=== hrange_accum ===
Fig. 1: hrange_accum, clock routing
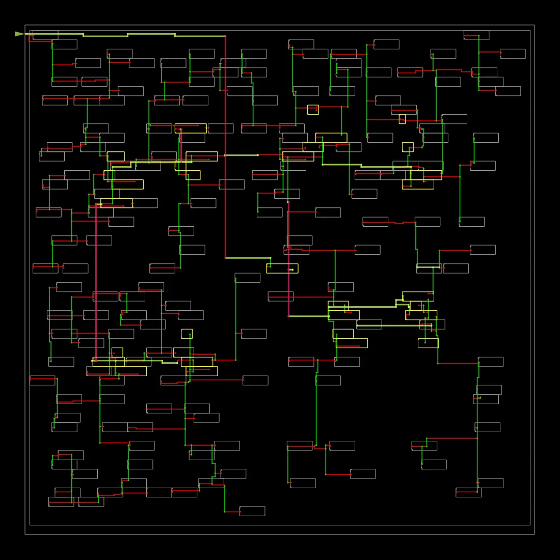
Fig. 2: hrange_accum, cells coloured by class
Drawn at 2 px/um. Fill, decap, tap and diode cells in grey.
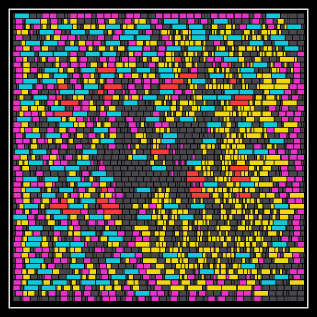
$ cat config.mk
export PLATFORM = sky130hd
export DESIGN_NAME = hrange_accum
export DESIGN_NICKNAME = d
export VERILOG_FILES = /design/src/rtl/hrange_pkg.sv /design/src/rtl/hrange_accum.sv
export SDC_FILE = /design/constraint.sdc
export NUM_CORES = 1
export LEC_CHECK = 0
export CAP_MARGIN = 15
export CORE_UTILIZATION = 40
export CTS_CLUSTER_DIAMETER = 60
export DETAILED_ROUTE_END_ITERATION = 8
export GPL_TIMING_DRIVEN = 0
export PLACE_DENSITY_LB_ADDON = 0.1
export SETUP_SLACK_MARGIN = 0.1
export SLEW_MARGIN = 30
export SYNTH_ARGS = -nofsm -noshare
export SYNTH_HDL_FRONTEND = slang
export SYNTH_SLANG_ARGS = --single-unit
$ cat constraint.sdc
create_clock -name _clock -period 4.1 [get_ports _clock]
set_input_delay 0.615 -clock _clock [delete_from_list [all_inputs] [get_ports _clock]]
set_output_delay 0.615 -clock _clock [all_outputs]
set_load 0.05 [all_outputs]
$ cat src/rtl/hrange_pkg.sv
// Shared constants for the hrange consumer stage: FSM state encoding and default data width.
package hrange_pkg;

  localparam int WIDTH_DEFAULT = 32;

  localparam logic [1:0] S_DONE   = 2'd0;
  localparam logic [1:0] S_LAUNCH = 2'd1;
  localparam logic [1:0] S_PULL   = 2'd2;
  localparam logic [1:0] S_DRAIN  = 2'd3;

endpackage

$ cat src/rtl/hrange_accum.sv
// Consumer of the hrange generator: sums each yielded pair into a running total and
// re-yields (total, count) downstream under the same ready/valid/done protocol.
module hrange_accum
  import hrange_pkg::*;
#(
  parameter int WIDTH = WIDTH_DEFAULT
) (
  input  logic             _clock,
  input  logic             _reset_n,
  input  logic             _start,
  input  logic [WIDTH-1:0] base,
  input  logic [WIDTH-1:0] limit,
  input  logic [WIDTH-1:0] step,
  input  logic             _ready,
  output logic             _valid,
  output logic             _done,
  output logic [WIDTH-1:0] _0,
  output logic [WIDTH-1:0] _1,
  output logic             _inner_start,
  output logic [WIDTH-1:0] _inner_base,
  output logic [WIDTH-1:0] _inner_limit,
  output logic [WIDTH-1:0] _inner_step,
  output logic             _inner_ready,
  input  logic             _inner_valid,
  input  logic             _inner_done,
  input  logic [WIDTH-1:0] _inner_0,
  input  logic [WIDTH-1:0] _inner_1
);

  logic [1:0]       r_state;
  logic [1:0]       w_next_state;
  logic             r_valid;
  logic             r_done;
  logic             r_inner_start;
  logic [WIDTH-1:0] r_total;
  logic [WIDTH-1:0] r_count;
  logic [WIDTH-1:0] r_base;
  logic [WIDTH-1:0] r_limit;
  logic [WIDTH-1:0] r_step;
  logic             w_inner_ready;
  logic             w_accept;
  logic [WIDTH-1:0] w_sum;

  // NOTE: sequential state uses non-blocking assignments so every register samples
  // pre-edge values and process ordering in simulation cannot change the result.
  always_ff @(posedge _clock) begin
    if (!_reset_n) r_state <= S_DONE;
    else           r_state <= w_next_state;
  end

  // NOTE: every always_comb output gets a default first, so no path can infer a latch.
  always_comb begin
    w_next_state = r_state;
    if (_start) begin
      w_next_state = S_LAUNCH;
    end else begin
      case (r_state)
        S_LAUNCH: w_next_state = S_PULL;
        S_PULL:   if (_inner_done) w_next_state = S_DRAIN;
        S_DRAIN:  if (!r_valid || _ready) w_next_state = S_DONE;
        default:  w_next_state = r_state;
      endcase
    end
  end

  // A restart refuses any pair on offer so the aborted run cannot leak into the new one.
  always_comb begin
    w_inner_ready = 1'b0;
    if (!_start && (r_state == S_PULL)) w_inner_ready = !r_valid || _ready;
  end

  assign w_accept = w_inner_ready && _inner_valid;
  // Two's-complement wrap makes unsigned and signed addition bit-identical here.
  assign w_sum    = r_total + _inner_0 + _inner_1;

  always_ff @(posedge _clock) begin
    if (!_reset_n) begin
      r_valid       <= 1'b0;
      r_done        <= 1'b0;
      r_inner_start <= 1'b0;
      r_total       <= '0;
      r_count       <= '0;
      r_base        <= '0;
      r_limit       <= '0;
      r_step        <= '0;
    end else begin
      r_inner_start <= 1'b0;
      r_done        <= (w_next_state == S_DONE);
      if (_start) begin
        r_base        <= base;
        r_limit       <= limit;
        r_step        <= step;
        r_total       <= '0;
        r_count       <= '0;
        r_valid       <= 1'b0;
        r_inner_start <= 1'b1;
      end else if (w_accept) begin
        r_total <= w_sum;
        r_count <= r_count + WIDTH'(1);
        r_valid <= 1'b1;
      end else if (_ready) begin
        r_valid <= 1'b0;
      end
    end
  end

  // The accumulators double as the output registers, so a new run starts from (0, 0).
  assign _valid       = r_valid;
  assign _done        = r_done;
  assign _0           = r_total;
  assign _1           = r_count;
  assign _inner_start = r_inner_start;
  assign _inner_base  = r_base;
  assign _inner_limit = r_limit;
  assign _inner_step  = r_step;
  assign _inner_ready = w_inner_ready;

endmodule

==> impl_metrics.csv <==
group,metric,value,unit
floorplan,chip_area,22040,um2
finish,clk_share,4.668,%
finish,n_antenna_cell,2,
detailed_routing,drt-total-wl,25370,um
setup_path,crit_required,4450,ps
setup_path,rrSetupSlack,810,ps
power_and_ir_drop,combPwrFrac,24.2,%
synthesis,yosys-mux-area-fraction,11.45,%
detailed_routing,dr_wl_met3,2128,um
finish,fillers,1889,
synthesis,synth_area,8581,um2
detailed_routing,drtAntennaViolNets,0,
setup_path,crit_chain,"clkdlybuf4s50_1 -> fa_1 -> ha_1 -> fa_1 -> a21oi_2 -> o211ai_4 -> nand4_1 -> a2111oi_2 -> nor2_1 -> or4_1 -> a31oi_1",
power_and_ir_drop,total_power,4353,uW
worst_hold_path,hold_class,"flip-flop to flip-flop",
grt,overflow,0,
setup_path,path_buffers,1,
finish,nNonClkInverters,17,
grt,top_usage_layer,"met2",
finish,final_cell_mix,"clkdlybuf4s50_1 (328), dfxtp_1 (165), nor2b_1 (100), mux2i_1 (97), nand2_1 (60)",
power_and_ir_drop,pg_seq,1690,uW
power_and_ir_drop,p_seq_share,38.9,%
setup_path,slowest_stage,"or4_1",
detailed_routing,drtPass1Iterations,5,
outcome,status,"completed",
power_and_ir_drop,p_sw_share,32.13,%
synthesis,synth-async-reset-ratio,0,%
clock_network,clk_pin_slew,70,ps
synthesis,synth-seq-area-share,38.50,%
sta,setup_viol,0,
setup_path,max_stage_delay,530,ps
power_and_ir_drop,p_leak,0.004995,uW
clock_network,cts_buffer_depth,2,
## Picture notes: Fig. 1
CTS Buf Count: 17
Flops: 165
clock buffer count in the final layout: 18
clk_skew: 20.01 ps
clock network power: 1610 uW

## Picture notes: Fig. 2
magenta -> other buffers and delay cells  # cells 370, share of their area 28%
cyan -> flops  # cells 165, share of their area 27%
red -> clock drivers and dummy loads  # cells 32, share of their area 4.8%
yellow -> all other logic  # cells 691, share of their area 41%
Seq area share: 25.78%
area of all placed cells without fillers: 12810 um2
# rows: 53
core area: 21020 um2
Layout Utilization: 60.94%


=== argon_alu_seq ===
<file path="src/rtl/argon_alu_seq.sv">
// -----------------------------------------------------------------------------
// argon_alu_seq
//
// Sequencer that drives one operation through a strobe-controlled ALU over a
// shared 16-bit bus. It accepts a request (op, a, b, optional flag preload),
// writes the operands and opcode into the ALU, waits one cycle while the ALU
// registers its result, then reads Y and the flags back. The result is held
// in a response buffer until the consumer takes it.
//
// State sequence:
//   IDLE -> WR_A -> WR_B -> [WR_F] -> WR_OP -> EXEC -> RD_Y -> RD_F -> RESP
//
// Configuration macro:
//   ARGON_ALU_SEQ_FLAGS_EN  defined   : WR_F state and flag preload are built.
//                           undefined : i_req_use_flags / i_req_flags are
//                                       ignored and o_latchF is tied low.
//
// Ports:
//   i_Clk, i_Reset_n            clock, synchronous active-low reset
//   i_req_valid / o_req_ready   request handshake (ready only in IDLE)
//   i_req_op, i_req_a, i_req_b  opcode and operands
//   i_req_use_flags, i_req_flags  optional flag register preload
//   o_rsp_valid / i_rsp_ready   response handshake
//   o_rsp_y, o_rsp_flags, o_rsp_err  result, flags, bus-invalid error
//   o_bus_data / i_bus_data     ALU bus out / in
//   i_bus_valid                 ALU bus-output valid qualifier
//   o_latchA/B/F/Op             ALU input register strobes
//   o_outputY/F                 ALU output-select strobes
//   o_busy                      high whenever not IDLE
// -----------------------------------------------------------------------------
module argon_alu_seq (
  input  logic        i_Clk,
  input  logic        i_Reset_n,
  // request
  input  logic        i_req_valid,
  output logic        o_req_ready,
  input  logic [3:0]  i_req_op,
  input  logic [15:0] i_req_a,
  input  logic [15:0] i_req_b,
  input  logic        i_req_use_flags,
  input  logic [15:0] i_req_flags,
  // response
  output logic        o_rsp_valid,
  input  logic        i_rsp_ready,
  output logic [15:0] o_rsp_y,
  output logic [15:0] o_rsp_flags,
  output logic        o_rsp_err,
  // ALU side
  output logic [15:0] o_bus_data,
  input  logic [15:0] i_bus_data,
  input  logic        i_bus_valid,
  output logic        o_latchA,
  output logic        o_latchB,
  output logic        o_latchF,
  output logic        o_latchOp,
  output logic        o_outputY,
  output logic        o_outputF,
  output logic        o_busy
);

  typedef enum logic [3:0] {
    S_IDLE,
    S_WR_A,
    S_WR_B,
    S_WR_F,
    S_WR_OP,
    S_EXEC,
    S_RD_Y,
    S_RD_F,
    S_RESP
  } state_e;

  state_e      state_q, state_d;
  logic [3:0]  op_q;
  logic [15:0] a_q, b_q;
  logic [15:0] rsp_y_q, rsp_flags_q;
  logic        rsp_err_q;
  logic        accept;

`ifdef ARGON_ALU_SEQ_FLAGS_EN
  logic        use_flags_q;
  logic [15:0] flags_q;
`else
  // Preload inputs have no function in this build; fold them into a sink.
  logic        unused_flag_inputs;
  assign unused_flag_inputs = ^{i_req_use_flags, i_req_flags};
`endif

  assign accept = i_req_valid & o_req_ready;

  // ---------------------------------------------------------------------------
  // State and response registers
  // ---------------------------------------------------------------------------
  // NOTE: sequential state is written with non-blocking assignments only, so
  // every register samples values from before the edge regardless of order.
  always_ff @(posedge i_Clk) begin
    if (!i_Reset_n) begin
      state_q     <= S_IDLE;
      rsp_y_q     <= '0;
      rsp_flags_q <= '0;
      rsp_err_q   <= 1'b0;
    end else begin
      state_q <= state_d;

      // Data is captured even when the bus is flagged invalid; the error bit
      // tells the consumer not to trust it.
      if (state_q == S_RD_Y) begin
        rsp_y_q <= i_bus_data;
        if (!i_bus_valid) rsp_err_q <= 1'b1;
      end
      if (state_q == S_RD_F) begin
        rsp_flags_q <= i_bus_data;
        if (!i_bus_valid) rsp_err_q <= 1'b1;
      end
      // Error stays set until the response carrying it is consumed.
      if (state_q == S_RESP && i_rsp_ready) rsp_err_q <= 1'b0;
    end
  end

  // ---------------------------------------------------------------------------
  // Request capture
  // ---------------------------------------------------------------------------
  // NOTE: operand registers carry no reset; they are always loaded on accept
  // before anything reads them, so a reset term would only add fan-in.
  always_ff @(posedge i_Clk) begin
    if (accept) begin
      op_q <= i_req_op;
      a_q  <= i_req_a;
      b_q  <= i_req_b;
`ifdef ARGON_ALU_SEQ_FLAGS_EN
      use_flags_q <= i_req_use_flags;
      flags_q     <= i_req_flags;
`endif
    end
  end

  // ---------------------------------------------------------------------------
  // Next state and strobes
  // ---------------------------------------------------------------------------
  // NOTE: every output of this block gets a default first, so no path leaves
  // one unassigned and no latch is inferred.
  always_comb begin
    state_d     = state_q;
    o_req_ready = 1'b0;
    o_latchA    = 1'b0;
    o_latchB    = 1'b0;
    o_latchF    = 1'b0;
    o_latchOp   = 1'b0;
    o_outputY   = 1'b0;
    o_outputF   = 1'b0;
    o_bus_data  = '0;

    unique case (state_q)
      S_IDLE: begin
        o_req_ready = 1'b1;
        if (i_req_valid) state_d = S_WR_A;
      end
      S_WR_A: begin
        o_latchA   = 1'b1;
        o_bus_data = a_q;
        state_d    = S_WR_B;
      end
      S_WR_B: begin
        o_latchB   = 1'b1;
        o_bus_data = b_q;
`ifdef ARGON_ALU_SEQ_FLAGS_EN
        state_d    = use_flags_q ? S_WR_F : S_WR_OP;
`else
        state_d    = S_WR_OP;
`endif
      end
      S_WR_F: begin
`ifdef ARGON_ALU_SEQ_FLAGS_EN
        o_latchF   = 1'b1;
        o_bus_data = flags_q;
        state_d    = S_WR_OP;
`else
        state_d    = S_IDLE;  // unreachable in this build
`endif
      end
      S_WR_OP: begin
        o_latchOp  = 1'b1;
        o_bus_data = {12'h000, op_q};
        state_d    = S_EXEC;
      end
      S_EXEC: begin
        // All strobes low: the ALU registers its result this cycle.
        state_d = S_RD_Y;
      end
      S_RD_Y: begin
        // Re-latching the same opcode keeps the ALU from recomputing with the
        // carry it just produced, so Y and flags stay frozen during readout.
        o_outputY  = 1'b1;
        o_latchOp  = 1'b1;
        o_bus_data = {12'h000, op_q};
        state_d    = S_RD_F;
      end
      S_RD_F: begin
        o_outputF  = 1'b1;
        o_latchOp  = 1'b1;
        o_bus_data = {12'h000, op_q};
        state_d    = S_RESP;
      end
      S_RESP: begin
        if (i_rsp_ready) state_d = S_IDLE;
      end
      default: state_d = S_IDLE;
    endcase
  end

  assign o_busy      = (state_q != S_IDLE);
  assign o_rsp_valid = (state_q == S_RESP);
  assign o_rsp_y     = rsp_y_q;
  assign o_rsp_flags = rsp_flags_q;
  assign o_rsp_err   = rsp_err_q;

endmodule

</file>
<file path="config.mk">
export PLATFORM = sky130hd
export DESIGN_NAME = argon_alu_seq
export DESIGN_NICKNAME = d
export VERILOG_FILES = /design/src/rtl/argon_alu_seq.sv
export SDC_FILE = /design/constraint.sdc
export NUM_CORES = 1
export LEC_CHECK = 0
export CAP_MARGIN = 15
export CORE_UTILIZATION = 37
export DETAILED_ROUTE_END_ITERATION = 12
export GPL_ROUTABILITY_DRIVEN = 0
export MAX_ROUTING_LAYER = met4
export PLACE_DENSITY = 0.77
export SETUP_SLACK_MARGIN = 0.15
export SLEW_MARGIN = 10
export SYNTH_ARGS = -nofsm -noshare
export SYNTH_HDL_FRONTEND = slang
export SYNTH_SLANG_ARGS = --single-unit
</file>
<file path="constraint.sdc">
create_clock -name i_Clk -period 2 [get_ports i_Clk]
set_input_delay 0.6 -clock i_Clk [delete_from_list [all_inputs] [get_ports i_Clk]]
set_output_delay 0.6 -clock i_Clk [all_outputs]
set_load 0.005 [all_outputs]
</file>
Fig. 3: argon_alu_seq, wires at chosen ports, followed through buffers
Drawn at 4 px/um.
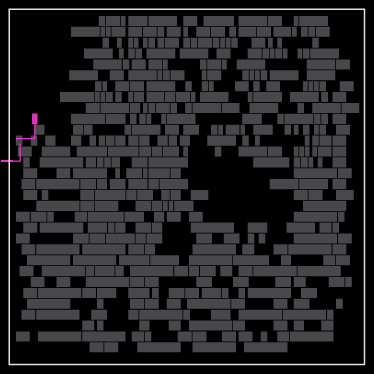
magenta -> `o_busy`  # bits 1, direction output, edge left, end cells 1, buffers 1, wire 15.6 um

==> impl_metrics.csv <==
group,metric,value,unit
synthesis,synth-edff-count,36,
outcome,failed_checks,"negative setup slack",
finish,layout.cells.non_filler,497,
finish,nets,467,
power_and_ir_drop,p_leak,0.001903,uW
finish,drive_above_1_share,27.39,%
detailed_routing,drtAntennaViolNets,0,
worst_hold_path,hold_depth,2,
synthesis,netlist.area_leader.share,39.13,%
setup_path,worstReg2RegStart,"state_q[1]$_SDFFE_PN0P_",
synthesis,yosysUniqueCellTypes,35,
clock_network,cts_buffer_depth,2,
sta,clock.fmax,425.2,MHz
detailed_routing,drt-total-wl,7313,um
outcome,status,"finished with violations",
synthesis,synth_top_cell_by_area,"edfxtp_1",
sta,fin_crit,2352,ps
sta,skew,6.311,ps
detailed_routing,vias_per_cell,4.753,
power_and_ir_drop,powerComb,474,uW
clock_network,cts_root_buf,"clkbuf_8",
sta,finalWorstSetupSlack,-351.8,ps
setup_path,crit_required,1400,ps
finish,comb_area,837.1,um2
clock_network,cts_tree,"yes",
finish,n_antenna_cell,0,
synthesis,fp_nets,310,
setup_path,critPathMostFrequentCell,"buf_6",
power_and_ir_drop,clkPwrFrac,36.1,%
floorplan,rows,31,
place,hpwl,4704,um
sta,setup_viol,23,
finish,final_cell_mix,"clkdlybuf4s50_1 (82), nand2_1 (48), edfxtp_1 (36), dfxtp_1 (32), buf_4 (26)",
sta,rsz0062_at_grt,"true",
synthesis,top_cells_by_area,"edfxtp_1 (39%), dfxtp_1 (27%), nand2_1 (6.5%)",

=== config_tile_target ===
Fig. 4: config_tile_target, wires at chosen ports, followed through buffers
Drawn at 2 px/um.
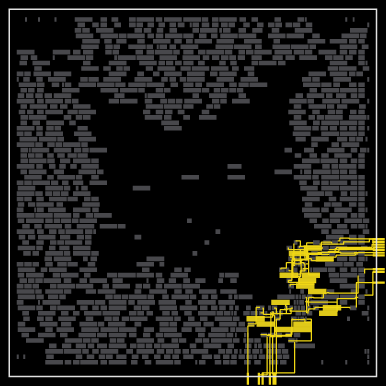
Fig. 5: config_tile_target, clock wires, drivers and flops
Drawn at 2 px/um.
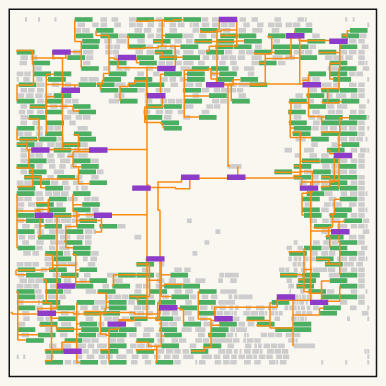
File: config.mk
export PLATFORM = sky130hd
export DESIGN_NAME = config_tile_target
export DESIGN_NICKNAME = d
export VERILOG_FILES = /design/src/rtl/config_tile_target.sv
export SDC_FILE = /design/constraint.sdc
export NUM_CORES = 1
export LEC_CHECK = 0
export CAP_MARGIN = 20
export CORE_MARGIN = 3
export CORE_UTILIZATION = 35
export DETAILED_ROUTE_END_ITERATION = 10
export PLACE_DENSITY = 0.75
export RECOVER_POWER = 25
export SLEW_MARGIN = 20
export SYNTH_ARGS = -nofsm -noshare
export SYNTH_HDL_FRONTEND = slang
export SYNTH_SLANG_ARGS = --single-unit
File: constraint.sdc
create_clock -name clk_in -period 4.8 [get_ports clk_in]
set_input_delay 0.48 -clock clk_in [delete_from_list [all_inputs] [get_ports clk_in]]
set_output_delay 0.48 -clock clk_in [all_outputs]
set_load 0.005 [all_outputs]
File: src/rtl/config_tile_target.sv
// Tile-addressed configuration register bank with optional readback path.
// Define CONFIG_TILE_READBACK_EN to enable read strobes and read_valid_out.
module config_tile_target #(
   parameter logic [15:0] TILE_ID  = 16'h0015,
   parameter int          NUM_REGS = 8
) (
   input  logic                   clk_in,
   input  logic                   reset_in,
   input  logic [31:0]            config_addr_in,
   input  logic [31:0]            config_data_in,
   input  logic                   config_write_in,
   input  logic                   config_read_in,
   output logic [31:0]            read_data_out,
   output logic                   read_valid_out,
   output logic [NUM_REGS*32-1:0] cfg_regs_out,
   output logic                   config_err_out,
   output logic [15:0]            write_count_out
);

   logic [31:0] r_regs [NUM_REGS];
   logic [15:0] r_wcnt;
   logic        r_err;

   logic        w_hit;
   logic [7:0]  w_idx;
   logic        w_inrange;
   logic        w_wr;
   logic        w_rd;
   logic        w_err;

   assign w_hit     = (config_addr_in[15:0] == TILE_ID) &&
                      (config_addr_in[23:16] == 8'h00);
   assign w_idx     = config_addr_in[31:24];
   assign w_inrange = (w_idx < 8'(NUM_REGS));
   assign w_wr      = w_hit && config_write_in && w_inrange;

`ifdef CONFIG_TILE_READBACK_EN
   logic [31:0] r_rdata;
   logic        r_rvalid;
   logic [31:0] w_rsel;

   assign w_rd  = w_hit && config_read_in && !config_write_in && w_inrange;
   assign w_err = w_hit && ((!w_inrange && (config_write_in || config_read_in)) ||
                            (config_write_in && config_read_in));

   // Data captured at the strobe edge so a following write cannot leak in
   always_comb begin
      w_rsel = 32'h0;
      for (int k = 0; k < NUM_REGS; k++) begin
         if (w_idx == 8'(k)) w_rsel = r_regs[k];
      end
   end

   always_ff @(posedge clk_in or negedge reset_in) begin
      if (!reset_in) begin
         r_rdata  <= 32'h0;
         r_rvalid <= 1'b0;
      end else begin
         r_rvalid <= w_rd;
         r_rdata  <= w_rd ? w_rsel : 32'h0;
      end
   end

   assign read_data_out  = r_rdata;
   assign read_valid_out = r_rvalid;
`else
   logic w_unused;

   assign w_unused       = config_read_in;
   assign w_rd           = 1'b0;
   assign w_err          = w_hit && config_write_in && !w_inrange;
   assign read_data_out  = 32'h0;
   assign read_valid_out = w_rd;
`endif

   always_ff @(posedge clk_in or negedge reset_in) begin
      if (!reset_in) begin
         for (int k = 0; k < NUM_REGS; k++) r_regs[k] <= 32'h0;
      end else begin
         for (int k = 0; k < NUM_REGS; k++) begin
            if (w_wr && (w_idx == 8'(k))) r_regs[k] <= config_data_in;
         end
      end
   end

   always_ff @(posedge clk_in or negedge reset_in) begin
      if (!reset_in) begin
         r_wcnt <= 16'h0;
         r_err  <= 1'b0;
      end else begin
         if (w_wr && (r_wcnt != 16'hFFFF)) r_wcnt <= r_wcnt + 16'h1;
         if (w_err) r_err <= 1'b1;
      end
   end

   genvar g;
   generate
      for (g = 0; g < NUM_REGS; g++) begin : g_out
         assign cfg_regs_out[g*32 +: 32] = r_regs[g];
      end
   endgenerate

   assign config_err_out  = r_err;
   assign write_count_out = r_wcnt;

endmodule

==> impl_metrics.csv <==
group,metric,value,unit
outcome,status,"finished with violations",
outcome,failed_checks,"max-capacitance violations, max-slew violations",
floorplan,tap_cells,396,
synthesis,netlist.area_leader.share,62.36,%
synthesis,synthMostInstantiatedCell,"dfrtp_1",
run,drv_cap,1,
place,port_buffers,339,
setup_path,cp.arrival,3820,ps
sta,final_hold_viol_count,0,
detailed_routing,drc,0,
synthesis,synth-async-reset-ratio,100.0,%
synthesis,numSynthFlops,273,
floorplan,die_h,182.9,um
clock_network,cts-buffers-inserted,29,
sta,drv_slew,90,
synthesis,ys_warn_count,0,
floorplan,rows,64,
Notes on Fig. 4 above:
yellow -> `write_count_out`  # bits 16, direction output, edge 10 right, 6 bottom, end cells 16, buffers 16, wire 930 um

Notes on Fig. 5 above:
purple -> cells driving clock nets  # count 29
orange -> clock wires  # length 3280 um
green -> flip-flops  # count 273
routed clock nets = 30
flops lie = widely spread
clock power share: 47.2%
clock latency (worst-skew pair): 540 ps
clock network power: 2190 uW
clk_skew: 0.9808 ps


=== rijndael_stream_wrapper_flat ===
File: src/rtl/rijndael_pkg.sv
// Shared types and sizing helpers for the word-serial Rijndael wrapper.
package rijndael_pkg;

    localparam int WORD = 32;

    typedef enum logic [1:0] {
        S_FILL,
        S_START,
        S_BUSY,
        S_DRAIN
    } wrapper_state_e;

    function automatic int max_words(input int nb, input int nk);
        return (nb > nk) ? nb : nk;
    endfunction

    // Round count of the core for a given state/key width.
    function automatic int nr(input int nb, input int nk);
        return max_words(nb, nk) + 6;
    endfunction

endpackage

File: src/rtl/rijndael_stream_wrapper_if.sv
// Stream and core-side signals of the wrapper; slave is the wrapper, master is its environment.
interface rijndael_stream_wrapper_if #(
    parameter int NB = 4,
    parameter int NK = 4
);
    import rijndael_pkg::*;

    logic [WORD-1:0]    key_word_i;
    logic               key_valid_i;
    logic               key_ready_o;
    logic [WORD-1:0]    in_word_i;
    logic               in_valid_i;
    logic               in_ready_o;
    logic [WORD-1:0]    out_word_o;
    logic               out_valid_o;
    logic               out_last_o;
    logic               out_ready_i;
    logic               core_enable_o;
    logic               core_ready_i;
    logic [WORD*NB-1:0] core_plaintext_o;
    logic [WORD*NK-1:0] core_key_o;
    logic [WORD*NB-1:0] core_ciphertext_i;

    modport slave (
        input  key_word_i, key_valid_i, in_word_i, in_valid_i, out_ready_i,
               core_ready_i, core_ciphertext_i,
        output key_ready_o, in_ready_o, out_word_o, out_valid_o, out_last_o,
               core_enable_o, core_plaintext_o, core_key_o
    );

    modport master (
        output key_word_i, key_valid_i, in_word_i, in_valid_i, out_ready_i,
               core_ready_i, core_ciphertext_i,
        input  key_ready_o, in_ready_o, out_word_o, out_valid_o, out_last_o,
               core_enable_o, core_plaintext_o, core_key_o
    );

endinterface

File: src/rtl/rijndael_word_shifter.sv
// Word register with parallel load and MS-first shift; shifting in at the LS end.
module rijndael_word_shifter
    import rijndael_pkg::*;
#(
    parameter int WORDS = 4
) (
    input  logic                  clk,
    input  logic                  rst_n,
    input  logic                  load,
    input  logic [WORDS*WORD-1:0] load_data,
    input  logic                  shift,
    input  logic [WORD-1:0]       word_in,
    output logic [WORDS*WORD-1:0] data
);
    localparam int W = WORDS * WORD;

    always_ff @(posedge clk or negedge rst_n) begin
        if (!rst_n) begin
            data <= '0;
        end else if (load) begin
            data <= load_data;
        end else if (shift) begin
            data <= (data << WORD) | W'(word_in);
        end
    end

endmodule

File: src/rtl/rijndael_stream_wrapper.sv
// Word-serial front/back end for rijndael_encrypt: gathers key and plaintext words,
// starts the core, captures its one-cycle ciphertext and streams it back out.
module rijndael_stream_wrapper
    import rijndael_pkg::*;
#(
    parameter int NB = 4,
    parameter int NK = 4
) (
    input logic                      clk_i,
    input logic                      rst_ni,
    rijndael_stream_wrapper_if.slave bus
);
    localparam int STATESIZE = WORD * NB;
    localparam int KEYSIZE   = WORD * NK;
    localparam int CW        = $clog2(max_words(NB, NK)) + 1;
    localparam logic [CW-1:0] NB_FULL = CW'(NB);
    localparam logic [CW-1:0] NB_LAST = CW'(NB - 1);
    localparam logic [CW-1:0] NK_LAST = CW'(NK - 1);

    wrapper_state_e       state;
    logic [CW-1:0]        key_cnt;
    logic [CW-1:0]        pt_cnt;
    logic [CW-1:0]        out_cnt;
    logic                 key_loaded;
    logic                 key_fire;
    logic                 pt_fire;
    logic                 out_fire;
    logic                 capture;
    logic [KEYSIZE-1:0]   key_reg;
    logic [STATESIZE-1:0] pt_reg;
    logic [STATESIZE-1:0] out_reg;

    // Handshake outputs are pure decodes of registered state and counters.
    assign bus.key_ready_o      = (state == S_FILL);
    assign bus.in_ready_o       = ((state == S_FILL) || (state == S_DRAIN)) && (pt_cnt < NB_FULL);
    assign bus.core_enable_o    = (state == S_START);
    assign bus.out_valid_o      = (state == S_DRAIN);
    assign bus.out_last_o       = (state == S_DRAIN) && (out_cnt == NB_LAST);
    assign bus.out_word_o       = out_reg[STATESIZE-1 -: WORD];
    assign bus.core_plaintext_o = pt_reg;
    assign bus.core_key_o       = key_reg;

    assign key_fire = bus.key_valid_i && bus.key_ready_o;
    assign pt_fire  = bus.in_valid_i && bus.in_ready_o;
    assign out_fire = bus.out_valid_o && bus.out_ready_i;
    assign capture  = (state == S_BUSY) && bus.core_ready_i;

    always_ff @(posedge clk_i or negedge rst_ni) begin
        if (!rst_ni) begin
            state      <= S_FILL;
            key_cnt    <= '0;
            pt_cnt     <= '0;
            out_cnt    <= '0;
            key_loaded <= 1'b0;
        end else begin
            // A reload restarting at word 0 invalidates the held key until it wraps again.
            if (key_fire) begin
                if (key_cnt == NK_LAST) begin
                    key_cnt    <= '0;
                    key_loaded <= 1'b1;
                end else begin
                    key_cnt <= key_cnt + 1'b1;
                    if (key_cnt == '0) key_loaded <= 1'b0;
                end
            end
            if (pt_fire) pt_cnt <= pt_cnt + 1'b1;

            case (state)
                S_FILL: begin
                    if ((pt_cnt == NB_FULL) && key_loaded && !key_fire) state <= S_START;
                end
                S_START: begin
                    if (bus.core_ready_i) state <= S_BUSY;
                end
                S_BUSY: begin
                    if (bus.core_ready_i) begin
                        pt_cnt  <= '0;
                        out_cnt <= '0;
                        state   <= S_DRAIN;
                    end
                end
                S_DRAIN: begin
                    if (out_fire) begin
                        out_cnt <= out_cnt + 1'b1;
                        if (out_cnt == NB_LAST) state <= S_FILL;
                    end
                end
                default: state <= S_FILL;
            endcase
        end
    end

    rijndael_word_shifter #(.WORDS(NK)) u_key (
        .clk       (clk_i),
        .rst_n     (rst_ni),
        .load      (1'b0),
        .load_data ('0),
        .shift     (key_fire),
        .word_in   (bus.key_word_i),
        .data      (key_reg)
    );

    rijndael_word_shifter #(.WORDS(NB)) u_pt (
        .clk       (clk_i),
        .rst_n     (rst_ni),
        .load      (1'b0),
        .load_data ('0),
        .shift     (pt_fire),
        .word_in   (bus.in_word_i),
        .data      (pt_reg)
    );

    // The core's ciphertext is only valid on its first ready cycle, hence the load on capture.
    rijndael_word_shifter #(.WORDS(NB)) u_ct (
        .clk       (clk_i),
        .rst_n     (rst_ni),
        .load      (capture),
        .load_data (bus.core_ciphertext_i),
        .shift     (out_fire),
        .word_in   ('0),
        .data      (out_reg)
    );

endmodule
File: src/flat_wrapper.sv
// flat-port wrapper written by rule: the top's interface ports become plain ports
module rijndael_stream_wrapper_flat import rijndael_pkg::*;
#(
    parameter int NB = 4,
    parameter int NK = 4
)
  (clk_i, rst_ni, bus_key_word_i, bus_key_valid_i, bus_in_word_i, bus_in_valid_i, bus_out_ready_i, bus_core_ready_i, bus_core_ciphertext_i, bus_key_ready_o, bus_in_ready_o, bus_out_word_o, bus_out_valid_o, bus_out_last_o, bus_core_enable_o, bus_core_plaintext_o, bus_core_key_o);
  rijndael_stream_wrapper_if #(.NB(NB), .NK(NK)) bus_i ();
  input logic clk_i;
  input logic rst_ni;
  input wire logic [$bits(bus_i.key_word_i)-1:0] bus_key_word_i;
  input wire logic [$bits(bus_i.key_valid_i)-1:0] bus_key_valid_i;
  input wire logic [$bits(bus_i.in_word_i)-1:0] bus_in_word_i;
  input wire logic [$bits(bus_i.in_valid_i)-1:0] bus_in_valid_i;
  input wire logic [$bits(bus_i.out_ready_i)-1:0] bus_out_ready_i;
  input wire logic [$bits(bus_i.core_ready_i)-1:0] bus_core_ready_i;
  input wire logic [$bits(bus_i.core_ciphertext_i)-1:0] bus_core_ciphertext_i;
  output wire logic [$bits(bus_i.key_ready_o)-1:0] bus_key_ready_o;
  output wire logic [$bits(bus_i.in_ready_o)-1:0] bus_in_ready_o;
  output wire logic [$bits(bus_i.out_word_o)-1:0] bus_out_word_o;
  output wire logic [$bits(bus_i.out_valid_o)-1:0] bus_out_valid_o;
  output wire logic [$bits(bus_i.out_last_o)-1:0] bus_out_last_o;
  output wire logic [$bits(bus_i.core_enable_o)-1:0] bus_core_enable_o;
  output wire logic [$bits(bus_i.core_plaintext_o)-1:0] bus_core_plaintext_o;
  output wire logic [$bits(bus_i.core_key_o)-1:0] bus_core_key_o;
  assign bus_i.key_word_i = bus_key_word_i;
  assign bus_i.key_valid_i = bus_key_valid_i;
  assign bus_i.in_word_i = bus_in_word_i;
  assign bus_i.in_valid_i = bus_in_valid_i;
  assign bus_i.out_ready_i = bus_out_ready_i;
  assign bus_i.core_ready_i = bus_core_ready_i;
  assign bus_i.core_ciphertext_i = bus_core_ciphertext_i;
  assign bus_key_ready_o = bus_i.key_ready_o;
  assign bus_in_ready_o = bus_i.in_ready_o;
  assign bus_out_word_o = bus_i.out_word_o;
  assign bus_out_valid_o = bus_i.out_valid_o;
  assign bus_out_last_o = bus_i.out_last_o;
  assign bus_core_enable_o = bus_i.core_enable_o;
  assign bus_core_plaintext_o = bus_i.core_plaintext_o;
  assign bus_core_key_o = bus_i.core_key_o;
  rijndael_stream_wrapper #(.NB(NB), .NK(NK)) u_core (.clk_i(clk_i), .rst_ni(rst_ni), .bus(bus_i));
endmodule
File: config.mk
export PLATFORM = sky130hd
export DESIGN_NAME = rijndael_stream_wrapper_flat
export DESIGN_NICKNAME = d
export VERILOG_FILES = /design/src/rtl/rijndael_pkg.sv /design/src/rtl/rijndael_stream_wrapper_if.sv /design/src/rtl/rijndael_word_shifter.sv /design/src/rtl/rijndael_stream_wrapper.sv /design/src/flat_wrapper.sv
export SDC_FILE = /design/constraint.sdc
export NUM_CORES = 1
export LEC_CHECK = 0
export CORE_UTILIZATION = 37
export DETAILED_ROUTE_END_ITERATION = 10
export SYNTH_ARGS = -nofsm -noshare
export SYNTH_HDL_FRONTEND = slang
export SYNTH_HIERARCHICAL = 1
export SYNTH_SLANG_ARGS = --single-unit
export TNS_END_PERCENT = 20
File: constraint.sdc
create_clock -name clk_i -period 3.6 [get_ports clk_i]
set_clock_uncertainty 0.15 [all_clocks]
set_input_delay 0.54 -clock clk_i [delete_from_list [all_inputs] [get_ports clk_i]]
set_output_delay 0.54 -clock clk_i [all_outputs]
set_load 0.02 [all_outputs]
Fig. 6: rijndael_stream_wrapper_flat, wires at chosen ports, followed through buffers
Drawn at 1.5 px/um.
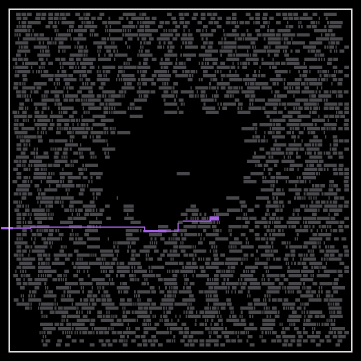
purple -> `bus_key_valid_i`  # bits 1, direction input, edge left, end cells 2, buffers 1, wire 144 um

==> impl_metrics.csv <==
group,metric,value,unit
finish,nNonClkInverters,11,
power_and_ir_drop,p_seq_share,35.7,%
place,hpwl,37410,um
detailed_routing,wl_met1,23670,um
synthesis,synth-edff-count,0,
synthesis,synthMostInstantiatedCell,"dfrtp_1",
detailed_routing,num_vias,14629,
sta,clock.fmax,329.5,MHz
sta,finalWorstSetupSlack,565.4,ps
run,drv_cap,0,
finish,signal_buffers,519,
setup_path,cp_top_family,"buffers and inverters",
place,port_buffers,490,
synthesis,ys_chip_area,18790,um2
finish,sh_seq_area,37.62,%
grt,antenna_found_initial,2,
detailed_routing,dr.first_iter.drc_count,777,
clock_network,cts_max_level,2,
sta,setup_viol,0,
floorplan,fp.coreArea,50170,um2
sta,slew_headroom,41.74,%
finish,nets,2685,
power_and_ir_drop,total_power,18990,uW
setup_path,rrSetupSlack,1030,ps
finish,layout.cells.non_filler,3182,
synthesis,ys.flop_type,"dfrtp_1",
setup_path,worstSetupStartpointType,"flip-flop",
sta,holdWs,352.1,ps
synthesis,avgSynthCellArea,10.78,um2
grt,grt_start_max_net_pins,101,
outcome,status,"completed",
synthesis,ys_sh_xor,0.04662,%
setup_path,cp.arrival,2340,ps
setup_path,worstSetupEndpoint,"bus_in_ready_o",
synthesis,synth-seq-area-share,52.75,%
synthesis,synth-async-reset-ratio,100.0,%
synthesis,numSynthFlops,396,
setup_path,worstReg2RegStart,"u_core/state[0]$_DFFE_PN0P_",
detailed_routing,drtPass1Iterations,4,
Fig. 7: rijndael_stream_wrapper_flat, clock routing
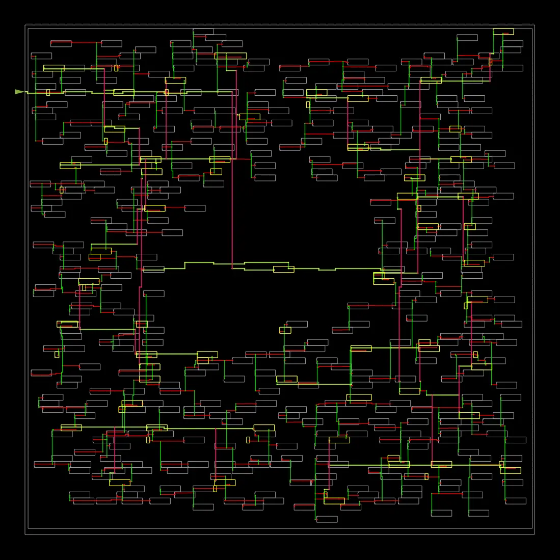
clock network power: 4590 uW
clock latency (worst-skew pair): 560 ps
Clock Sinks: 396
CTS Buf Count: 46
clock buffer count in the final layout: 75


=== fifo_rd_ctrl ===
--- src/rtl/fifo_rd_ctrl.sv ---
// fifo_rd_ctrl: read-side pointer, empty/almost-empty/level flags and underflow pulse for an async FIFO.
module fifo_rd_ctrl #(
  parameter int fifo_depth      = 8,
  parameter int addr_size       = $clog2(fifo_depth),
  parameter int almost_empty_th = 2
) (
  input  logic                 clk,
  input  logic                 rst,
  input  logic                 rinc,
  input  logic [addr_size:0]   rq2_wptr,
  output logic [addr_size-1:0] raddr,
  output logic [addr_size:0]   rptr,
  output logic                 rempty,
  output logic                 ralmost_empty,
  output logic [addr_size:0]   rlevel,
  output logic                 rd_underflow
);
  localparam int P = addr_size + 1;
  logic [P-1:0] rbin_q, rbin_d, rptr_q, rptr_d, rlevel_q, rlevel_d, wbin;
  logic rempty_q, rempty_d, ralmost_empty_q, ralmost_empty_d, rd_underflow_q, rd_underflow_d, rd_en;
  always_comb begin
    rd_en = rinc & ~rempty_q;
    rbin_d = rbin_q + P'(rd_en);
    rptr_d = (rbin_d >> 1) ^ rbin_d;
    wbin = '0;
    for (int i = 0; i < P; i++) wbin[i] = ^(rq2_wptr >> i);
    rlevel_d = wbin - rbin_d;
    ralmost_empty_d = rlevel_d <= P'(almost_empty_th);
    rempty_d = rptr_d == rq2_wptr;
    rd_underflow_d = rinc & rempty_q;
  end
  always_ff @(posedge clk) begin
    if (!rst) begin
      rbin_q <= '0;
      rptr_q <= '0;
      rlevel_q <= '0;
      rempty_q <= 1'b1;
      ralmost_empty_q <= 1'b1;
      rd_underflow_q <= 1'b0;
    end else begin
      rbin_q <= rbin_d;
      rptr_q <= rptr_d;
      rlevel_q <= rlevel_d;
      rempty_q <= rempty_d;
      ralmost_empty_q <= ralmost_empty_d;
      rd_underflow_q <= rd_underflow_d;
    end
  end
  assign raddr = rbin_q[addr_size-1:0];
  assign rptr = rptr_q;
  assign rempty = rempty_q;
  assign ralmost_empty = ralmost_empty_q;
  assign rlevel = rlevel_q;
  assign rd_underflow = rd_underflow_q;
endmodule

--- config.mk ---
export PLATFORM = sky130hd
export DESIGN_NAME = fifo_rd_ctrl
export DESIGN_NICKNAME = d
export VERILOG_FILES = /design/src/rtl/fifo_rd_ctrl.sv
export SDC_FILE = /design/constraint.sdc
export NUM_CORES = 1
export LEC_CHECK = 0
export CORE_AREA = 3 3 43 45
export DETAILED_ROUTE_END_ITERATION = 6
export DIE_AREA = 0 0 46 48
export GPL_TIMING_DRIVEN = 0
export HOLD_SLACK_MARGIN = 0.02
export PLACE_DENSITY = 0.78
export SYNTH_ARGS = -nofsm -noshare
export SYNTH_HDL_FRONTEND = slang
export SYNTH_SLANG_ARGS = --single-unit
--- constraint.sdc ---
create_clock -name clk -period 7.5 [get_ports clk]
set_clock_uncertainty 0.05 [all_clocks]
set_input_delay 1.875 -clock clk [delete_from_list [all_inputs] [get_ports clk]]
set_output_delay 1.875 -clock clk [all_outputs]
set_load 0.02 [all_outputs]
Fig. 8: fifo_rd_ctrl, clock wires, drivers and flops
Drawn at 10 px/um.
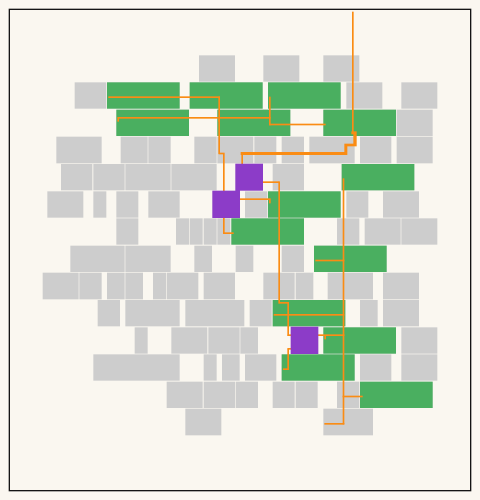
orange -> clock wires  # length 152 um
purple -> cells driving clock nets  # count 3
green -> flip-flops  # count 14
routed clock nets = 4
clock network power: 51.7 uW
clock power share: 25.6%
clock latency (worst-skew pair): 270 ps

==> impl_metrics.csv <==
group,metric,value,unit
finish,area_growth,35.47,%
finish,lay_top_count,"clkdlybuf4s50_1",
finish,nets,108,
outcome,status,"completed",
synthesis,ys_chip_area,723.2,um2
floorplan,die_h,48,um
synthesis,yosys-mux-area-fraction,2.076,%
finish,drive_above_1_share,10.53,%
synthesis,synth-edff-count,0,
finish,num-clock-buffers,4,
synthesis,top_cells_by_area,"dfxtp_1 (39%), xor2_1 (9.7%), and2_1 (8.7%)",
detailed_routing,wl_met1,518,um
floorplan,boundaryPins,21,
finish,comb_area_share,42.78,%
finish,finish.utilization,65.03,%
clock_network,ctsResizeCount,0,
setup_path,cp_max_fo,6,
sta,tightest_slew,631.4,ps
setup_path,crit_path_end_kind,"flip-flop",
worst_hold_path,hold_start,"rempty$_SDFF_PN1_",
synthesis,syn_inst,71,
power_and_ir_drop,p_seq_share,41.9,%
synthesis,yosys_cells,71,
place,place_ws,2713,ps
setup_path,cp_top_family,"adder cells",
synthesis,yosysUniqueCellTypes,22,
clock_network,cts_num_sinks,14,
grt,grt_use_met2,24.18,%
setup_path,slowest_stage,"xor2_1",
finish,seq_cells,14,
power_and_ir_drop,irDropWorstVdd,100.7,uV
synthesis,synth_top_cell_by_area,"dfxtp_1",
grt,use_met1,13.51,%
floorplan,chip_area,2208,um2
finish,final_cell_mix,"clkdlybuf4s50_1 (20), dfxtp_1 (14), and2_1 (10), xor2_1 (8), nor2b_1 (6)",
detailed_routing,routed.top_layer,"met3",
detailed_routing,drc,0,
run,drv_cap,0,
finish,nNonClkInverters,4,
power_and_ir_drop,powerComb,65.9,uW
grt,top_usage_layer,"met2",
sta,clock.fmax,222.7,MHz
synthesis,synth-async-reset-ratio,0,%
sta,holdWs,464.1,ps
Fig. 9: fifo_rd_ctrl, cells coloured by class
Drawn at 8 px/um. Fill, decap, tap and diode cells in grey.
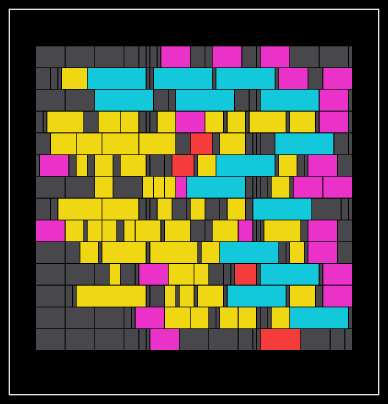
yellow -> all other logic  # cells 55, share of their area 45%
cyan -> flops  # cells 14, share of their area 29%
magenta -> other buffers and delay cells  # cells 22, share of their area 22%
red -> clock drivers and dummy loads  # cells 4, share of their area 3.8%


=== retire_rrf ===
<file path="config.mk">
export PLATFORM = sky130hd
export DESIGN_NAME = retire_rrf
export DESIGN_NICKNAME = d
export VERILOG_FILES = /design/src/rtl/retire_rrf_pkg.sv /design/src/rtl/retire_rrf.sv
export SDC_FILE = /design/constraint.sdc
export NUM_CORES = 1
export LEC_CHECK = 0
export ABC_AREA = 1
export CAP_MARGIN = 20
export CORE_MARGIN = 2
export CORE_UTILIZATION = 40
export DETAILED_ROUTE_END_ITERATION = 8
export HOLD_SLACK_MARGIN = 0.02
export PLACE_DENSITY = 0.66
export SETUP_SLACK_MARGIN = 0.3
export SYNTH_ARGS = -nofsm -noshare
export SYNTH_HDL_FRONTEND = slang
export SYNTH_SLANG_ARGS = --single-unit
export TNS_END_PERCENT = 30
</file>
<file path="constraint.sdc">
create_clock -name clk -period 2.8 [get_ports clk]
set_clock_uncertainty 0.05 [all_clocks]
set_input_delay 0.56 -clock clk [delete_from_list [all_inputs] [get_ports clk]]
set_output_delay 0.56 -clock clk [all_outputs]
set_load 0.02 [all_outputs]
</file>
<file path="src/rtl/retire_rrf_pkg.sv">
// Shared rename types: physical tag type, register counts and the RAT restore state encoding.
package rv32i_types;

  localparam int unsigned PHYS_REGS = 64;
  localparam int unsigned ARCH_REGS = 32;
  localparam int unsigned PTAG_W    = 6;

  typedef logic [PTAG_W-1:0] ptag_t;

  typedef enum logic {
    RRF_IDLE    = 1'b0,
    RRF_RESTORE = 1'b1
  } rrf_state_t;

endpackage

</file>
<file path="src/rtl/retire_rrf.sv">
// Retirement register file: committed arch-to-phys map, freed-tag return, retired count
// and the one-cycle RAT restore pulse after a mispredict.
module retire_rrf #(
  parameter int unsigned PHYS_REGS = rv32i_types::PHYS_REGS,
  parameter int unsigned ARCH_REGS = rv32i_types::ARCH_REGS
) (
  input  logic                                   clk,
  input  logic                                   rst,
  input  logic                                   commit_valid,
  input  logic [4:0]                             commit_rd,
  input  logic [5:0]                             commit_pd,
  input  logic                                   commit_regf_we,
  input  logic                                   flush,
  output logic                                   free_valid,
  output logic [5:0]                             free_preg,
  output logic                                   rat_restore,
  output rv32i_types::ptag_t [ARCH_REGS-1:0]     rrf_map,
  output logic [63:0]                            retired_count
);

  import rv32i_types::*;

  localparam int unsigned TAG_W = $clog2(PHYS_REGS);

  rrf_state_t       state;
  logic             arch_commit;
  logic             do_free;
  logic [TAG_W-1:0] old_tag;

  // Writes to x0 and non-writing commits never touch the map; rewriting the same tag frees nothing.
  always_comb begin
    arch_commit = 1'b0;
    old_tag     = '0;
    do_free     = 1'b0;
    arch_commit = commit_valid && commit_regf_we && (commit_rd != 5'd0);
    old_tag     = rrf_map[commit_rd];
    do_free     = arch_commit && (old_tag != commit_pd);
  end

  always_ff @(posedge clk) begin
    if (rst) begin
      for (int i = 0; i < int'(ARCH_REGS); i++) begin
        rrf_map[i] <= ptag_t'(i);
      end
      free_valid    <= 1'b0;
      free_preg     <= '0;
      state         <= RRF_IDLE;
      rat_restore   <= 1'b0;
      retired_count <= '0;
    end else begin
      if (arch_commit) begin
        rrf_map[commit_rd] <= commit_pd;
      end
      free_valid <= do_free;
      if (do_free) begin
        free_preg <= old_tag;
      end
      if (commit_valid) begin
        retired_count <= retired_count + 64'd1;
      end
      // A flush while already restoring re-enters RESTORE so the pulse has no gap.
      case (state)
        RRF_IDLE: begin
          state       <= flush ? RRF_RESTORE : RRF_IDLE;
          rat_restore <= flush;
        end
        RRF_RESTORE: begin
          state       <= flush ? RRF_RESTORE : RRF_IDLE;
          rat_restore <= flush;
        end
        default: begin
          state       <= RRF_IDLE;
          rat_restore <= 1'b0;
        end
      endcase
    end
  end

endmodule

</file>
Fig. 10: retire_rrf, cells coloured by class
Drawn at 2 px/um. Fill, decap, tap and diode cells in grey.
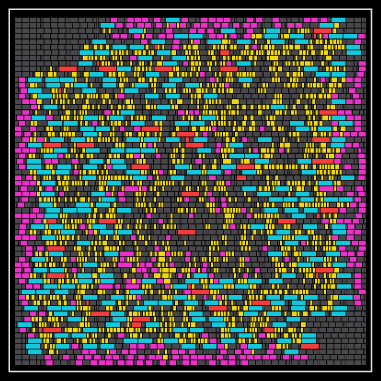
cyan -> flops  # cells 264, share of their area 32%
yellow -> all other logic  # cells 1502, share of their area 41%
red -> clock drivers and dummy loads  # cells 46, share of their area 5.3%
magenta -> other buffers and delay cells  # cells 365, share of their area 21%
core area: 30590 um2
Layout Utilization: 55.24%
# rows: 64

==> impl_metrics.csv <==
group,metric,value,unit
sta,period_used_share,84.40,%
setup_path,crit_chain,"nand2_1 -> nor2_1 -> inv_1 -> nor3_1 -> nand3_1 -> nor2_1 -> nand2_1 -> xor2_1 -> nor2_1",
finish,regMostFlops,"rrf_map",
synthesis,ys.flop_type,"dfxtp_1",
setup_path,max_stage_delay,440,ps
finish,reg_top3,"rrf_map: 192 flops, retired_count: 64 flops, free_preg: 6 flops",
floorplan,boundaryPins,280,
clock_network,cts_buffer_depth,3,
setup_path,worstSetupStartpointType,"flip-flop",
finish,signal_buffers,365,
worst_hold_path,hold_start,"rrf_map[4]$_SDFFE_PP0P_",
power_and_ir_drop,combPwrFrac,8.2,%
clock_network,cts_root_buf,"clkbuf_16",
finish,sh_seq_area,31.29,%
setup_path,worstSetupEndpoint,"retired_count[56]$_SDFFE_PP0P_",
setup_path,path_buffers,1,
synthesis,synthMostInstantiatedCell,"nand2_1",
detailed_routing,drc,0,
place,hpwl,36070,um
outcome,status,"completed",
power_and_ir_drop,p_sw_share,24.69,%
synthesis,netlist.area_leader.share,42.45,%
finish,nNonClkInverters,168,
synthesis,synth_area,12450,um2
synthesis,top_cells_by_area,"dfxtp_1 (42%), nand2_1 (18%), a21oi_1 (6.3%)",
clock_network,postCtsSetupBuffers,0,
synthesis,synth-seq-area-share,42.45,%
grt,grt_pass1_wl,75020,um
floorplan,die_h,180.4,um
setup_path,critPathMostFrequentCell,"nor2_1",
sta,finalWorstSetupSlack,436.9,ps
finish,nets,2179,
finish,dominant_cells,"combinational gates",
power_and_ir_drop,top_power_group,"sequential cells",
synthesis,ys_chip_area,12450,um2
clock_network,cts_max_level,1,
setup_path,timing.rr.end,"retired_count[56]$_SDFFE_PP0P_",
power_and_ir_drop,p_switching,1999,uW
setup_path,rrSetupSlack,440,ps

=== uart_tx_buffer ===
Fig. 11: uart_tx_buffer, wires at chosen ports, followed through buffers
Drawn at 2 px/um.
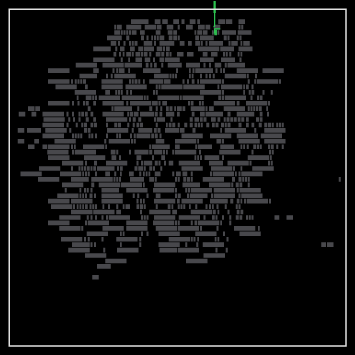
$ cat src/rtl/uart_tx_buffer.sv
// Byte FIFO feeding the UART transmitter over the newd/dintx/donetx handshake.
// Optional sticky overflow flag is built when UART_TX_BUFFER_OVF_EN is defined.
module uart_tx_buffer #(
  parameter int DEPTH  = 16,
  parameter int ADDR_W = 4
) (
  input  logic              clk,
  input  logic              rst,
  input  logic              wr_en,
  input  logic [7:0]        wr_data,
  output logic              full,
  output logic              empty,
  output logic [ADDR_W:0]   count,
  output logic              busy,
  output logic              newd,
  output logic [7:0]        dintx,
  input  logic              donetx,
  output logic              ovf
);

  // Handshake: newd is a one-cycle start pulse with dintx valid and held until
  // the transmitter answers with a donetx pulse; donetx is only accepted in WAIT
  // after newd has dropped, so a stale pulse can never acknowledge a new byte.
  typedef enum logic {IDLE, WAIT} state_t;

  localparam logic [ADDR_W:0] DEPTH_C = (ADDR_W+1)'(DEPTH);

  state_t            state, state_next;
  logic [7:0]        mem [DEPTH];
  logic [ADDR_W-1:0] wr_ptr, rd_ptr;
  logic              push, pop, ack;

  assign full  = (count == DEPTH_C);
  assign empty = (count == '0);
  assign push  = wr_en && !full;

  always_comb begin
    state_next = state;
    pop        = 1'b0;
    ack        = 1'b0;
    case (state)
      IDLE: begin
        if (!empty) begin
          pop        = 1'b1;
          state_next = WAIT;
        end
      end
      WAIT: begin
        if (!newd && donetx) begin
          ack        = 1'b1;
          state_next = IDLE;
        end
      end
      default: state_next = IDLE;
    endcase
  end

  always_ff @(posedge clk) begin
    if (push) mem[wr_ptr] <= wr_data;
  end

  always_ff @(posedge clk) begin
    if (rst) begin
      state  <= IDLE;
      wr_ptr <= '0;
      rd_ptr <= '0;
      count  <= '0;
      newd   <= 1'b0;
      busy   <= 1'b0;
      dintx  <= 8'h00;
    end else begin
      state <= state_next;
      newd  <= pop;
      if (push) wr_ptr <= wr_ptr + 1'b1;
      if (pop) begin
        dintx  <= mem[rd_ptr];
        rd_ptr <= rd_ptr + 1'b1;
        busy   <= 1'b1;
      end else if (ack) begin
        busy <= 1'b0;
      end
      case ({push, pop})
        2'b10:   count <= count + 1'b1;
        2'b01:   count <= count - 1'b1;
        default: count <= count;
      endcase
    end
  end

`ifdef UART_TX_BUFFER_OVF_EN
  always_ff @(posedge clk) begin
    if (rst)                ovf <= 1'b0;
    else if (wr_en && full) ovf <= 1'b1;
  end
`else
  assign ovf = 1'b0;
`endif

endmodule

$ cat config.mk
export PLATFORM = sky130hd
export DESIGN_NAME = uart_tx_buffer
export DESIGN_NICKNAME = d
export VERILOG_FILES = /design/src/rtl/uart_tx_buffer.sv
export SDC_FILE = /design/constraint.sdc
export NUM_CORES = 1
export LEC_CHECK = 0
export ABC_AREA = 1
export CAP_MARGIN = 20
export CORE_MARGIN = 2
export CORE_UTILIZATION = 25
export DETAILED_ROUTE_END_ITERATION = 6
export GPL_ROUTABILITY_DRIVEN = 0
export SYNTH_ARGS = -nofsm -noshare
export SYNTH_HDL_FRONTEND = slang
export SYNTH_SLANG_ARGS = --single-unit
$ cat constraint.sdc
create_clock -name clk -period 2 [get_ports clk]
set_clock_uncertainty 0.05 [all_clocks]
set_input_delay 0.6 -clock clk [delete_from_list [all_inputs] [get_ports clk]]
set_output_delay 0.6 -clock clk [all_outputs]
set_load 0.005 [all_outputs]
==> impl_metrics.csv <==
group,metric,value,unit
finish,lay_top_count,"nand2_1",
finish,layout.area.seq,4332,um2
finish,nNonClkInverters,97,
synthesis,synth-async-reset-ratio,0,%
setup_path,crit_type,"input pin to flip-flop",
sta,holdWs,444.6,ps
clock_network,cts_num_sinks,152,
detailed_routing,dr_wl_met3,640,um
detailed_routing,drtAntennaViolNets,0,
sta,setup_tns,0,ps
synthesis,fp_nets,707,
sta,final_hold_viol_count,0,
detailed_routing,wl_per_cell,14.11,um
finish,finish.utilization,31.54,%
sta,fin_crit,1956,ps
synthesis,avgSynthCellArea,9.760,um2
clock_network,cts-buffers-inserted,17,
floorplan,die_x,167.7,um
detailed_routing,routed.top_layer,"met4",
outcome,status,"completed",
clock_network,ctsResizeCount,11,
place,dpl_cell_area,7624,um2
power_and_ir_drop,pg_seq,3800,uW
sta,period_used_share,97.79,%
setup_path,critPathMostFrequentCell,"nand2_1",
About Fig. 11:
green -> `donetx`  # bits 1, direction input, edge top, end cells 1, buffers 1, wire 13.4 um
IO buf count: 28
I/O pins: 30


=== regfile_wb_arbiter_flat ===
Fig. 12: regfile_wb_arbiter_flat, clock wires, drivers and flops
Drawn at 4 px/um.
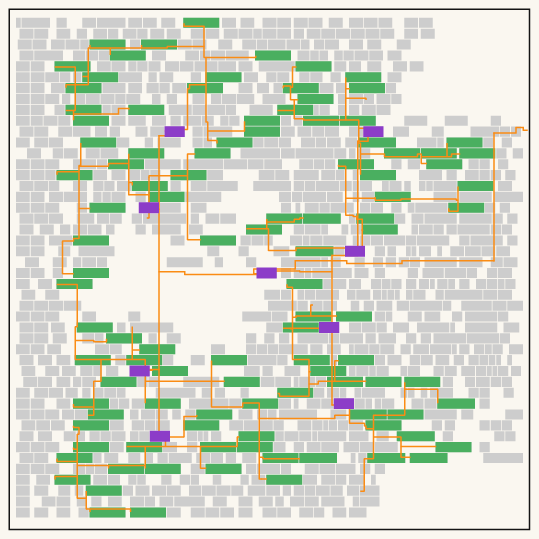
Fig. 13: regfile_wb_arbiter_flat, clock routing
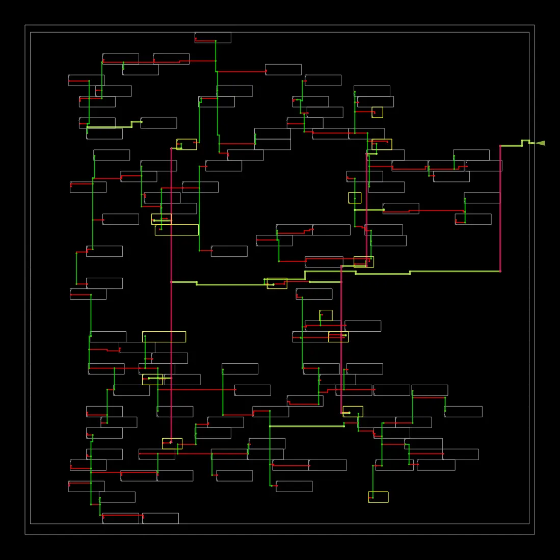
--- src/rtl/regfile_wb_arbiter_if.sv ---
// Writeback request, decode-issue and register-file write-port signals for regfile_wb_arbiter.
// slave is the arbiter's view; master is the requester/decode/regfile side.
interface regfile_wb_arbiter_if;
   logic        alu_valid_i;
   logic        alu_ready_o;
   logic [4:0]  alu_rd_i;
   logic [63:0] alu_data_i;
   logic        lsu_valid_i;
   logic        lsu_ready_o;
   logic [4:0]  lsu_rd_i;
   logic [63:0] lsu_data_i;
   logic        mdu_valid_i;
   logic        mdu_ready_o;
   logic [4:0]  mdu_rd_i;
   logic [63:0] mdu_data_i;
   logic        issue_i;
   logic [4:0]  issue_rd_i;
   logic [4:0]  rs1_i;
   logic [4:0]  rs2_i;
   logic        stall_o;
   logic [31:0] busy_o;
   logic        wr_reg_en_o;
   logic [4:0]  wr_rd_o;
   logic [63:0] wr_data_o;

   modport slave (
      input  alu_valid_i, alu_rd_i, alu_data_i,
      input  lsu_valid_i, lsu_rd_i, lsu_data_i,
      input  mdu_valid_i, mdu_rd_i, mdu_data_i,
      input  issue_i, issue_rd_i, rs1_i, rs2_i,
      output alu_ready_o, lsu_ready_o, mdu_ready_o,
      output stall_o, busy_o, wr_reg_en_o, wr_rd_o, wr_data_o
   );

   modport master (
      output alu_valid_i, alu_rd_i, alu_data_i,
      output lsu_valid_i, lsu_rd_i, lsu_data_i,
      output mdu_valid_i, mdu_rd_i, mdu_data_i,
      output issue_i, issue_rd_i, rs1_i, rs2_i,
      input  alu_ready_o, lsu_ready_o, mdu_ready_o,
      input  stall_o, busy_o, wr_reg_en_o, wr_rd_o, wr_data_o
   );
endinterface

--- src/rtl/regfile_wb_arbiter.sv ---
// Round-robin writeback arbiter (ALU/LSU/MDU) with register scoreboard; grant is same-cycle,
// write port is registered (1 cycle); losers are backpressured by ready low until their turn.
module regfile_wb_arbiter (
   input  logic                 clk_i,
   input  logic                 rst_i,
   regfile_wb_arbiter_if.slave  bus
);

   logic [1:0]  rst_sync_q, rst_sync_d;
   logic        active;
   logic [1:0]  ptr_q, ptr_d;
   logic [2:0]  vld, gnt;
   logic        xfer;
   logic [4:0]  sel_rd;
   logic [63:0] sel_data;
   logic        wr_en_q, wr_en_d;
   logic [4:0]  wr_rd_q, wr_rd_d;
   logic [63:0] wr_data_q, wr_data_d;
   logic [31:0] busy_q, busy_d;
   logic        stall;
   logic        issue_ok;

   // Release of reset is re-timed so no grant can appear before the first clean edge.
   assign rst_sync_d = {rst_sync_q[0], 1'b1};
   assign active     = rst_sync_q[1];

   assign vld = {bus.mdu_valid_i, bus.lsu_valid_i, bus.alu_valid_i} & {3{active}};

   always_comb begin
      gnt = 3'b000;
      case (ptr_q)
         2'd0: begin
            if      (vld[1]) gnt = 3'b010;
            else if (vld[2]) gnt = 3'b100;
            else if (vld[0]) gnt = 3'b001;
         end
         2'd1: begin
            if      (vld[2]) gnt = 3'b100;
            else if (vld[0]) gnt = 3'b001;
            else if (vld[1]) gnt = 3'b010;
         end
         default: begin
            if      (vld[0]) gnt = 3'b001;
            else if (vld[1]) gnt = 3'b010;
            else if (vld[2]) gnt = 3'b100;
         end
      endcase
   end

   always_comb begin
      sel_rd   = 5'd0;
      sel_data = 64'd0;
      ptr_d    = ptr_q;
      if (gnt[0]) begin
         sel_rd   = bus.alu_rd_i;
         sel_data = bus.alu_data_i;
         ptr_d    = 2'd0;
      end else if (gnt[1]) begin
         sel_rd   = bus.lsu_rd_i;
         sel_data = bus.lsu_data_i;
         ptr_d    = 2'd1;
      end else if (gnt[2]) begin
         sel_rd   = bus.mdu_rd_i;
         sel_data = bus.mdu_data_i;
         ptr_d    = 2'd2;
      end
   end

   assign xfer = |gnt;

   assign stall = busy_q[bus.rs1_i] | busy_q[bus.rs2_i] |
                  (bus.issue_i & busy_q[bus.issue_rd_i]);
   assign issue_ok = bus.issue_i & ~stall & (bus.issue_rd_i != 5'd0);

   // Writes to x0 are accepted but never reach the register file or the scoreboard.
   always_comb begin
      wr_en_d   = xfer && (sel_rd != 5'd0);
      wr_rd_d   = wr_en_d ? sel_rd   : wr_rd_q;
      wr_data_d = wr_en_d ? sel_data : wr_data_q;
   end

   // Clear first, then set, so an issue colliding with a retiring write keeps the bit.
   always_comb begin
      busy_d = busy_q;
      if (wr_en_d)  busy_d[sel_rd]         = 1'b0;
      if (issue_ok) busy_d[bus.issue_rd_i] = 1'b1;
      busy_d[0] = 1'b0;
   end

   always_ff @(posedge clk_i or negedge rst_i) begin
      if (!rst_i) begin
         rst_sync_q <= 2'b00;
         ptr_q      <= 2'd2;
         wr_en_q    <= 1'b0;
         wr_rd_q    <= 5'd0;
         wr_data_q  <= 64'd0;
         busy_q     <= 32'd0;
      end else begin
         rst_sync_q <= rst_sync_d;
         ptr_q      <= ptr_d;
         wr_en_q    <= wr_en_d;
         wr_rd_q    <= wr_rd_d;
         wr_data_q  <= wr_data_d;
         busy_q     <= busy_d;
      end
   end

   assign bus.alu_ready_o = gnt[0];
   assign bus.lsu_ready_o = gnt[1];
   assign bus.mdu_ready_o = gnt[2];
   assign bus.stall_o     = stall;
   assign bus.busy_o      = busy_q;
   assign bus.wr_reg_en_o = wr_en_q;
   assign bus.wr_rd_o     = wr_rd_q;
   assign bus.wr_data_o   = wr_data_q;

endmodule

--- src/flat_wrapper.sv ---
// flat-port wrapper written by rule: the top's interface ports become plain ports
module regfile_wb_arbiter_flat 
  (clk_i, rst_i, bus_alu_valid_i, bus_alu_rd_i, bus_alu_data_i, bus_lsu_valid_i, bus_lsu_rd_i, bus_lsu_data_i, bus_mdu_valid_i, bus_mdu_rd_i, bus_mdu_data_i, bus_issue_i, bus_issue_rd_i, bus_rs1_i, bus_rs2_i, bus_alu_ready_o, bus_lsu_ready_o, bus_mdu_ready_o, bus_stall_o, bus_busy_o, bus_wr_reg_en_o, bus_wr_rd_o, bus_wr_data_o);
  regfile_wb_arbiter_if bus_i ();
  input  logic clk_i;
  input  logic rst_i;
  input wire logic [$bits(bus_i.alu_valid_i)-1:0] bus_alu_valid_i;
  input wire logic [$bits(bus_i.alu_rd_i)-1:0] bus_alu_rd_i;
  input wire logic [$bits(bus_i.alu_data_i)-1:0] bus_alu_data_i;
  input wire logic [$bits(bus_i.lsu_valid_i)-1:0] bus_lsu_valid_i;
  input wire logic [$bits(bus_i.lsu_rd_i)-1:0] bus_lsu_rd_i;
  input wire logic [$bits(bus_i.lsu_data_i)-1:0] bus_lsu_data_i;
  input wire logic [$bits(bus_i.mdu_valid_i)-1:0] bus_mdu_valid_i;
  input wire logic [$bits(bus_i.mdu_rd_i)-1:0] bus_mdu_rd_i;
  input wire logic [$bits(bus_i.mdu_data_i)-1:0] bus_mdu_data_i;
  input wire logic [$bits(bus_i.issue_i)-1:0] bus_issue_i;
  input wire logic [$bits(bus_i.issue_rd_i)-1:0] bus_issue_rd_i;
  input wire logic [$bits(bus_i.rs1_i)-1:0] bus_rs1_i;
  input wire logic [$bits(bus_i.rs2_i)-1:0] bus_rs2_i;
  output wire logic [$bits(bus_i.alu_ready_o)-1:0] bus_alu_ready_o;
  output wire logic [$bits(bus_i.lsu_ready_o)-1:0] bus_lsu_ready_o;
  output wire logic [$bits(bus_i.mdu_ready_o)-1:0] bus_mdu_ready_o;
  output wire logic [$bits(bus_i.stall_o)-1:0] bus_stall_o;
  output wire logic [$bits(bus_i.busy_o)-1:0] bus_busy_o;
  output wire logic [$bits(bus_i.wr_reg_en_o)-1:0] bus_wr_reg_en_o;
  output wire logic [$bits(bus_i.wr_rd_o)-1:0] bus_wr_rd_o;
  output wire logic [$bits(bus_i.wr_data_o)-1:0] bus_wr_data_o;
  assign bus_i.alu_valid_i = bus_alu_valid_i;
  assign bus_i.alu_rd_i = bus_alu_rd_i;
  assign bus_i.alu_data_i = bus_alu_data_i;
  assign bus_i.lsu_valid_i = bus_lsu_valid_i;
  assign bus_i.lsu_rd_i = bus_lsu_rd_i;
  assign bus_i.lsu_data_i = bus_lsu_data_i;
  assign bus_i.mdu_valid_i = bus_mdu_valid_i;
  assign bus_i.mdu_rd_i = bus_mdu_rd_i;
  assign bus_i.mdu_data_i = bus_mdu_data_i;
  assign bus_i.issue_i = bus_issue_i;
  assign bus_i.issue_rd_i = bus_issue_rd_i;
  assign bus_i.rs1_i = bus_rs1_i;
  assign bus_i.rs2_i = bus_rs2_i;
  assign bus_alu_ready_o = bus_i.alu_ready_o;
  assign bus_lsu_ready_o = bus_i.lsu_ready_o;
  assign bus_mdu_ready_o = bus_i.mdu_ready_o;
  assign bus_stall_o = bus_i.stall_o;
  assign bus_busy_o = bus_i.busy_o;
  assign bus_wr_reg_en_o = bus_i.wr_reg_en_o;
  assign bus_wr_rd_o = bus_i.wr_rd_o;
  assign bus_wr_data_o = bus_i.wr_data_o;
  regfile_wb_arbiter u_core (.clk_i(clk_i), .rst_i(rst_i), .bus(bus_i));
endmodule
--- config.mk ---
export PLATFORM = sky130hd
export DESIGN_NAME = regfile_wb_arbiter_flat
export DESIGN_NICKNAME = d
export VERILOG_FILES = /design/src/rtl/regfile_wb_arbiter_if.sv /design/src/rtl/regfile_wb_arbiter.sv /design/src/flat_wrapper.sv
export SDC_FILE = /design/constraint.sdc
export NUM_CORES = 1
export LEC_CHECK = 0
export CAP_MARGIN = 20
export CORE_UTILIZATION = 36
export CTS_BUF_LIST = sky130_fd_sc_hd__clkbuf_4 sky130_fd_sc_hd__clkbuf_8
export DETAILED_ROUTE_END_ITERATION = 10
export MAX_ROUTING_LAYER = met4
export PLACE_DENSITY = 0.88
export REMOVE_ABC_BUFFERS = 1
export SETUP_SLACK_MARGIN = 0.4
export SLEW_MARGIN = 10
export SYNTH_ARGS = -nofsm -noshare
export SYNTH_HDL_FRONTEND = slang
export SYNTH_SLANG_ARGS = --single-unit
--- constraint.sdc ---
create_clock -name clk_i -period 2.9 [get_ports clk_i]
set_input_delay 0.58 -clock clk_i [delete_from_list [all_inputs] [get_ports clk_i]]
set_output_delay 0.58 -clock clk_i [all_outputs]
set_load 0.1 [all_outputs]
==> impl_metrics.csv <==
group,metric,value,unit
setup_path,slowest_stage,"mux4_2",
place,dpl_cell_area,9555,um2
synthesis,yosysUniqueCellTypes,42,
setup_path,crit_required,2320,ps
outcome,status,"finished with violations",
grt,overflow,0,
setup_path,cp_top_family,"multiplexers",
detailed_routing,drt-total-wl,30870,um
synthesis,synth-seq-area-share,44.79,%
synthesis,common_cells,"dfrtp_1 (104), nor4_1 (67), a21oi_1 (65), a222oi_1 (65), clkbuf_1 (60)",
finish,num-clock-buffers,11,
synthesis,ys_top_logic_family,"AND-OR/OR-AND gates",
setup_path,timing.rr.end,"u_core.bus.wr_rd_o[0]$_DFFE_PN0N_",
clock_network,cts_buffer_depth,2,
detailed_routing,dr.first_iter.drc_count,1058,
sta,tightest_slew,1032,ps
power_and_ir_drop,pg_seq,2300,uW
power_and_ir_drop,irDropWorstVdd,594.5,uV
setup_path,cp.arrival,2380,ps
finish,dominant_cells,"buffers",
synthesis,synth-compound-area-share,28.08,%
clock_network,postCtsSetupBuffers,30,
setup_path,crit_type,"input pin to output pin",
sta,setup_viol,1,
setup_path,startpoint,"bus_rs2_i[0]",
floorplan,fp.coreArea,15890,um2
setup_path,crit_path_end_kind,"output pin",
synthesis,yosys-mux-area-fraction,9.060,%
synthesis,numSynthFlops,105,
finish,largest_reg_flops,64,
grt,grt_pass1_wl,41420,um
floorplan,tap_cells,216,
clock_network,ctsResizeCount,119,
sta,period_used_share,101.9,%
power_and_ir_drop,powerComb,6910,uW
power_and_ir_drop,top_power_group,"combinational cells",
setup_path,worstReg2RegStart,"u_core.ptr_q[1]$_DFFE_PN1P_",
outcome,failed_checks,"negative setup slack",
power_and_ir_drop,internal-power,4428,uW
setup_path,worstSetupStartpointType,"input pin",
synthesis,synth-edff-count,0,
sta,finalWorstSetupSlack,-56.34,ps
About Fig. 12:
purple -> cells driving clock nets  # count 9
green -> flip-flops  # count 105
orange -> clock wires  # length 1350 um
flops lie = widely spread
routed clock nets = 10

About Fig. 13:
clock latency (worst-skew pair): 390 ps
clk_skew: 17.52 ps


=== omok_board_engine_flat ===
Fig. 14: omok_board_engine_flat, clock wires, drivers and flops
Drawn at 2 px/um.
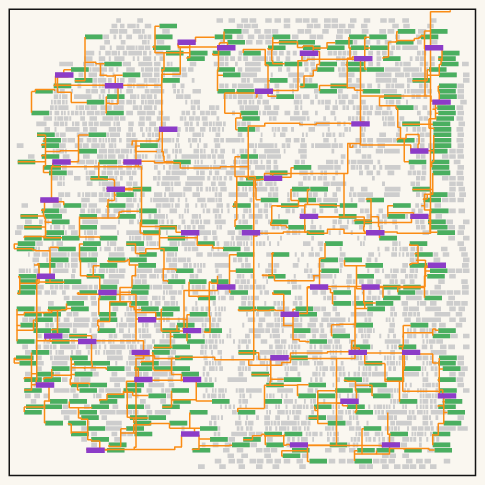
<file path="config.mk">
export PLATFORM = sky130hd
export DESIGN_NAME = omok_board_engine_flat
export DESIGN_NICKNAME = d
export VERILOG_FILES = /design/src/rtl/omok_board_engine_if.sv /design/src/rtl/omok_board_engine.sv /design/src/flat_wrapper.sv
export SDC_FILE = /design/constraint.sdc
export NUM_CORES = 1
export LEC_CHECK = 0
export CORE_MARGIN = 2
export CORE_UTILIZATION = 44
export CTS_BUF_LIST = sky130_fd_sc_hd__clkbuf_16
export CTS_CLUSTER_DIAMETER = 60
export DETAILED_ROUTE_END_ITERATION = 16
export GPL_TIMING_DRIVEN = 0
export PLACE_DENSITY = 0.66
export SLEW_MARGIN = 20
export SYNTH_ARGS = -nofsm -noshare
export SYNTH_HDL_FRONTEND = slang
export SYNTH_SLANG_ARGS = --single-unit
</file>
<file path="constraint.sdc">
create_clock -name clk -period 4.7 [get_ports clk]
set_input_delay 0.94 -clock clk [delete_from_list [all_inputs] [get_ports clk]]
set_output_delay 0.94 -clock clk [all_outputs]
set_load 0.005 [all_outputs]
</file>
<file path="src/rtl/omok_board_engine_if.sv">
// Bundle between the cursor/button logic (master) and the Gomoku board engine (slave).
interface omok_board_engine_if #(
  parameter int BOARD_N = 10,
  parameter int PW      = $clog2(BOARD_N*BOARD_N)
);
  logic [PW-1:0]                cur_pos;
  logic                         put;
  logic                         undo;
  logic                         clear;
  logic [BOARD_N*BOARD_N-1:0]   board_state;
  logic [BOARD_N*BOARD_N-1:0]   turn_map;
  logic                         next_turn;
  logic                         busy;
  logic                         accept;
  logic                         reject;
  logic                         game_over;
  logic                         winner;

  modport master (
    output cur_pos, put, undo, clear,
    input  board_state, turn_map, next_turn, busy, accept, reject, game_over, winner
  );

  modport slave (
    input  cur_pos, put, undo, clear,
    output board_state, turn_map, next_turn, busy, accept, reject, game_over, winner
  );
endinterface

</file>
<file path="src/rtl/omok_board_engine.sv">
// Gomoku board engine: stone storage, turn alternation, undo history and a sequential win scan.
// OMOK_EXACT_FIVE_EN selects the overline rule (a line longer than WIN_LEN does not win).
//
// state | meaning
// IDLE  | waiting for put/undo/clear
// SCAN  | probing the four lines through the stone just placed
// OVER  | win found, puts refused until undo or clear
module omok_board_engine #(
  parameter int BOARD_N    = 10,
  parameter int WIN_LEN    = 5,
  parameter int HIST_DEPTH = 16,
  parameter int PW         = $clog2(BOARD_N*BOARD_N)
) (
  input  logic              clk,
  input  logic              rst,
  omok_board_engine_if.slave bus
);

  localparam int NC = BOARD_N*BOARD_N;
  localparam int CW = $clog2(BOARD_N) + 2;
  localparam int HW = $clog2(HIST_DEPTH);
  localparam int MW = $clog2(2*WIN_LEN + 2);
  localparam int SW = $clog2(WIN_LEN + 1);
`ifdef OMOK_EXACT_FIVE_EN
  localparam int PROBE_L = WIN_LEN;
`else
  localparam int PROBE_L = WIN_LEN - 1;
`endif

  typedef enum logic [1:0] {S_IDLE, S_SCAN, S_OVER} state_t;

  state_t                 state_q, state_d;
  logic [NC-1:0]          board_q, board_d;
  logic [NC-1:0]          turn_q, turn_d;
  logic                   next_turn_q, next_turn_d;
  logic                   busy_q, busy_d;
  logic                   accept_q, accept_d;
  logic                   reject_q, reject_d;
  logic                   game_over_q, game_over_d;
  logic                   winner_q, winner_d;
  logic                   put_prev_q, put_prev_d;
  logic                   undo_prev_q, undo_prev_d;
  logic [PW-1:0]          hist_q [HIST_DEPTH];
  logic [PW-1:0]          hist_d [HIST_DEPTH];
  logic [HW-1:0]          wp_q, wp_d;
  logic [HW:0]            hcnt_q, hcnt_d;
  logic [1:0]             dir_q, dir_d;
  logic                   side_q, side_d;
  logic [SW-1:0]          steps_q, steps_d;
  logic [MW-1:0]          matches_q, matches_d;
  logic                   colour_q, colour_d;
  logic signed [CW-1:0]   org_r_q, org_r_d, org_c_q, org_c_d;
  logic signed [CW-1:0]   prb_r_q, prb_r_d, prb_c_q, prb_c_d;

  function automatic logic [2*CW-1:0] dir_delta(input logic [1:0] d);
    logic signed [CW-1:0] r;
    logic signed [CW-1:0] c;
    r = '0;
    c = '0;
    case (d)
      2'd0:    begin r = CW'(0); c = CW'(1);  end
      2'd1:    begin r = CW'(1); c = CW'(0);  end
      2'd2:    begin r = CW'(1); c = CW'(1);  end
      default: begin r = CW'(1); c = -CW'(1); end
    endcase
    return {r, c};
  endfunction

  logic                 put_edge, undo_edge, pos_ok, in_bounds, probe_match, side_done, win_hit;
  logic signed [CW-1:0] cur_row, cur_col, cur_dr, cur_dc, nxt_dr, nxt_dc, d0_r, d0_c, step_r, step_c;
  logic [PW-1:0]        prb_idx, pop_pos;
  logic [MW-1:0]        total;

  always_comb begin
    state_d     = state_q;
    board_d     = board_q;
    turn_d      = turn_q;
    next_turn_d = next_turn_q;
    busy_d      = busy_q;
    accept_d    = 1'b0;
    reject_d    = 1'b0;
    game_over_d = game_over_q;
    winner_d    = winner_q;
    put_prev_d  = bus.put;
    undo_prev_d = bus.undo;
    hist_d      = hist_q;
    wp_d        = wp_q;
    hcnt_d      = hcnt_q;
    dir_d       = dir_q;
    side_d      = side_q;
    steps_d     = steps_q;
    matches_d   = matches_q;
    colour_d    = colour_q;
    org_r_d     = org_r_q;
    org_c_d     = org_c_q;
    prb_r_d     = prb_r_q;
    prb_c_d     = prb_c_q;
    side_done   = 1'b0;
    win_hit     = 1'b0;
    total       = '0;

    put_edge  = bus.put & ~put_prev_q;
    undo_edge = bus.undo & ~undo_prev_q;
    pos_ok    = ({1'b0, bus.cur_pos} < (PW+1)'(NC)) && !board_q[bus.cur_pos];
    cur_row   = CW'(bus.cur_pos / PW'(BOARD_N));
    cur_col   = CW'(bus.cur_pos % PW'(BOARD_N));
    pop_pos   = hist_q[wp_q - HW'(1)];

    {cur_dr, cur_dc} = dir_delta(dir_q);
    {nxt_dr, nxt_dc} = dir_delta(dir_q + 2'd1);
    {d0_r, d0_c}     = dir_delta(2'd0);
    step_r = side_q ? -cur_dr : cur_dr;
    step_c = side_q ? -cur_dc : cur_dc;

    // Row/col bounds are checked before the flat index is trusted, so lines never wrap.
    in_bounds   = !prb_r_q[CW-1] && (prb_r_q < CW'(BOARD_N)) &&
                  !prb_c_q[CW-1] && (prb_c_q < CW'(BOARD_N));
    prb_idx     = PW'(prb_r_q) * PW'(BOARD_N) + PW'(prb_c_q);
    probe_match = in_bounds && board_q[prb_idx] && (turn_q[prb_idx] == colour_q);

    if (bus.clear) begin
      state_d     = S_IDLE;
      board_d     = '0;
      turn_d      = '0;
      next_turn_d = 1'b0;
      busy_d      = 1'b0;
      game_over_d = 1'b0;
      winner_d    = 1'b0;
      hist_d      = '{default: '0};
      wp_d        = '0;
      hcnt_d      = '0;
    end else begin
      case (state_q)
        S_IDLE, S_OVER: begin
          if (undo_edge) begin
            if (hcnt_q != '0) begin
              board_d[pop_pos] = 1'b0;
              turn_d[pop_pos]  = 1'b0;
              next_turn_d      = ~next_turn_q;
              wp_d             = wp_q - HW'(1);
              hcnt_d           = hcnt_q - (HW+1)'(1);
              game_over_d      = 1'b0;
              winner_d         = 1'b0;
              state_d          = S_IDLE;
            end
          end else if (put_edge) begin
            if (state_q == S_OVER || !pos_ok) begin
              reject_d = 1'b1;
            end else begin
              board_d[bus.cur_pos] = 1'b1;
              turn_d[bus.cur_pos]  = next_turn_q;
              hist_d[wp_q]         = bus.cur_pos;
              wp_d                 = wp_q + HW'(1);
              // A full history overwrites its oldest entry, so the count saturates.
              if (hcnt_q != (HW+1)'(HIST_DEPTH)) hcnt_d = hcnt_q + (HW+1)'(1);
              next_turn_d = ~next_turn_q;
              colour_d    = next_turn_q;
              accept_d    = 1'b1;
              busy_d      = 1'b1;
              state_d     = S_SCAN;
              org_r_d     = cur_row;
              org_c_d     = cur_col;
              prb_r_d     = cur_row + d0_r;
              prb_c_d     = cur_col + d0_c;
              dir_d       = 2'd0;
              side_d      = 1'b0;
              steps_d     = '0;
              matches_d   = '0;
            end
          end
        end
        S_SCAN: begin
          side_done = 1'b1;
          if (probe_match) begin
            matches_d = matches_q + MW'(1);
            steps_d   = steps_q + SW'(1);
            if ((steps_q + SW'(1)) < SW'(PROBE_L)) begin
              side_done = 1'b0;
              prb_r_d   = prb_r_q + step_r;
              prb_c_d   = prb_c_q + step_c;
            end
          end
          if (side_done) begin
            steps_d = '0;
            if (!side_q) begin
              side_d  = 1'b1;
              prb_r_d = org_r_q - cur_dr;
              prb_c_d = org_c_q - cur_dc;
            end else begin
              total = matches_d + MW'(1);
`ifdef OMOK_EXACT_FIVE_EN
              win_hit = (total == MW'(WIN_LEN));
`else
              win_hit = (total >= MW'(WIN_LEN));
`endif
              if (win_hit) begin
                game_over_d = 1'b1;
                winner_d    = colour_q;
                busy_d      = 1'b0;
                state_d     = S_OVER;
              end else if (dir_q == 2'd3) begin
                busy_d  = 1'b0;
                state_d = S_IDLE;
              end else begin
                dir_d     = dir_q + 2'd1;
                side_d    = 1'b0;
                matches_d = '0;
                prb_r_d   = org_r_q + nxt_dr;
                prb_c_d   = org_c_q + nxt_dc;
              end
            end
          end
        end
        default: begin
          state_d = S_IDLE;
          busy_d  = 1'b0;
        end
      endcase
    end
  end

  always_ff @(posedge clk or negedge rst) begin
    if (!rst) begin
      state_q     <= S_IDLE;
      board_q     <= '0;
      turn_q      <= '0;
      next_turn_q <= 1'b0;
      busy_q      <= 1'b0;
      accept_q    <= 1'b0;
      reject_q    <= 1'b0;
      game_over_q <= 1'b0;
      winner_q    <= 1'b0;
      put_prev_q  <= 1'b0;
      undo_prev_q <= 1'b0;
      hist_q      <= '{default: '0};
      wp_q        <= '0;
      hcnt_q      <= '0;
      dir_q       <= '0;
      side_q      <= 1'b0;
      steps_q     <= '0;
      matches_q   <= '0;
      colour_q    <= 1'b0;
      org_r_q     <= '0;
      org_c_q     <= '0;
      prb_r_q     <= '0;
      prb_c_q     <= '0;
    end else begin
      state_q     <= state_d;
      board_q     <= board_d;
      turn_q      <= turn_d;
      next_turn_q <= next_turn_d;
      busy_q      <= busy_d;
      accept_q    <= accept_d;
      reject_q    <= reject_d;
      game_over_q <= game_over_d;
      winner_q    <= winner_d;
      put_prev_q  <= put_prev_d;
      undo_prev_q <= undo_prev_d;
      hist_q      <= hist_d;
      wp_q        <= wp_d;
      hcnt_q      <= hcnt_d;
      dir_q       <= dir_d;
      side_q      <= side_d;
      steps_q     <= steps_d;
      matches_q   <= matches_d;
      colour_q    <= colour_d;
      org_r_q     <= org_r_d;
      org_c_q     <= org_c_d;
      prb_r_q     <= prb_r_d;
      prb_c_q     <= prb_c_d;
    end
  end

  assign bus.board_state = board_q;
  assign bus.turn_map    = turn_q;
  assign bus.next_turn   = next_turn_q;
  assign bus.busy        = busy_q;
  assign bus.accept      = accept_q;
  assign bus.reject      = reject_q;
  assign bus.game_over   = game_over_q;
  assign bus.winner      = winner_q;

endmodule

</file>
<file path="src/flat_wrapper.sv">
// flat-port wrapper written by rule: the top's interface ports become plain ports
module omok_board_engine_flat 
#(
  parameter int BOARD_N    = 10,
  parameter int WIN_LEN    = 5,
  parameter int HIST_DEPTH = 16,
  parameter int PW         = $clog2(BOARD_N*BOARD_N)
)
  (clk, rst, bus_cur_pos, bus_put, bus_undo, bus_clear, bus_board_state, bus_turn_map, bus_next_turn, bus_busy, bus_accept, bus_reject, bus_game_over, bus_winner);
  omok_board_engine_if #(.BOARD_N(BOARD_N), .PW(PW)) bus_i ();
  input  logic clk;
  input  logic rst;
  input wire logic [$bits(bus_i.cur_pos)-1:0] bus_cur_pos;
  input wire logic [$bits(bus_i.put)-1:0] bus_put;
  input wire logic [$bits(bus_i.undo)-1:0] bus_undo;
  input wire logic [$bits(bus_i.clear)-1:0] bus_clear;
  output wire logic [$bits(bus_i.board_state)-1:0] bus_board_state;
  output wire logic [$bits(bus_i.turn_map)-1:0] bus_turn_map;
  output wire logic [$bits(bus_i.next_turn)-1:0] bus_next_turn;
  output wire logic [$bits(bus_i.busy)-1:0] bus_busy;
  output wire logic [$bits(bus_i.accept)-1:0] bus_accept;
  output wire logic [$bits(bus_i.reject)-1:0] bus_reject;
  output wire logic [$bits(bus_i.game_over)-1:0] bus_game_over;
  output wire logic [$bits(bus_i.winner)-1:0] bus_winner;
  assign bus_i.cur_pos = bus_cur_pos;
  assign bus_i.put = bus_put;
  assign bus_i.undo = bus_undo;
  assign bus_i.clear = bus_clear;
  assign bus_board_state = bus_i.board_state;
  assign bus_turn_map = bus_i.turn_map;
  assign bus_next_turn = bus_i.next_turn;
  assign bus_busy = bus_i.busy;
  assign bus_accept = bus_i.accept;
  assign bus_reject = bus_i.reject;
  assign bus_game_over = bus_i.game_over;
  assign bus_winner = bus_i.winner;
  omok_board_engine #(.BOARD_N(BOARD_N), .WIN_LEN(WIN_LEN), .HIST_DEPTH(HIST_DEPTH), .PW(PW)) u_core (.clk(clk), .rst(rst), .bus(bus_i));
endmodule
</file>
==> impl_metrics.csv <==
group,metric,value,unit
power_and_ir_drop,combPwrFrac,52.7,%
sta,setup_viol,24,
outcome,status,"finished with violations",
finish,fillers,4498,
place,port_buffers,215,
sta,holdWs,164.2,ps
synthesis,numSynthFlops,364,
sta,finalWorstSetupSlack,-88.08,ps
setup_path,slowest_stage,"clkbuf_1",
grt,top_usage_layer,"met2",
finish,nonClkBufAreaFrac,13.97,%
outcome,failed_checks,"negative setup slack",
finish,clk_share,5.020,%
power_and_ir_drop,total_power,14760,uW
power_and_ir_drop,powerComb,7770,uW
## Picture notes: Fig. 14
green -> flip-flops  # count 364
orange -> clock wires  # length 5490 um
purple -> cells driving clock nets  # count 46
routed clock nets = 47
flops lie = widely spread
clock latency (worst-skew pair): 630 ps
clk_skew: 31.51 ps
clock network power: 3520 uW
clock power share: 23.8%


=== fetch_sequencer_flat ===
Fig. 15: fetch_sequencer_flat, wires at chosen ports, followed through buffers
Drawn at 3 px/um.
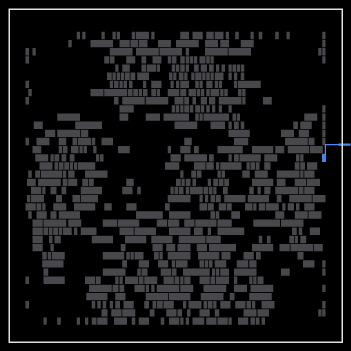
Fig. 16: fetch_sequencer_flat, clock routing
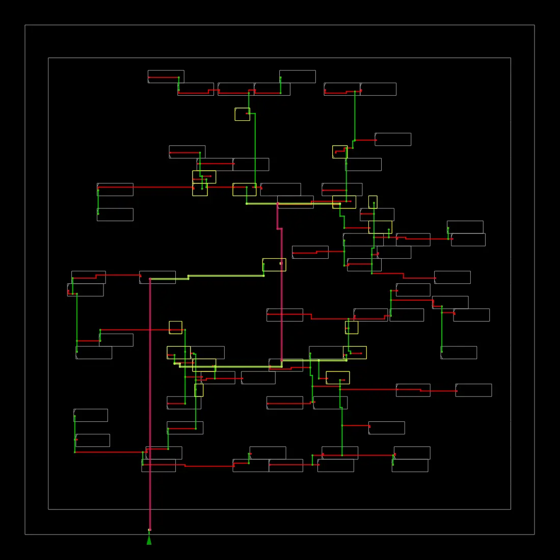
==> src/rtl/fetch_sequencer_if.sv <==
`default_nettype none
// ============================================================================
// Module      : fetch_sequencer_if
// Description : Instruction-memory bus, decode handshake and redirect bundle
//               between the fetch sequencer and its surroundings.
// Revision    : 1.0 - initial release
// ============================================================================
interface fetch_sequencer_if;
    logic [31:0] direinstru;   // word address to instruction memory
    logic [31:0] instru;       // instruction word for direinstru
    logic [31:0] if_instr;     // registered instruction to decode
    logic [31:0] if_pc;        // address of if_instr
    logic        if_valid;     // if_instr/if_pc hold a live instruction
    logic        id_ready;     // decode accepts
    logic        br_taken;     // one-cycle redirect request
    logic [31:0] br_target;    // redirect word address
    logic        pd_jump;      // predecoded-jump indicator

    modport master (
        output direinstru,
        input  instru,
        output if_instr,
        output if_pc,
        output if_valid,
        output pd_jump,
        input  id_ready,
        input  br_taken,
        input  br_target
    );

    modport slave (
        input  direinstru,
        output instru,
        input  if_instr,
        input  if_pc,
        input  if_valid,
        input  pd_jump,
        output id_ready,
        output br_taken,
        output br_target
    );
endinterface
`default_nettype wire

==> src/rtl/fetch_sequencer.sv <==
`default_nettype none
// ============================================================================
// Module      : fetch_sequencer
// Description : Instruction fetch sequencer. Walks the PC through a DEPTH-word
//               instruction memory, registers one instruction per cycle into
//               a valid/ready handshake toward decode, stalls on back-pressure
//               and takes one-cycle redirects from execute.
//               Optional macro FETCH_PREDECODE_EN: predecodes opcode 6'b111110
//               as a PC-relative jump and follows it with no bubble.
// Revision    : 1.0 - initial release
// ============================================================================
module fetch_sequencer #(
    parameter int unsigned DEPTH      = 32,   // power of two, >= 2
    parameter int unsigned START_ADDR = 0
) (
    input  wire logic         clk,
    input  wire logic         reset,          // synchronous, active low
    input  wire logic         en,
    fetch_sequencer_if.master bus,
    output logic [15:0]       fetch_count,
    output logic [1:0]        state
);

    localparam int ADDR_W = $clog2(DEPTH);

    typedef enum logic [1:0] {
        S_IDLE     = 2'b00,
        S_RUN      = 2'b01,
        S_HOLD     = 2'b10,
        S_REDIRECT = 2'b11
    } state_t;

    state_t              r_state;
    state_t              w_state_nxt;
    logic [ADDR_W-1:0]   r_pc;
    logic [31:0]         r_if_instr;
    logic [31:0]         r_if_pc;
    logic                r_if_valid;
    logic                r_pd_jump;
    logic [15:0]         r_fetch_count;

    logic                w_capture;    // load instru into the decode register
    logic                w_squash;     // redirect: drop the live instruction
    logic                w_xfer;       // counted decode transfer
    logic                w_is_jump;
    logic [ADDR_W-1:0]   w_pc_adv;     // pc after a capture
    logic [31:0]         w_pc_ext;

    assign w_pc_ext = 32'(r_pc);

`ifdef FETCH_PREDECODE_EN
    logic [31:0] w_offset;
    logic [31:0] w_jump_sum;
    logic        w_unused;

    assign w_offset   = {{16{bus.instru[15]}}, bus.instru[15:0]};
    assign w_jump_sum = w_pc_ext + w_offset;
    assign w_is_jump  = (bus.instru[31:26] == 6'b111110);
    // Follow the jump directly; the jump word itself is still delivered.
    assign w_pc_adv   = w_is_jump ? w_jump_sum[ADDR_W-1:0] : r_pc + ADDR_W'(1);
    assign w_unused   = &{1'b0, bus.br_target, w_jump_sum};
`else
    logic        w_unused;

    assign w_is_jump  = 1'b0;
    assign w_pc_adv   = r_pc + ADDR_W'(1);
    assign w_unused   = &{1'b0, bus.br_target};
`endif

    // Next-state and capture/squash decisions; redirect has top priority.
    always_comb begin
        w_state_nxt = r_state;
        w_capture   = 1'b0;
        w_squash    = 1'b0;
        case (r_state)
            S_IDLE: begin
                if (en) begin
                    w_state_nxt = S_RUN;
                end
            end
            S_RUN, S_HOLD: begin
                if (bus.br_taken) begin
                    w_squash    = 1'b1;
                    w_state_nxt = S_REDIRECT;
                end else if (!en) begin
                    w_state_nxt = S_IDLE;
                end else if (!r_if_valid || bus.id_ready) begin
                    w_capture   = 1'b1;
                    w_state_nxt = S_RUN;
                end else begin
                    w_state_nxt = S_HOLD;
                end
            end
            S_REDIRECT: begin
                // The redirect cycle already fetches the target word so it
                // is on if_valid two cycles after br_taken.
                if (bus.br_taken) begin
                    w_squash    = 1'b1;
                    w_state_nxt = S_REDIRECT;
                end else if (en) begin
                    w_capture   = 1'b1;
                    w_state_nxt = S_RUN;
                end else begin
                    w_state_nxt = S_IDLE;
                end
            end
            default: w_state_nxt = S_IDLE;
        endcase
    end

    // A squashed instruction is never handed to decode, so never counted.
    assign w_xfer = r_if_valid & bus.id_ready & ~w_squash;

    // State register.
    always_ff @(posedge clk) begin
        if (!reset) begin
            r_state <= S_IDLE;
        end else begin
            r_state <= w_state_nxt;
        end
    end

    // PC, decode register and transfer counter.
    always_ff @(posedge clk) begin
        if (!reset) begin
            r_pc          <= ADDR_W'(START_ADDR);
            r_if_instr    <= '0;
            r_if_pc       <= '0;
            r_if_valid    <= 1'b0;
            r_pd_jump     <= 1'b0;
            r_fetch_count <= '0;
        end else begin
            if (w_squash) begin
                r_pc <= bus.br_target[ADDR_W-1:0];
            end else if (w_capture) begin
                r_pc <= w_pc_adv;
            end

            if (w_capture) begin
                r_if_instr <= bus.instru;
                r_if_pc    <= w_pc_ext;
            end

            if (w_squash) begin
                r_if_valid <= 1'b0;
                r_pd_jump  <= 1'b0;
            end else if (w_capture) begin
                r_if_valid <= 1'b1;
                r_pd_jump  <= w_is_jump;
            end else if (w_xfer) begin
                r_if_valid <= 1'b0;
                r_pd_jump  <= 1'b0;
            end

            if (w_xfer) begin
                r_fetch_count <= r_fetch_count + 16'd1;
            end
        end
    end

    assign bus.direinstru = w_pc_ext;
    assign bus.if_instr   = r_if_instr;
    assign bus.if_pc      = r_if_pc;
    assign bus.if_valid   = r_if_valid;
    assign bus.pd_jump    = r_pd_jump;
    assign fetch_count    = r_fetch_count;
    assign state          = r_state;

endmodule
`default_nettype wire

==> src/flat_wrapper.sv <==
// flat-port wrapper written by rule: the top's interface ports become plain ports
module fetch_sequencer_flat 
#(
    parameter int unsigned DEPTH      = 32,                        
    parameter int unsigned START_ADDR = 0
)
  (clk, reset, en, fetch_count, state, bus_direinstru, bus_instru, bus_if_instr, bus_if_pc, bus_if_valid, bus_pd_jump, bus_id_ready, bus_br_taken, bus_br_target);
  fetch_sequencer_if bus_i ();
  input  wire logic clk;
  input  wire logic reset;
  input  wire logic en;
  output logic [15:0] fetch_count;
  output logic [1:0] state;
  output wire logic [$bits(bus_i.direinstru)-1:0] bus_direinstru;
  input wire logic [$bits(bus_i.instru)-1:0] bus_instru;
  output wire logic [$bits(bus_i.if_instr)-1:0] bus_if_instr;
  output wire logic [$bits(bus_i.if_pc)-1:0] bus_if_pc;
  output wire logic [$bits(bus_i.if_valid)-1:0] bus_if_valid;
  output wire logic [$bits(bus_i.pd_jump)-1:0] bus_pd_jump;
  input wire logic [$bits(bus_i.id_ready)-1:0] bus_id_ready;
  input wire logic [$bits(bus_i.br_taken)-1:0] bus_br_taken;
  input wire logic [$bits(bus_i.br_target)-1:0] bus_br_target;
  assign bus_direinstru = bus_i.direinstru;
  assign bus_i.instru = bus_instru;
  assign bus_if_instr = bus_i.if_instr;
  assign bus_if_pc = bus_i.if_pc;
  assign bus_if_valid = bus_i.if_valid;
  assign bus_pd_jump = bus_i.pd_jump;
  assign bus_i.id_ready = bus_id_ready;
  assign bus_i.br_taken = bus_br_taken;
  assign bus_i.br_target = bus_br_target;
  fetch_sequencer #(.DEPTH(DEPTH), .START_ADDR(START_ADDR)) u_core (.clk(clk), .reset(reset), .en(en), .bus(bus_i), .fetch_count(fetch_count), .state(state));
endmodule
==> config.mk <==
export PLATFORM = sky130hd
export DESIGN_NAME = fetch_sequencer_flat
export DESIGN_NICKNAME = d
export VERILOG_FILES = /design/src/rtl/fetch_sequencer_if.sv /design/src/rtl/fetch_sequencer.sv /design/src/flat_wrapper.sv
export SDC_FILE = /design/constraint.sdc
export NUM_CORES = 1
export LEC_CHECK = 0
export ABC_AREA = 1
export CAP_MARGIN = 20
export CORE_MARGIN = 5
export CORE_UTILIZATION = 30
export DETAILED_ROUTE_END_ITERATION = 12
export PLACE_DENSITY = 0.76
export SLEW_MARGIN = 10
export SYNTH_ARGS = -nofsm -noshare
export SYNTH_HDL_FRONTEND = slang
export SYNTH_SLANG_ARGS = --single-unit
export TNS_END_PERCENT = 50
==> constraint.sdc <==
create_clock -name clk -period 1.7 [get_ports clk]
set_clock_uncertainty 0.15 [all_clocks]
set_input_delay 0.34 -clock clk [delete_from_list [all_inputs] [get_ports clk]]
set_output_delay 0.34 -clock clk [all_outputs]
set_load 0.005 [all_outputs]
==> impl_metrics.csv <==
group,metric,value,unit
finish,signal_buffers,127,
setup_path,crit_type,"flip-flop to output pin",
worst_hold_path,holdPathEnd,"u_core.state[1]$_SDFFE_PN0P_",
worst_hold_path,hold_start,"en",
outcome,status,"completed",
power_and_ir_drop,p_seq_share,47.3,%
grt,grtUsageTotal,12.74,%
setup_path,rrSetupSlack,70,ps
power_and_ir_drop,internal-power,2285,uW
finish,lay_top_count,"nor2_1",
place,place_ws,-215.9,ps
clock_network,cts_tree,"yes",
synthesis,numSynthFlops,61,
detailed_routing,drt-total-wl,8951,um
synthesis,netlist.area_leader.share,40.31,%
floorplan,tap_cells,133,
synthesis,ys_chip_area,3029,um2
setup_path,cp.arrival,1170,ps
detailed_routing,dr.first_iter.drc_count,99,
grt,use_met1,14.78,%
finish,largest_reg_flops,32,
setup_path,crit_path_end_kind,"output pin",
grt,grt_pass1_vias,2652,
worst_hold_path,hold_depth,4,
synthesis,syn_inst,417,
finish,nNonClkInverters,30,
detailed_routing,drc,0,
run,warnings,56,
setup_path,slowest_stage,"clkdlybuf4s50_1",
detailed_routing,drtAntennaViolNets,0,
sta,period_used_share,97.64,%
power_and_ir_drop,pg_seq,1510,uW
About Fig. 15:
blue -> `bus_pd_jump`  # bits 1, direction output, edge right, end cells 1, buffers 0, wire 8.40 um
IO buf count: 102
I/O pins: 185

About Fig. 16:
clock latency (worst-skew pair): 330 ps
Flops: 61
clock network power: 1140 uW


=== reg_writeback_flat ===
Fig. 17: reg_writeback_flat, clock routing
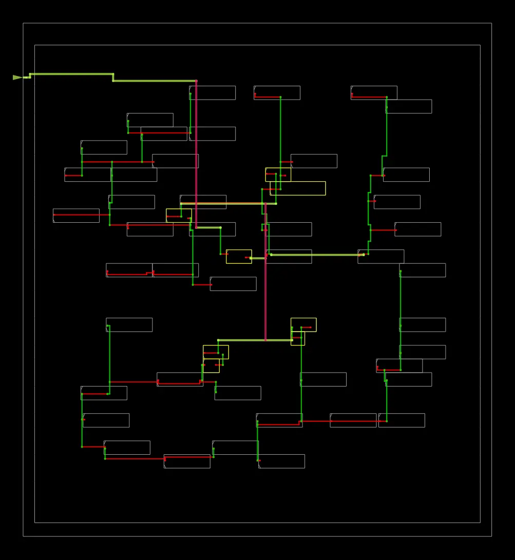
Fig. 18: reg_writeback_flat, wires at chosen ports, followed through buffers
Drawn at 4 px/um.
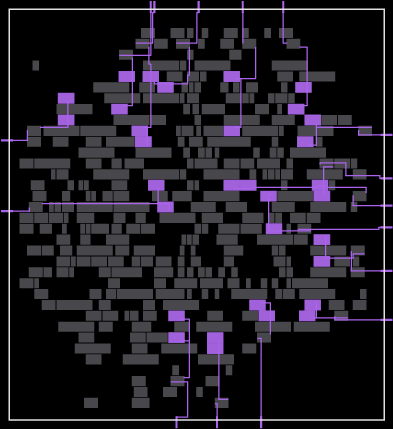
Fig. 19: reg_writeback_flat, clock wires, drivers and flops
Drawn at 4 px/um.
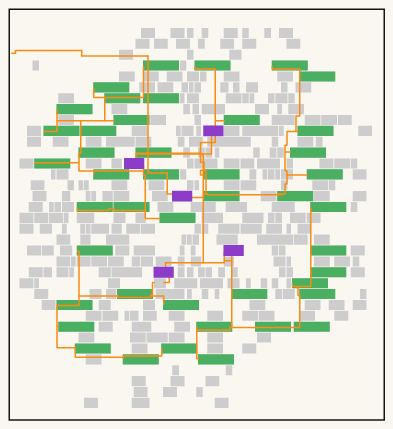
===== src/rtl/reg_writeback_if.sv =====
`default_nettype none
// ============================================================================
// Module      : reg_writeback_if
// Description : Result-in / register-write-out / forwarding bundle for
//               reg_writeback.
// Revision    : 1.0 - initial release
// ============================================================================
interface reg_writeback_if #(
  parameter int DATA_W = 16,
  parameter int ADDR_W = 4,
  parameter int DEPTH  = 2
);
  localparam int c_cnt_w = $clog2(DEPTH) + 1;

  logic                res_valid;
  logic                res_ready;
  logic [ADDR_W-1:0]   res_addr;
  logic [DATA_W-1:0]   res_data;
  logic                flush;
  logic                reg_wr_en;
  logic [ADDR_W-1:0]   reg_wr_addr;
  logic [DATA_W-1:0]   reg_wr_data;
  logic                reg_wr_ack;
  logic [ADDR_W-1:0]   fwd_addr;
  logic                fwd_hit;
  logic [DATA_W-1:0]   fwd_data;
  logic [c_cnt_w-1:0]  pending;

  modport master (
    output res_valid, res_addr, res_data, flush, reg_wr_ack, fwd_addr,
    input  res_ready, reg_wr_en, reg_wr_addr, reg_wr_data, fwd_hit, fwd_data, pending
  );

  modport slave (
    input  res_valid, res_addr, res_data, flush, reg_wr_ack, fwd_addr,
    output res_ready, reg_wr_en, reg_wr_addr, reg_wr_data, fwd_hit, fwd_data, pending
  );
endinterface
`default_nettype wire


===== src/rtl/reg_writeback.sv =====
`default_nettype none
// ============================================================================
// Module      : reg_writeback
// Description : In-order result queue driving the register bank write port,
//               with combinational forwarding of queued, unwritten results.
// Revision    : 1.0 - initial release
// ============================================================================
module reg_writeback #(
  parameter int DATA_W = 16,
  parameter int ADDR_W = 4,
  parameter int DEPTH  = 2
) (
  input  wire logic        clk,
  input  wire logic        rst_n,
  reg_writeback_if.slave   bus
);
  localparam int c_ptr_w = $clog2(DEPTH);
  localparam int c_cnt_w = c_ptr_w + 1;
  localparam logic [c_cnt_w-1:0] c_full    = c_cnt_w'(DEPTH);
  localparam logic [c_cnt_w-1:0] c_cnt_one = c_cnt_w'(1);
  localparam logic [c_ptr_w-1:0] c_ptr_one = c_ptr_w'(1);

  logic [ADDR_W-1:0]  r_addr [DEPTH];
  logic [DATA_W-1:0]  r_data [DEPTH];
  logic [c_ptr_w-1:0] r_wr_ptr;
  logic [c_ptr_w-1:0] r_rd_ptr;
  logic [c_cnt_w-1:0] r_count;

  logic               w_ready;
  logic               w_push;
  logic               w_pop;
  logic               w_wr_en;
  logic               w_fwd_hit;
  logic [DATA_W-1:0]  w_fwd_data;
  logic [c_ptr_w-1:0] w_fwd_idx;

  // No pass-through when full: readiness depends only on the registered count.
  assign w_ready = (r_count < c_full) & ~bus.flush;
  assign w_push  = bus.res_valid & w_ready;
  assign w_wr_en = (r_count != '0);
  assign w_pop   = w_wr_en & bus.reg_wr_ack;

  always_ff @(posedge clk or negedge rst_n) begin
    if (!rst_n) begin
      r_wr_ptr <= '0;
      r_rd_ptr <= '0;
      r_count  <= '0;
    end else if (bus.flush) begin
      r_wr_ptr <= '0;
      r_rd_ptr <= '0;
      r_count  <= '0;
    end else begin
      if (w_push) begin
        r_wr_ptr <= r_wr_ptr + c_ptr_one;
      end
      if (w_pop) begin
        r_rd_ptr <= r_rd_ptr + c_ptr_one;
      end
      case ({w_push, w_pop})
        2'b10:   r_count <= r_count + c_cnt_one;
        2'b01:   r_count <= r_count - c_cnt_one;
        default: r_count <= r_count;
      endcase
    end
  end

  generate
    for (genvar g = 0; g < DEPTH; g++) begin : g_entry
      always_ff @(posedge clk or negedge rst_n) begin
        if (!rst_n) begin
          r_addr[g] <= '0;
          r_data[g] <= '0;
        end else if (w_push && (r_wr_ptr == c_ptr_w'(g))) begin
          r_addr[g] <= bus.res_addr;
          r_data[g] <= bus.res_data;
        end
      end
    end
  endgenerate

  // Oldest-to-newest scan so the most recently pushed match wins.
  always_comb begin
    w_fwd_hit  = 1'b0;
    w_fwd_data = '0;
    w_fwd_idx  = '0;
    for (int k = 0; k < DEPTH; k++) begin
      w_fwd_idx = r_rd_ptr + c_ptr_w'(k);
      if ((c_cnt_w'(k) < r_count) && (r_addr[w_fwd_idx] == bus.fwd_addr)) begin
        w_fwd_hit  = 1'b1;
        w_fwd_data = r_data[w_fwd_idx];
      end
    end
  end

  assign bus.res_ready   = w_ready;
  assign bus.reg_wr_en   = w_wr_en;
  assign bus.reg_wr_addr = r_addr[r_rd_ptr];
  assign bus.reg_wr_data = r_data[r_rd_ptr];
  assign bus.fwd_hit     = w_fwd_hit;
  assign bus.fwd_data    = w_fwd_data;
  assign bus.pending     = r_count;

endmodule
`default_nettype wire


===== src/flat_wrapper.sv =====
// flat-port wrapper written by rule: the top's interface ports become plain ports
module reg_writeback_flat 
#(
  parameter int DATA_W = 16,
  parameter int ADDR_W = 4,
  parameter int DEPTH  = 2
)
  (clk, rst_n, bus_res_valid, bus_res_addr, bus_res_data, bus_flush, bus_reg_wr_ack, bus_fwd_addr, bus_res_ready, bus_reg_wr_en, bus_reg_wr_addr, bus_reg_wr_data, bus_fwd_hit, bus_fwd_data, bus_pending);
  reg_writeback_if #(.DATA_W(DATA_W), .ADDR_W(ADDR_W), .DEPTH(DEPTH)) bus_i ();
  input  wire logic clk;
  input  wire logic rst_n;
  input wire logic [$bits(bus_i.res_valid)-1:0] bus_res_valid;
  input wire logic [$bits(bus_i.res_addr)-1:0] bus_res_addr;
  input wire logic [$bits(bus_i.res_data)-1:0] bus_res_data;
  input wire logic [$bits(bus_i.flush)-1:0] bus_flush;
  input wire logic [$bits(bus_i.reg_wr_ack)-1:0] bus_reg_wr_ack;
  input wire logic [$bits(bus_i.fwd_addr)-1:0] bus_fwd_addr;
  output wire logic [$bits(bus_i.res_ready)-1:0] bus_res_ready;
  output wire logic [$bits(bus_i.reg_wr_en)-1:0] bus_reg_wr_en;
  output wire logic [$bits(bus_i.reg_wr_addr)-1:0] bus_reg_wr_addr;
  output wire logic [$bits(bus_i.reg_wr_data)-1:0] bus_reg_wr_data;
  output wire logic [$bits(bus_i.fwd_hit)-1:0] bus_fwd_hit;
  output wire logic [$bits(bus_i.fwd_data)-1:0] bus_fwd_data;
  output wire logic [$bits(bus_i.pending)-1:0] bus_pending;
  assign bus_i.res_valid = bus_res_valid;
  assign bus_i.res_addr = bus_res_addr;
  assign bus_i.res_data = bus_res_data;
  assign bus_i.flush = bus_flush;
  assign bus_i.reg_wr_ack = bus_reg_wr_ack;
  assign bus_i.fwd_addr = bus_fwd_addr;
  assign bus_res_ready = bus_i.res_ready;
  assign bus_reg_wr_en = bus_i.reg_wr_en;
  assign bus_reg_wr_addr = bus_i.reg_wr_addr;
  assign bus_reg_wr_data = bus_i.reg_wr_data;
  assign bus_fwd_hit = bus_i.fwd_hit;
  assign bus_fwd_data = bus_i.fwd_data;
  assign bus_pending = bus_i.pending;
  reg_writeback #(.DATA_W(DATA_W), .ADDR_W(ADDR_W), .DEPTH(DEPTH)) u_core (.clk(clk), .rst_n(rst_n), .bus(bus_i));
endmodule

===== config.mk =====
export PLATFORM = sky130hd
export DESIGN_NAME = reg_writeback_flat
export DESIGN_NICKNAME = d
export VERILOG_FILES = /design/src/rtl/reg_writeback_if.sv /design/src/rtl/reg_writeback.sv /design/src/flat_wrapper.sv
export SDC_FILE = /design/constraint.sdc
export NUM_CORES = 1
export LEC_CHECK = 0
export CORE_ASPECT_RATIO = 1.1
export CORE_MARGIN = 2
export CORE_UTILIZATION = 30
export CTS_CLUSTER_DIAMETER = 30
export DETAILED_ROUTE_END_ITERATION = 12
export GPL_TIMING_DRIVEN = 0
export PLACE_DENSITY = 0.53
export SLEW_MARGIN = 20
export SYNTH_ARGS = -nofsm -noshare
export SYNTH_HDL_FRONTEND = slang
export SYNTH_SLANG_ARGS = --single-unit

===== constraint.sdc =====
create_clock -name clk -period 3.45 [get_ports clk]
set_clock_uncertainty 0.2 [all_clocks]
set_input_delay 0.69 -clock clk [delete_from_list [all_inputs] [get_ports clk]]
set_output_delay 0.69 -clock clk [all_outputs]
set_load 0.01 [all_outputs]

==> impl_metrics.csv <==
group,metric,value,unit
outcome,status,"completed",
setup_path,slowest_stage,"dfrtp_1",
detailed_routing,vias_per_cell,5.131,
detailed_routing,drtAntennaViolNets,0,
synthesis,synth-seq-area-share,41.79,%
detailed_routing,dr.first_iter.drc_count,174,
setup_path,r2r_cells,6,
synthesis,synthMostInstantiatedCell,"mux2_2",
detailed_routing,wl_met1,3507,um
grt,overflow,0,
setup_path,crit_path_end_kind,"output pin",
detailed_routing,drc,0,
clock_network,clk_latency,300,ps
synthesis,synth_area,2635,um2
detailed_routing,wl_per_cell,17.28,um
synthesis,ys_sh_xor,3.324,%
sta,rsz0062_at_grt,"true",
clock_network,clk_pin_slew,100,ps
synthesis,ys_warn_count,0,
detailed_routing,met2_length,3703,um
worst_hold_path,hold_class,"input pin to async pin",
finish,comb_area,1515,um2
synthesis,ys_sh_simple,12.68,%
power_and_ir_drop,pwr_density_cell,844.3,nW/um2
finish,largest_reg_flops,32,
finish,dominant_cells,"combinational gates",
sta,period_used_share,98.97,%
grt,grt_start_max_net_pins,26,
clock_network,cts_root_buf,"clkbuf_8",
synthesis,synth_top_cell_by_area,"dfrtp_1",
finish,layout.area.seq,1101,um2
finish,n_antenna_cell,0,
finish,nMultiInputCombCells,177,
Notes on Fig. 17 above:
clock network power: 415 uW
clock buffer count in the final layout: 5

Notes on Fig. 18 above:
purple -> `bus_res_data`  # bits 16, direction input, edge 6 right, 5 top, 3 bottom, 2 left, end cells 32, buffers 16, wire 517 um
I/O pins: 70
IO buf count: 69

Notes on Fig. 19 above:
green -> flip-flops  # count 44
purple -> cells driving clock nets  # count 5
orange -> clock wires  # length 615 um
routed clock nets = 6


=== muxes_top ===
Fig. 20: muxes_top, clock routing
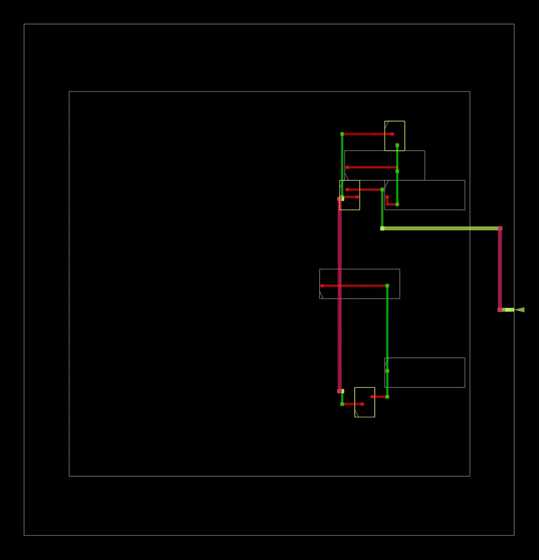
Fig. 21: muxes_top, wires at chosen ports, followed through buffers
Drawn at 8 px/um.
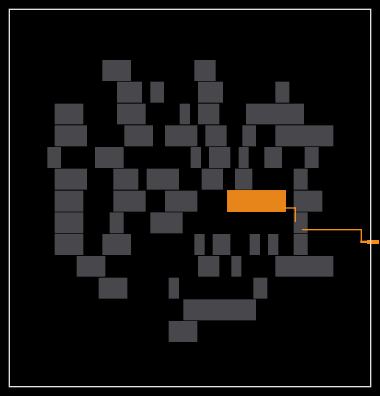
Fig. 22: muxes_top, clock wires, drivers and flops
Drawn at 10 px/um.
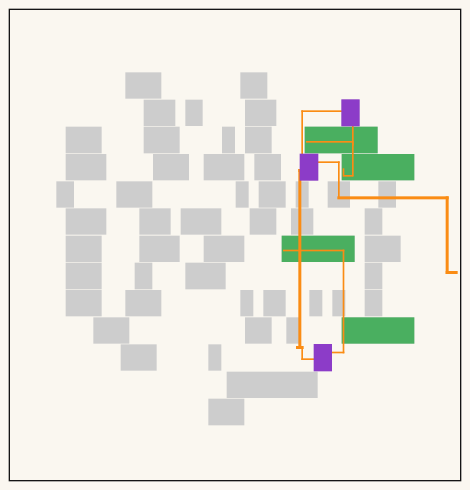
===== src/rtl/muxes_pkg.sv =====
// Shared constants and types for the registered 4:1 selector bank.
package muxes_pkg;

    localparam int unsigned SEL_W    = 2;
    localparam int unsigned LANES    = 4;
    localparam int unsigned DATA_LSB = 2;

    // Index of one lane in the four-lane selector bank.
    typedef logic [SEL_W-1:0] lane_t;

endpackage : muxes_pkg


===== src/rtl/muxes_mux4.sv =====
// One-bit 4:1 combinational multiplexer with a 2-bit select.
module mux4
    import muxes_pkg::*;
(
    input  logic [LANES-1:0] d,
    input  lane_t            sel,
    output logic             y
);

    // Pure select decode: every select code maps to exactly one lane.
    always_comb begin
        y = d[0];
        case (sel)
            2'd0: y = d[0];
            2'd1: y = d[1];
            2'd2: y = d[2];
            2'd3: y = d[3];
            default: y = d[0];
        endcase
    end

endmodule : mux4


===== src/rtl/muxes_top.sv =====
// Bank of four registered selectors: selected input bit, selected data bit,
// their AND and their XOR, all registered with one cycle of latency.
module muxes_top
    import muxes_pkg::*;
(
    input  logic       clk,
    input  logic       rst_n,
    input  logic       in0_top,
    input  logic       in1_top,
    input  logic       in2_top,
    input  logic       in3_top,
    input  logic [1:0] sel,
    input  logic [5:2] data,
    output logic       out0,
    output logic       out1,
    output logic       out2,
    output logic       out3
);

    logic [LANES-1:0] in_v;
    logic [LANES-1:0] d_v;
    logic             a;
    logic             b;

    // Pack the lane inputs and rebase the data word so lane k uses data[k+2].
    always_comb begin
        in_v = {in3_top, in2_top, in1_top, in0_top};
        d_v  = {data[DATA_LSB+3], data[DATA_LSB+2], data[DATA_LSB+1], data[DATA_LSB]};
    end

    mux4 u_mux_in (
        .d   (in_v),
        .sel (lane_t'(sel)),
        .y   (a)
    );

    mux4 u_mux_data (
        .d   (d_v),
        .sel (lane_t'(sel)),
        .y   (b)
    );

    // Output flops: reset wins over loading; otherwise load every cycle.
    always_ff @(posedge clk) begin
        if (!rst_n) begin
            out0 <= 1'b0;
            out1 <= 1'b0;
            out2 <= 1'b0;
            out3 <= 1'b0;
        end else begin
            out0 <= a;
            out1 <= b;
            out2 <= a & b;
            out3 <= a ^ b;
        end
    end

endmodule : muxes_top


===== config.mk =====
export PLATFORM = sky130hd
export DESIGN_NAME = muxes_top
export DESIGN_NICKNAME = d
export VERILOG_FILES = /design/src/rtl/muxes_pkg.sv /design/src/rtl/muxes_mux4.sv /design/src/rtl/muxes_top.sv
export SDC_FILE = /design/constraint.sdc
export NUM_CORES = 1
export LEC_CHECK = 0
export ABC_AREA = 1
export ABC_CLOCK_PERIOD_IN_PS = 800
export CAP_MARGIN = 10
export CELL_PAD_IN_SITES_DETAIL_PLACEMENT = 1
export CELL_PAD_IN_SITES_GLOBAL_PLACEMENT = 1
export CORE_AREA = 4 4 41 43
export CTS_BUF_LIST = sky130_fd_sc_hd__clkbuf_2
export CTS_CLUSTER_DIAMETER = 120
export DETAILED_ROUTE_END_ITERATION = 8
export DIE_AREA = 0 0 45 47
export PLACE_DENSITY = 0.76
export SYNTH_ARGS = -nofsm -noshare
export SYNTH_HDL_FRONTEND = slang
export SYNTH_SLANG_ARGS = --single-unit

===== constraint.sdc =====
create_clock -name clk -period 0.8 [get_ports clk]
set_input_delay 0.08 -clock clk [delete_from_list [all_inputs] [get_ports clk]]
set_output_delay 0.08 -clock clk [all_outputs]
set_load 0.02 [all_outputs]

==> impl_metrics.csv <==
group,metric,value,unit
outcome,status,"completed",
finish,area_growth,145.1,%
clock_network,clk_pin_slew,40,ps
detailed_routing,drc,0,
power_and_ir_drop,pg_clk,182,uW
setup_path,max_stage_delay,230,ps
clock_network,postCtsSetupBuffers,3,
grt,use_met3,1.149,%
finish,n_antenna_cell,0,
clock_network,cts_tree,"yes",
worst_hold_path,hold_depth,8,
setup_path,crit_required,910,ps
finish,clk_share,2.985,%
place,placed_cells,63,
power_and_ir_drop,pg_seq,221,uW
place,place_congestion,0.6404,
synthesis,synth-async-reset-ratio,0,%
sta,final_hold_viol_count,0,
setup_path,crit_path_end_kind,"flip-flop",
setup_path,cp_top_family,"simple AND/OR/NAND/NOR gates",
finish,sh_seq_area,15.92,%
About Fig. 20:
clock buffer count in the final layout: 3
Clock Sinks: 4
CTS Buf Count: 3

About Fig. 21:
orange -> `out3`  # bits 1, direction output, edge right, end cells 1, buffers 1, wire 12.7 um
I/O pins: 16
IO buf count: 15

About Fig. 22:
green -> flip-flops  # count 4
purple -> cells driving clock nets  # count 3
orange -> clock wires  # length 88.6 um
routed clock nets = 4


=== fixed_to_float_pipe_flat ===
[src/rtl/fixed_to_float_pipe_if.sv]
// Stream bundle for the fixed-point to float converter: a fixed-point sample
// flows in with its binary-point position, and a packed IEEE-754 single flows out.
interface fixed_to_float_pipe_if #(
   parameter int IN_WIDTH  = 32,
   parameter int POS_WIDTH = 5
);
   logic                 in_valid;
   logic                 in_ready;
   logic [POS_WIDTH-1:0] fixpointpos;
   logic [IN_WIDTH-1:0]  targetnumber;
   logic                 out_valid;
   logic                 out_ready;
   logic [31:0]          result;

   // Upstream producer and downstream consumer side (drives samples, takes results).
   modport master (
      output in_valid, fixpointpos, targetnumber, out_ready,
      input  in_ready, out_valid, result
   );

   // The converter itself.
   modport slave (
      input  in_valid, fixpointpos, targetnumber, out_ready,
      output in_ready, out_valid, result
   );
endinterface

[src/rtl/fixed_to_float_pipe.sv]
// Three-stage fixed-point to IEEE-754 single converter: capture/magnitude,
// normalise, round/pack. One sample per cycle with a single global stall.
module fixed_to_float_pipe #(
   parameter int IN_WIDTH  = 32,
   parameter int POS_WIDTH = 5,
   parameter int SIGNED    = 1,
   parameter int ROUND_EN  = 1
) (
   input logic                 clk,
   input logic                 rst,
   fixed_to_float_pipe_if.slave bus
);
   localparam int LW = $clog2(IN_WIDTH);
   localparam int EW = IN_WIDTH + 24;

   // Handshake: a sample moves on an edge where valid & ready are both high.
   // Every stage advances together whenever the output slot is empty or being
   // taken; otherwise the whole pipe (bubbles included) holds.
   logic adv;

   logic                 s1_valid, s1_sign, s1_zero;
   logic [IN_WIDTH-1:0]  s1_mag;
   logic [POS_WIDTH-1:0] s1_pos;

   logic                 s2_valid, s2_sign, s2_zero, s2_guard, s2_sticky;
   logic [22:0]          s2_mant;
   logic [7:0]           s2_exp;

   logic                 s3_valid;
   logic [31:0]          s3_result;

   assign adv           = ~s3_valid | bus.out_ready;
   assign bus.in_ready  = adv;
   assign bus.out_valid = s3_valid;
   assign bus.result    = s3_result;

   // S1 combinational: sign and magnitude (most negative value maps to 2^(N-1)).
   logic                neg;
   logic [IN_WIDTH-1:0] abs_val;
   assign neg     = (SIGNED != 0) && bus.targetnumber[IN_WIDTH-1];
   assign abs_val = neg ? (~bus.targetnumber + IN_WIDTH'(1)) : bus.targetnumber;

   // S2 combinational: leading-one position and left-justification.
   logic [LW-1:0] lead;
   logic [LW-1:0] shamt;
   logic [EW-1:0] ext;
   always_comb begin
      lead = '0;
      for (int i = 0; i < IN_WIDTH; i++) begin
         if (s1_mag[i]) lead = LW'(i);
      end
      shamt = LW'(IN_WIDTH - 1) - lead;
      ext   = {s1_mag, 24'd0} << shamt;
   end

   // S3 combinational: round-to-nearest-even and pack; carry-out rolls into the exponent.
   logic        inc;
   logic [23:0] rnd;
   logic [7:0]  exp_f;
   logic [31:0] packed_val;
   always_comb begin
      inc        = (ROUND_EN != 0) && s2_guard && (s2_sticky || s2_mant[0]);
      rnd        = {1'b0, s2_mant} + {23'd0, inc};
      exp_f      = rnd[23] ? (s2_exp + 8'd1) : s2_exp;
      packed_val = s2_zero ? 32'd0 : {s2_sign, exp_f, rnd[22:0]};
   end

   always_ff @(posedge clk) begin
      if (rst) begin
         s1_valid  <= 1'b0;
         s2_valid  <= 1'b0;
         s3_valid  <= 1'b0;
         s3_result <= 32'd0;
      end else if (adv) begin
         s1_valid  <= bus.in_valid;
         s1_sign   <= neg;
         s1_mag    <= abs_val;
         s1_pos    <= bus.fixpointpos;
         s1_zero   <= (bus.targetnumber == '0);

         s2_valid  <= s1_valid;
         s2_sign   <= s1_sign;
         s2_zero   <= s1_zero | ~ext[EW-1];
         s2_mant   <= ext[EW-2 -: 23];
         s2_guard  <= ext[IN_WIDTH-1];
         s2_sticky <= |ext[IN_WIDTH-2:0];
         s2_exp    <= 8'd127 + 8'(lead) - 8'(s1_pos);

         s3_valid  <= s2_valid;
         s3_result <= packed_val;
      end
   end
endmodule

[src/flat_wrapper.sv]
// flat-port wrapper written by rule: the top's interface ports become plain ports
module fixed_to_float_pipe_flat 
#(
   parameter int IN_WIDTH  = 32,
   parameter int POS_WIDTH = 5,
   parameter int SIGNED    = 1,
   parameter int ROUND_EN  = 1
)
  (clk, rst, bus_in_valid, bus_fixpointpos, bus_targetnumber, bus_out_ready, bus_in_ready, bus_out_valid, bus_result);
  fixed_to_float_pipe_if #(.IN_WIDTH(IN_WIDTH), .POS_WIDTH(POS_WIDTH)) bus_i ();
  input logic clk;
  input logic rst;
  input wire logic [$bits(bus_i.in_valid)-1:0] bus_in_valid;
  input wire logic [$bits(bus_i.fixpointpos)-1:0] bus_fixpointpos;
  input wire logic [$bits(bus_i.targetnumber)-1:0] bus_targetnumber;
  input wire logic [$bits(bus_i.out_ready)-1:0] bus_out_ready;
  output wire logic [$bits(bus_i.in_ready)-1:0] bus_in_ready;
  output wire logic [$bits(bus_i.out_valid)-1:0] bus_out_valid;
  output wire logic [$bits(bus_i.result)-1:0] bus_result;
  assign bus_i.in_valid = bus_in_valid;
  assign bus_i.fixpointpos = bus_fixpointpos;
  assign bus_i.targetnumber = bus_targetnumber;
  assign bus_i.out_ready = bus_out_ready;
  assign bus_in_ready = bus_i.in_ready;
  assign bus_out_valid = bus_i.out_valid;
  assign bus_result = bus_i.result;
  fixed_to_float_pipe #(.IN_WIDTH(IN_WIDTH), .POS_WIDTH(POS_WIDTH), .SIGNED(SIGNED), .ROUND_EN(ROUND_EN)) u_core (.clk(clk), .rst(rst), .bus(bus_i));
endmodule
[config.mk]
export PLATFORM = sky130hd
export DESIGN_NAME = fixed_to_float_pipe_flat
export DESIGN_NICKNAME = d
export VERILOG_FILES = /design/src/rtl/fixed_to_float_pipe_if.sv /design/src/rtl/fixed_to_float_pipe.sv /design/src/flat_wrapper.sv
export SDC_FILE = /design/constraint.sdc
export NUM_CORES = 1
export LEC_CHECK = 0
export ABC_AREA = 1
export CAP_MARGIN = 20
export CORE_ASPECT_RATIO = 1.1
export CORE_UTILIZATION = 40
export DETAILED_ROUTE_END_ITERATION = 10
export GPL_ROUTABILITY_DRIVEN = 0
export SLEW_MARGIN = 15
export SYNTH_ARGS = -nofsm -noshare
export SYNTH_HDL_FRONTEND = slang
export SYNTH_SLANG_ARGS = --single-unit
[constraint.sdc]
create_clock -name clk -period 4.91 [get_ports clk]
set_input_delay 0.982 -clock clk [delete_from_list [all_inputs] [get_ports clk]]
set_output_delay 0.982 -clock clk [all_outputs]
set_load 0.02 [all_outputs]
Fig. 23: fixed_to_float_pipe_flat, cells coloured by class
Drawn at 3 px/um. Fill, decap, tap and diode cells in grey.
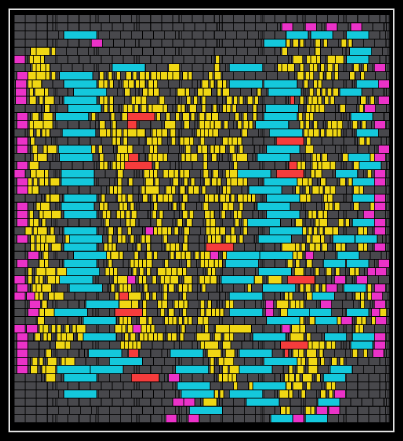
red -> clock drivers and dummy loads  # cells 16, share of their area 3.5%
magenta -> other buffers and delay cells  # cells 85, share of their area 10%
cyan -> flops  # cells 109, share of their area 37%
yellow -> all other logic  # cells 810, share of their area 49%
Seq area share: 35.77%
# rows: 50
area of all placed cells without fillers: 8172 um2

Fig. 24: fixed_to_float_pipe_flat, the metal 2 layer
Drawn at 3 px/um. Cells faint in the background.
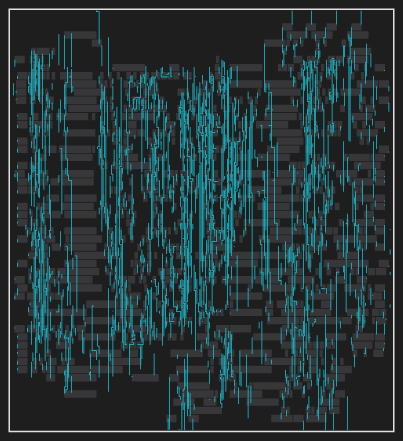
longest straight run = 63.6 um
main direction = vertical
share of all routed wire = 46%
nets with wire on the layer = 796
GR met2 Demand/Resource: 29.13%
DRT Wirelength: 15010 um
DR vias: 6053

==> impl_metrics.csv <==
group,metric,value,unit
clock_network,ctsHoldBuffers,0,
clock_network,cts_tree,"yes",
setup_path,worstSetupStartpointType,"flip-flop",
synthesis,synth-seq-area-share,42.05,%
setup_path,max_stage_delay,400,ps
setup_path,timing.rr.end,"u_core.s2_exp[4]$_DFFE_PP_",
grt,grtUsageTotal,17.31,%
power_and_ir_drop,p_seq_share,47.5,%
sta,tightest_slew,887.3,ps
synthesis,ys_sh_xor,4.914,%
finish,comb_area,3441,um2
power_and_ir_drop,p_leak,0.003443,uW
floorplan,fp.coreArea,17020,um2
finish,comb_area_share,42.11,%
grt,use_met3,2.368,%
finish,final_cell_mix,"nand2_1 (289), nand3_1 (119), inv_1 (109), clkdlybuf4s50_1 (74), edfxtp_1 (74)",
clock_network,clk_latency,360,ps
floorplan,boundaryPins,75,
synthesis,ys_chip_area,6950,um2
finish,seq_cells,109,
clock_network,ctsResizeCount,0,
synthesis,synth-async-reset-ratio,0,%
setup_path,cp_max_fo,58,
outcome,status,"completed",
setup_path,critPathMostFrequentCell,"nand2_1",
sta,skew,9.355,ps
detailed_routing,vias_per_cell,4.827,
synthesis,yosysUniqueCellTypes,42,
place,placed_cells,1238,

=== win_check ===
Fig. 25: win_check, clock wires, drivers and flops
Drawn at 2 px/um.
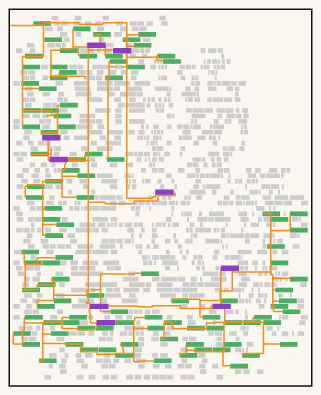
Fig. 26: win_check, the metal 2 layer
Drawn at 2 px/um. Cells faint in the background.
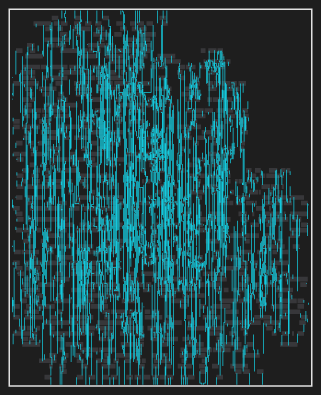
[src/rtl/win_check.sv]
// win_check: connect-four win scanner, one (cell,direction) pair per cycle; define WIN_CHECK_DRAW_EN to report full-board draws as winner=3
module win_check (
  input  logic        clk,
  input  logic        rst,
  input  logic [97:0] grid,
  output logic [1:0]  winner,
  output logic        win_valid,
  output logic        busy,
  output logic [2:0]  win_row,
  output logic [2:0]  win_col,
  output logic [1:0]  win_dir
);
  localparam logic IDLE = 1'b0;
  localparam logic SCAN = 1'b1;
  logic        state, state_n;
  logic [83:0] snap;
  logic [2:0]  r, c;
  logic [1:0]  d;
  logic [6:0]  base, step, i1, i2, i3;
  logic [1:0]  c0, c1, c2, c3;
  logic        on, hit, last, changed, full;
  always_ff @(posedge clk or posedge rst)
    if (rst) state <= IDLE;
    else state <= state_n;
  always_comb begin
    changed = grid[83:0] != snap;
    last = r == 3'd5 && c == 3'd6 && d == 2'd3;
    state_n = state == IDLE ? (changed ? SCAN : IDLE) : (hit || last ? IDLE : SCAN);
  end
  assign busy = state == SCAN;
  // The line fits on the board iff its far end does; indices are zeroed otherwise to stay in range
  always_comb begin
    on = (d == 2'd0 || r <= 3'd2) && (d == 2'd1 || (d == 2'd3 ? c >= 3'd3 : c <= 3'd3));
    step = !on ? 7'd0 : d == 2'd0 ? 7'd126 : d == 2'd1 ? 7'd14 : d == 2'd2 ? 7'd12 : 7'd16;
    base = on ? 7'd14 * {4'd0, r} + 7'd12 - {3'd0, c, 1'b0} : 7'd0;
    i1 = base + step;
    i2 = i1 + step;
    i3 = i2 + step;
    c0 = snap[base +: 2];
    c1 = snap[i1 +: 2];
    c2 = snap[i2 +: 2];
    c3 = snap[i3 +: 2];
    hit = state == SCAN && on && (c0[1] ^ c0[0]) && c0 == c1 && c1 == c2 && c2 == c3;
  end
`ifdef WIN_CHECK_DRAW_EN
  always_comb begin
    full = 1'b1;
    for (int i = 0; i < 42; i++) full = full & (snap[2*i] ^ snap[2*i+1]);
  end
`else
  assign full = 1'b0;
`endif
  always_ff @(posedge clk or posedge rst)
    if (rst) begin
      snap      <= '0;
      r         <= '0;
      c         <= '0;
      d         <= '0;
      winner    <= '0;
      win_valid <= 1'b0;
      win_row   <= '0;
      win_col   <= '0;
      win_dir   <= '0;
    end else begin
      win_valid <= 1'b0;
      if (state == IDLE) begin
        if (changed) begin
          snap <= grid[83:0];
          r    <= '0;
          c    <= '0;
          d    <= '0;
        end
      end else if (hit || last) begin
        winner    <= hit ? c0 : (full ? 2'd3 : 2'd0);
        win_row   <= hit ? r : 3'd0;
        win_col   <= hit ? c : 3'd0;
        win_dir   <= hit ? d : 2'd0;
        win_valid <= 1'b1;
      end else begin
        d <= d + 2'd1;
        c <= d == 2'd3 ? (c == 3'd6 ? 3'd0 : c + 3'd1) : c;
        r <= d == 2'd3 && c == 3'd6 ? r + 3'd1 : r;
      end
    end
endmodule

[config.mk]
export PLATFORM = sky130hd
export DESIGN_NAME = win_check
export DESIGN_NICKNAME = d
export VERILOG_FILES = /design/src/rtl/win_check.sv
export SDC_FILE = /design/constraint.sdc
export NUM_CORES = 1
export LEC_CHECK = 0
export CAP_MARGIN = 40
export CORE_ASPECT_RATIO = 1.25
export CORE_UTILIZATION = 35
export CTS_CLUSTER_SIZE = 20
export DETAILED_ROUTE_END_ITERATION = 8
export PLACE_DENSITY_LB_ADDON = 0.1
export SYNTH_ARGS = -nofsm -noshare
export SYNTH_HDL_FRONTEND = slang
export SYNTH_SLANG_ARGS = --single-unit
[constraint.sdc]
create_clock -name clk -period 9.9 [get_ports clk]
set_input_delay 1.98 -clock clk [delete_from_list [all_inputs] [get_ports clk]]
set_output_delay 1.98 -clock clk [all_outputs]
set_load 0.005 [all_outputs]
==> impl_metrics.csv <==
group,metric,value,unit
outcome,status,"completed",
sta,clock.fmax,124.8,MHz
clock_network,clk_latency,380,ps
synthesis,synth-seq-area-share,26.98,%
clock_network,cts_max_level,3,
grt,grt_pass1_vias,7759,
place,place_congestion,0.8880,
grt,grt_pass1_wl,48130,um
setup_path,cp.arrival,8310,ps
grt,overflow,0,
detailed_routing,vias_per_cell,5.787,
synthesis,synthMostInstantiatedCell,"dfrtp_1",
synthesis,ys_sh_xor,10.18,%
synthesis,ys_chip_area,9647,um2
clock_network,cts_num_sinks,104,
worst_hold_path,hold_class,"flip-flop to flip-flop",
finish,sh_seq_area,22.83,%
sta,period_used_share,80.93,%
finish,nNonClkInverters,33,
finish,layout.area.seq,2603,um2
grt,antenna_found_initial,0,
synthesis,top_cells_by_area,"dfrtp_1 (27%), mux4_2 (14%), mux2_2 (11%)",
finish,final_cell_mix,"dfrtp_1 (104), clkdlybuf4s50_1 (97), mux2_2 (92), xnor2_1 (79), mux4_2 (60)",
synthesis,synth-async-reset-ratio,100.0,%
finish,lay_top_count,"dfrtp_1",
clock_network,cts_tree,"yes",
setup_path,crit_type,"flip-flop to flip-flop",
floorplan,die_x,150.5,um
synthesis,ys_warn_count,0,
sta,finalWorstSetupSlack,1888,ps
grt,use_met1,29.18,%
detailed_routing,wl_per_cell,23.50,um
finish,seq_cells,104,
sta,final_hold_viol_count,0,
sta,setup_viol,0,
detailed_routing,wl_met1,12950,um
sta,setup_tns,0,ps
About Fig. 25:
orange -> clock wires  # length 1660 um
green -> flip-flops  # count 104
purple -> cells driving clock nets  # count 9
routed clock nets = 10
flops lie = widely spread

About Fig. 26:
main direction = vertical
nets with wire on the layer = 944
longest straight run = 94.2 um
GR met2 Demand/Resource: 39.76%
DR vias: 7633
DRT Wirelength: 30990 um


=== fetch_ctrl ===
==> src/rtl/fetch_ctrl_pkg.sv <==
// Shared fetch-stage definitions: memory-map defaults and the sequencer state
// encoding, so the hazard unit and debug logic can decode STALL and HALT.
package fetch_ctrl_pkg;

  localparam logic [31:0] TEXT_START_DEF = 32'h0000_3000;
  localparam logic [31:0] IM_BYTES_DEF   = 32'h0000_4000;
  localparam logic [31:0] EXC_VECTOR_DEF = 32'h0000_4180;

  typedef enum logic [1:0] {
    ST_RUN   = 2'd0,
    ST_STALL = 2'd1,
    ST_HALT  = 2'd2
  } fetch_state_e;

  function automatic logic is_halt(input fetch_state_e s);
    return s == ST_HALT;
  endfunction

endpackage

==> src/rtl/fetch_addr_check.sv <==
// Classifies the address about to be loaded into the PC: AdEL (misaligned or
// below text) versus past the end of instruction memory (halt boundary).
module fetch_addr_check
  import fetch_ctrl_pkg::*;
#(
  parameter logic [31:0] TEXT_START = TEXT_START_DEF,
  parameter logic [31:0] IM_BYTES   = IM_BYTES_DEF
) (
  input  logic [31:0] addr,
  output logic        adel,
  output logic        beyond
);

  // 33-bit limit so a text segment ending at 4 GiB cannot wrap the compare
  localparam logic [32:0] LIMIT = {1'b0, TEXT_START} + {1'b0, IM_BYTES};

  logic misaligned;
  logic below;

  always_comb begin
    misaligned = addr[1:0] != 2'b00;
    below      = addr < TEXT_START;
    adel       = misaligned || below;
    beyond     = {1'b0, addr} >= LIMIT;
  end

endmodule

==> src/rtl/fetch_ctrl.sv <==
// IF-stage sequencer: owns the PC and applies reset, exception, ERET, halt and
// stall priority to the next-PC calculator's result; also counts PC advances.
//
// state    | meaning
// ST_RUN   | fetching, PC advances from npc_in each cycle
// ST_STALL | hazard freeze, PC/bd/fetch_exc/count held
// ST_HALT  | fetched past end of text; only exc/eret/reset leave
module fetch_ctrl
  import fetch_ctrl_pkg::*;
#(
  parameter logic [31:0] TEXT_START = TEXT_START_DEF,
  parameter logic [31:0] IM_BYTES   = IM_BYTES_DEF,
  parameter logic [31:0] EXC_VECTOR = EXC_VECTOR_DEF
) (
  input  logic        clk,
  input  logic        reset,
  input  logic        stall,
  input  logic [31:0] npc_in,
  input  logic        branch_in_id,
  input  logic        exc_req,
  input  logic        eret_req,
  input  logic [31:0] epc_in,
  output logic [31:0] pc_out,
  output logic        pc_valid,
  output logic        bd_out,
  output logic        fetch_exc,
  output logic        halted,
  output logic [31:0] fetch_cnt
);

  fetch_state_e state, state_n;

  logic        load;
  logic        cnt_inc;
  logic [31:0] load_addr;
  logic        load_bd;
  logic        adel;
  logic        beyond;

  fetch_addr_check #(
    .TEXT_START (TEXT_START),
    .IM_BYTES   (IM_BYTES)
  ) u_addr_check (
    .addr   (load_addr),
    .adel   (adel),
    .beyond (beyond)
  );

  always_comb begin
    state_n   = state;
    load      = 1'b0;
    cnt_inc   = 1'b0;
    load_addr = npc_in;
    load_bd   = branch_in_id;

    if (exc_req) begin
      load      = 1'b1;
      load_addr = EXC_VECTOR;
      load_bd   = 1'b0;
    end else if (eret_req) begin
      load      = 1'b1;
      load_addr = epc_in;
      load_bd   = 1'b0;
    end else if (state == ST_HALT) begin
      state_n = ST_HALT;
    end else if (stall) begin
      state_n = ST_STALL;
    end else begin
      load    = 1'b1;
      cnt_inc = 1'b1;
    end

    // AdEL takes precedence: a faulting address reports, it does not halt
    if (load) begin
      state_n = (beyond && !adel) ? ST_HALT : ST_RUN;
    end
  end

  always_ff @(posedge clk) begin
    if (!reset) begin
      state     <= ST_RUN;
      pc_out    <= TEXT_START;
      pc_valid  <= 1'b1;
      bd_out    <= 1'b0;
      fetch_exc <= 1'b0;
      fetch_cnt <= 32'd0;
    end else begin
      state <= state_n;
      if (load) begin
        pc_out    <= load_addr;
        pc_valid  <= !adel && !beyond;
        bd_out    <= load_bd;
        fetch_exc <= adel;
      end
      if (cnt_inc) begin
        fetch_cnt <= fetch_cnt + 32'd1;
      end
    end
  end

  assign halted = is_halt(state);

endmodule

==> config.mk <==
export PLATFORM = sky130hd
export DESIGN_NAME = fetch_ctrl
export DESIGN_NICKNAME = d
export VERILOG_FILES = /design/src/rtl/fetch_ctrl_pkg.sv /design/src/rtl/fetch_addr_check.sv /design/src/rtl/fetch_ctrl.sv
export SDC_FILE = /design/constraint.sdc
export NUM_CORES = 1
export LEC_CHECK = 0
export ABC_AREA = 1
export CORE_ASPECT_RATIO = 1.2
export CORE_MARGIN = 8
export CORE_UTILIZATION = 25
export CTS_CLUSTER_SIZE = 16
export DETAILED_ROUTE_END_ITERATION = 8
export PLACE_DENSITY = 0.61
export SLEW_MARGIN = 25
export SYNTH_ARGS = -nofsm -noshare
export SYNTH_HDL_FRONTEND = slang
export SYNTH_SLANG_ARGS = --single-unit
==> constraint.sdc <==
create_clock -name clk -period 1.9 [get_ports clk]
set_clock_uncertainty 0.2 [all_clocks]
set_input_delay 0.38 -clock clk [delete_from_list [all_inputs] [get_ports clk]]
set_output_delay 0.38 -clock clk [all_outputs]
set_load 0.005 [all_outputs]
Fig. 27: fetch_ctrl, cells coloured by class
Drawn at 2 px/um. Fill, decap, tap and diode cells in grey.
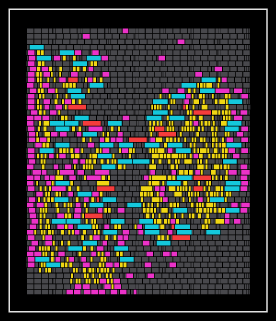
red -> clock drivers and dummy loads  # cells 15, share of their area 4.7%
cyan -> flops  # cells 69, share of their area 24%
magenta -> other buffers and delay cells  # cells 199, share of their area 33%
yellow -> all other logic  # cells 497, share of their area 39%
# rows: 49
Seq area share: 22.78%
core area: 14900 um2

==> impl_metrics.csv <==
group,metric,value,unit
outcome,status,"completed",
detailed_routing,met2_length,6175,um
power_and_ir_drop,powerComb,636,uW
clock_network,clk_pin_slew,60,ps
clock_network,clk_latency,330,ps
synthesis,ys_warn_count,0,
floorplan,boundaryPins,138,
detailed_routing,dr.first_iter.drc_count,253,
setup_path,worstSetupStartpointType,"flip-flop",
synthesis,synth_top_cell_by_area,"dfxtp_1",
synthesis,synth-seq-area-share,36.63,%
finish,nonClkBufAreaFrac,31.16,%
clock_network,cts_max_level,3,
floorplan,tap_cells,204,
synthesis,synthMostInstantiatedCell,"nand2_1",
finish,comb_area_share,33.08,%
detailed_routing,vias_per_cell,4.368,
synthesis,yosys-mux-area-fraction,0,%
finish,dominant_cells,"combinational gates",
setup_path,cp_top_family,"buffers and inverters",
detailed_routing,wl_met1,5272,um
clock_network,ctsHoldBuffers,0,
synthesis,synth-compound-area-share,15.16,%
clock_network,cts_root_buf,"clkbuf_16",
setup_path,crit_type,"flip-flop to output pin",
synthesis,ys_top_logic_family,"simple AND/OR/NAND/NOR gates",
finish,seq_cells,69,
grt,grtUsageTotal,13.72,%
floorplan,die_x,128.1,um
place,dpl_cell_area,5803,um2
place,place_ws,-382.1,ps
finish,lay_top_count,"nand2_1",
worst_hold_path,hold_start,"pc_out[13]$_SDFFE_PN1P_",
run,drv_cap,0,
synthesis,synth_area,3771,um2
detailed_routing,drtAntennaViolNets,0,
sta,drv_slew,0,
grt,use_met3,6.308,%
finish,final_cell_mix,"nand2_1 (159), clkdlybuf4s50_1 (127), nor2_1 (72), inv_1 (66), buf_4 (55)",
detailed_routing,drc,0,
grt,grt_pass1_wl,20830,um
setup_path,rrSetupSlack,130,ps
Fig. 28: fetch_ctrl, the metal 2 layer
Drawn at 3 px/um. Cells faint in the background.
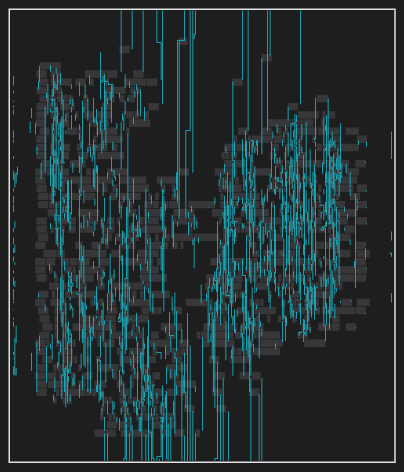
share of all routed wire = 47%
main direction = vertical
wire length on this layer = 6180 um
DR vias: 4298
DRT Wirelength: 13050 um
GR met2 Demand/Resource: 22.78%


=== alu_ctl_driver ===
### src/rtl/alu_ctl_pkg.sv
// Shared encodings for the ALU control driver: MIPS opcode/funct fields,
// 4-bit ALUctl codes, operand-b selection and the driver FSM states.
package alu_ctl_pkg;

    localparam logic [5:0] OP_RTYPE = 6'b000000;
    localparam logic [5:0] OP_ADDI  = 6'b001000;
    localparam logic [5:0] OP_SLTI  = 6'b001010;
    localparam logic [5:0] OP_ANDI  = 6'b001100;
    localparam logic [5:0] OP_ORI   = 6'b001101;
    localparam logic [5:0] OP_BEQ   = 6'b000100;

    localparam logic [5:0] FN_ADD   = 6'b100000;
    localparam logic [5:0] FN_SUB   = 6'b100010;
    localparam logic [5:0] FN_AND   = 6'b100100;
    localparam logic [5:0] FN_OR    = 6'b100101;
    localparam logic [5:0] FN_SLT   = 6'b101010;
    localparam logic [5:0] FN_NOR   = 6'b100111;

    localparam logic [3:0] CTL_AND  = 4'b0000;
    localparam logic [3:0] CTL_OR   = 4'b0001;
    localparam logic [3:0] CTL_ADD  = 4'b0010;
    localparam logic [3:0] CTL_SUB  = 4'b0110;
    localparam logic [3:0] CTL_SLT  = 4'b0111;
    localparam logic [3:0] CTL_NOR  = 4'b1100;

    typedef enum logic [1:0] {
        BSEL_RT,
        BSEL_SEXT,
        BSEL_ZEXT
    } bsel_e;

    typedef enum logic [1:0] {
        ST_IDLE,
        ST_DRIVE,
        ST_RESP
    } state_e;

endpackage

### src/rtl/alu_ctl_decode.sv
// Combinational MIPS decode into ALUctl, operand-b source and illegal flag.
// ALU_CTL_NOR_EN makes R-type nor legal (ALUctl 1100).
module alu_ctl_decode
    import alu_ctl_pkg::*;
(
    input  logic [31:0] instr,
    output logic [3:0]  ctl,
    output bsel_e       bsel,
    output logic        illegal
);

    logic unused_fields;
    assign unused_fields = ^instr[25:6];

    always_comb begin
        ctl     = CTL_AND;
        bsel    = BSEL_RT;
        illegal = 1'b0;
        case (instr[31:26])
            OP_RTYPE: begin
                case (instr[5:0])
                    FN_ADD:  ctl = CTL_ADD;
                    FN_SUB:  ctl = CTL_SUB;
                    FN_AND:  ctl = CTL_AND;
                    FN_OR:   ctl = CTL_OR;
                    FN_SLT:  ctl = CTL_SLT;
`ifdef ALU_CTL_NOR_EN
                    FN_NOR:  ctl = CTL_NOR;
`else
                    FN_NOR:  illegal = 1'b1;
`endif
                    default: illegal = 1'b1;
                endcase
            end
            OP_ADDI: begin ctl = CTL_ADD; bsel = BSEL_SEXT; end
            OP_SLTI: begin ctl = CTL_SLT; bsel = BSEL_SEXT; end
            OP_ANDI: begin ctl = CTL_AND; bsel = BSEL_ZEXT; end
            OP_ORI:  begin ctl = CTL_OR;  bsel = BSEL_ZEXT; end
            OP_BEQ:  ctl = CTL_SUB;
            default: illegal = 1'b1;
        endcase
    end

endmodule

### src/rtl/alu_ctl_driver.sv
// Initiator for the combinational ALU: request handshake, decode, one settle
// cycle, result capture and response handshake. Honours ALU_CTL_NOR_EN via decode.
module alu_ctl_driver
    import alu_ctl_pkg::*;
#(
    parameter int DATA_W = 32
) (
    input  logic              clk,
    input  logic              rst_n,
    input  logic              req_valid,
    output logic              req_ready,
    input  logic [31:0]       req_instr,
    input  logic [DATA_W-1:0] req_rs_val,
    input  logic [DATA_W-1:0] req_rt_val,
    output logic [DATA_W-1:0] alu_a,
    output logic [DATA_W-1:0] alu_b,
    output logic [3:0]        alu_ctl,
    input  logic [DATA_W-1:0] alu_out,
    input  logic [1:0]        alu_zero,
    output logic              rsp_valid,
    input  logic              rsp_ready,
    output logic [DATA_W-1:0] rsp_result,
    output logic              rsp_zero,
    output logic              rsp_illegal
);

    state_e                    state, state_nxt;
    logic [3:0]                dec_ctl_p0;
    bsel_e                     dec_bsel_p0;
    logic                      dec_ill_p0;
    logic signed [DATA_W-1:0]  b_p0;
    logic                      accept;
    logic                      unused_zero_hi;

    assign unused_zero_hi = alu_zero[1];

    function automatic logic signed [DATA_W-1:0] sext_imm(input logic signed [15:0] imm);
        return DATA_W'(imm);
    endfunction

    function automatic logic signed [DATA_W-1:0] zext_imm(input logic [15:0] imm);
        return $signed({{(DATA_W-16){1'b0}}, imm});
    endfunction

    alu_ctl_decode u_decode (
        .instr   (req_instr),
        .ctl     (dec_ctl_p0),
        .bsel    (dec_bsel_p0),
        .illegal (dec_ill_p0)
    );

    always_comb begin
        b_p0 = $signed(req_rt_val);
        case (dec_bsel_p0)
            BSEL_SEXT: b_p0 = sext_imm($signed(req_instr[15:0]));
            BSEL_ZEXT: b_p0 = zext_imm(req_instr[15:0]);
            default:   b_p0 = $signed(req_rt_val);
        endcase
    end

    always_comb begin
        state_nxt = state;
        req_ready = 1'b0;
        rsp_valid = 1'b0;
        case (state)
            ST_IDLE: begin
                req_ready = 1'b1;
                if (req_valid)
                    state_nxt = dec_ill_p0 ? ST_RESP : ST_DRIVE;
            end
            ST_DRIVE: state_nxt = ST_RESP;
            ST_RESP: begin
                rsp_valid = 1'b1;
                if (rsp_ready)
                    state_nxt = ST_IDLE;
            end
            default: state_nxt = ST_IDLE;
        endcase
    end

    assign accept = req_ready && req_valid;

    always_ff @(posedge clk or negedge rst_n) begin
        if (!rst_n)
            state <= ST_IDLE;
        else
            state <= state_nxt;
    end

    // p0 -> ALU operands: loaded on accept; illegal requests skip straight to a response
    always_ff @(posedge clk or negedge rst_n) begin
        if (!rst_n) begin
            alu_a       <= '0;
            alu_b       <= '0;
            alu_ctl     <= CTL_AND;
            rsp_result  <= '0;
            rsp_zero    <= 1'b0;
            rsp_illegal <= 1'b0;
        end else begin
            if (accept && !dec_ill_p0) begin
                alu_a   <= req_rs_val;
                alu_b   <= b_p0;
                alu_ctl <= dec_ctl_p0;
            end
            if (accept && dec_ill_p0) begin
                rsp_result  <= '0;
                rsp_zero    <= 1'b0;
                rsp_illegal <= 1'b1;
            end
            // p1 -> response: ALU has settled for a full cycle
            if (state == ST_DRIVE) begin
                rsp_result  <= alu_out;
                rsp_zero    <= alu_zero[0];
                rsp_illegal <= 1'b0;
            end
        end
    end

endmodule

### config.mk
export PLATFORM = sky130hd
export DESIGN_NAME = alu_ctl_driver
export DESIGN_NICKNAME = d
export VERILOG_FILES = /design/src/rtl/alu_ctl_pkg.sv /design/src/rtl/alu_ctl_decode.sv /design/src/rtl/alu_ctl_driver.sv
export SDC_FILE = /design/constraint.sdc
export NUM_CORES = 1
export LEC_CHECK = 0
export ABC_AREA = 1
export CORE_MARGIN = 2
export CORE_UTILIZATION = 32
export CTS_CLUSTER_SIZE = 30
export DETAILED_ROUTE_END_ITERATION = 16
export HOLD_SLACK_MARGIN = 0.15
export PLACE_DENSITY = 0.75
export SYNTH_ARGS = -nofsm -noshare
export SYNTH_HDL_FRONTEND = slang
export SYNTH_SLANG_ARGS = --single-unit
### constraint.sdc
create_clock -name clk -period 1.6 [get_ports clk]
set_clock_uncertainty 0.15 [all_clocks]
set_input_delay 0.32 -clock clk [delete_from_list [all_inputs] [get_ports clk]]
set_output_delay 0.32 -clock clk [all_outputs]
set_load 0.02 [all_outputs]
Fig. 29: alu_ctl_driver, cells coloured by class
Drawn at 3 px/um. Fill, decap, tap and diode cells in grey.
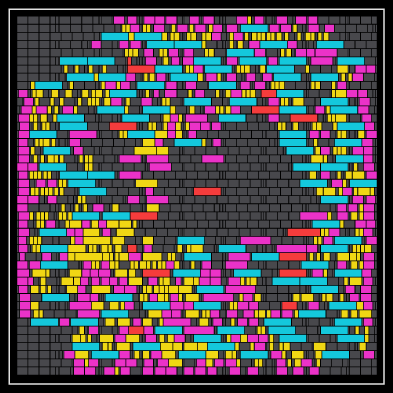
red -> clock drivers and dummy loads  # cells 15, share of their area 3.9%
yellow -> all other logic  # cells 405, share of their area 28%
cyan -> flops  # cells 103, share of their area 32%
magenta -> other buffers and delay cells  # cells 282, share of their area 36%
core area: 14370 um2
# rows: 44

Fig. 30: alu_ctl_driver, clock wires, drivers and flops
Drawn at 4 px/um.
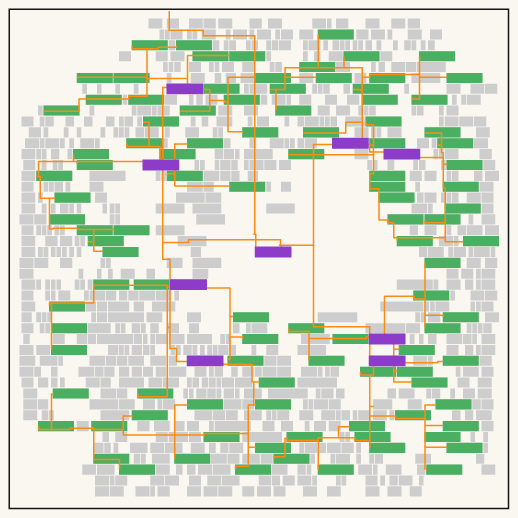
green -> flip-flops  # count 103
orange -> clock wires  # length 1310 um
purple -> cells driving clock nets  # count 9
routed clock nets = 10

==> impl_metrics.csv <==
group,metric,value,unit
synthesis,netlist.area_leader.share,55.54,%
finish,reg_top3,"alu_a: 32 flops, alu_b: 32 flops, rsp_result: 32 flops",
synthesis,ys_chip_area,4641,um2
grt,use_met1,23.86,%
finish,num-clock-buffers,13,
detailed_routing,drtAntennaViolNets,0,
synthesis,synth-seq-area-share,55.54,%
setup_path,crit_chain,"nor2_4 -> nand2_4 -> nand3b_4 -> buf_12 -> buf_16 -> nand2_2 -> nand2_1",
worst_hold_path,hold_class,"input pin to flip-flop",
finish,comb_area_share,26.24,%
finish,sh_seq_area,31.33,%
synthesis,synth-edff-count,0,
synthesis,avgSynthCellArea,8.642,um2
grt,grt_start_max_net_pins,58,
setup_path,cp_num_cells,7,
finish,fillers,1271,
grt,overflow,0,
worst_hold_path,holdPathEnd,"alu_b[2]$_DFFE_PN0P_",
sta,clock.fmax,626.5,MHz
floorplan,fp_util,32.30,%
outcome,status,"completed",
power_and_ir_drop,pg_clk,2280,uW
synthesis,synth-compound-area-share,5.311,%

=== mem_req_queue ===
File: src/rtl/mips_pkg.sv
// Shared widths, occupancy states and the queue-entry layout for the
// EXE->MEM request queue.
package mips_pkg;

  localparam int DEF_ADDR_W = 32;
  localparam int DEF_DATA_W = 32;
  localparam int DEF_DEST_W = 5;

  typedef enum logic [1:0] {
    Q_EMPTY = 2'd0,
    Q_ONE   = 2'd1,
    Q_FULL  = 2'd2
  } q_state_e;

  // Entry layout at the default widths; the top rebuilds the same shape from
  // its own parameters so overrides stay consistent.
  typedef struct packed {
    logic                  wb_en;
    logic                  mem_read;
    logic                  mem_write;
    logic [DEF_DEST_W-1:0] dest;
    logic [DEF_ADDR_W-1:0] alu_res;
    logic [DEF_DATA_W-1:0] st_val;
  } q_entry_t;

endpackage

File: src/rtl/req_fifo.sv
// Two-entry storage with 1-bit read/write pointers; occupancy is tracked by
// the owner, which only raises push_i/pop_i when legal.
module req_fifo #(
  parameter int W = 8
) (
  input  logic         clk,
  input  logic         rst,
  input  logic         push_i,
  input  logic         pop_i,
  input  logic [W-1:0] wdata_i,
  output logic [W-1:0] head_o
);

  logic [1:0][W-1:0] mem_q;
  logic              wptr_q, wptr_d;
  logic              rptr_q, rptr_d;

  always_comb begin
    wptr_d = push_i ? wptr_q + 1'b1 : wptr_q;
    rptr_d = pop_i  ? rptr_q + 1'b1 : rptr_q;
  end

  always_ff @(posedge clk or negedge rst) begin
    if (!rst) begin
      mem_q  <= '0;
      wptr_q <= 1'b0;
      rptr_q <= 1'b0;
    end else begin
      if (push_i) mem_q[wptr_q] <= wdata_i;
      wptr_q <= wptr_d;
      rptr_q <= rptr_d;
    end
  end

  assign head_o = mem_q[rptr_q];

endmodule

File: src/rtl/mem_req_queue.sv
// Decouples EXE from a stalling memory stage: 2-deep request queue, head
// drives the memory request, retired entries land in the WB register.
module mem_req_queue
  import mips_pkg::*;
#(
  parameter int ADDR_W = DEF_ADDR_W,
  parameter int DATA_W = DEF_DATA_W,
  parameter int DEST_W = DEF_DEST_W
) (
  input  logic              clk,
  input  logic              rst,
  input  logic              exe_valid,
  input  logic              exe_wb_en,
  input  logic              exe_mem_read,
  input  logic              exe_mem_write,
  input  logic [DEST_W-1:0] exe_dest,
  input  logic [ADDR_W-1:0] exe_alu_res,
  input  logic [DATA_W-1:0] exe_st_val,
  output logic              exe_freeze,
  output logic              mem_wb_en,
  output logic              mem_read,
  output logic              mem_write,
  output logic [ADDR_W-1:0] mem_address,
  output logic [DATA_W-1:0] mem_data,
  input  logic              mem_ready,
  input  logic [DATA_W-1:0] mem_read_data,
  output logic              wb_valid,
  output logic              wb_wb_en,
  output logic              wb_mem_read,
  output logic [ADDR_W-1:0] wb_alu_res,
  output logic [DATA_W-1:0] wb_read_data,
  output logic [DEST_W-1:0] wb_dest,
  output logic [15:0]       stall_cycles
);

  typedef struct packed {
    logic              wb_en;
    logic              mem_read;
    logic              mem_write;
    logic [DEST_W-1:0] dest;
    logic [ADDR_W-1:0] alu_res;
    logic [DATA_W-1:0] st_val;
  } entry_t;

  localparam int ENTRY_W = $bits(entry_t);

  q_state_e          state_q, state_d;
  entry_t            push_ent, head;
  logic              push, pop, nonempty, head_mem, stall;

  logic [ADDR_W-1:0] addr_hold_q;
  logic [DATA_W-1:0] data_hold_q;
  logic              wb_valid_q, wb_wb_en_q, wb_mem_read_q;
  logic [ADDR_W-1:0] wb_alu_res_q;
  logic [DATA_W-1:0] wb_read_data_q;
  logic [DEST_W-1:0] wb_dest_q;
  logic [15:0]       stall_q, stall_d;

  always_comb begin
    push_ent           = '0;
    push_ent.wb_en     = exe_wb_en;
    push_ent.mem_read  = exe_mem_read;
    push_ent.mem_write = exe_mem_write;
    push_ent.dest      = exe_dest;
    push_ent.alu_res   = exe_alu_res;
    push_ent.st_val    = exe_st_val;
  end

  req_fifo #(.W(ENTRY_W)) u_fifo (
    .clk     (clk),
    .rst     (rst),
    .push_i  (push),
    .pop_i   (pop),
    .wdata_i (push_ent),
    .head_o  (head)
  );

  always_ff @(posedge clk or negedge rst) begin
    if (!rst) state_q <= Q_EMPTY;
    else      state_q <= state_d;
  end

  // Freeze comes from registered occupancy only, so mem_ready never reaches
  // the upstream stall path combinationally.
  always_comb begin
    state_d     = state_q;
    nonempty    = (state_q != Q_EMPTY);
    head_mem    = head.mem_read | head.mem_write;
    pop         = nonempty & (~head_mem | mem_ready);
    push        = exe_valid & (state_q != Q_FULL);
    stall       = nonempty & head_mem & ~mem_ready;
    exe_freeze  = (state_q == Q_FULL);
    mem_wb_en   = nonempty & head.wb_en;
    mem_read    = nonempty & head.mem_read;
    mem_write   = nonempty & head.mem_write;
    mem_address = nonempty ? head.alu_res : addr_hold_q;
    mem_data    = nonempty ? head.st_val  : data_hold_q;
    unique case (state_q)
      Q_EMPTY: if (push) state_d = Q_ONE;
      Q_ONE: begin
        if (push && !pop)      state_d = Q_FULL;
        else if (!push && pop) state_d = Q_EMPTY;
      end
      Q_FULL:  if (pop) state_d = Q_ONE;
      default: state_d = Q_EMPTY;
    endcase
  end

  // Last head address/data, presented while the queue is empty.
  always_ff @(posedge clk or negedge rst) begin
    if (!rst) begin
      addr_hold_q <= '0;
      data_hold_q <= '0;
    end else if (nonempty) begin
      addr_hold_q <= head.alu_res;
      data_hold_q <= head.st_val;
    end
  end

  always_ff @(posedge clk or negedge rst) begin
    if (!rst) begin
      wb_valid_q     <= 1'b0;
      wb_wb_en_q     <= 1'b0;
      wb_mem_read_q  <= 1'b0;
      wb_alu_res_q   <= '0;
      wb_read_data_q <= '0;
      wb_dest_q      <= '0;
    end else if (pop) begin
      wb_valid_q     <= 1'b1;
      wb_wb_en_q     <= head.wb_en;
      wb_mem_read_q  <= head.mem_read;
      wb_alu_res_q   <= head.alu_res;
      wb_read_data_q <= mem_read_data;
      wb_dest_q      <= head.dest;
    end else begin
      wb_valid_q     <= 1'b0;
      wb_wb_en_q     <= 1'b0;
      wb_mem_read_q  <= 1'b0;
    end
  end

  always_comb begin
    stall_d = stall_q;
    if (stall && stall_q != 16'hFFFF) stall_d = stall_q + 16'd1;
  end

  always_ff @(posedge clk or negedge rst) begin
    if (!rst) stall_q <= '0;
    else      stall_q <= stall_d;
  end

  assign wb_valid     = wb_valid_q;
  assign wb_wb_en     = wb_wb_en_q;
  assign wb_mem_read  = wb_mem_read_q;
  assign wb_alu_res   = wb_alu_res_q;
  assign wb_read_data = wb_read_data_q;
  assign wb_dest      = wb_dest_q;
  assign stall_cycles = stall_q;

endmodule
File: config.mk
export PLATFORM = sky130hd
export DESIGN_NAME = mem_req_queue
export DESIGN_NICKNAME = d
export VERILOG_FILES = /design/src/rtl/mips_pkg.sv /design/src/rtl/req_fifo.sv /design/src/rtl/mem_req_queue.sv
export SDC_FILE = /design/constraint.sdc
export NUM_CORES = 1
export LEC_CHECK = 0
export CAP_MARGIN = 20
export CELL_PAD_IN_SITES_DETAIL_PLACEMENT = 1
export CELL_PAD_IN_SITES_GLOBAL_PLACEMENT = 2
export CORE_UTILIZATION = 31
export CTS_CLUSTER_SIZE = 28
export DETAILED_ROUTE_END_ITERATION = 8
export GPL_ROUTABILITY_DRIVEN = 0
export GPL_TIMING_DRIVEN = 0
export PLACE_DENSITY = 0.79
export SYNTH_ARGS = -nofsm -noshare
export SYNTH_HDL_FRONTEND = slang
export SYNTH_SLANG_ARGS = --single-unit
File: constraint.sdc
create_clock -name clk -period 1.7 [get_ports clk]
set_clock_uncertainty 0.1 [all_clocks]
set_input_delay 0.17 -clock clk [delete_from_list [all_inputs] [get_ports clk]]
set_output_delay 0.17 -clock clk [all_outputs]
set_load 0.02 [all_outputs]
Fig. 31: mem_req_queue, clock wires, drivers and flops
Drawn at 2 px/um.
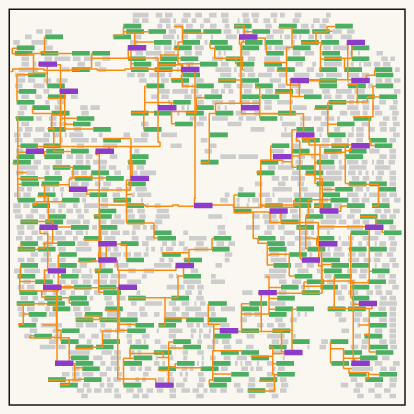
orange -> clock wires  # length 4350 um
purple -> cells driving clock nets  # count 37
green -> flip-flops  # count 300
flops lie = widely spread
routed clock nets = 38

==> impl_metrics.csv <==
group,metric,value,unit
outcome,status,"finished with violations",
outcome,failed_checks,"negative setup slack",
power_and_ir_drop,internal-power,29860,uW
floorplan,die_x,197.1,um
synthesis,avgSynthCellArea,13.59,um2
grt,grt_pass1_wl,51940,um
floorplan,rows,71,
finish,nonClkBufAreaFrac,22.34,%
clock_network,cts_max_level,2,
synthesis,ys_top_logic_family,"multiplexers",
finish,final_cell_mix,"dfrtp_1 (292), clkdlybuf4s50_1 (192), mux2_2 (165), buf_6 (72), clkbuf_16 (51)",
sta,finalWorstSetupSlack,-482.0,ps
setup_path,worstReg2RegStart,"u_fifo.rptr_q$_DFFE_PN0P_",
sta,setup_viol,310,
synthesis,common_cells,"dfrtp_1 (300), mux2_2 (165), nand2_1 (76), mux2i_1 (73), o21ai_0 (68)",
run,warnings,35,
grt,grt_start_max_net_pins,119,
finish,drive_above_1_share,48.25,%
finish,nNonClkInverters,2,
grt,top_usage_layer,"met2",
power_and_ir_drop,clkPwrFrac,17.1,%
setup_path,crit_chain,"buf_12 -> buf_12 -> mux2i_4 -> a21oi_4 -> buf_4",
setup_path,crit_type,"flip-flop to output pin",
synthesis,synth-seq-area-share,63.64,%
detailed_routing,dr_wl_met3,2433,um

=== vram_arbiter ===
`config.mk`:
```
export PLATFORM = sky130hd
export DESIGN_NAME = vram_arbiter
export DESIGN_NICKNAME = d
export VERILOG_FILES = /design/src/rtl/vram_arbiter.sv
export SDC_FILE = /design/constraint.sdc
export NUM_CORES = 1
export LEC_CHECK = 0
export CORE_MARGIN = 4
export CORE_UTILIZATION = 42
export DETAILED_ROUTE_END_ITERATION = 8
export PLACE_DENSITY = 0.85
export SLEW_MARGIN = 30
export SYNTH_ARGS = -nofsm -noshare
export SYNTH_HDL_FRONTEND = slang
export SYNTH_SLANG_ARGS = --single-unit
```
`constraint.sdc`:
```
create_clock -name clk -period 3.5 [get_ports clk]
set_input_delay 0.7 -clock clk [delete_from_list [all_inputs] [get_ports clk]]
set_output_delay 0.7 -clock clk [all_outputs]
set_load 0.005 [all_outputs]
```
`src/rtl/vram_arbiter.sv`:
```
// vram_arbiter: shares the single-port video RAM between the text-mode pixel
// generator and the CPU bus. Pixel reads own the TEXT_FETCH and GLYPH_FETCH
// slots of visible pixels. Every other cycle belongs to the CPU, whose single
// buffered transaction is issued on the first CPU-owned slot and acknowledged
// with a one-cycle pulse.
//
// Ports:
//   clk, reset            clock (4 clocks per pixel), async active-high reset
//   enable                video enable; 0 hands every slot to the CPU
//   pixel_counter         current pixel from VGA timing
//   line_counter          current line from VGA timing
//   pixel_state           sub-pixel slot: 0 TEXT_FETCH, 1 GLYPH_FETCH, 2 WAIT, 3 DRAW
//   pg_addr / pg_data     pixel generator read address / read data
//   cpu_req .. cpu_wdata  CPU request (held until cpu_ack), we, address, data
//   cpu_ack / cpu_rdata   one-cycle completion pulse / read data (held)
//   cpu_busy              transaction buffered or in flight
//   mem_*                 VRAM port (synchronous read, 1-cycle latency)
module vram_arbiter #(
  parameter int unsigned H_VISIBLE  = 640,
  parameter int unsigned V_VISIBLE  = 480,
  parameter int unsigned ADDR_WIDTH = 15,
  parameter int unsigned DATA_WIDTH = 16
) (
  input  logic                  clk,
  input  logic                  reset,
  input  logic                  enable,
  input  logic [9:0]            pixel_counter,
  input  logic [8:0]            line_counter,
  input  logic [1:0]            pixel_state,
  input  logic [ADDR_WIDTH-1:0] pg_addr,
  output logic [DATA_WIDTH-1:0] pg_data,
  input  logic                  cpu_req,
  input  logic                  cpu_we,
  input  logic [ADDR_WIDTH-1:0] cpu_addr,
  input  logic [DATA_WIDTH-1:0] cpu_wdata,
  output logic                  cpu_ack,
  output logic [DATA_WIDTH-1:0] cpu_rdata,
  output logic                  cpu_busy,
  output logic [ADDR_WIDTH-1:0] mem_addr,
  output logic                  mem_we,
  output logic [DATA_WIDTH-1:0] mem_wdata,
  input  logic [DATA_WIDTH-1:0] mem_rdata
);

  typedef enum logic [1:0] {
    ST_IDLE    = 2'd0,
    ST_PENDING = 2'd1,
    ST_ISSUED  = 2'd2,
    ST_ACK     = 2'd3
  } state_t;

  state_t                  state_q, state_d;
  logic [ADDR_WIDTH-1:0]   buf_addr_q, buf_addr_d;
  logic                    buf_we_q, buf_we_d;
  logic [DATA_WIDTH-1:0]   buf_wdata_q, buf_wdata_d;
  logic                    cpu_ack_q, cpu_ack_d;
  logic [DATA_WIDTH-1:0]   cpu_rdata_q, cpu_rdata_d;
  logic                    cpu_busy_q, cpu_busy_d;
  logic [DATA_WIDTH-1:0]   pg_hold_q, pg_hold_d;
  logic                    pix_rd_q, pix_rd_d;

  logic active_c;
  logic pix_slot_c;
  logic cpu_issue_c;

  // Slot ownership follows the counters every cycle, no hysteresis.
  assign active_c    = enable
                     && (32'(pixel_counter) < H_VISIBLE)
                     && (32'(line_counter)  < V_VISIBLE);
  assign pix_slot_c  = active_c && ((pixel_state == 2'd0) || (pixel_state == 2'd1));
  assign cpu_issue_c = (state_q == ST_PENDING) && !pix_slot_c;

  // VRAM port mux: the buffered CPU access only reaches memory on a CPU slot,
  // so a CPU write can never coincide with a pixel read.
  always_comb begin
    mem_addr  = pg_addr;
    mem_we    = 1'b0;
    mem_wdata = '0;
    if (cpu_issue_c) begin
      mem_addr  = buf_addr_q;
      mem_we    = buf_we_q;
      mem_wdata = buf_wdata_q;
    end
  end

  // Pixel read data is live the cycle after a pixel slot, otherwise the last
  // pixel word is replayed so the glyph stays stable through DRAW.
  assign pg_data   = pix_rd_q ? mem_rdata : pg_hold_q;
  assign pix_rd_d  = pix_slot_c;
  assign pg_hold_d = pix_rd_q ? mem_rdata : pg_hold_q;

  // CPU transaction sequencing: capture, wait for a CPU slot, collect data, ack.
  always_comb begin
    state_d     = state_q;
    buf_addr_d  = buf_addr_q;
    buf_we_d    = buf_we_q;
    buf_wdata_d = buf_wdata_q;
    cpu_ack_d   = 1'b0;
    cpu_rdata_d = cpu_rdata_q;
    unique case (state_q)
      ST_IDLE: begin
        // The ack guard keeps a still-asserted request from being taken twice.
        if (cpu_req && !cpu_ack_q) begin
          buf_addr_d  = cpu_addr;
          buf_we_d    = cpu_we;
          buf_wdata_d = cpu_wdata;
          state_d     = ST_PENDING;
        end
      end
      ST_PENDING: begin
        if (cpu_issue_c) state_d = ST_ISSUED;
      end
      ST_ISSUED: begin
        if (!buf_we_q) cpu_rdata_d = mem_rdata;
        cpu_ack_d = 1'b1;
        state_d   = ST_ACK;
      end
      ST_ACK: begin
        state_d = ST_IDLE;
      end
      default: state_d = ST_IDLE;
    endcase
    cpu_busy_d = (state_d != ST_IDLE);
  end

  // All state; reset drops any buffered request without acking or writing.
  always_ff @(posedge clk or posedge reset) begin
    if (reset) begin
      state_q     <= ST_IDLE;
      buf_addr_q  <= '0;
      buf_we_q    <= 1'b0;
      buf_wdata_q <= '0;
      cpu_ack_q   <= 1'b0;
      cpu_rdata_q <= '0;
      cpu_busy_q  <= 1'b0;
      pg_hold_q   <= '0;
      pix_rd_q    <= 1'b0;
    end else begin
      state_q     <= state_d;
      buf_addr_q  <= buf_addr_d;
      buf_we_q    <= buf_we_d;
      buf_wdata_q <= buf_wdata_d;
      cpu_ack_q   <= cpu_ack_d;
      cpu_rdata_q <= cpu_rdata_d;
      cpu_busy_q  <= cpu_busy_d;
      pg_hold_q   <= pg_hold_d;
      pix_rd_q    <= pix_rd_d;
    end
  end

  assign cpu_ack   = cpu_ack_q;
  assign cpu_rdata = cpu_rdata_q;
  assign cpu_busy  = cpu_busy_q;

endmodule

```
==> impl_metrics.csv <==
group,metric,value,unit
outcome,status,"completed",
finish,fin_area,4684,um2
synthesis,synth_top_cell_by_area,"dfrtp_1",
floorplan,boundaryPins,154,
sta,final_hold_viol_count,0,
clock_network,cts-buffers-inserted,9,
power_and_ir_drop,combPwrFrac,41.0,%
finish,num-clock-buffers,11,
place,port_buffers,140,
setup_path,r2r_cells,3,
place,hpwl,5261,um
synthesis,synth_area,2938,um2
setup_path,crit_type,"input pin to output pin",
sta,rsz0062_at_grt,"false",
synthesis,top_cells_by_area,"dfrtp_1 (59%), mux2_2 (30%), and2_1 (3.6%)",
sta,finalWorstSetupSlack,92.02,ps
floorplan,die_x,91.64,um
finish,nNonClkInverters,4,
floorplan,die_h,91.64,um
power_and_ir_drop,p_seq_share,36.9,%
detailed_routing,wl_met1,2805,um
place,place_ws,97.66,ps
setup_path,cp.arrival,2710,ps
sta,setup_tns,0,ps
clock_network,cts_root_buf,"clkbuf_8",
synthesis,ys_top_logic_family,"multiplexers",
power_and_ir_drop,internal-power,2638,uW
setup_path,worstSetupEndpoint,"mem_addr[7]",
grt,grt_start_max_net_pins,41,
place,place_congestion,0.6713,
clock_network,ctsHoldBuffers,0,
synthesis,ys_sh_xor,0,%
synthesis,adder_share,0,%
place,placed_cells,422,
power_and_ir_drop,pg_seq,1320,uW
power_and_ir_drop,p_leak,0.001913,uW
Fig. 32: vram_arbiter, clock wires, drivers and flops
Drawn at 4 px/um.
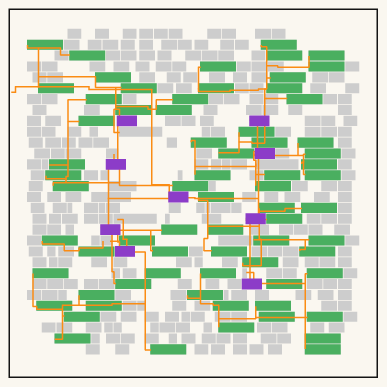
green -> flip-flops  # count 69
orange -> clock wires  # length 818 um
purple -> cells driving clock nets  # count 9
flops lie = widely spread
routed clock nets = 10


=== if_fetch_unit ===
===== src/rtl/if_fetch_unit.sv =====
// Instruction-fetch stage: keeps the fetch PC, issues one memory request at a time and
// buffers returned instructions in a small queue toward ID; redirects flush and discard.
module if_fetch_unit #(
  parameter logic [31:0] RESET_PC = 32'h0000_0060,
  parameter int unsigned QDEPTH   = 2
) (
  input  logic        clk,
  input  logic        rst,
  output logic        inst_read,
  output logic [31:0] inst_addr,
  input  logic        inst_resp,
  input  logic [31:0] inst_rdata,
  input  logic        redirect,
  input  logic [31:0] redirect_pc,
  input  logic        id_ready,
  output logic        id_valid,
  output logic [31:0] id_pc,
  output logic [31:0] id_instr
);

  localparam int unsigned PTR_W = $clog2(QDEPTH);
  localparam int unsigned CNT_W = PTR_W + 1;

  typedef enum logic [1:0] {IDLE, REQ, HOLD, DISCARD} state_t;

  typedef struct packed {
    logic [31:0] pc;
    logic [31:0] instr;
  } entry_t;

  state_t           state;
  logic [31:0]      pc;
  entry_t           q [QDEPTH];
  logic [PTR_W-1:0] wr_ptr;
  logic [PTR_W-1:0] rd_ptr;
  logic [CNT_W-1:0] count;

  logic             enq_c;
  logic             deq_c;
  logic [CNT_W-1:0] count_after_c;
  logic [31:0]      target_pc_c;
  logic [31:0]      pc_inc_c;

  // Queue traffic is suppressed on a redirect edge; the flush wins.
  assign enq_c         = (state == REQ) && inst_resp && !redirect;
  assign deq_c         = id_valid && id_ready && !redirect;
  assign count_after_c = count + CNT_W'(enq_c) - CNT_W'(deq_c);
  assign target_pc_c   = redirect_pc & 32'hFFFF_FFFC;
  assign pc_inc_c      = pc + 32'd4;

  assign id_valid = (count != '0);
  assign id_pc    = q[rd_ptr].pc;
  assign id_instr = q[rd_ptr].instr;

  // Fetch FSM, PC and queue storage.
  always_ff @(posedge clk or negedge rst) begin
    if (!rst) begin
      state     <= IDLE;
      pc        <= RESET_PC;
      inst_read <= 1'b0;
      inst_addr <= '0;
      wr_ptr    <= '0;
      rd_ptr    <= '0;
      count     <= '0;
      for (int unsigned i = 0; i < QDEPTH; i++) begin
        q[i] <= '0;
      end
    end else if (redirect) begin
      pc     <= target_pc_c;
      wr_ptr <= '0;
      rd_ptr <= '0;
      count  <= '0;
      // An unanswered request must still be drained; address stays on the bus.
      if ((state == REQ || state == DISCARD) && !inst_resp) begin
        state     <= DISCARD;
        inst_read <= 1'b1;
      end else begin
        state     <= REQ;
        inst_read <= 1'b1;
        inst_addr <= target_pc_c;
      end
    end else begin
      if (enq_c) begin
        q[wr_ptr].pc    <= pc;
        q[wr_ptr].instr <= inst_rdata;
        wr_ptr          <= wr_ptr + PTR_W'(1);
      end
      if (deq_c) begin
        rd_ptr <= rd_ptr + PTR_W'(1);
      end
      count <= count_after_c;

      case (state)
        IDLE: begin
          state     <= REQ;
          inst_read <= 1'b1;
          inst_addr <= pc;
        end
        REQ: begin
          if (inst_resp) begin
            pc <= pc_inc_c;
            if (count_after_c < CNT_W'(QDEPTH)) begin
              state     <= REQ;
              inst_read <= 1'b1;
              inst_addr <= pc_inc_c;
            end else begin
              state     <= HOLD;
              inst_read <= 1'b0;
            end
          end
        end
        HOLD: begin
          if (deq_c) begin
            state     <= REQ;
            inst_read <= 1'b1;
            inst_addr <= pc;
          end
        end
        DISCARD: begin
          if (inst_resp) begin
            state     <= REQ;
            inst_read <= 1'b1;
            inst_addr <= pc;
          end
        end
        default: begin
          state     <= IDLE;
          inst_read <= 1'b0;
        end
      endcase
    end
  end

endmodule


===== config.mk =====
export PLATFORM = sky130hd
export DESIGN_NAME = if_fetch_unit
export DESIGN_NICKNAME = d
export VERILOG_FILES = /design/src/rtl/if_fetch_unit.sv
export SDC_FILE = /design/constraint.sdc
export NUM_CORES = 1
export LEC_CHECK = 0
export CORE_MARGIN = 4
export CORE_UTILIZATION = 30
export CTS_CLUSTER_SIZE = 28
export DETAILED_ROUTE_END_ITERATION = 10
export RECOVER_POWER = 25
export SYNTH_ARGS = -nofsm -noshare
export SYNTH_HDL_FRONTEND = slang
export SYNTH_SLANG_ARGS = --single-unit

===== constraint.sdc =====
create_clock -name clk -period 3.7 [get_ports clk]
set_clock_uncertainty 0.1 [all_clocks]
set_input_delay 0.555 -clock clk [delete_from_list [all_inputs] [get_ports clk]]
set_output_delay 0.555 -clock clk [all_outputs]
set_load 0.005 [all_outputs]

Fig. 33: if_fetch_unit, the metal 2 layer
Drawn at 2 px/um. Cells faint in the background.
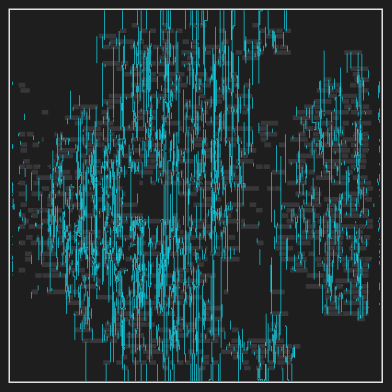
share of all routed wire = 46%
nets with wire on the layer = 869
longest straight run = 78.2 um
main direction = vertical
wire length on this layer = 11800 um
GR met2 Demand/Resource: 22.97%
DRT Wirelength: 25300 um

Fig. 34: if_fetch_unit, cells coloured by class
Drawn at 2 px/um. Fill, decap, tap and diode cells in grey.
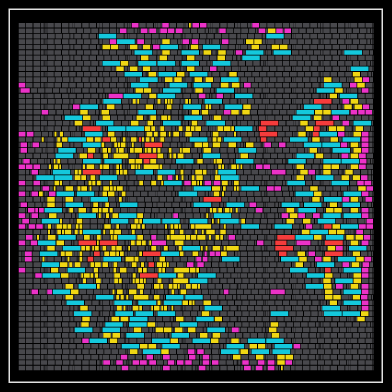
red -> clock drivers and dummy loads  # cells 32, share of their area 4.9%
cyan -> flops  # cells 191, share of their area 41%
magenta -> other buffers and delay cells  # cells 179, share of their area 16%
yellow -> all other logic  # cells 532, share of their area 38%
Layout Utilization: 38.96%
core area: 30910 um2
area of all placed cells without fillers: 12040 um2
Seq area share: 39.72%

==> impl_metrics.csv <==
group,metric,value,unit
sta,slew_headroom,41.07,%
outcome,status,"completed",
finish,reg_top3,"q: 124 flops, inst_addr: 31 flops, pc: 30 flops",
sta,holdWs,319.2,ps
synthesis,ys_top_logic_family,"multiplexers",
setup_path,cp_max_fo,8,
clock_network,cts_buffer_depth,2,
detailed_routing,drtAntennaViolNets,0,
sta,period_used_share,82.72,%
synthesis,synth-compound-area-share,5.885,%
clock_network,clk_pin_slew,80,ps
power_and_ir_drop,clkPwrFrac,25.5,%
detailed_routing,num_vias,6628,
grt,grt_pass1_wl,39610,um
finish,n_antenna_cell,0,
sta,setup_tns,0,ps
setup_path,max_stage_delay,540,ps
power_and_ir_drop,top_power_group,"sequential cells",
floorplan,die_x,185.8,um
finish,num-clock-buffers,18,
place,place_congestion,0.7742,
setup_path,worstReg2RegStart,"count[1]$_DFF_PN0_",
power_and_ir_drop,total_power,7207,uW
setup_path,crit_path_end_kind,"flip-flop",
sta,rsz0062_at_grt,"false",
synthesis,ys_chip_area,9483,um2
run,drv_cap,0,
grt,grtUsageTotal,14.74,%
run,warnings,28,

=== serial_packet_tx ===
--- src/rtl/serial_packet_tx.sv ---
// -----------------------------------------------------------------------------
// serial_packet_tx
//
// Transmit side of the single-wire serial packet link. A packet is taken over a
// valid/ready handshake and sent LSB first on S_data as
//   start (0), PKT_W data bits, [even parity], STOP_BITS stop bits (1).
// The line idles at 1. All outputs come straight from flops.
//
// Optional feature macro:
//   TX_PARITY_EN  - when defined, an even-parity bit (^packet) is sent between
//                   the last data bit and the first stop bit.
//
// Parameters:
//   PKT_W      packet width in bits
//   STOP_BITS  number of stop-bit cycles (1..3)
//
// Ports:
//   Clk_S          in   link clock, all logic on posedge
//   Rst_n          in   asynchronous active-low reset
//   TX_Data_Valid  in   upstream offers a packet on TX_Data
//   TX_Data        in   packet, captured only on accept (valid && ready)
//   TX_Ready       out  block can accept a packet this cycle
//   TX_Busy        out  a frame is in flight (state != IDLE)
//   TX_Done        out  one-cycle pulse on the first IDLE cycle after a frame
//   S_data         out  registered serial line
// -----------------------------------------------------------------------------
module serial_packet_tx #(
    parameter int PKT_W     = 55,
    parameter int STOP_BITS = 1
) (
    input  logic             Clk_S,
    input  logic             Rst_n,
    input  logic             TX_Data_Valid,
    input  logic [PKT_W-1:0] TX_Data,
    output logic             TX_Ready,
    output logic             TX_Busy,
    output logic             TX_Done,
    output logic             S_data
);

    localparam int               CNT_W     = $clog2(PKT_W);
    localparam logic [CNT_W-1:0] LAST_BIT  = CNT_W'(PKT_W - 1);
    localparam logic [1:0]       LAST_STOP = 2'(STOP_BITS - 1);

    // Explicit encodings so that unused codes exist and fall into the
    // recovery branch of the next-state logic.
    typedef enum logic [2:0] {
        ST_IDLE   = 3'd0,
        ST_START  = 3'd1,
        ST_DATA   = 3'd2,
`ifdef TX_PARITY_EN
        ST_PARITY = 3'd3,
`endif
        ST_STOP   = 3'd4
    } state_t;

    state_t           state_q, state_d;
    logic [PKT_W-1:0] shift_q, shift_d;
    logic [CNT_W-1:0] count_q, count_d;
    logic [1:0]       stop_q,  stop_d;
    logic             sdata_q, sdata_d;
    logic             ready_q, ready_d;
    logic             busy_q,  busy_d;
    logic             done_q,  done_d;
`ifdef TX_PARITY_EN
    logic             parity_q, parity_d;
`endif

    // Bit counter increment that holds at the last data bit instead of wrapping.
    function automatic logic [CNT_W-1:0] sat_inc(input logic [CNT_W-1:0] v);
        if (v >= LAST_BIT) begin
            return LAST_BIT;
        end
        return v + CNT_W'(1);
    endfunction

    // Next-state and next-output logic. Outputs are computed for the state
    // being entered, so the flops present them in the same cycle as that state.
    always_comb begin
        state_d  = state_q;
        shift_d  = shift_q;
        count_d  = count_q;
        stop_d   = stop_q;
        sdata_d  = 1'b1;
        ready_d  = 1'b0;
        done_d   = 1'b0;
`ifdef TX_PARITY_EN
        parity_d = parity_q;
`endif

        case (state_q)
            ST_IDLE: begin
                ready_d = 1'b1;
                if (TX_Data_Valid && ready_q) begin
                    state_d  = ST_START;
                    shift_d  = TX_Data;
                    count_d  = '0;
                    sdata_d  = 1'b0;
                    ready_d  = 1'b0;
`ifdef TX_PARITY_EN
                    parity_d = ^TX_Data;
`endif
                end
            end

            ST_START: begin
                // Start bit is on the line now; queue bit 0 for the next cycle.
                state_d = ST_DATA;
                count_d = '0;
                sdata_d = shift_q[0];
                shift_d = shift_q >> 1;
            end

            ST_DATA: begin
                // count_q is the index of the bit currently on the line and
                // shift_q[0] already holds the following bit.
                if (count_q == LAST_BIT) begin
`ifdef TX_PARITY_EN
                    state_d = ST_PARITY;
                    sdata_d = parity_q;
`else
                    state_d = ST_STOP;
                    sdata_d = 1'b1;
                    stop_d  = '0;
`endif
                end else begin
                    sdata_d = shift_q[0];
                    shift_d = shift_q >> 1;
                    count_d = sat_inc(count_q);
                end
            end

`ifdef TX_PARITY_EN
            ST_PARITY: begin
                state_d = ST_STOP;
                sdata_d = 1'b1;
                stop_d  = '0;
            end
`endif

            ST_STOP: begin
                sdata_d = 1'b1;
                if (stop_q >= LAST_STOP) begin
                    state_d = ST_IDLE;
                    ready_d = 1'b1;
                    done_d  = 1'b1;
                end else begin
                    stop_d = stop_q + 2'd1;
                end
            end

            default: begin
                // Unused encoding: return to a clean idle line.
                state_d = ST_IDLE;
                sdata_d = 1'b1;
                ready_d = 1'b1;
            end
        endcase

        busy_d = (state_d != ST_IDLE);
    end

    always_ff @(posedge Clk_S or negedge Rst_n) begin
        if (!Rst_n) begin
            state_q  <= ST_IDLE;
            shift_q  <= '0;
            count_q  <= '0;
            stop_q   <= '0;
            sdata_q  <= 1'b1;
            ready_q  <= 1'b1;
            busy_q   <= 1'b0;
            done_q   <= 1'b0;
`ifdef TX_PARITY_EN
            parity_q <= 1'b0;
`endif
        end else begin
            state_q  <= state_d;
            shift_q  <= shift_d;
            count_q  <= count_d;
            stop_q   <= stop_d;
            sdata_q  <= sdata_d;
            ready_q  <= ready_d;
            busy_q   <= busy_d;
            done_q   <= done_d;
`ifdef TX_PARITY_EN
            parity_q <= parity_d;
`endif
        end
    end

    assign S_data   = sdata_q;
    assign TX_Ready = ready_q;
    assign TX_Busy  = busy_q;
    assign TX_Done  = done_q;

endmodule

--- config.mk ---
export PLATFORM = sky130hd
export DESIGN_NAME = serial_packet_tx
export DESIGN_NICKNAME = d
export VERILOG_FILES = /design/src/rtl/serial_packet_tx.sv
export SDC_FILE = /design/constraint.sdc
export NUM_CORES = 1
export LEC_CHECK = 0
export CORE_ASPECT_RATIO = 1.2
export CORE_MARGIN = 5
export CORE_UTILIZATION = 53
export DETAILED_ROUTE_END_ITERATION = 8
export GPL_TIMING_DRIVEN = 0
export PLACE_DENSITY_LB_ADDON = 0.08
export SLEW_MARGIN = 20
export SYNTH_ARGS = -nofsm -noshare
export SYNTH_HDL_FRONTEND = slang
export SYNTH_SLANG_ARGS = --single-unit
export TNS_END_PERCENT = 5
--- constraint.sdc ---
create_clock -name Clk_S -period 2.7 [get_ports Clk_S]
set_input_delay 0.27 -clock Clk_S [delete_from_list [all_inputs] [get_ports Clk_S]]
set_output_delay 0.27 -clock Clk_S [all_outputs]
set_load 0.01 [all_outputs]
==> impl_metrics.csv <==
group,metric,value,unit
setup_path,crit_required,2920,ps
finish,dominant_cells,"sequential cells",
power_and_ir_drop,pg_seq,1790,uW
setup_path,timing.rr.end,"shift_q[35]$_DFFE_PN0P_",
finish,area_growth,27.68,%
place,dpl_cell_area,4268,um2
synthesis,fp_nets,304,
place,place_ws,524.7,ps
sta,final_hold_viol_count,0,
detailed_routing,wl_per_cell,15.42,um
clock_network,cts_tree,"yes",
outcome,status,"completed",
synthesis,syn_inst,244,
power_and_ir_drop,clkPwrFrac,16.4,%
grt,use_met3,5.302,%
synthesis,synthMostInstantiatedCell,"mux2_2",
setup_path,startpoint,"state_q[1]$_DFF_PN0_",
power_and_ir_drop,total_power,5697,uW
power_and_ir_drop,combPwrFrac,52.1,%
synthesis,yosys_cells,244,
Fig. 35: serial_packet_tx, wires at chosen ports, followed through buffers
Drawn at 4 px/um.
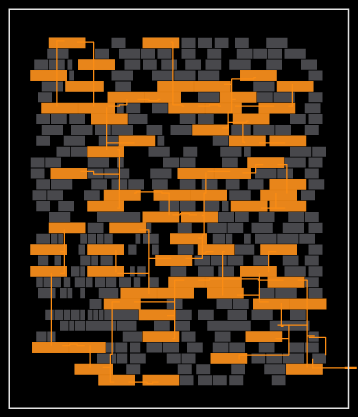
orange -> `Rst_n`  # bits 1, direction input, edge right, end cells 68, buffers 3, wire 541 um


=== pc_stack ===
File: src/rtl/pc_stack.sv
// Program counter with absolute/relative jumps and a LIFO return-address stack.
// Commands are one-hot by priority: load > call > ret > rel > inc > hold.
module pc_stack #(
  parameter int            N         = 8,
  parameter int            DEPTH     = 4,
  parameter logic [N-1:0]  RESET_VEC = {N{1'b0}}
) (
  input  logic                       clk,
  input  logic                       reset,
  input  logic                       inc,
  input  logic                       load,
  input  logic [N-1:0]               d,
  input  logic                       rel,
  input  logic [N-1:0]               off,
  input  logic                       call,
  input  logic                       ret,
  input  logic                       err_clr,
  output logic [N-1:0]               q,
  output logic [$clog2(DEPTH+1)-1:0] depth,
  output logic                       full,
  output logic                       empty,
  output logic                       err
);

  localparam int DW = $clog2(DEPTH + 1);
  localparam int AW = (DEPTH > 1) ? $clog2(DEPTH) : 1;
  localparam logic [DW-1:0] DEPTH_MAX = DW'(DEPTH);
  localparam logic [DW-1:0] DEPTH_ONE = {{(DW-1){1'b0}}, 1'b1};
  localparam logic [N-1:0]  PC_ONE    = {{(N-1){1'b0}}, 1'b1};

  logic [N-1:0]  q_r, q_nxt_s;
  logic [DW-1:0] depth_r, depth_nxt_s;
  logic          err_r, err_nxt_s;
  logic          full_r, empty_r;
  logic          push_s, fault_s;
  logic [N-1:0]  pc_plus1_s;
  logic [AW-1:0] wr_idx_s, top_idx_s;
  logic [N-1:0]  stack_r [DEPTH];

  assign pc_plus1_s = q_r + PC_ONE;
  assign wr_idx_s   = AW'(depth_r);
  assign top_idx_s  = AW'(depth_r - DEPTH_ONE);

  // Next-state selection by fixed command priority.
  always_comb begin
    q_nxt_s     = q_r;
    depth_nxt_s = depth_r;
    push_s      = 1'b0;
    fault_s     = 1'b0;
    if (load) begin
      q_nxt_s = d;
    end else if (call) begin
      if (full_r) begin
        fault_s = 1'b1;
      end else begin
        push_s      = 1'b1;
        depth_nxt_s = depth_r + DEPTH_ONE;
        q_nxt_s     = d;
      end
    end else if (ret) begin
      if (empty_r) begin
        fault_s = 1'b1;
      end else begin
        q_nxt_s     = stack_r[top_idx_s];
        depth_nxt_s = depth_r - DEPTH_ONE;
      end
    end else if (rel) begin
      q_nxt_s = q_r + off;
    end else if (inc) begin
      q_nxt_s = pc_plus1_s;
    end else begin
      q_nxt_s = q_r;
    end
    // A new fault outranks a simultaneous clear.
    err_nxt_s = fault_s | (err_r & ~err_clr);
  end

  // Counter, stack pointer and flag registers.
  always_ff @(posedge clk or negedge reset) begin
    if (!reset) begin
      q_r     <= RESET_VEC;
      depth_r <= {DW{1'b0}};
      err_r   <= 1'b0;
      full_r  <= 1'b0;
      empty_r <= 1'b1;
    end else begin
      q_r     <= q_nxt_s;
      depth_r <= depth_nxt_s;
      err_r   <= err_nxt_s;
      full_r  <= (depth_nxt_s == DEPTH_MAX);
      empty_r <= (depth_nxt_s == {DW{1'b0}});
    end
  end

  // Return-address storage; contents are only read while occupied, so no reset.
  always_ff @(posedge clk) begin
    if (push_s) begin
      stack_r[wr_idx_s] <= pc_plus1_s;
    end else begin
      stack_r[wr_idx_s] <= stack_r[wr_idx_s];
    end
  end

  assign q     = q_r;
  assign depth = depth_r;
  assign full  = full_r;
  assign empty = empty_r;
  assign err   = err_r;

endmodule

File: config.mk
export PLATFORM = sky130hd
export DESIGN_NAME = pc_stack
export DESIGN_NICKNAME = d
export VERILOG_FILES = /design/src/rtl/pc_stack.sv
export SDC_FILE = /design/constraint.sdc
export NUM_CORES = 1
export LEC_CHECK = 0
export CAP_MARGIN = 15
export CELL_PAD_IN_SITES_DETAIL_PLACEMENT = 2
export CELL_PAD_IN_SITES_GLOBAL_PLACEMENT = 2
export CORE_MARGIN = 2
export CORE_UTILIZATION = 36
export CTS_BUF_LIST = sky130_fd_sc_hd__clkbuf_16
export DETAILED_ROUTE_END_ITERATION = 16
export GPL_TIMING_DRIVEN = 0
export PLACE_DENSITY = 0.75
export SYNTH_ARGS = -nofsm -noshare
export SYNTH_HDL_FRONTEND = slang
export SYNTH_SLANG_ARGS = --single-unit
File: constraint.sdc
create_clock -name clk -period 2.2 [get_ports clk]
set_input_delay 0.22 -clock clk [delete_from_list [all_inputs] [get_ports clk]]
set_output_delay 0.22 -clock clk [all_outputs]
set_load 0.01 [all_outputs]
Fig. 36: pc_stack, clock routing
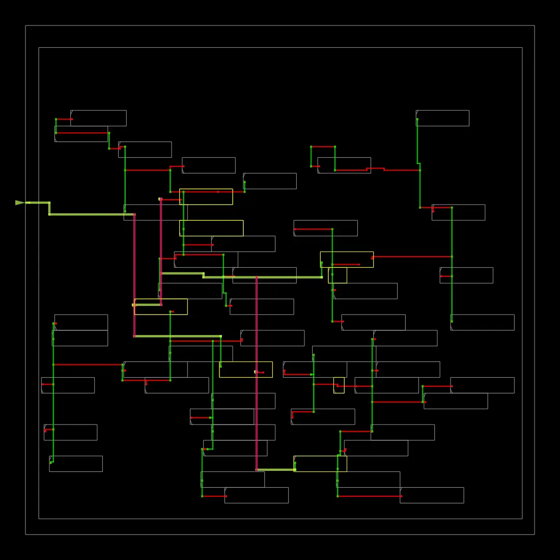
clock latency (worst-skew pair): 290 ps
Clock Sinks: 46
clk_skew: 6.009 ps

Fig. 37: pc_stack, the metal 2 layer
Drawn at 6 px/um. Cells faint in the background.
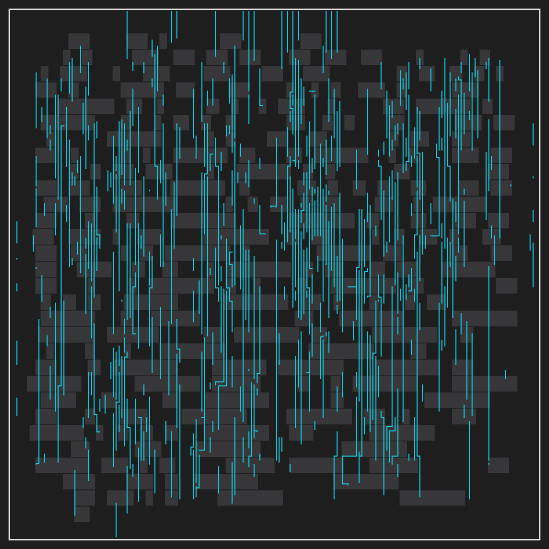
share of all routed wire = 50%
longest straight run = 43.3 um
GR met2 Demand/Resource: 34.09%
DR vias: 1906
DRT Wirelength: 6953 um

Fig. 38: pc_stack, clock wires, drivers and flops
Drawn at 6 px/um.
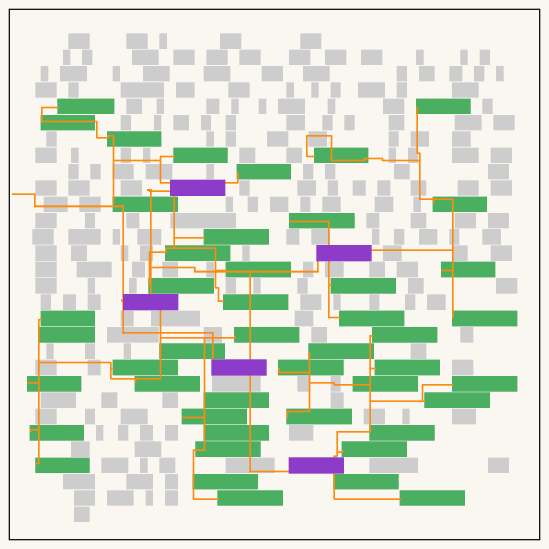
green -> flip-flops  # count 46
purple -> cells driving clock nets  # count 5
orange -> clock wires  # length 594 um
routed clock nets = 6

==> impl_metrics.csv <==
group,metric,value,unit
synthesis,ys_top_logic_family,"AND-OR/OR-AND gates",
grt,antenna_found_initial,0,
finish,fillers,698,
synthesis,synth_area,2549,um2
sta,finalWorstSetupSlack,153.4,ps
detailed_routing,drc,0,
power_and_ir_drop,top_power_group,"combinational cells",
setup_path,cp_top_family,"AND-OR/OR-AND gates",
finish,nonClkBufAreaFrac,13.04,%
detailed_routing,met2_length,3509,um
setup_path,crit_required,2370,ps
power_and_ir_drop,clkPwrFrac,22.4,%
sta,setup_viol,0,
outcome,status,"completed",
sta,drv_slew,0,
setup_path,rrSetupSlack,150,ps
sta,setup_tns,0,ps
power_and_ir_drop,p_switching,1403,uW
finish,final_cell_mix,"clkdlybuf4s50_1 (35), edfxtp_1 (32), a21oi_1 (14), nor2_1 (13)",
power_and_ir_drop,p_seq_share,33.9,%

=== fir_tap_scheduler ===
`src/rtl/fir_tap_scheduler.sv`:
```
// fir_tap_scheduler: loads a coefficient bank from ROM into the FIR's serial
// tap port and turns left-channel word-select strobes into FIR clock enables.
// Samples arriving while a load is in progress are dropped and counted.
module fir_tap_scheduler #(
  parameter int NTAPS  = 16,
  parameter int NBANKS = 4,
  parameter int BANK_W = 2,
  parameter int IDX_W  = 4,
  parameter int TAP_W  = 16
) (
  input  logic                    i_clk,
  input  logic                    i_reset,
  input  logic                    i_bank_req,
  input  logic [BANK_W-1:0]       i_bank_sel,
  input  logic                    i_wsp,
  input  logic                    i_ws,
  input  logic                    i_drop_clr,
  output logic [BANK_W+IDX_W-1:0] o_rom_addr,
  input  logic [TAP_W-1:0]        i_rom_data,
  output logic [TAP_W-1:0]        o_tap,
  output logic                    o_tap_wr,
  output logic                    o_ce,
  output logic                    o_busy,
  output logic                    o_load_done,
  output logic [BANK_W-1:0]       o_loaded_bank,
  output logic [7:0]              o_drop_cnt
);

  typedef enum logic [2:0] {
    BOOT = 3'd0,
    IDLE = 3'd1,
    LOAD = 3'd2,
    LAST = 3'd3,
    DONE = 3'd4
  } state_t;

  localparam logic [IDX_W-1:0] IDX_LAST = IDX_W'(NTAPS - 1);

  state_t            state;
  state_t            next_state;
  logic [IDX_W-1:0]  idx;
  logic [BANK_W-1:0] bank;
  logic              sample_ev;
  logic              req_ok;

  // A left-channel sample is a word-select edge with WS low.
  assign sample_ev = i_wsp & ~i_ws;
  // Only banks the ROM actually holds can be requested.
  assign req_ok    = i_bank_req && (32'(i_bank_sel) < NBANKS);

  // ROM is addressed straight from the bank/index registers; the tap value
  // is the ROM word itself, the write strobe is delayed to match ROM latency.
  assign o_rom_addr = {bank, idx};
  assign o_tap      = i_rom_data;

  // State register.
  always_ff @(posedge i_clk) begin
    if (!i_reset) begin
      state <= BOOT;
    end else begin
      state <= next_state;
    end
  end

  // Next-state logic for the load sequencer.
  always_comb begin
    next_state = state;
    case (state)
      BOOT: next_state = LOAD;
      IDLE: begin
        if (req_ok) begin
          next_state = LOAD;
        end else begin
          next_state = IDLE;
        end
      end
      LOAD: begin
        if (idx == IDX_LAST) begin
          next_state = LAST;
        end else begin
          next_state = LOAD;
        end
      end
      LAST:    next_state = DONE;
      DONE:    next_state = IDLE;
      default: next_state = BOOT;
    endcase
  end

  // Bank/index tracking and the registered strobes derived from the state.
  always_ff @(posedge i_clk) begin
    if (!i_reset) begin
      idx           <= '0;
      bank          <= '0;
      o_tap_wr      <= 1'b0;
      o_ce          <= 1'b0;
      o_load_done   <= 1'b0;
      o_loaded_bank <= '0;
      o_busy        <= 1'b1;
    end else begin
      case (state)
        BOOT:    bank <= '0;
        IDLE:    bank <= req_ok ? i_bank_sel : bank;
        default: bank <= bank;
      endcase
      if (state == LOAD) begin
        idx <= (idx == IDX_LAST) ? '0 : idx + IDX_W'(1);
      end else begin
        idx <= '0;
      end
      // ROM data for a LOAD address arrives one cycle later, so the write
      // strobe trails every LOAD cycle by one (covering LAST, not first LOAD).
      o_tap_wr    <= (state == LOAD);
      o_ce        <= sample_ev && (state == IDLE);
      o_load_done <= (state == LAST);
      if (state == LAST) begin
        o_loaded_bank <= bank;
      end
      o_busy <= (next_state != IDLE);
    end
  end

  // Saturating count of samples lost while busy; clear has priority.
  always_ff @(posedge i_clk) begin
    if (!i_reset) begin
      o_drop_cnt <= 8'd0;
    end else if (i_drop_clr) begin
      o_drop_cnt <= 8'd0;
    end else if (sample_ev && (state != IDLE) && (o_drop_cnt != 8'hFF)) begin
      o_drop_cnt <= o_drop_cnt + 8'd1;
    end
  end

endmodule
```
`config.mk`:
```
export PLATFORM = sky130hd
export DESIGN_NAME = fir_tap_scheduler
export DESIGN_NICKNAME = d
export VERILOG_FILES = /design/src/rtl/fir_tap_scheduler.sv
export SDC_FILE = /design/constraint.sdc
export NUM_CORES = 1
export LEC_CHECK = 0
export ABC_AREA = 1
export CORE_MARGIN = 1
export CORE_UTILIZATION = 42
export DETAILED_ROUTE_END_ITERATION = 12
export PLACE_DENSITY = 0.84
export SKIP_CTS_REPAIR_TIMING = 1
export SYNTH_ARGS = -nofsm -noshare
export SYNTH_HDL_FRONTEND = slang
export SYNTH_SLANG_ARGS = --single-unit
```
`constraint.sdc`:
```
create_clock -name i_clk -period 2.3 [get_ports i_clk]
set_input_delay 0.46 -clock i_clk [delete_from_list [all_inputs] [get_ports i_clk]]
set_output_delay 0.46 -clock i_clk [all_outputs]
set_load 0.05 [all_outputs]
```
Fig. 39: fir_tap_scheduler, clock wires, drivers and flops
Drawn at 8 px/um.
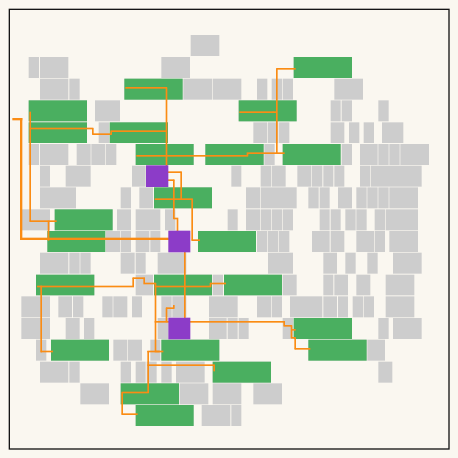
green -> flip-flops  # count 23
orange -> clock wires  # length 258 um
purple -> cells driving clock nets  # count 3
routed clock nets = 4

==> impl_metrics.csv <==
group,metric,value,unit
power_and_ir_drop,pg_clk,185,uW
floorplan,chip_area,3000,um2
setup_path,max_stage_delay,860,ps
setup_path,path_buffers,1,
detailed_routing,routed.top_layer,"met4",
sta,setup_tns,0,ps
finish,nets,203,
outcome,status,"completed",
clock_network,clk_latency,300,ps
grt,grt_use_met2,30.12,%
worst_hold_path,hold_start,"idx[0]$_SDFF_PP0_",
setup_path,cp_max_fo,9,
sta,tightest_slew,507.3,ps
floorplan,fp_util,45.97,%
power_and_ir_drop,p_switching,164.3,uW
setup_path,startpoint,"o_drop_cnt[2]$_SDFFE_PP0P_",
power_and_ir_drop,internal-power,492.9,uW
power_and_ir_drop,p_sw_share,25.00,%
synthesis,top_cells_by_area,"dfxtp_1 (39%), nand2_1 (11%), buf_4 (10%)",
synthesis,yosys_cells,162,
setup_path,crit_path_end_kind,"output pin",
grt,grtUsageTotal,16.31,%

=== seq_stage_arbiter ===
--- src/rtl/seq_arb_pkg.sv ---
// Shared types for the clocked-to-self-timed stage arbiter.
// Holds the FSM state enum and synchronizer depth.
package seq_arb_pkg;

  localparam int SYNC_STAGES = 2;

  typedef enum logic [2:0] {
    IDLE,
    SETUP,
    WAIT_ACK_HI,
    WAIT_ACK_LO,
    RELEASE
  } state_e;

endpackage

--- src/rtl/sync2_m.sv ---
// Two-flop synchronizer for a 1-bit asynchronous level.
// Ports: clk_i, rst_i (async high), d_i (async in), q_o (synced out).
module sync2_m
  import seq_arb_pkg::*;
(
  input  logic clk_i,
  input  logic rst_i,
  input  logic d_i,
  output logic q_o
);

  logic [SYNC_STAGES-1:0] sync_q;

  always_ff @(posedge clk_i or posedge rst_i) begin
    if (rst_i) begin
      sync_q <= '0;
    end else begin
      sync_q <= {sync_q[SYNC_STAGES-2:0], d_i};
    end
  end

  assign q_o = sync_q[SYNC_STAGES-1];

endmodule

--- src/rtl/seq_stage_arbiter.sv ---
// Round-robin arbiter driving one bundled-data 4-phase stage input.
// Ports: aclk, reset; req_in/ack_out/data_in per requester;
// stage_req_out/stage_ack_in/stage_data_out to the stage;
// grant_id, busy, timeout_err status.
module seq_stage_arbiter
  import seq_arb_pkg::*;
#(
  parameter int NREQ         = 4,
  parameter int WIDTH        = 1,
  parameter int SETUP_CYCLES = 2,
  parameter int TIMEOUT      = 255
) (
  input  logic                     aclk,
  input  logic                     reset,
  input  logic [NREQ-1:0]          req_in,
  output logic [NREQ-1:0]          ack_out,
  input  logic [NREQ*WIDTH-1:0]    data_in,
  output logic                     stage_req_out,
  input  logic                     stage_ack_in,
  output logic [WIDTH-1:0]         stage_data_out,
  output logic [$clog2(NREQ)-1:0]  grant_id,
  output logic                     busy,
  output logic                     timeout_err
);

  localparam int IDW = $clog2(NREQ);

  // MSB flags a hit; low bits are the winner. Scanning
  // downward lets the nearest requester after ptr win.
  function automatic logic [IDW:0] rr_pick(
    input logic [NREQ-1:0] req,
    input logic [IDW-1:0]  ptr
  );
    logic [IDW:0] res;
    int           idx;
    res = '0;
    for (int k = NREQ; k >= 1; k--) begin
      idx = (int'(ptr) + k) % NREQ;
      if (req[idx]) begin
        res = {1'b1, IDW'(idx)};
      end
    end
    return res;
  endfunction

  state_e           state_q, state_d;
  logic [IDW-1:0]   ptr_q, ptr_d;
  logic [IDW-1:0]   grant_q, grant_d;
  logic [WIDTH-1:0] data_q, data_d;
  logic             sreq_q, sreq_d;
  logic [NREQ-1:0]  ack_q, ack_d;
  logic             err_q, err_d;
  logic [3:0]       scnt_q, scnt_d;
  logic [15:0]      tcnt_q, tcnt_d;
  logic             ack_s;
  logic [IDW:0]     pick;
  logic [IDW-1:0]   pick_id;

  sync2_m u_sync (
    .clk_i (aclk),
    .rst_i (reset),
    .d_i   (stage_ack_in),
    .q_o   (ack_s)
  );

  assign pick    = rr_pick(req_in, ptr_q);
  assign pick_id = pick[IDW-1:0];

  always_ff @(posedge aclk or posedge reset) begin
    if (reset) begin
      state_q <= IDLE;
    end else begin
      state_q <= state_d;
    end
  end

  always_ff @(posedge aclk or posedge reset) begin
    if (reset) begin
      ptr_q   <= IDW'(NREQ - 1);
      grant_q <= '0;
      data_q  <= '0;
      sreq_q  <= 1'b0;
      ack_q   <= '0;
      err_q   <= 1'b0;
      scnt_q  <= '0;
      tcnt_q  <= '0;
    end else begin
      ptr_q   <= ptr_d;
      grant_q <= grant_d;
      data_q  <= data_d;
      sreq_q  <= sreq_d;
      ack_q   <= ack_d;
      err_q   <= err_d;
      scnt_q  <= scnt_d;
      tcnt_q  <= tcnt_d;
    end
  end

  always_comb begin
    state_d = state_q;
    ptr_d   = ptr_q;
    grant_d = grant_q;
    data_d  = data_q;
    sreq_d  = sreq_q;
    ack_d   = ack_q;
    err_d   = err_q;
    scnt_d  = scnt_q;
    tcnt_d  = tcnt_q;
    unique case (state_q)
      IDLE: begin
        // A stale high ack means the stage has not
        // returned to zero; starting now would skip it.
        if (pick[IDW] && !ack_s) begin
          grant_d = pick_id;
          data_d  = data_in[int'(pick_id)*WIDTH +: WIDTH];
          scnt_d  = 4'(SETUP_CYCLES);
          state_d = SETUP;
        end
      end
      SETUP: begin
        if (scnt_q == 4'd1) begin
          sreq_d  = 1'b1;
          tcnt_d  = 16'(TIMEOUT);
          state_d = WAIT_ACK_HI;
        end else begin
          scnt_d = scnt_q - 4'd1;
        end
      end
      WAIT_ACK_HI: begin
        if (ack_s) begin
          sreq_d  = 1'b0;
          tcnt_d  = 16'(TIMEOUT);
          state_d = WAIT_ACK_LO;
        end else if (tcnt_q == 16'd1) begin
          err_d   = 1'b1;
          sreq_d  = 1'b0;
          state_d = WAIT_ACK_LO;
        end else begin
          tcnt_d = tcnt_q - 16'd1;
        end
      end
      WAIT_ACK_LO: begin
        // Once an error is flagged the transfer is lost
        // and the arbiter parks here until reset.
        if (!err_q) begin
          if (!ack_s) begin
            ack_d          = '0;
            ack_d[grant_q] = 1'b1;
            ptr_d          = grant_q;
            state_d        = RELEASE;
          end else if (tcnt_q == 16'd1) begin
            err_d = 1'b1;
          end else begin
            tcnt_d = tcnt_q - 16'd1;
          end
        end
      end
      RELEASE: begin
        if (!req_in[grant_q]) begin
          ack_d   = '0;
          state_d = IDLE;
        end
      end
      default: begin
        state_d = IDLE;
      end
    endcase
  end

  always_comb begin
    ack_out        = ack_q;
    stage_req_out  = sreq_q;
    stage_data_out = data_q;
    grant_id       = grant_q;
    busy           = (state_q != IDLE);
    timeout_err    = err_q;
  end

endmodule

--- config.mk ---
export PLATFORM = sky130hd
export DESIGN_NAME = seq_stage_arbiter
export DESIGN_NICKNAME = d
export VERILOG_FILES = /design/src/rtl/seq_arb_pkg.sv /design/src/rtl/sync2_m.sv /design/src/rtl/seq_stage_arbiter.sv
export SDC_FILE = /design/constraint.sdc
export NUM_CORES = 1
export LEC_CHECK = 0
export CAP_MARGIN = 10
export CORE_MARGIN = 3
export CORE_UTILIZATION = 50
export DETAILED_ROUTE_END_ITERATION = 10
export PLACE_DENSITY = 0.73
export SYNTH_ARGS = -nofsm -noshare
export SYNTH_HDL_FRONTEND = slang
export SYNTH_SLANG_ARGS = --single-unit
--- constraint.sdc ---
create_clock -name aclk -period 1.9 [get_ports aclk]
set_input_delay 0.57 -clock aclk [delete_from_list [all_inputs] [get_ports aclk]]
set_output_delay 0.57 -clock aclk [all_outputs]
set_load 0.02 [all_outputs]
==> impl_metrics.csv <==
group,metric,value,unit
finish,clk_share,3.359,%
finish,nMultiInputCombCells,157,
sta,skew,5.990,ps
setup_path,cp_top_family,"simple AND/OR/NAND/NOR gates",
synthesis,ys_sh_xor,2.117,%
sta,setup_viol,10,
detailed_routing,drtAntennaViolNets,0,
power_and_ir_drop,p_switching,1654,uW
setup_path,crit_type,"flip-flop to flip-flop",
floorplan,tap_cells,48,
outcome,status,"finished with violations",
synthesis,ys_top_logic_family,"simple AND/OR/NAND/NOR gates",
floorplan,fp.coreArea,3826,um2
worst_hold_path,hold_class,"flip-flop to flip-flop",
power_and_ir_drop,p_seq_share,29.1,%
grt,use_met1,24.68,%
sta,period_used_share,111.6,%
floorplan,fp_util,54.05,%
detailed_routing,drtPass1Iterations,4,
synthesis,common_cells,"dfrtp_1 (34), nand2_1 (16), o21ai_0 (16), nand3_1 (15), inv_1 (14)",
sta,finalWorstSetupSlack,-221.1,ps
setup_path,rrSetupSlack,-220,ps
clock_network,ctsHoldBuffers,0,
finish,regMostFlops,"tcnt_q",
outcome,failed_checks,"negative setup slack",
power_and_ir_drop,pwr_density_cell,1376,nW/um2
setup_path,cp.arrival,2350,ps
place,place_ws,-509.7,ps
finish,fillers,272,
detailed_routing,dr.first_iter.drc_count,155,
grt,grtUsageTotal,21.42,%
grt,grt_use_met2,38.46,%
Fig. 40: seq_stage_arbiter, wires at chosen ports, followed through buffers
Drawn at 6 px/um.
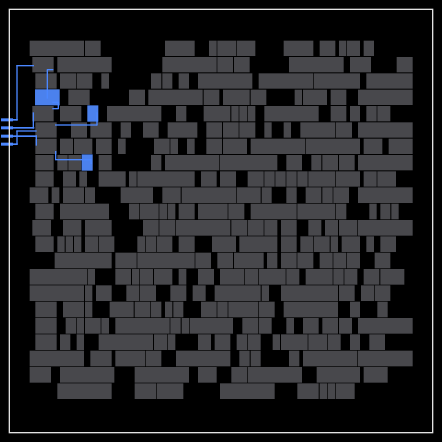
blue -> `data_in`  # bits 4, direction input, edge left, end cells 3, buffers 4, wire 55.5 um
I/O pins: 21
IO buf count: 20

Fig. 41: seq_stage_arbiter, clock routing
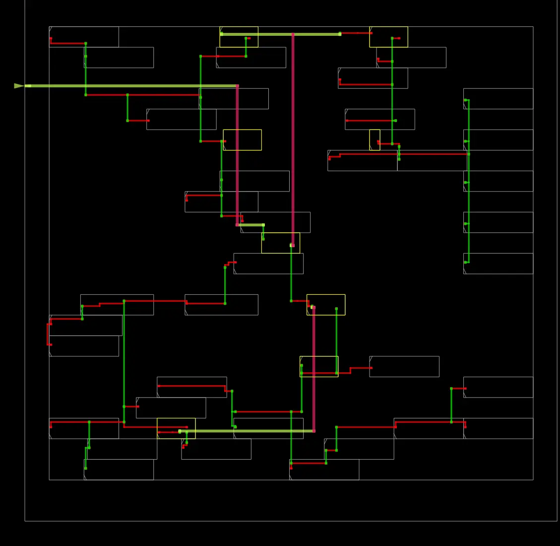
CTS Buf Count: 5
clock latency (worst-skew pair): 290 ps
Clock Sinks: 36
clock buffer count in the final layout: 8


=== ifetch ===
Fig. 42: ifetch, wires at chosen ports, followed through buffers
Drawn at 3 px/um.
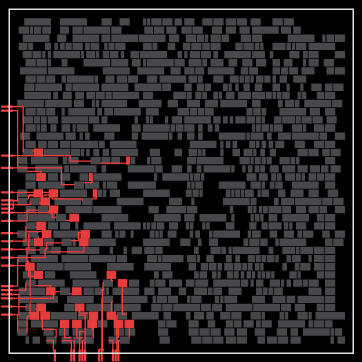
Fig. 43: ifetch, cells coloured by class
Drawn at 3 px/um. Fill, decap, tap and diode cells in grey.
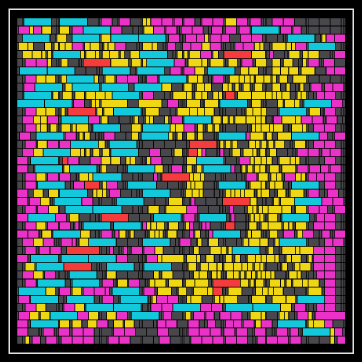
## src/rtl/ifetch.sv

```systemverilog
// ifetch: instruction fetch stage of the pako32 core.
// Owns the PC, fetches one word per request/grant/rvalid handshake, presents it
// to decode, and follows the control stage's next-PC select.
// Optional feature macro: IFETCH_MISALIGN_TRAP_EN (trap on misaligned next PC).
module ifetch #(
    parameter logic [31:0] RESET_PC = 32'h0000_0000
) (
    input  logic        clk_i,
    input  logic        rstn_i,
    output logic        imem_req_o,
    output logic [31:0] imem_addr_o,
    input  logic        imem_gnt_i,
    input  logic        imem_rvalid_i,
    input  logic [31:0] imem_rdata_i,
    input  logic [1:0]  pc_next_sel_i,
    input  logic [31:0] pc_next_off_i,
    input  logic [31:0] pc_target_i,
    output logic [31:0] pc_o,
    output logic [31:0] pc_data_o,
    output logic        instr_valid_o,
    output logic [31:0] fetch_cnt_o,
    output logic        trap_o
);

    localparam logic [31:0] NOP = 32'h0000_0013;
    localparam logic [1:0] PC_NEXT_SEL_STALL  = 2'd0;
    localparam logic [1:0] PC_NEXT_SEL_PC_IMM = 2'd1;
    localparam logic [1:0] PC_NEXT_SEL_ABS    = 2'd2;

    typedef enum logic [2:0] {
        ST_RESET,
        ST_REQ,
        ST_WAIT,
        ST_VALID,
        ST_TRAP
    } state_t;

    state_t      state_q, state_d;
    logic [31:0] pc_d, data_d, cnt_d, pc_calc;
    logic        req_d, valid_d;
`ifdef IFETCH_MISALIGN_TRAP_EN
    logic        trap_d;
`endif

    // The fetch address is the PC itself; no separate address register.
    assign imem_addr_o = pc_o;

    // Next-state and next-output logic; every output is registered below.
    always_comb begin
        state_d = state_q;
        pc_d    = pc_o;
        data_d  = pc_data_o;
        cnt_d   = fetch_cnt_o;
        valid_d = instr_valid_o;
        pc_calc = pc_o;
`ifdef IFETCH_MISALIGN_TRAP_EN
        trap_d  = trap_o;
`endif
        case (state_q)
            ST_RESET: state_d = ST_REQ;
            ST_REQ: begin
                if (imem_gnt_i) state_d = ST_WAIT;
            end
            ST_WAIT: begin
                if (imem_rvalid_i) begin
                    data_d  = imem_rdata_i;
                    valid_d = 1'b1;
                    state_d = ST_VALID;
                end
            end
            ST_VALID: begin
                // STALL and the unused encoding 3 both hold everything.
                if (pc_next_sel_i == PC_NEXT_SEL_PC_IMM || pc_next_sel_i == PC_NEXT_SEL_ABS) begin
                    pc_calc = (pc_next_sel_i == PC_NEXT_SEL_PC_IMM) ? pc_o + pc_next_off_i
                                                                     : pc_target_i & ~32'h1;
                    cnt_d   = fetch_cnt_o + 32'd1;
                    valid_d = 1'b0;
                    data_d  = NOP;
`ifdef IFETCH_MISALIGN_TRAP_EN
                    pc_d = pc_calc;
                    if (pc_calc[1:0] != 2'b00) begin
                        trap_d  = 1'b1;
                        state_d = ST_TRAP;
                    end else begin
                        state_d = ST_REQ;
                    end
`else
                    pc_d    = pc_calc & ~32'h3;
                    state_d = ST_REQ;
`endif
                end
            end
            ST_TRAP: state_d = ST_TRAP;
            default: state_d = ST_RESET;
        endcase
        // Request is high exactly while sitting in ST_REQ; address held until grant.
        req_d = (state_d == ST_REQ);
    end

    // State and output registers; reset drops any outstanding response.
    always_ff @(posedge clk_i or negedge rstn_i) begin
        if (!rstn_i) begin
            state_q       <= ST_RESET;
            pc_o          <= RESET_PC;
            imem_req_o    <= 1'b0;
            instr_valid_o <= 1'b0;
            pc_data_o     <= NOP;
            fetch_cnt_o   <= 32'd0;
        end else begin
            state_q       <= state_d;
            pc_o          <= pc_d;
            imem_req_o    <= req_d;
            instr_valid_o <= valid_d;
            pc_data_o     <= data_d;
            fetch_cnt_o   <= cnt_d;
        end
    end

`ifdef IFETCH_MISALIGN_TRAP_EN
    // Sticky trap flag, cleared only by reset.
    always_ff @(posedge clk_i or negedge rstn_i) begin
        if (!rstn_i) trap_o <= 1'b0;
        else         trap_o <= trap_d;
    end
`else
    assign trap_o = 1'b0;
`endif

endmodule

```

## config.mk

```make
export PLATFORM = sky130hd
export DESIGN_NAME = ifetch
export DESIGN_NICKNAME = d
export VERILOG_FILES = /design/src/rtl/ifetch.sv
export SDC_FILE = /design/constraint.sdc
export NUM_CORES = 1
export LEC_CHECK = 0
export CAP_MARGIN = 20
export CORE_MARGIN = 2
export CORE_UTILIZATION = 48
export CTS_CLUSTER_SIZE = 20
export DETAILED_ROUTE_END_ITERATION = 6
export GPL_TIMING_DRIVEN = 0
export PLACE_DENSITY_LB_ADDON = 0.08
export SYNTH_ARGS = -nofsm -noshare
export SYNTH_HDL_FRONTEND = slang
export SYNTH_SLANG_ARGS = --single-unit
```

## constraint.sdc

```tcl
create_clock -name clk_i -period 5.2 [get_ports clk_i]
set_clock_uncertainty 0.05 [all_clocks]
set_input_delay 1.04 -clock clk_i [delete_from_list [all_inputs] [get_ports clk_i]]
set_output_delay 1.04 -clock clk_i [all_outputs]
set_load 0.05 [all_outputs]
```

==> impl_metrics.csv <==
group,metric,value,unit
synthesis,ys_top_logic_family,"AND-OR/OR-AND gates",
synthesis,adder_share,7.005,%
clock_network,ctsHoldBuffers,0,
power_and_ir_drop,total_power,5688,uW
place,dpl_cell_area,8279,um2
place,placed_cells,966,
clock_network,cts_max_level,3,
clock_network,postCtsSetupBuffers,0,
floorplan,fp.coreArea,11910,um2
power_and_ir_drop,top_power_group,"combinational cells",
power_and_ir_drop,p_leak,0.003906,uW
power_and_ir_drop,powerComb,3680,uW
outcome,status,"completed",
synthesis,yosysUniqueCellTypes,55,
finish,layout.area.seq,2481,um2
detailed_routing,num_vias,5204,
detailed_routing,vias_per_cell,5.299,
sta,period_used_share,75.63,%
synthesis,top_cells_by_area,"dfrtp_1 (41%), ha_1 (6.7%), xnor2_1 (5.3%)",
detailed_routing,dr_wl_met3,1256,um
grt,overflow,0,
setup_path,path_buffers,1,
floorplan,tap_cells,147,
setup_path,crit_type,"input pin to flip-flop",
detailed_routing,met2_length,7815,um
About Fig. 42:
red -> `imem_rdata_i`  # bits 32, direction input, edge 21 left, 11 bottom, end cells 32, buffers 32, wire 588 um
I/O pins: 233
IO buf count: 223

About Fig. 43:
cyan -> flops  # cells 99, share of their area 30%
yellow -> all other logic  # cells 440, share of their area 36%
magenta -> other buffers and delay cells  # cells 280, share of their area 31%
red -> clock drivers and dummy loads  # cells 16, share of their area 3.7%


=== lsu_ctrl ===
Fig. 44: lsu_ctrl, cells coloured by class
Drawn at 3 px/um. Fill, decap, tap and diode cells in grey.
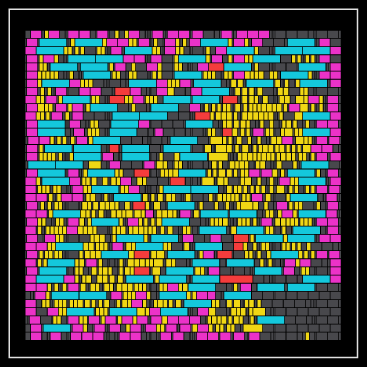
Fig. 45: lsu_ctrl, clock routing
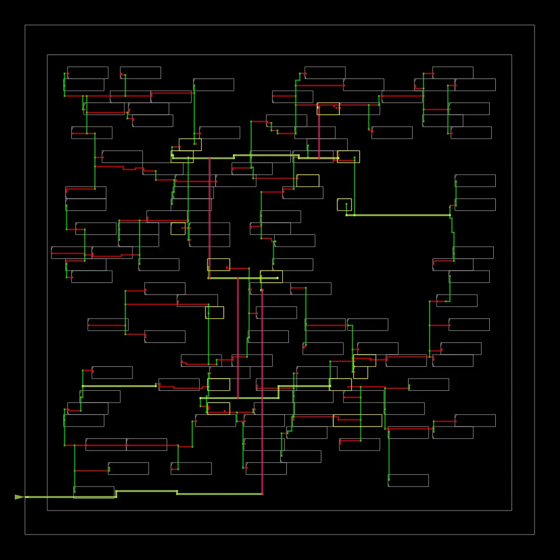
Fig. 46: lsu_ctrl, clock wires, drivers and flops
Drawn at 4 px/um.
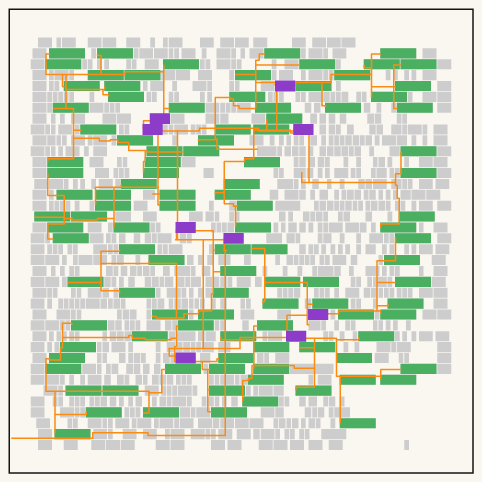
$ cat src/rtl/lsu_ctrl.sv
// Load/store sequencer between the memory stage and the data cache port.
// One op in flight: issue with valid/ready, await response, return the extended load result.
module lsu_ctrl #(
  parameter int AWIDTH = 32
) (
  input  logic              clk,
  input  logic              reset,
  input  logic              req_valid,
  output logic              req_ready,
  input  logic              req_is_store,
  input  logic [2:0]        req_funct3,
  input  logic [AWIDTH-1:0] req_addr,
  input  logic [31:0]       req_wdata,
  input  logic              kill,
  output logic              resp_valid,
  output logic [31:0]       resp_data,
  output logic              busy,
  output logic              dcache_req_valid,
  input  logic              dcache_req_ready,
  output logic [AWIDTH-1:0] dcache_req_addr,
  output logic [3:0]        dcache_req_we,
  output logic [31:0]       dcache_req_wdata,
  input  logic              dcache_resp_valid,
  input  logic [31:0]       dcache_resp_data
);

  typedef enum logic [1:0] {IDLE, ISSUE, WAIT, DRAIN} state_t;

  state_t state, state_nxt;
  logic   accept, complete;

  logic              is_store_p1;
  logic [2:0]        funct3_p1;
  logic [1:0]        off_p1;
  logic [AWIDTH-1:0] addr_p1;
  logic [3:0]        we_p1;
  logic [31:0]       wdata_p1;
  logic              vld_p2;
  logic [31:0]       resp_data_p2;

  function automatic logic [3:0] store_we(input logic [2:0] f3, input logic [1:0] o);
    logic [3:0] we;
    case (f3)
      3'b000: we = 4'b0001 << o;
      3'b001: begin
        case (o)
          2'd0:    we = 4'b0011;
          2'd1:    we = 4'b0110;
          default: we = 4'b1100;
        endcase
      end
      default: we = 4'b1111;
    endcase
    return we;
  endfunction

  function automatic logic [31:0] store_data(input logic [2:0] f3, input logic [1:0] o,
                                             input logic [31:0] d);
    logic [31:0] r;
    case (f3)
      3'b000:  r = {4{d[7:0]}};
      3'b001:  r = (o == 2'd1) ? {8'h00, d[15:0], 8'h00} : {2{d[15:0]}};
      default: r = d;
    endcase
    return r;
  endfunction

  function automatic logic [31:0] load_ext(input logic [2:0] f3, input logic [1:0] o,
                                           input logic [31:0] w);
    logic signed [7:0]  b;
    logic signed [15:0] h;
    logic signed [31:0] r;
    b = w[{o, 3'b000} +: 8];
    case (o)
      2'd0:    h = w[15:0];
      2'd1:    h = w[23:8];
      default: h = w[31:16];
    endcase
    case (f3)
      3'b000:  r = 32'(b);
      3'b100:  r = {24'h0, b};
      3'b001:  r = 32'(h);
      3'b101:  r = {16'h0, h};
      default: r = w;
    endcase
    return r;
  endfunction

  always_ff @(posedge clk or posedge reset) begin
    if (reset) state <= IDLE;
    else       state <= state_nxt;
  end

  always_comb begin
    state_nxt        = state;
    req_ready        = 1'b0;
    dcache_req_valid = 1'b0;
    accept           = 1'b0;
    complete         = 1'b0;
    case (state)
      IDLE: begin
        req_ready = !kill;
        if (req_valid && !kill) begin
          accept    = 1'b1;
          state_nxt = ISSUE;
        end
      end
      ISSUE: begin
        dcache_req_valid = 1'b1;
        if (dcache_req_ready) state_nxt = kill ? DRAIN : WAIT;
        else if (kill)        state_nxt = IDLE;
      end
      WAIT: begin
        if (dcache_resp_valid) begin
          complete  = !kill;
          state_nxt = IDLE;
        end else if (kill) begin
          state_nxt = DRAIN;
        end
      end
      DRAIN: begin
        if (dcache_resp_valid) state_nxt = IDLE;
      end
      default: state_nxt = IDLE;
    endcase
  end

  // p1: op captured at accept, held stable for the cache request
  always_ff @(posedge clk or posedge reset) begin
    if (reset) begin
      is_store_p1 <= 1'b0;
      funct3_p1   <= 3'b0;
      off_p1      <= 2'b0;
      addr_p1     <= '0;
      we_p1       <= 4'b0;
      wdata_p1    <= 32'h0;
    end else if (accept) begin
      is_store_p1 <= req_is_store;
      funct3_p1   <= req_funct3;
      off_p1      <= req_addr[1:0];
      addr_p1     <= {req_addr[AWIDTH-1:2], 2'b00};
      we_p1       <= req_is_store ? store_we(req_funct3, req_addr[1:0]) : 4'b0;
      wdata_p1    <= req_is_store ? store_data(req_funct3, req_addr[1:0], req_wdata) : 32'h0;
    end
  end

  // p2: registered completion result
  always_ff @(posedge clk or posedge reset) begin
    if (reset) begin
      vld_p2       <= 1'b0;
      resp_data_p2 <= 32'h0;
    end else begin
      vld_p2 <= complete;
      if (complete)
        resp_data_p2 <= is_store_p1 ? 32'h0 : load_ext(funct3_p1, off_p1, dcache_resp_data);
    end
  end

  assign busy             = (state != IDLE);
  assign resp_valid       = vld_p2;
  assign resp_data        = resp_data_p2;
  assign dcache_req_addr  = addr_p1;
  assign dcache_req_we    = we_p1;
  assign dcache_req_wdata = wdata_p1;

endmodule

$ cat config.mk
export PLATFORM = sky130hd
export DESIGN_NAME = lsu_ctrl
export DESIGN_NICKNAME = d
export VERILOG_FILES = /design/src/rtl/lsu_ctrl.sv
export SDC_FILE = /design/constraint.sdc
export NUM_CORES = 1
export LEC_CHECK = 0
export ABC_AREA = 1
export CAP_MARGIN = 10
export CORE_MARGIN = 5
export CORE_UTILIZATION = 49
export CTS_BUF_LIST = sky130_fd_sc_hd__clkbuf_8
export CTS_CLUSTER_DIAMETER = 100
export DETAILED_ROUTE_END_ITERATION = 8
export GPL_ROUTABILITY_DRIVEN = 0
export PLACE_DENSITY = 0.88
export SETUP_SLACK_MARGIN = 0.2
export SLEW_MARGIN = 20
export SYNTH_ARGS = -nofsm -noshare
export SYNTH_HDL_FRONTEND = slang
export SYNTH_SLANG_ARGS = --single-unit
export TNS_END_PERCENT = 50
$ cat constraint.sdc
create_clock -name clk -period 9.7 [get_ports clk]
set_input_delay 0.97 -clock clk [delete_from_list [all_inputs] [get_ports clk]]
set_output_delay 0.97 -clock clk [all_outputs]
set_load 0.01 [all_outputs]
==> impl_metrics.csv <==
group,metric,value,unit
finish,signal_buffers,210,
power_and_ir_drop,irDropWorstVdd,163.6,uV
place,placed_cells,1067,
power_and_ir_drop,pg_clk,300,uW
clock_network,cts_num_sinks,107,
worst_hold_path,holdPathEnd,"dcache_req_wdata[11]$_DFFE_PP0P_",
grt,grt_pass1_vias,5525,
setup_path,max_stage_delay,540,ps
detailed_routing,num_vias,5606,
finish,fillers,869,
sta,drv_slew,0,
power_and_ir_drop,pwr_density_cell,281.4,nW/um2
setup_path,path_buffers,2,
grt,grtUsageTotal,25.40,%
grt,use_met1,32.51,%
detailed_routing,drtAntennaViolNets,0,
clock_network,clk_pin_slew,100,ps
outcome,status,"completed",
setup_path,startpoint,"kill",
finish,nNonClkInverters,58,
finish,nets,1044,
synthesis,synth_top_cell_by_area,"dfrtp_1",
finish,layout.area.seq,2678,um2
sta,tightest_slew,847.4,ps
floorplan,chip_area,13350,um2
## Picture notes: Fig. 44
red -> clock drivers and dummy loads  # cells 16, share of their area 2.9%
cyan -> flops  # cells 107, share of their area 35%
magenta -> other buffers and delay cells  # cells 210, share of their area 28%
yellow -> all other logic  # cells 610, share of their area 34%
Layout Utilization: 71.43%
area of all placed cells without fillers: 7777 um2

## Picture notes: Fig. 45
clk_skew: 13.19 ps
clock buffer count in the final layout: 11
CTS Buf Count: 9

## Picture notes: Fig. 46
orange -> clock wires  # length 1270 um
green -> flip-flops  # count 107
purple -> cells driving clock nets  # count 9
flops lie = widely spread
routed clock nets = 10


=== genius_sequencer ===
--- src/rtl/genius_sequencer_pkg.sv ---
// ============================================================================
// genius_sequencer_pkg
// State codes and LFSR step shared by the Genius/Simon sequencer blocks.
// Revision: 1.0
// ============================================================================
`default_nettype none

package genius_sequencer_pkg;

    typedef enum logic [2:0] {
        ST_IDLE     = 3'd0,
        ST_ADD      = 3'd1,
        ST_SHOW_ON  = 3'd2,
        ST_SHOW_OFF = 3'd3,
        ST_WAIT_IN  = 3'd4,
        ST_WIN      = 3'd5,
        ST_LOSE     = 3'd6
    } state_t;

    localparam int          LFSR_W    = 16;
    // Galois mask for x^16 + x^14 + x^13 + x^11 + 1 (right-shifting form)
    localparam logic [15:0] LFSR_TAPS = 16'hB400;

    function automatic logic [LFSR_W-1:0] lfsr_next(input logic [LFSR_W-1:0] s);
        lfsr_next = s[0] ? ((s >> 1) ^ LFSR_TAPS) : (s >> 1);
    endfunction

endpackage

`default_nettype wire

--- src/rtl/genius_lfsr.sv ---
// ============================================================================
// genius_lfsr
// Free-running 16-bit Galois LFSR; advances every cycle out of reset.
// Revision: 1.0
// ============================================================================
`default_nettype none

module genius_lfsr
    import genius_sequencer_pkg::*;
#(
    parameter logic [15:0] SEED = 16'hACE1
) (
    input  logic        clk,
    input  logic        rst_n,
    output logic [15:0] o_lfsr
);

    logic [15:0] r_lfsr;

    always_ff @(posedge clk or negedge rst_n) begin
        if (!rst_n) begin
            r_lfsr <= SEED;
        end else begin
            r_lfsr <= lfsr_next(r_lfsr);
        end
    end

    assign o_lfsr = r_lfsr;

endmodule

`default_nettype wire

--- src/rtl/genius_sequencer.sv ---
// ============================================================================
// genius_sequencer
// Genius/Simon game core: grows a random sequence, plays it back, checks input.
// Revision: 1.0
// ============================================================================
`default_nettype none

module genius_sequencer
    import genius_sequencer_pkg::*;
#(
    parameter int          N_CH        = 4,
    parameter int          MAX_LEN     = 32,
    parameter int          ON_CYC      = 25000000,
    parameter int          OFF_CYC     = 12500000,
    parameter int          TIMEOUT_CYC = 250000000,
    parameter logic [15:0] SEED        = 16'hACE1
) (
    input  logic                         CLOCK_50,
    input  logic                         RESET_N,
    input  logic                         i_start,
    input  logic [N_CH-1:0]              i_btn,
    output logic [N_CH-1:0]              o_led,
    output logic [$clog2(MAX_LEN+1)-1:0] o_level,
    output logic [2:0]                   o_state,
    output logic                         o_win,
    output logic                         o_lose
);

    localparam int CW   = $clog2(N_CH);
    localparam int LW   = $clog2(MAX_LEN+1);
    localparam int AW   = (MAX_LEN > 1) ? $clog2(MAX_LEN) : 1;
    localparam int MAXA = (ON_CYC > OFF_CYC) ? ON_CYC : OFF_CYC;
    localparam int MAXC = (MAXA > TIMEOUT_CYC) ? MAXA : TIMEOUT_CYC;
    localparam int TW   = $clog2(MAXC) + 1;

    localparam logic [TW-1:0] c_on_last  = TW'(ON_CYC - 1);
    localparam logic [TW-1:0] c_off_last = TW'(OFF_CYC - 1);
    localparam logic [TW-1:0] c_to_last  = TW'(TIMEOUT_CYC - 1);
    localparam logic [LW-1:0] c_len_max  = LW'(MAX_LEN);

    state_t          r_state, w_state_nx;
    logic [LW-1:0]   r_level, w_level_nx;
    logic [LW-1:0]   r_idx,   w_idx_nx;
    logic [TW-1:0]   r_timer, w_timer_nx, w_timer_inc;
    logic [N_CH-1:0] r_led,   w_led_nx;
    logic [CW-1:0]   r_mem [0:MAX_LEN-1];
    logic            w_mem_we;
    logic [15:0]     w_lfsr;
    logic [CW-1:0]   w_show_sym;
    logic [N_CH-1:0] w_exp_oh;
    logic            w_last, w_press, w_btn_onehot;

    function automatic logic [N_CH-1:0] f_onehot(input logic [CW-1:0] s);
        f_onehot    = '0;
        f_onehot[s] = 1'b1;
    endfunction

    genius_lfsr #(.SEED(SEED)) u_lfsr (
        .clk    (CLOCK_50),
        .rst_n  (RESET_N),
        .o_lfsr (w_lfsr)
    );

    assign w_last       = (r_idx == (r_level - LW'(1)));
    assign w_exp_oh     = f_onehot(r_mem[r_idx[AW-1:0]]);
    assign w_press      = |i_btn;
    assign w_btn_onehot = w_press && ((i_btn & (i_btn - N_CH'(1))) == '0);
    assign w_timer_inc  = (r_timer == '1) ? r_timer : r_timer + TW'(1);

    always_comb begin
        w_state_nx = r_state;
        w_level_nx = r_level;
        w_idx_nx   = r_idx;
        w_timer_nx = w_timer_inc;
        w_mem_we   = 1'b0;
        case (r_state)
            ST_IDLE, ST_WIN, ST_LOSE: begin
                if (i_start) begin
                    w_state_nx = ST_ADD;
                    w_level_nx = '0;
                end
            end
            ST_ADD: begin
                w_mem_we   = 1'b1;
                w_level_nx = r_level + LW'(1);
                w_idx_nx   = '0;
                w_timer_nx = '0;
                w_state_nx = ST_SHOW_ON;
            end
            ST_SHOW_ON: begin
                if (r_timer == c_on_last) begin
                    w_timer_nx = '0;
                    w_state_nx = ST_SHOW_OFF;
                end
            end
            ST_SHOW_OFF: begin
                if (r_timer == c_off_last) begin
                    w_timer_nx = '0;
                    if (w_last) begin
                        w_idx_nx   = '0;
                        w_state_nx = ST_WAIT_IN;
                    end else begin
                        w_idx_nx   = r_idx + LW'(1);
                        w_state_nx = ST_SHOW_ON;
                    end
                end
            end
            ST_WAIT_IN: begin
                // A press on the timeout cycle takes priority over the timeout
                if (w_press) begin
                    if (!w_btn_onehot || (i_btn != w_exp_oh)) begin
                        w_state_nx = ST_LOSE;
                    end else if (!w_last) begin
                        w_idx_nx   = r_idx + LW'(1);
                        w_timer_nx = '0;
                    end else if (r_level == c_len_max) begin
                        w_state_nx = ST_WIN;
                    end else begin
                        w_state_nx = ST_ADD;
                    end
                end else if (r_timer == c_to_last) begin
                    w_state_nx = ST_LOSE;
                end
            end
            default: begin
                w_state_nx = ST_IDLE;
            end
        endcase
    end

    // The first playback step of a new game reads the symbol being written this cycle
    assign w_show_sym = ((r_state == ST_ADD) && (r_level == '0)) ? w_lfsr[CW-1:0]
                                                                 : r_mem[w_idx_nx[AW-1:0]];

    always_comb begin
        w_led_nx = '0;
        case (w_state_nx)
            ST_SHOW_ON: w_led_nx = f_onehot(w_show_sym);
            ST_WAIT_IN: w_led_nx = (r_state == ST_WAIT_IN) ? i_btn : '0;
            ST_WIN:     w_led_nx = '1;
            default:    w_led_nx = '0;
        endcase
    end

    always_ff @(posedge CLOCK_50 or negedge RESET_N) begin
        if (!RESET_N) begin
            r_state <= ST_IDLE;
            r_level <= '0;
            r_idx   <= '0;
            r_timer <= '0;
            r_led   <= '0;
        end else begin
            r_state <= w_state_nx;
            r_level <= w_level_nx;
            r_idx   <= w_idx_nx;
            r_timer <= w_timer_nx;
            r_led   <= w_led_nx;
        end
    end

    always_ff @(posedge CLOCK_50) begin
        if (w_mem_we) begin
            r_mem[r_level[AW-1:0]] <= w_lfsr[CW-1:0];
        end
    end

    assign o_led   = r_led;
    assign o_level = r_level;
    assign o_state = r_state;
    assign o_win   = (r_state == ST_WIN);
    assign o_lose  = (r_state == ST_LOSE);

endmodule

`default_nettype wire

--- config.mk ---
export PLATFORM = sky130hd
export DESIGN_NAME = genius_sequencer
export DESIGN_NICKNAME = d
export VERILOG_FILES = /design/src/rtl/genius_sequencer_pkg.sv /design/src/rtl/genius_lfsr.sv /design/src/rtl/genius_sequencer.sv
export SDC_FILE = /design/constraint.sdc
export NUM_CORES = 1
export LEC_CHECK = 0
export CORE_MARGIN = 4
export CORE_UTILIZATION = 56
export CTS_CLUSTER_SIZE = 28
export DETAILED_ROUTE_END_ITERATION = 10
export GPL_TIMING_DRIVEN = 0
export PLACE_DENSITY = 0.73
export RECOVER_POWER = 100
export SLEW_MARGIN = 20
export SYNTH_ARGS = -nofsm -noshare
export SYNTH_HDL_FRONTEND = slang
export SYNTH_SLANG_ARGS = --single-unit
export TNS_END_PERCENT = 1
--- constraint.sdc ---
create_clock -name CLOCK_50 -period 4.39 [get_ports CLOCK_50]
set_input_delay 0.878 -clock CLOCK_50 [delete_from_list [all_inputs] [get_ports CLOCK_50]]
set_output_delay 0.878 -clock CLOCK_50 [all_outputs]
set_load 0.1 [all_outputs]
Fig. 47: genius_sequencer, cells coloured by class
Drawn at 3 px/um. Fill, decap, tap and diode cells in grey.
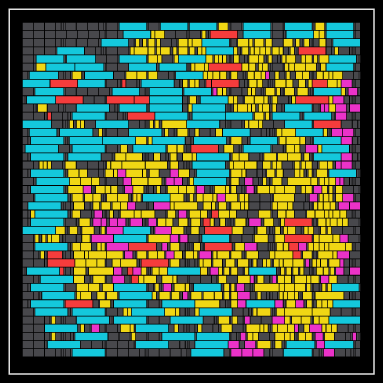
cyan -> flops  # cells 128, share of their area 41%
magenta -> other buffers and delay cells  # cells 93, share of their area 9.1%
red -> clock drivers and dummy loads  # cells 32, share of their area 6.8%
yellow -> all other logic  # cells 524, share of their area 43%

Fig. 48: genius_sequencer, clock wires, drivers and flops
Drawn at 4 px/um.
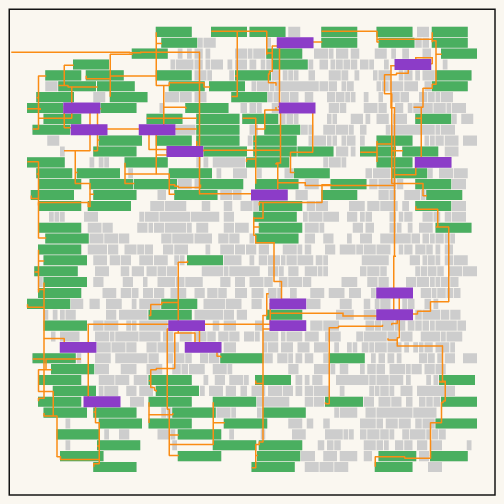
orange -> clock wires  # length 1620 um
purple -> cells driving clock nets  # count 17
green -> flip-flops  # count 128
flops lie = widely spread
routed clock nets = 18
clock latency (worst-skew pair): 420 ps
clock power share: 51.9%
clk_skew: 9.154 ps

==> impl_metrics.csv <==
group,metric,value,unit
place,dpl_cell_area,7636,um2
outcome,failed_checks,"max-capacitance violations, max-slew violations, negative setup slack",
floorplan,chip_area,14660,um2
setup_path,max_stage_delay,420,ps
finish,comb_area,3565,um2
detailed_routing,dr_wl_met3,1881,um
setup_path,cp_max_fo,8,
finish,signal_buffers,93,
setup_path,crit_type,"flip-flop to flip-flop",
sta,setup_viol,4,
sta,drv_slew,57,
grt,use_met1,38.56,%
synthesis,synth_area,7158,um2
worst_hold_path,hold_depth,0,
clock_network,cts_tree,"yes",
sta,period_used_share,102.8,%
sta,fin_crit,4513,ps
grt,grt_start_max_net_pins,57,
grt,grt_pass1_vias,6039,
grt,use_met3,8.298,%
power_and_ir_drop,p_seq_share,46.7,%
synthesis,top_cells_by_area,"edfxtp_1 (27%), dfrtp_1 (20%), mux2i_1 (6.3%)",
sta,finalWorstSetupSlack,-123.2,ps
finish,dominant_cells,"combinational gates",
setup_path,worstSetupStartpointType,"flip-flop",
setup_path,critPathMostFrequentCell,"buf_6",
finish,layout.cells.non_filler,949,
detailed_routing,met2_length,9314,um
synthesis,synth-async-reset-ratio,50.00,%
synthesis,yosysUniqueCellTypes,71,
power_and_ir_drop,pg_clk,1390,uW
run,drv_cap,1,
power_and_ir_drop,pwr_density_cell,306.3,nW/um2
finish,fin_area,8760,um2
finish,drive_above_1_share,20.85,%
worst_hold_path,hold_start,"u_lfsr.o_lfsr[9]$_DFF_PN0_",
synthesis,adder_share,1.224,%
sta,clock.fmax,221.6,MHz
setup_path,timing.rr.end,"o_led[0]$_DFF_PN0_",
outcome,status,"finished with violations",
detailed_routing,drtAntennaViolNets,0,
sta,holdWs,345.5,ps
Fig. 49: genius_sequencer, wires at chosen ports, followed through buffers
Drawn at 3 px/um.
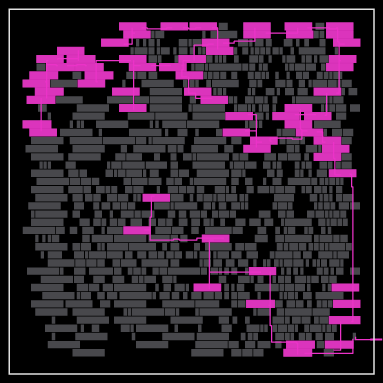
magenta -> `RESET_N`  # bits 1, direction input, edge right, end cells 64, buffers 2, wire 511 um


=== writeback ===
Fig. 50: writeback, clock wires, drivers and flops
Drawn at 3 px/um.
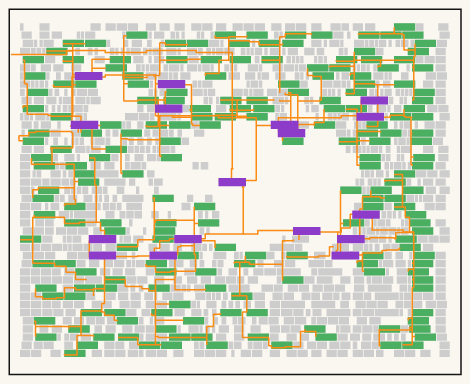
Fig. 51: writeback, wires at chosen ports, followed through buffers
Drawn at 2 px/um.
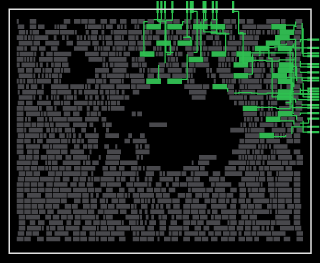
Fig. 52: writeback, clock routing
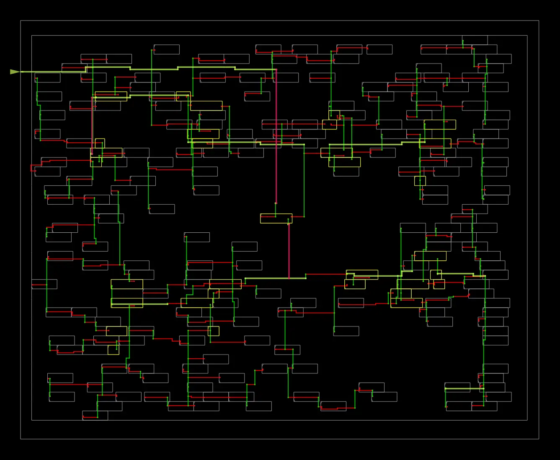
File: config.mk
export PLATFORM = sky130hd
export DESIGN_NAME = writeback
export DESIGN_NICKNAME = d
export VERILOG_FILES = /design/src/rtl/writeback_pkg.sv /design/src/rtl/writeback_load_align.sv /design/src/rtl/writeback.sv
export SDC_FILE = /design/constraint.sdc
export NUM_CORES = 1
export LEC_CHECK = 0
export CORE_ASPECT_RATIO = 0.8
export CORE_MARGIN = 3
export CORE_UTILIZATION = 46
export CTS_CLUSTER_DIAMETER = 50
export DETAILED_ROUTE_END_ITERATION = 8
export HOLD_SLACK_MARGIN = 0.03
export PLACE_DENSITY = 0.95
export SKIP_LAST_GASP = 1
export SLEW_MARGIN = 20
export SYNTH_ARGS = -nofsm -noshare
export SYNTH_HDL_FRONTEND = slang
export SYNTH_SLANG_ARGS = --single-unit
File: constraint.sdc
create_clock -name clk -period 3.6 [get_ports clk]
set_input_delay 0.72 -clock clk [delete_from_list [all_inputs] [get_ports clk]]
set_output_delay 0.72 -clock clk [all_outputs]
set_load 0.02 [all_outputs]
File: src/rtl/writeback_pkg.sv
// Shared definitions for the writeback stage: load/store width codes,
// FSM state encoding and the access legality rule.
// Latency: n/a (package). Backpressure: n/a.
package writeback_pkg;

  // funct3 width codes for loads
  localparam logic [2:0] F3_LB  = 3'b000;
  localparam logic [2:0] F3_LH  = 3'b001;
  localparam logic [2:0] F3_LW  = 3'b010;
  localparam logic [2:0] F3_LBU = 3'b100;
  localparam logic [2:0] F3_LHU = 3'b101;

  // funct3 width codes for stores
  localparam logic [2:0] F3_SB  = 3'b000;
  localparam logic [2:0] F3_SH  = 3'b001;
  localparam logic [2:0] F3_SW  = 3'b010;

  typedef enum logic {
    IDLE     = 1'b0,
    MEM_WAIT = 1'b1
  } state_t;

  // Width code legal and address naturally aligned for that width.
  function automatic logic access_ok(input logic [2:0] funct3, input logic [1:0] addr_lo);
    case (funct3)
      F3_LB, F3_LBU: access_ok = 1'b1;
      F3_LH, F3_LHU: access_ok = ~addr_lo[0];
      F3_LW:         access_ok = (addr_lo == 2'b00);
      default:       access_ok = 1'b0;
    endcase
  endfunction

endpackage

File: src/rtl/writeback_load_align.sv
// Selects the addressed byte/halfword lane of a load word and sign/zero extends it.
// Latency: combinational.
// Backpressure: none.
module writeback_load_align
  import writeback_pkg::*;
(
  input  logic [31:0] rdata,
  input  logic [1:0]  byte_off,
  input  logic [2:0]  funct3,
  output logic [31:0] data
);

  logic [31:0] lane;

  // Shift the addressed byte to lane 0, then extend according to the width code.
  always_comb begin
    lane = rdata >> {byte_off, 3'b000};
    case (funct3)
      F3_LB:   data = {{24{lane[7]}}, lane[7:0]};
      F3_LH:   data = {{16{lane[15]}}, lane[15:0]};
      F3_LBU:  data = {24'h0, lane[7:0]};
      F3_LHU:  data = {16'h0, lane[15:0]};
      default: data = lane;
    endcase
  end

endmodule

File: src/rtl/writeback.sv
// Final pipeline stage: register writeback, data-memory load/store over req/ack, retirement.
// Latency: 1 cycle for ALU ops; memory ops complete the cycle after dmem_ack (or after timeout).
// Backpressure: ex_ready is low for the whole time a memory access is outstanding.
module writeback
  import writeback_pkg::*;
#(
  parameter int MEM_TIMEOUT = 255,
  parameter int CNT_W       = 8
) (
  input  logic        clk,
  input  logic        reset,
  input  logic        ex_valid,
  output logic        ex_ready,
  input  logic [31:0] ex_result,
  input  logic [31:0] ex_store_data,
  input  logic [31:0] ex_mem_addr,
  input  logic        ex_mem_write,
  input  logic        ex_mem_to_reg,
  input  logic [2:0]  ex_funct3,
  input  logic [4:0]  ex_dest_reg_sel,
  input  logic [31:0] ex_pc,
  output logic        dmem_req,
  output logic        dmem_we,
  output logic [31:0] dmem_addr,
  output logic [31:0] dmem_wdata,
  output logic [3:0]  dmem_wstrb,
  input  logic        dmem_ack,
  input  logic [31:0] dmem_rdata,
  output logic        wb_en,
  output logic [4:0]  wb_dest_reg_sel,
  output logic [31:0] wb_data,
  output logic        retire,
  output logic [31:0] retire_pc,
  output logic        misalign,
  output logic        bus_err
);

  localparam logic [CNT_W-1:0] TIMEOUT_CNT = CNT_W'(MEM_TIMEOUT);

  state_t           state;
  logic [CNT_W-1:0] wait_cnt;

  // Context of the outstanding memory access, needed when the ack returns.
  logic             pend_load;
  logic [2:0]       pend_funct3;
  logic [1:0]       pend_off;
  logic [4:0]       pend_dest;
  logic [31:0]      pend_pc;

  logic             is_mem;
  logic             acc_ok;
  logic [3:0]       st_strb;
  logic [31:0]      st_data;
  logic [31:0]      load_data;

  assign ex_ready = (state == IDLE);
  assign is_mem   = ex_mem_write | ex_mem_to_reg;
  assign acc_ok   = access_ok(ex_funct3, ex_mem_addr[1:0]);

  writeback_load_align u_load_align (
    .rdata    (dmem_rdata),
    .byte_off (pend_off),
    .funct3   (pend_funct3),
    .data     (load_data)
  );

  // Store byte enables and lane-replicated store data from the width code.
  always_comb begin
    st_strb = 4'b1111;
    st_data = ex_store_data;
    case (ex_funct3[1:0])
      2'b00: begin
        st_strb = 4'b0001 << ex_mem_addr[1:0];
        st_data = {4{ex_store_data[7:0]}};
      end
      2'b01: begin
        st_strb = 4'b0011 << {ex_mem_addr[1], 1'b0};
        st_data = {2{ex_store_data[15:0]}};
      end
      default: ;
    endcase
  end

  // Stage FSM: accept, issue memory access, wait for ack or timeout, emit single-cycle results.
  always_ff @(posedge clk) begin
    if (reset) begin
      state           <= IDLE;
      wait_cnt        <= '0;
      dmem_req        <= 1'b0;
      dmem_we         <= 1'b0;
      dmem_addr       <= '0;
      dmem_wdata      <= '0;
      dmem_wstrb      <= '0;
      wb_en           <= 1'b0;
      wb_dest_reg_sel <= '0;
      wb_data         <= '0;
      retire          <= 1'b0;
      retire_pc       <= '0;
      misalign        <= 1'b0;
      bus_err         <= 1'b0;
      pend_load       <= 1'b0;
      pend_funct3     <= '0;
      pend_off        <= '0;
      pend_dest       <= '0;
      pend_pc         <= '0;
    end else begin
      wb_en           <= 1'b0;
      wb_dest_reg_sel <= '0;
      wb_data         <= '0;
      retire          <= 1'b0;
      retire_pc       <= '0;
      misalign        <= 1'b0;
      bus_err         <= 1'b0;
      case (state)
        IDLE: begin
          if (ex_valid) begin
            if (!is_mem) begin
              wb_en           <= (ex_dest_reg_sel != 5'd0);
              wb_dest_reg_sel <= ex_dest_reg_sel;
              wb_data         <= ex_result;
              retire          <= 1'b1;
              retire_pc       <= ex_pc;
            end else if (!acc_ok) begin
              misalign <= 1'b1;
            end else begin
              state       <= MEM_WAIT;
              wait_cnt    <= '0;
              dmem_req    <= 1'b1;
              dmem_we     <= ex_mem_write;
              dmem_addr   <= {ex_mem_addr[31:2], 2'b00};
              dmem_wdata  <= ex_mem_write ? st_data : 32'h0;
              dmem_wstrb  <= ex_mem_write ? st_strb : 4'b0000;
              pend_load   <= ~ex_mem_write;
              pend_funct3 <= ex_funct3;
              pend_off    <= ex_mem_addr[1:0];
              pend_dest   <= ex_dest_reg_sel;
              pend_pc     <= ex_pc;
            end
          end
        end
        MEM_WAIT: begin
          wait_cnt <= wait_cnt + CNT_W'(1);
          // An ack in the timeout cycle still completes the access.
          if (dmem_ack) begin
            state     <= IDLE;
            dmem_req  <= 1'b0;
            retire    <= 1'b1;
            retire_pc <= pend_pc;
            if (pend_load) begin
              wb_en           <= (pend_dest != 5'd0);
              wb_dest_reg_sel <= pend_dest;
              wb_data         <= load_data;
            end
          end else if (wait_cnt == TIMEOUT_CNT) begin
            state    <= IDLE;
            dmem_req <= 1'b0;
            bus_err  <= 1'b1;
          end
        end
        default: state <= IDLE;
      endcase
    end
  end

endmodule

==> impl_metrics.csv <==
group,metric,value,unit
outcome,status,"completed",
finish,fillers,1157,
grt,top_usage_layer,"met2",
power_and_ir_drop,pg_seq,2230,uW
setup_path,rrSetupSlack,1620,ps
power_and_ir_drop,irDropWorstVdd,291.3,uV
finish,nMultiInputCombCells,560,
clock_network,postCtsSetupBuffers,0,
setup_path,worstReg2RegStart,"pend_off[1]$_SDFFE_PP0P_",
detailed_routing,vias_per_cell,5.475,
synthesis,yosysUniqueCellTypes,54,
sta,final_hold_viol_count,0,
grt,use_met1,30.31,%
power_and_ir_drop,top_power_group,"sequential cells",
finish,nets,1281,
floorplan,boundaryPins,318,
run,drv_cap,0,
finish,sh_seq_area,33.83,%
clock_network,cts_tree,"yes",
power_and_ir_drop,p_seq_share,47.0,%
detailed_routing,num_vias,7304,
synthesis,ys_sh_simple,14.41,%
sta,tightest_slew,776.9,ps
About Fig. 50:
green -> flip-flops  # count 193
orange -> clock wires  # length 2070 um
purple -> cells driving clock nets  # count 17
flops lie = widely spread
clock power share: 38.9%
clk_skew: 11.79 ps
clock latency (worst-skew pair): 420 ps

About Fig. 51:
green -> `retire_pc`  # bits 32, direction output, edge 20 right, 12 top, end cells 32, buffers 32, wire 799 um

About Fig. 52:
clock network power: 1850 uW
CTS Buf Count: 17


=== s_mem_sequencer ===
### config.mk
export PLATFORM = sky130hd
export DESIGN_NAME = s_mem_sequencer
export DESIGN_NICKNAME = d
export VERILOG_FILES = /design/src/rtl/s_mem_seq_pkg.sv /design/src/rtl/s_mem_port_mux.sv /design/src/rtl/s_mem_sequencer.sv
export SDC_FILE = /design/constraint.sdc
export NUM_CORES = 1
export LEC_CHECK = 0
export ABC_AREA = 1
export CAP_MARGIN = 20
export CORE_MARGIN = 4
export CORE_UTILIZATION = 24
export DETAILED_ROUTE_END_ITERATION = 7
export PLACE_DENSITY = 0.8
export SYNTH_ARGS = -nofsm -noshare
export SYNTH_HDL_FRONTEND = slang
export SYNTH_SLANG_ARGS = --single-unit
### constraint.sdc
create_clock -name clk -period 1.3 [get_ports clk]
set_input_delay 0.26 -clock clk [delete_from_list [all_inputs] [get_ports clk]]
set_output_delay 0.26 -clock clk [all_outputs]
set_load 0.02 [all_outputs]
### src/rtl/s_mem_seq_pkg.sv
// Shared types and constants for the RC4 s_mem sequencer: state codes, bus widths,
// phase encodings and the watchdog limit.
package s_mem_seq_pkg;

    localparam int ADDR_W  = 8;
    localparam int DATA_W  = 8;
    localparam int WDOG_W  = 16;

    typedef logic [3:0] state_t;

    localparam state_t S_IDLE       = 4'd0;
    localparam state_t S_INIT_START = 4'd1;
    localparam state_t S_INIT_WAIT  = 4'd2;
    localparam state_t S_SWAP_START = 4'd3;
    localparam state_t S_SWAP_WAIT  = 4'd4;
    localparam state_t S_DEC_START  = 4'd5;
    localparam state_t S_DEC_WAIT   = 4'd6;
    localparam state_t S_DONE       = 4'd7;
    localparam state_t S_ERROR      = 4'd8;

    localparam logic [1:0] PH_IDLE = 2'd0;
    localparam logic [1:0] PH_INIT = 2'd1;
    localparam logic [1:0] PH_SWAP = 2'd2;
    localparam logic [1:0] PH_DEC  = 2'd3;

    localparam logic [WDOG_W-1:0] WDOG_LIMIT = 16'd4096;

    // Phase doubles as the grant select of the port mux.
    function automatic logic [1:0] state_phase(input state_t s);
        case (s)
            S_INIT_START, S_INIT_WAIT: return PH_INIT;
            S_SWAP_START, S_SWAP_WAIT: return PH_SWAP;
            S_DEC_START,  S_DEC_WAIT:  return PH_DEC;
            default:                   return PH_IDLE;
        endcase
    endfunction

endpackage

### src/rtl/s_mem_port_mux.sv
// 3:1 grant mux onto the single s_mem port; an ungranted port drives all zeros so
// no stray write enable reaches the memory.
module s_mem_port_mux
    import s_mem_seq_pkg::*;
(
    input  logic [1:0]        sel,
    input  logic [ADDR_W-1:0] init_address,
    input  logic [DATA_W-1:0] init_data_in,
    input  logic              init_wren,
    input  logic [ADDR_W-1:0] swap_address,
    input  logic [DATA_W-1:0] swap_data_in,
    input  logic              swap_wren,
    input  logic [ADDR_W-1:0] dec_address,
    input  logic [DATA_W-1:0] dec_data_in,
    input  logic              dec_wren,
    output logic [ADDR_W-1:0] address,
    output logic [DATA_W-1:0] data_in,
    output logic              wren
);

    always_comb begin
        address = '0;
        data_in = '0;
        wren    = 1'b0;
        case (sel)
            PH_INIT: begin
                address = init_address;
                data_in = init_data_in;
                wren    = init_wren;
            end
            PH_SWAP: begin
                address = swap_address;
                data_in = swap_data_in;
                wren    = swap_wren;
            end
            PH_DEC: begin
                address = dec_address;
                data_in = dec_data_in;
                wren    = dec_wren;
            end
            default: ;
        endcase
    end

endmodule

### src/rtl/s_mem_sequencer.sv
// Sequences one RC4 pass (init -> swap -> decrypt) and grants s_mem to the active client.
// Optional watchdog with ERROR state enabled by defining S_MEM_SEQ_WATCHDOG_EN.
module s_mem_sequencer
    import s_mem_seq_pkg::*;
(
    input  logic              clk,
    input  logic              reset,
    input  logic              start_flag,
    output logic              done_flag,
    output logic [1:0]        phase,
    output logic              init_start,
    output logic              swap_start,
    output logic              dec_start,
    input  logic              init_done,
    input  logic              swap_done,
    input  logic              dec_done,
    input  logic [ADDR_W-1:0] init_address,
    input  logic [ADDR_W-1:0] swap_address,
    input  logic [ADDR_W-1:0] dec_address,
    input  logic [DATA_W-1:0] init_data_in,
    input  logic [DATA_W-1:0] swap_data_in,
    input  logic [DATA_W-1:0] dec_data_in,
    input  logic              init_wren,
    input  logic              swap_wren,
    input  logic              dec_wren,
    output logic [ADDR_W-1:0] address,
    output logic [DATA_W-1:0] data_in,
    output logic              wren,
    output logic              error
);

    state_t state;
    state_t state_nxt;
    logic   wdog_hit;

`ifdef S_MEM_SEQ_WATCHDOG_EN
    logic [WDOG_W-1:0] wdog_cnt;
    logic              in_start;
    logic              in_wait;

    assign in_start = (state == S_INIT_START) || (state == S_SWAP_START) || (state == S_DEC_START);
    assign in_wait  = (state == S_INIT_WAIT)  || (state == S_SWAP_WAIT)  || (state == S_DEC_WAIT);
    // Fires on the last permitted wait cycle so ERROR is entered after WDOG_LIMIT waits.
    assign wdog_hit = in_wait && (wdog_cnt == (WDOG_LIMIT - 16'd1));

    always_ff @(posedge clk) begin
        if (reset) begin
            wdog_cnt <= '0;
        end else if (in_start) begin
            wdog_cnt <= '0;
        end else if (in_wait) begin
            wdog_cnt <= wdog_cnt + 16'd1;
        end
    end

    assign error = (state == S_ERROR);
`else
    assign wdog_hit = 1'b0;
    assign error    = 1'b0;
`endif

    always_comb begin
        state_nxt = state;
        case (state)
            S_IDLE:       if (start_flag) state_nxt = S_INIT_START;
            S_INIT_START: state_nxt = S_INIT_WAIT;
            S_INIT_WAIT: begin
                if (init_done)     state_nxt = S_SWAP_START;
                else if (wdog_hit) state_nxt = S_ERROR;
            end
            S_SWAP_START: state_nxt = S_SWAP_WAIT;
            S_SWAP_WAIT: begin
                if (swap_done)     state_nxt = S_DEC_START;
                else if (wdog_hit) state_nxt = S_ERROR;
            end
            S_DEC_START:  state_nxt = S_DEC_WAIT;
            S_DEC_WAIT: begin
                if (dec_done)      state_nxt = S_DONE;
                else if (wdog_hit) state_nxt = S_ERROR;
            end
            // A held start_flag parks here; only its release rearms the sequencer.
            S_DONE:       if (!start_flag) state_nxt = S_IDLE;
            S_ERROR:      state_nxt = S_ERROR;
            default:      state_nxt = S_IDLE;
        endcase
    end

    always_ff @(posedge clk) begin
        if (reset) begin
            state <= S_IDLE;
        end else begin
            state <= state_nxt;
        end
    end

    assign phase      = state_phase(state);
    assign init_start = (state == S_INIT_START);
    assign swap_start = (state == S_SWAP_START);
    assign dec_start  = (state == S_DEC_START);
    assign done_flag  = (state == S_DONE);

    s_mem_port_mux u_port_mux (
        .sel          (phase),
        .init_address (init_address),
        .init_data_in (init_data_in),
        .init_wren    (init_wren),
        .swap_address (swap_address),
        .swap_data_in (swap_data_in),
        .swap_wren    (swap_wren),
        .dec_address  (dec_address),
        .dec_data_in  (dec_data_in),
        .dec_wren     (dec_wren),
        .address      (address),
        .data_in      (data_in),
        .wren         (wren)
    );

endmodule

Fig. 53: s_mem_sequencer, wires at chosen ports, followed through buffers
Drawn at 6 px/um.
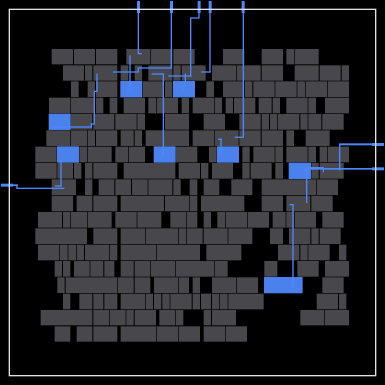
blue -> `data_in`  # bits 8, direction output, edge 5 top, 2 right, 1 left, end cells 8, buffers 8, wire 179 um
IO buf count: 79
I/O pins: 81

==> impl_metrics.csv <==
group,metric,value,unit
power_and_ir_drop,irDropWorstVdd,1768,uV
synthesis,fp_nets,189,
floorplan,fp.coreArea,2567,um2
grt,grtUsageTotal,19.00,%
place,dpl_cell_area,1717,um2
sta,finalWorstSetupSlack,-412.1,ps
synthesis,ys.flop_type,"dfxtp_1",
finish,clk_share,1.278,%
power_and_ir_drop,internal-power,2475,uW
detailed_routing,drtPass1Iterations,4,
synthesis,top_cells_by_area,"nand2_1 (33%), nand3_1 (17%), dfxtp_1 (12%)",
worst_hold_path,hold_start,"state[1]$_SDFFE_PP0P_",
clock_network,ctsHoldBuffers,0,
finish,final_cell_mix,"clkdlybuf4s50_1 (56), nand2_1 (51), buf_6 (29), nand3_2 (19), buf_4 (15)",
power_and_ir_drop,pg_seq,272,uW
sta,fin_crit,1712,ps
outcome,failed_checks,"negative setup slack",
power_and_ir_drop,p_sw_share,48.29,%
finish,signal_buffers,105,
sta,setup_viol,25,
outcome,status,"finished with violations",
detailed_routing,wl_met1,1497,um
detailed_routing,met2_length,2212,um


==> layout pictures side by side <==
Clock wires, drivers and flops.
picture 1
Drawn at 2 px/um.
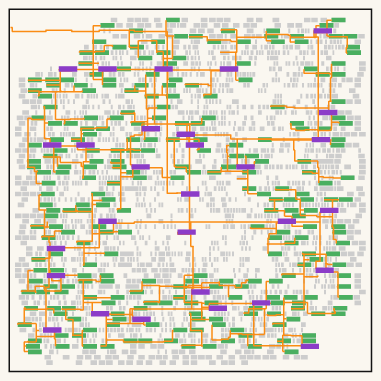
picture 2
Drawn at 6 px/um.
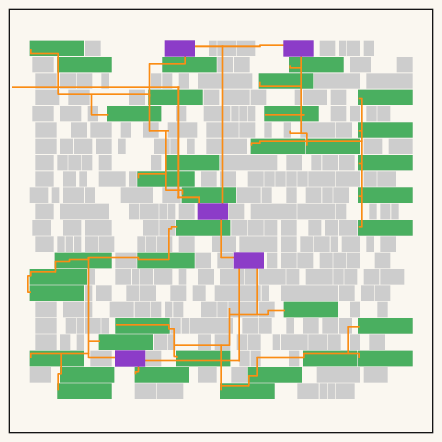
picture 3
Drawn at 8 px/um.
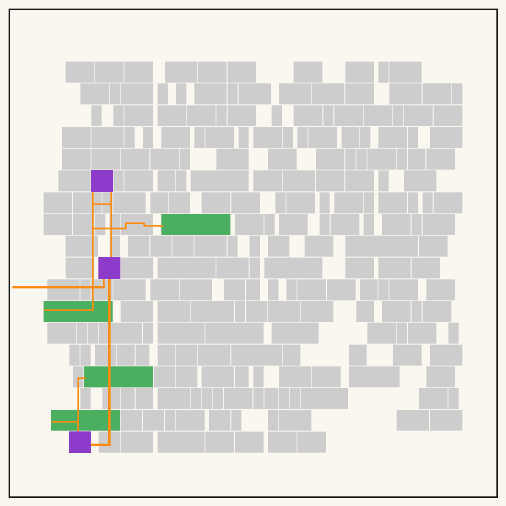
picture 4
Drawn at 4 px/um.
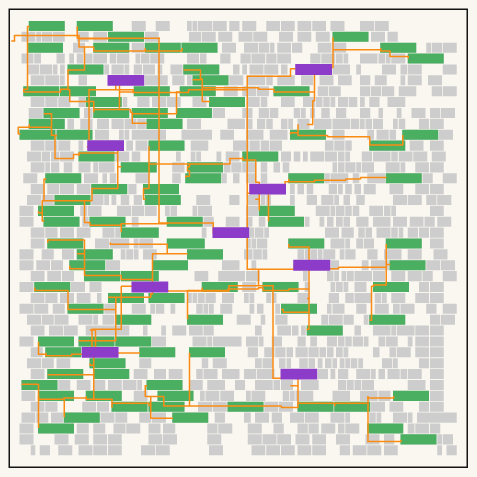
picture 5
Drawn at 3 px/um.
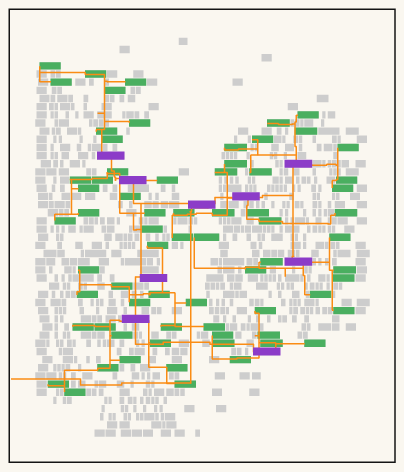
picture 6
Drawn at 2 px/um.
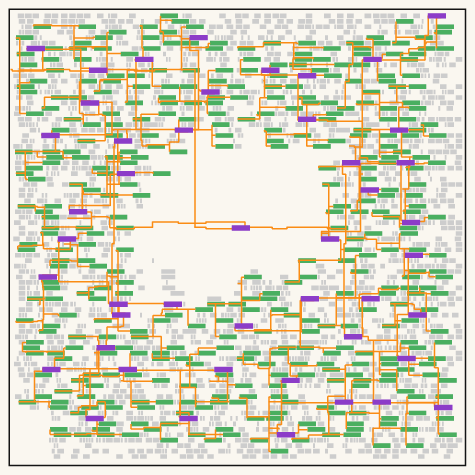
picture 6 -> rijndael_stream_wrapper_flat
picture 3 -> s_mem_sequencer
picture 5 -> fetch_ctrl
picture 4 -> ifetch
picture 2 -> seq_stage_arbiter
picture 1 -> retire_rrf

Key to picture 5:
purple -> cells driving clock nets  # count 9
orange -> clock wires  # length 1060 um
green -> flip-flops  # count 69
routed clock nets = 10


## Gallery

Clock routing.
panel A
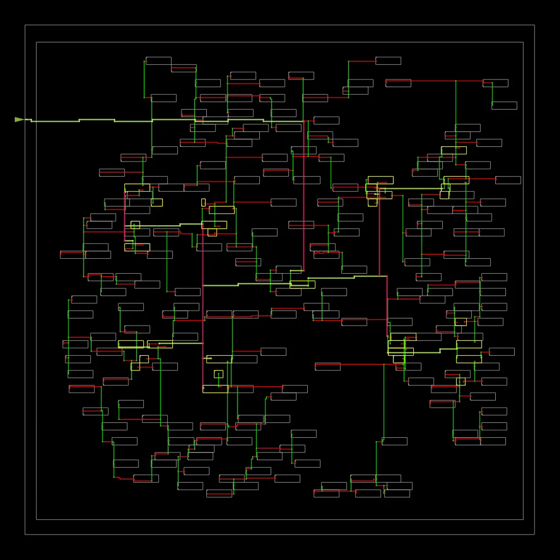
panel B
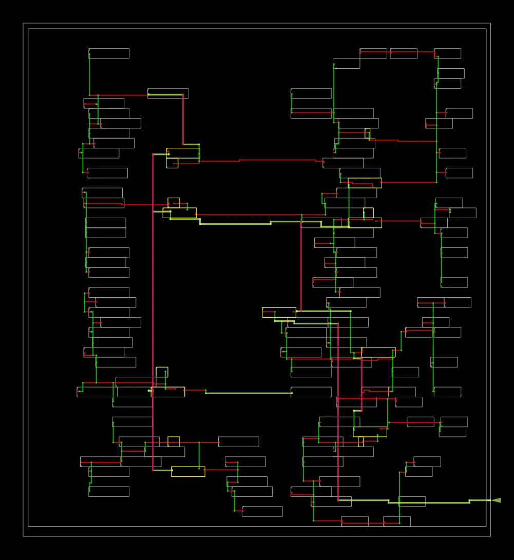
panel C
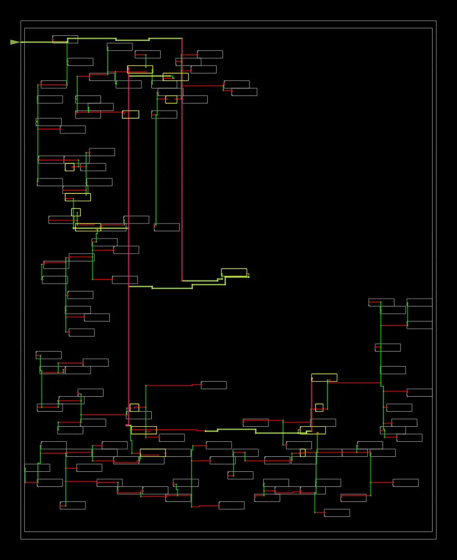
panel D
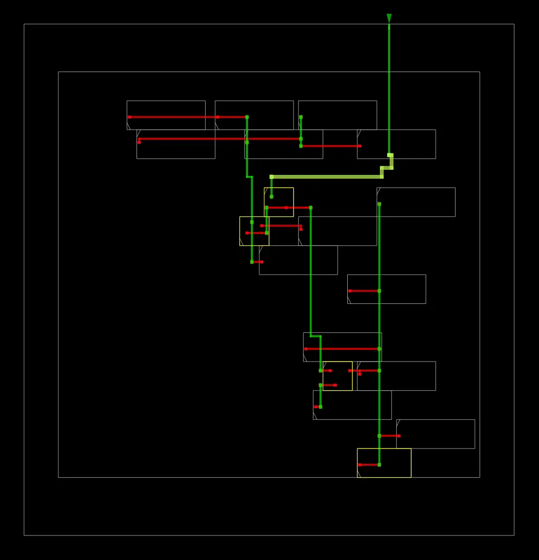
panel E
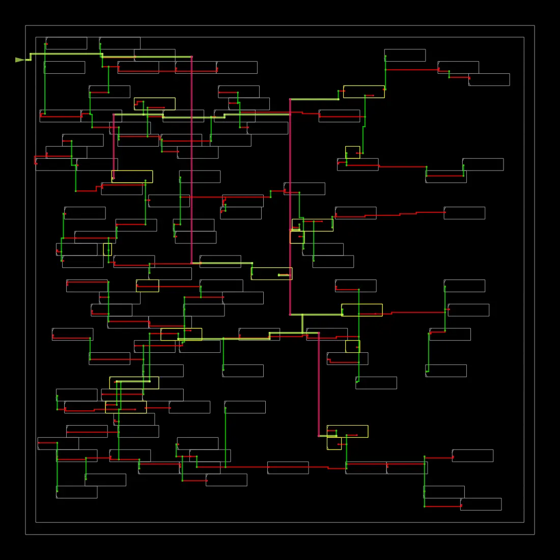
panel F
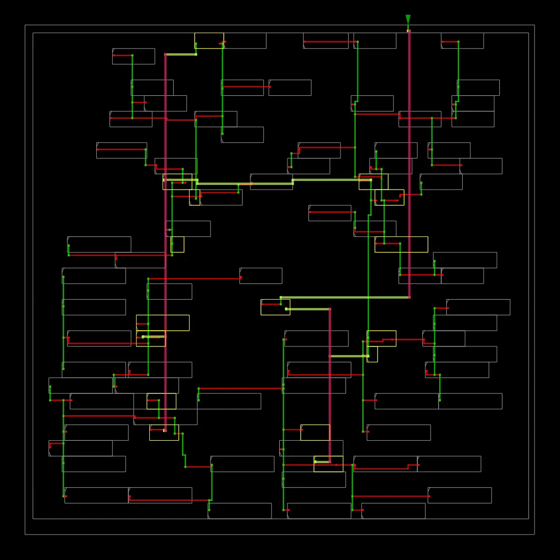
| from | picture |
|---|---|
| fifo_rd_ctrl | panel D |
| win_check | panel C |
| if_fetch_unit | panel A |
| argon_alu_seq | panel F |
| fixed_to_float_pipe_flat | panel B |
| ifetch | panel E |
Of these, most sequential cells: panel A
Of these, most clock buffers: panel A

Power is estimated from default activity; no workload was simulated.
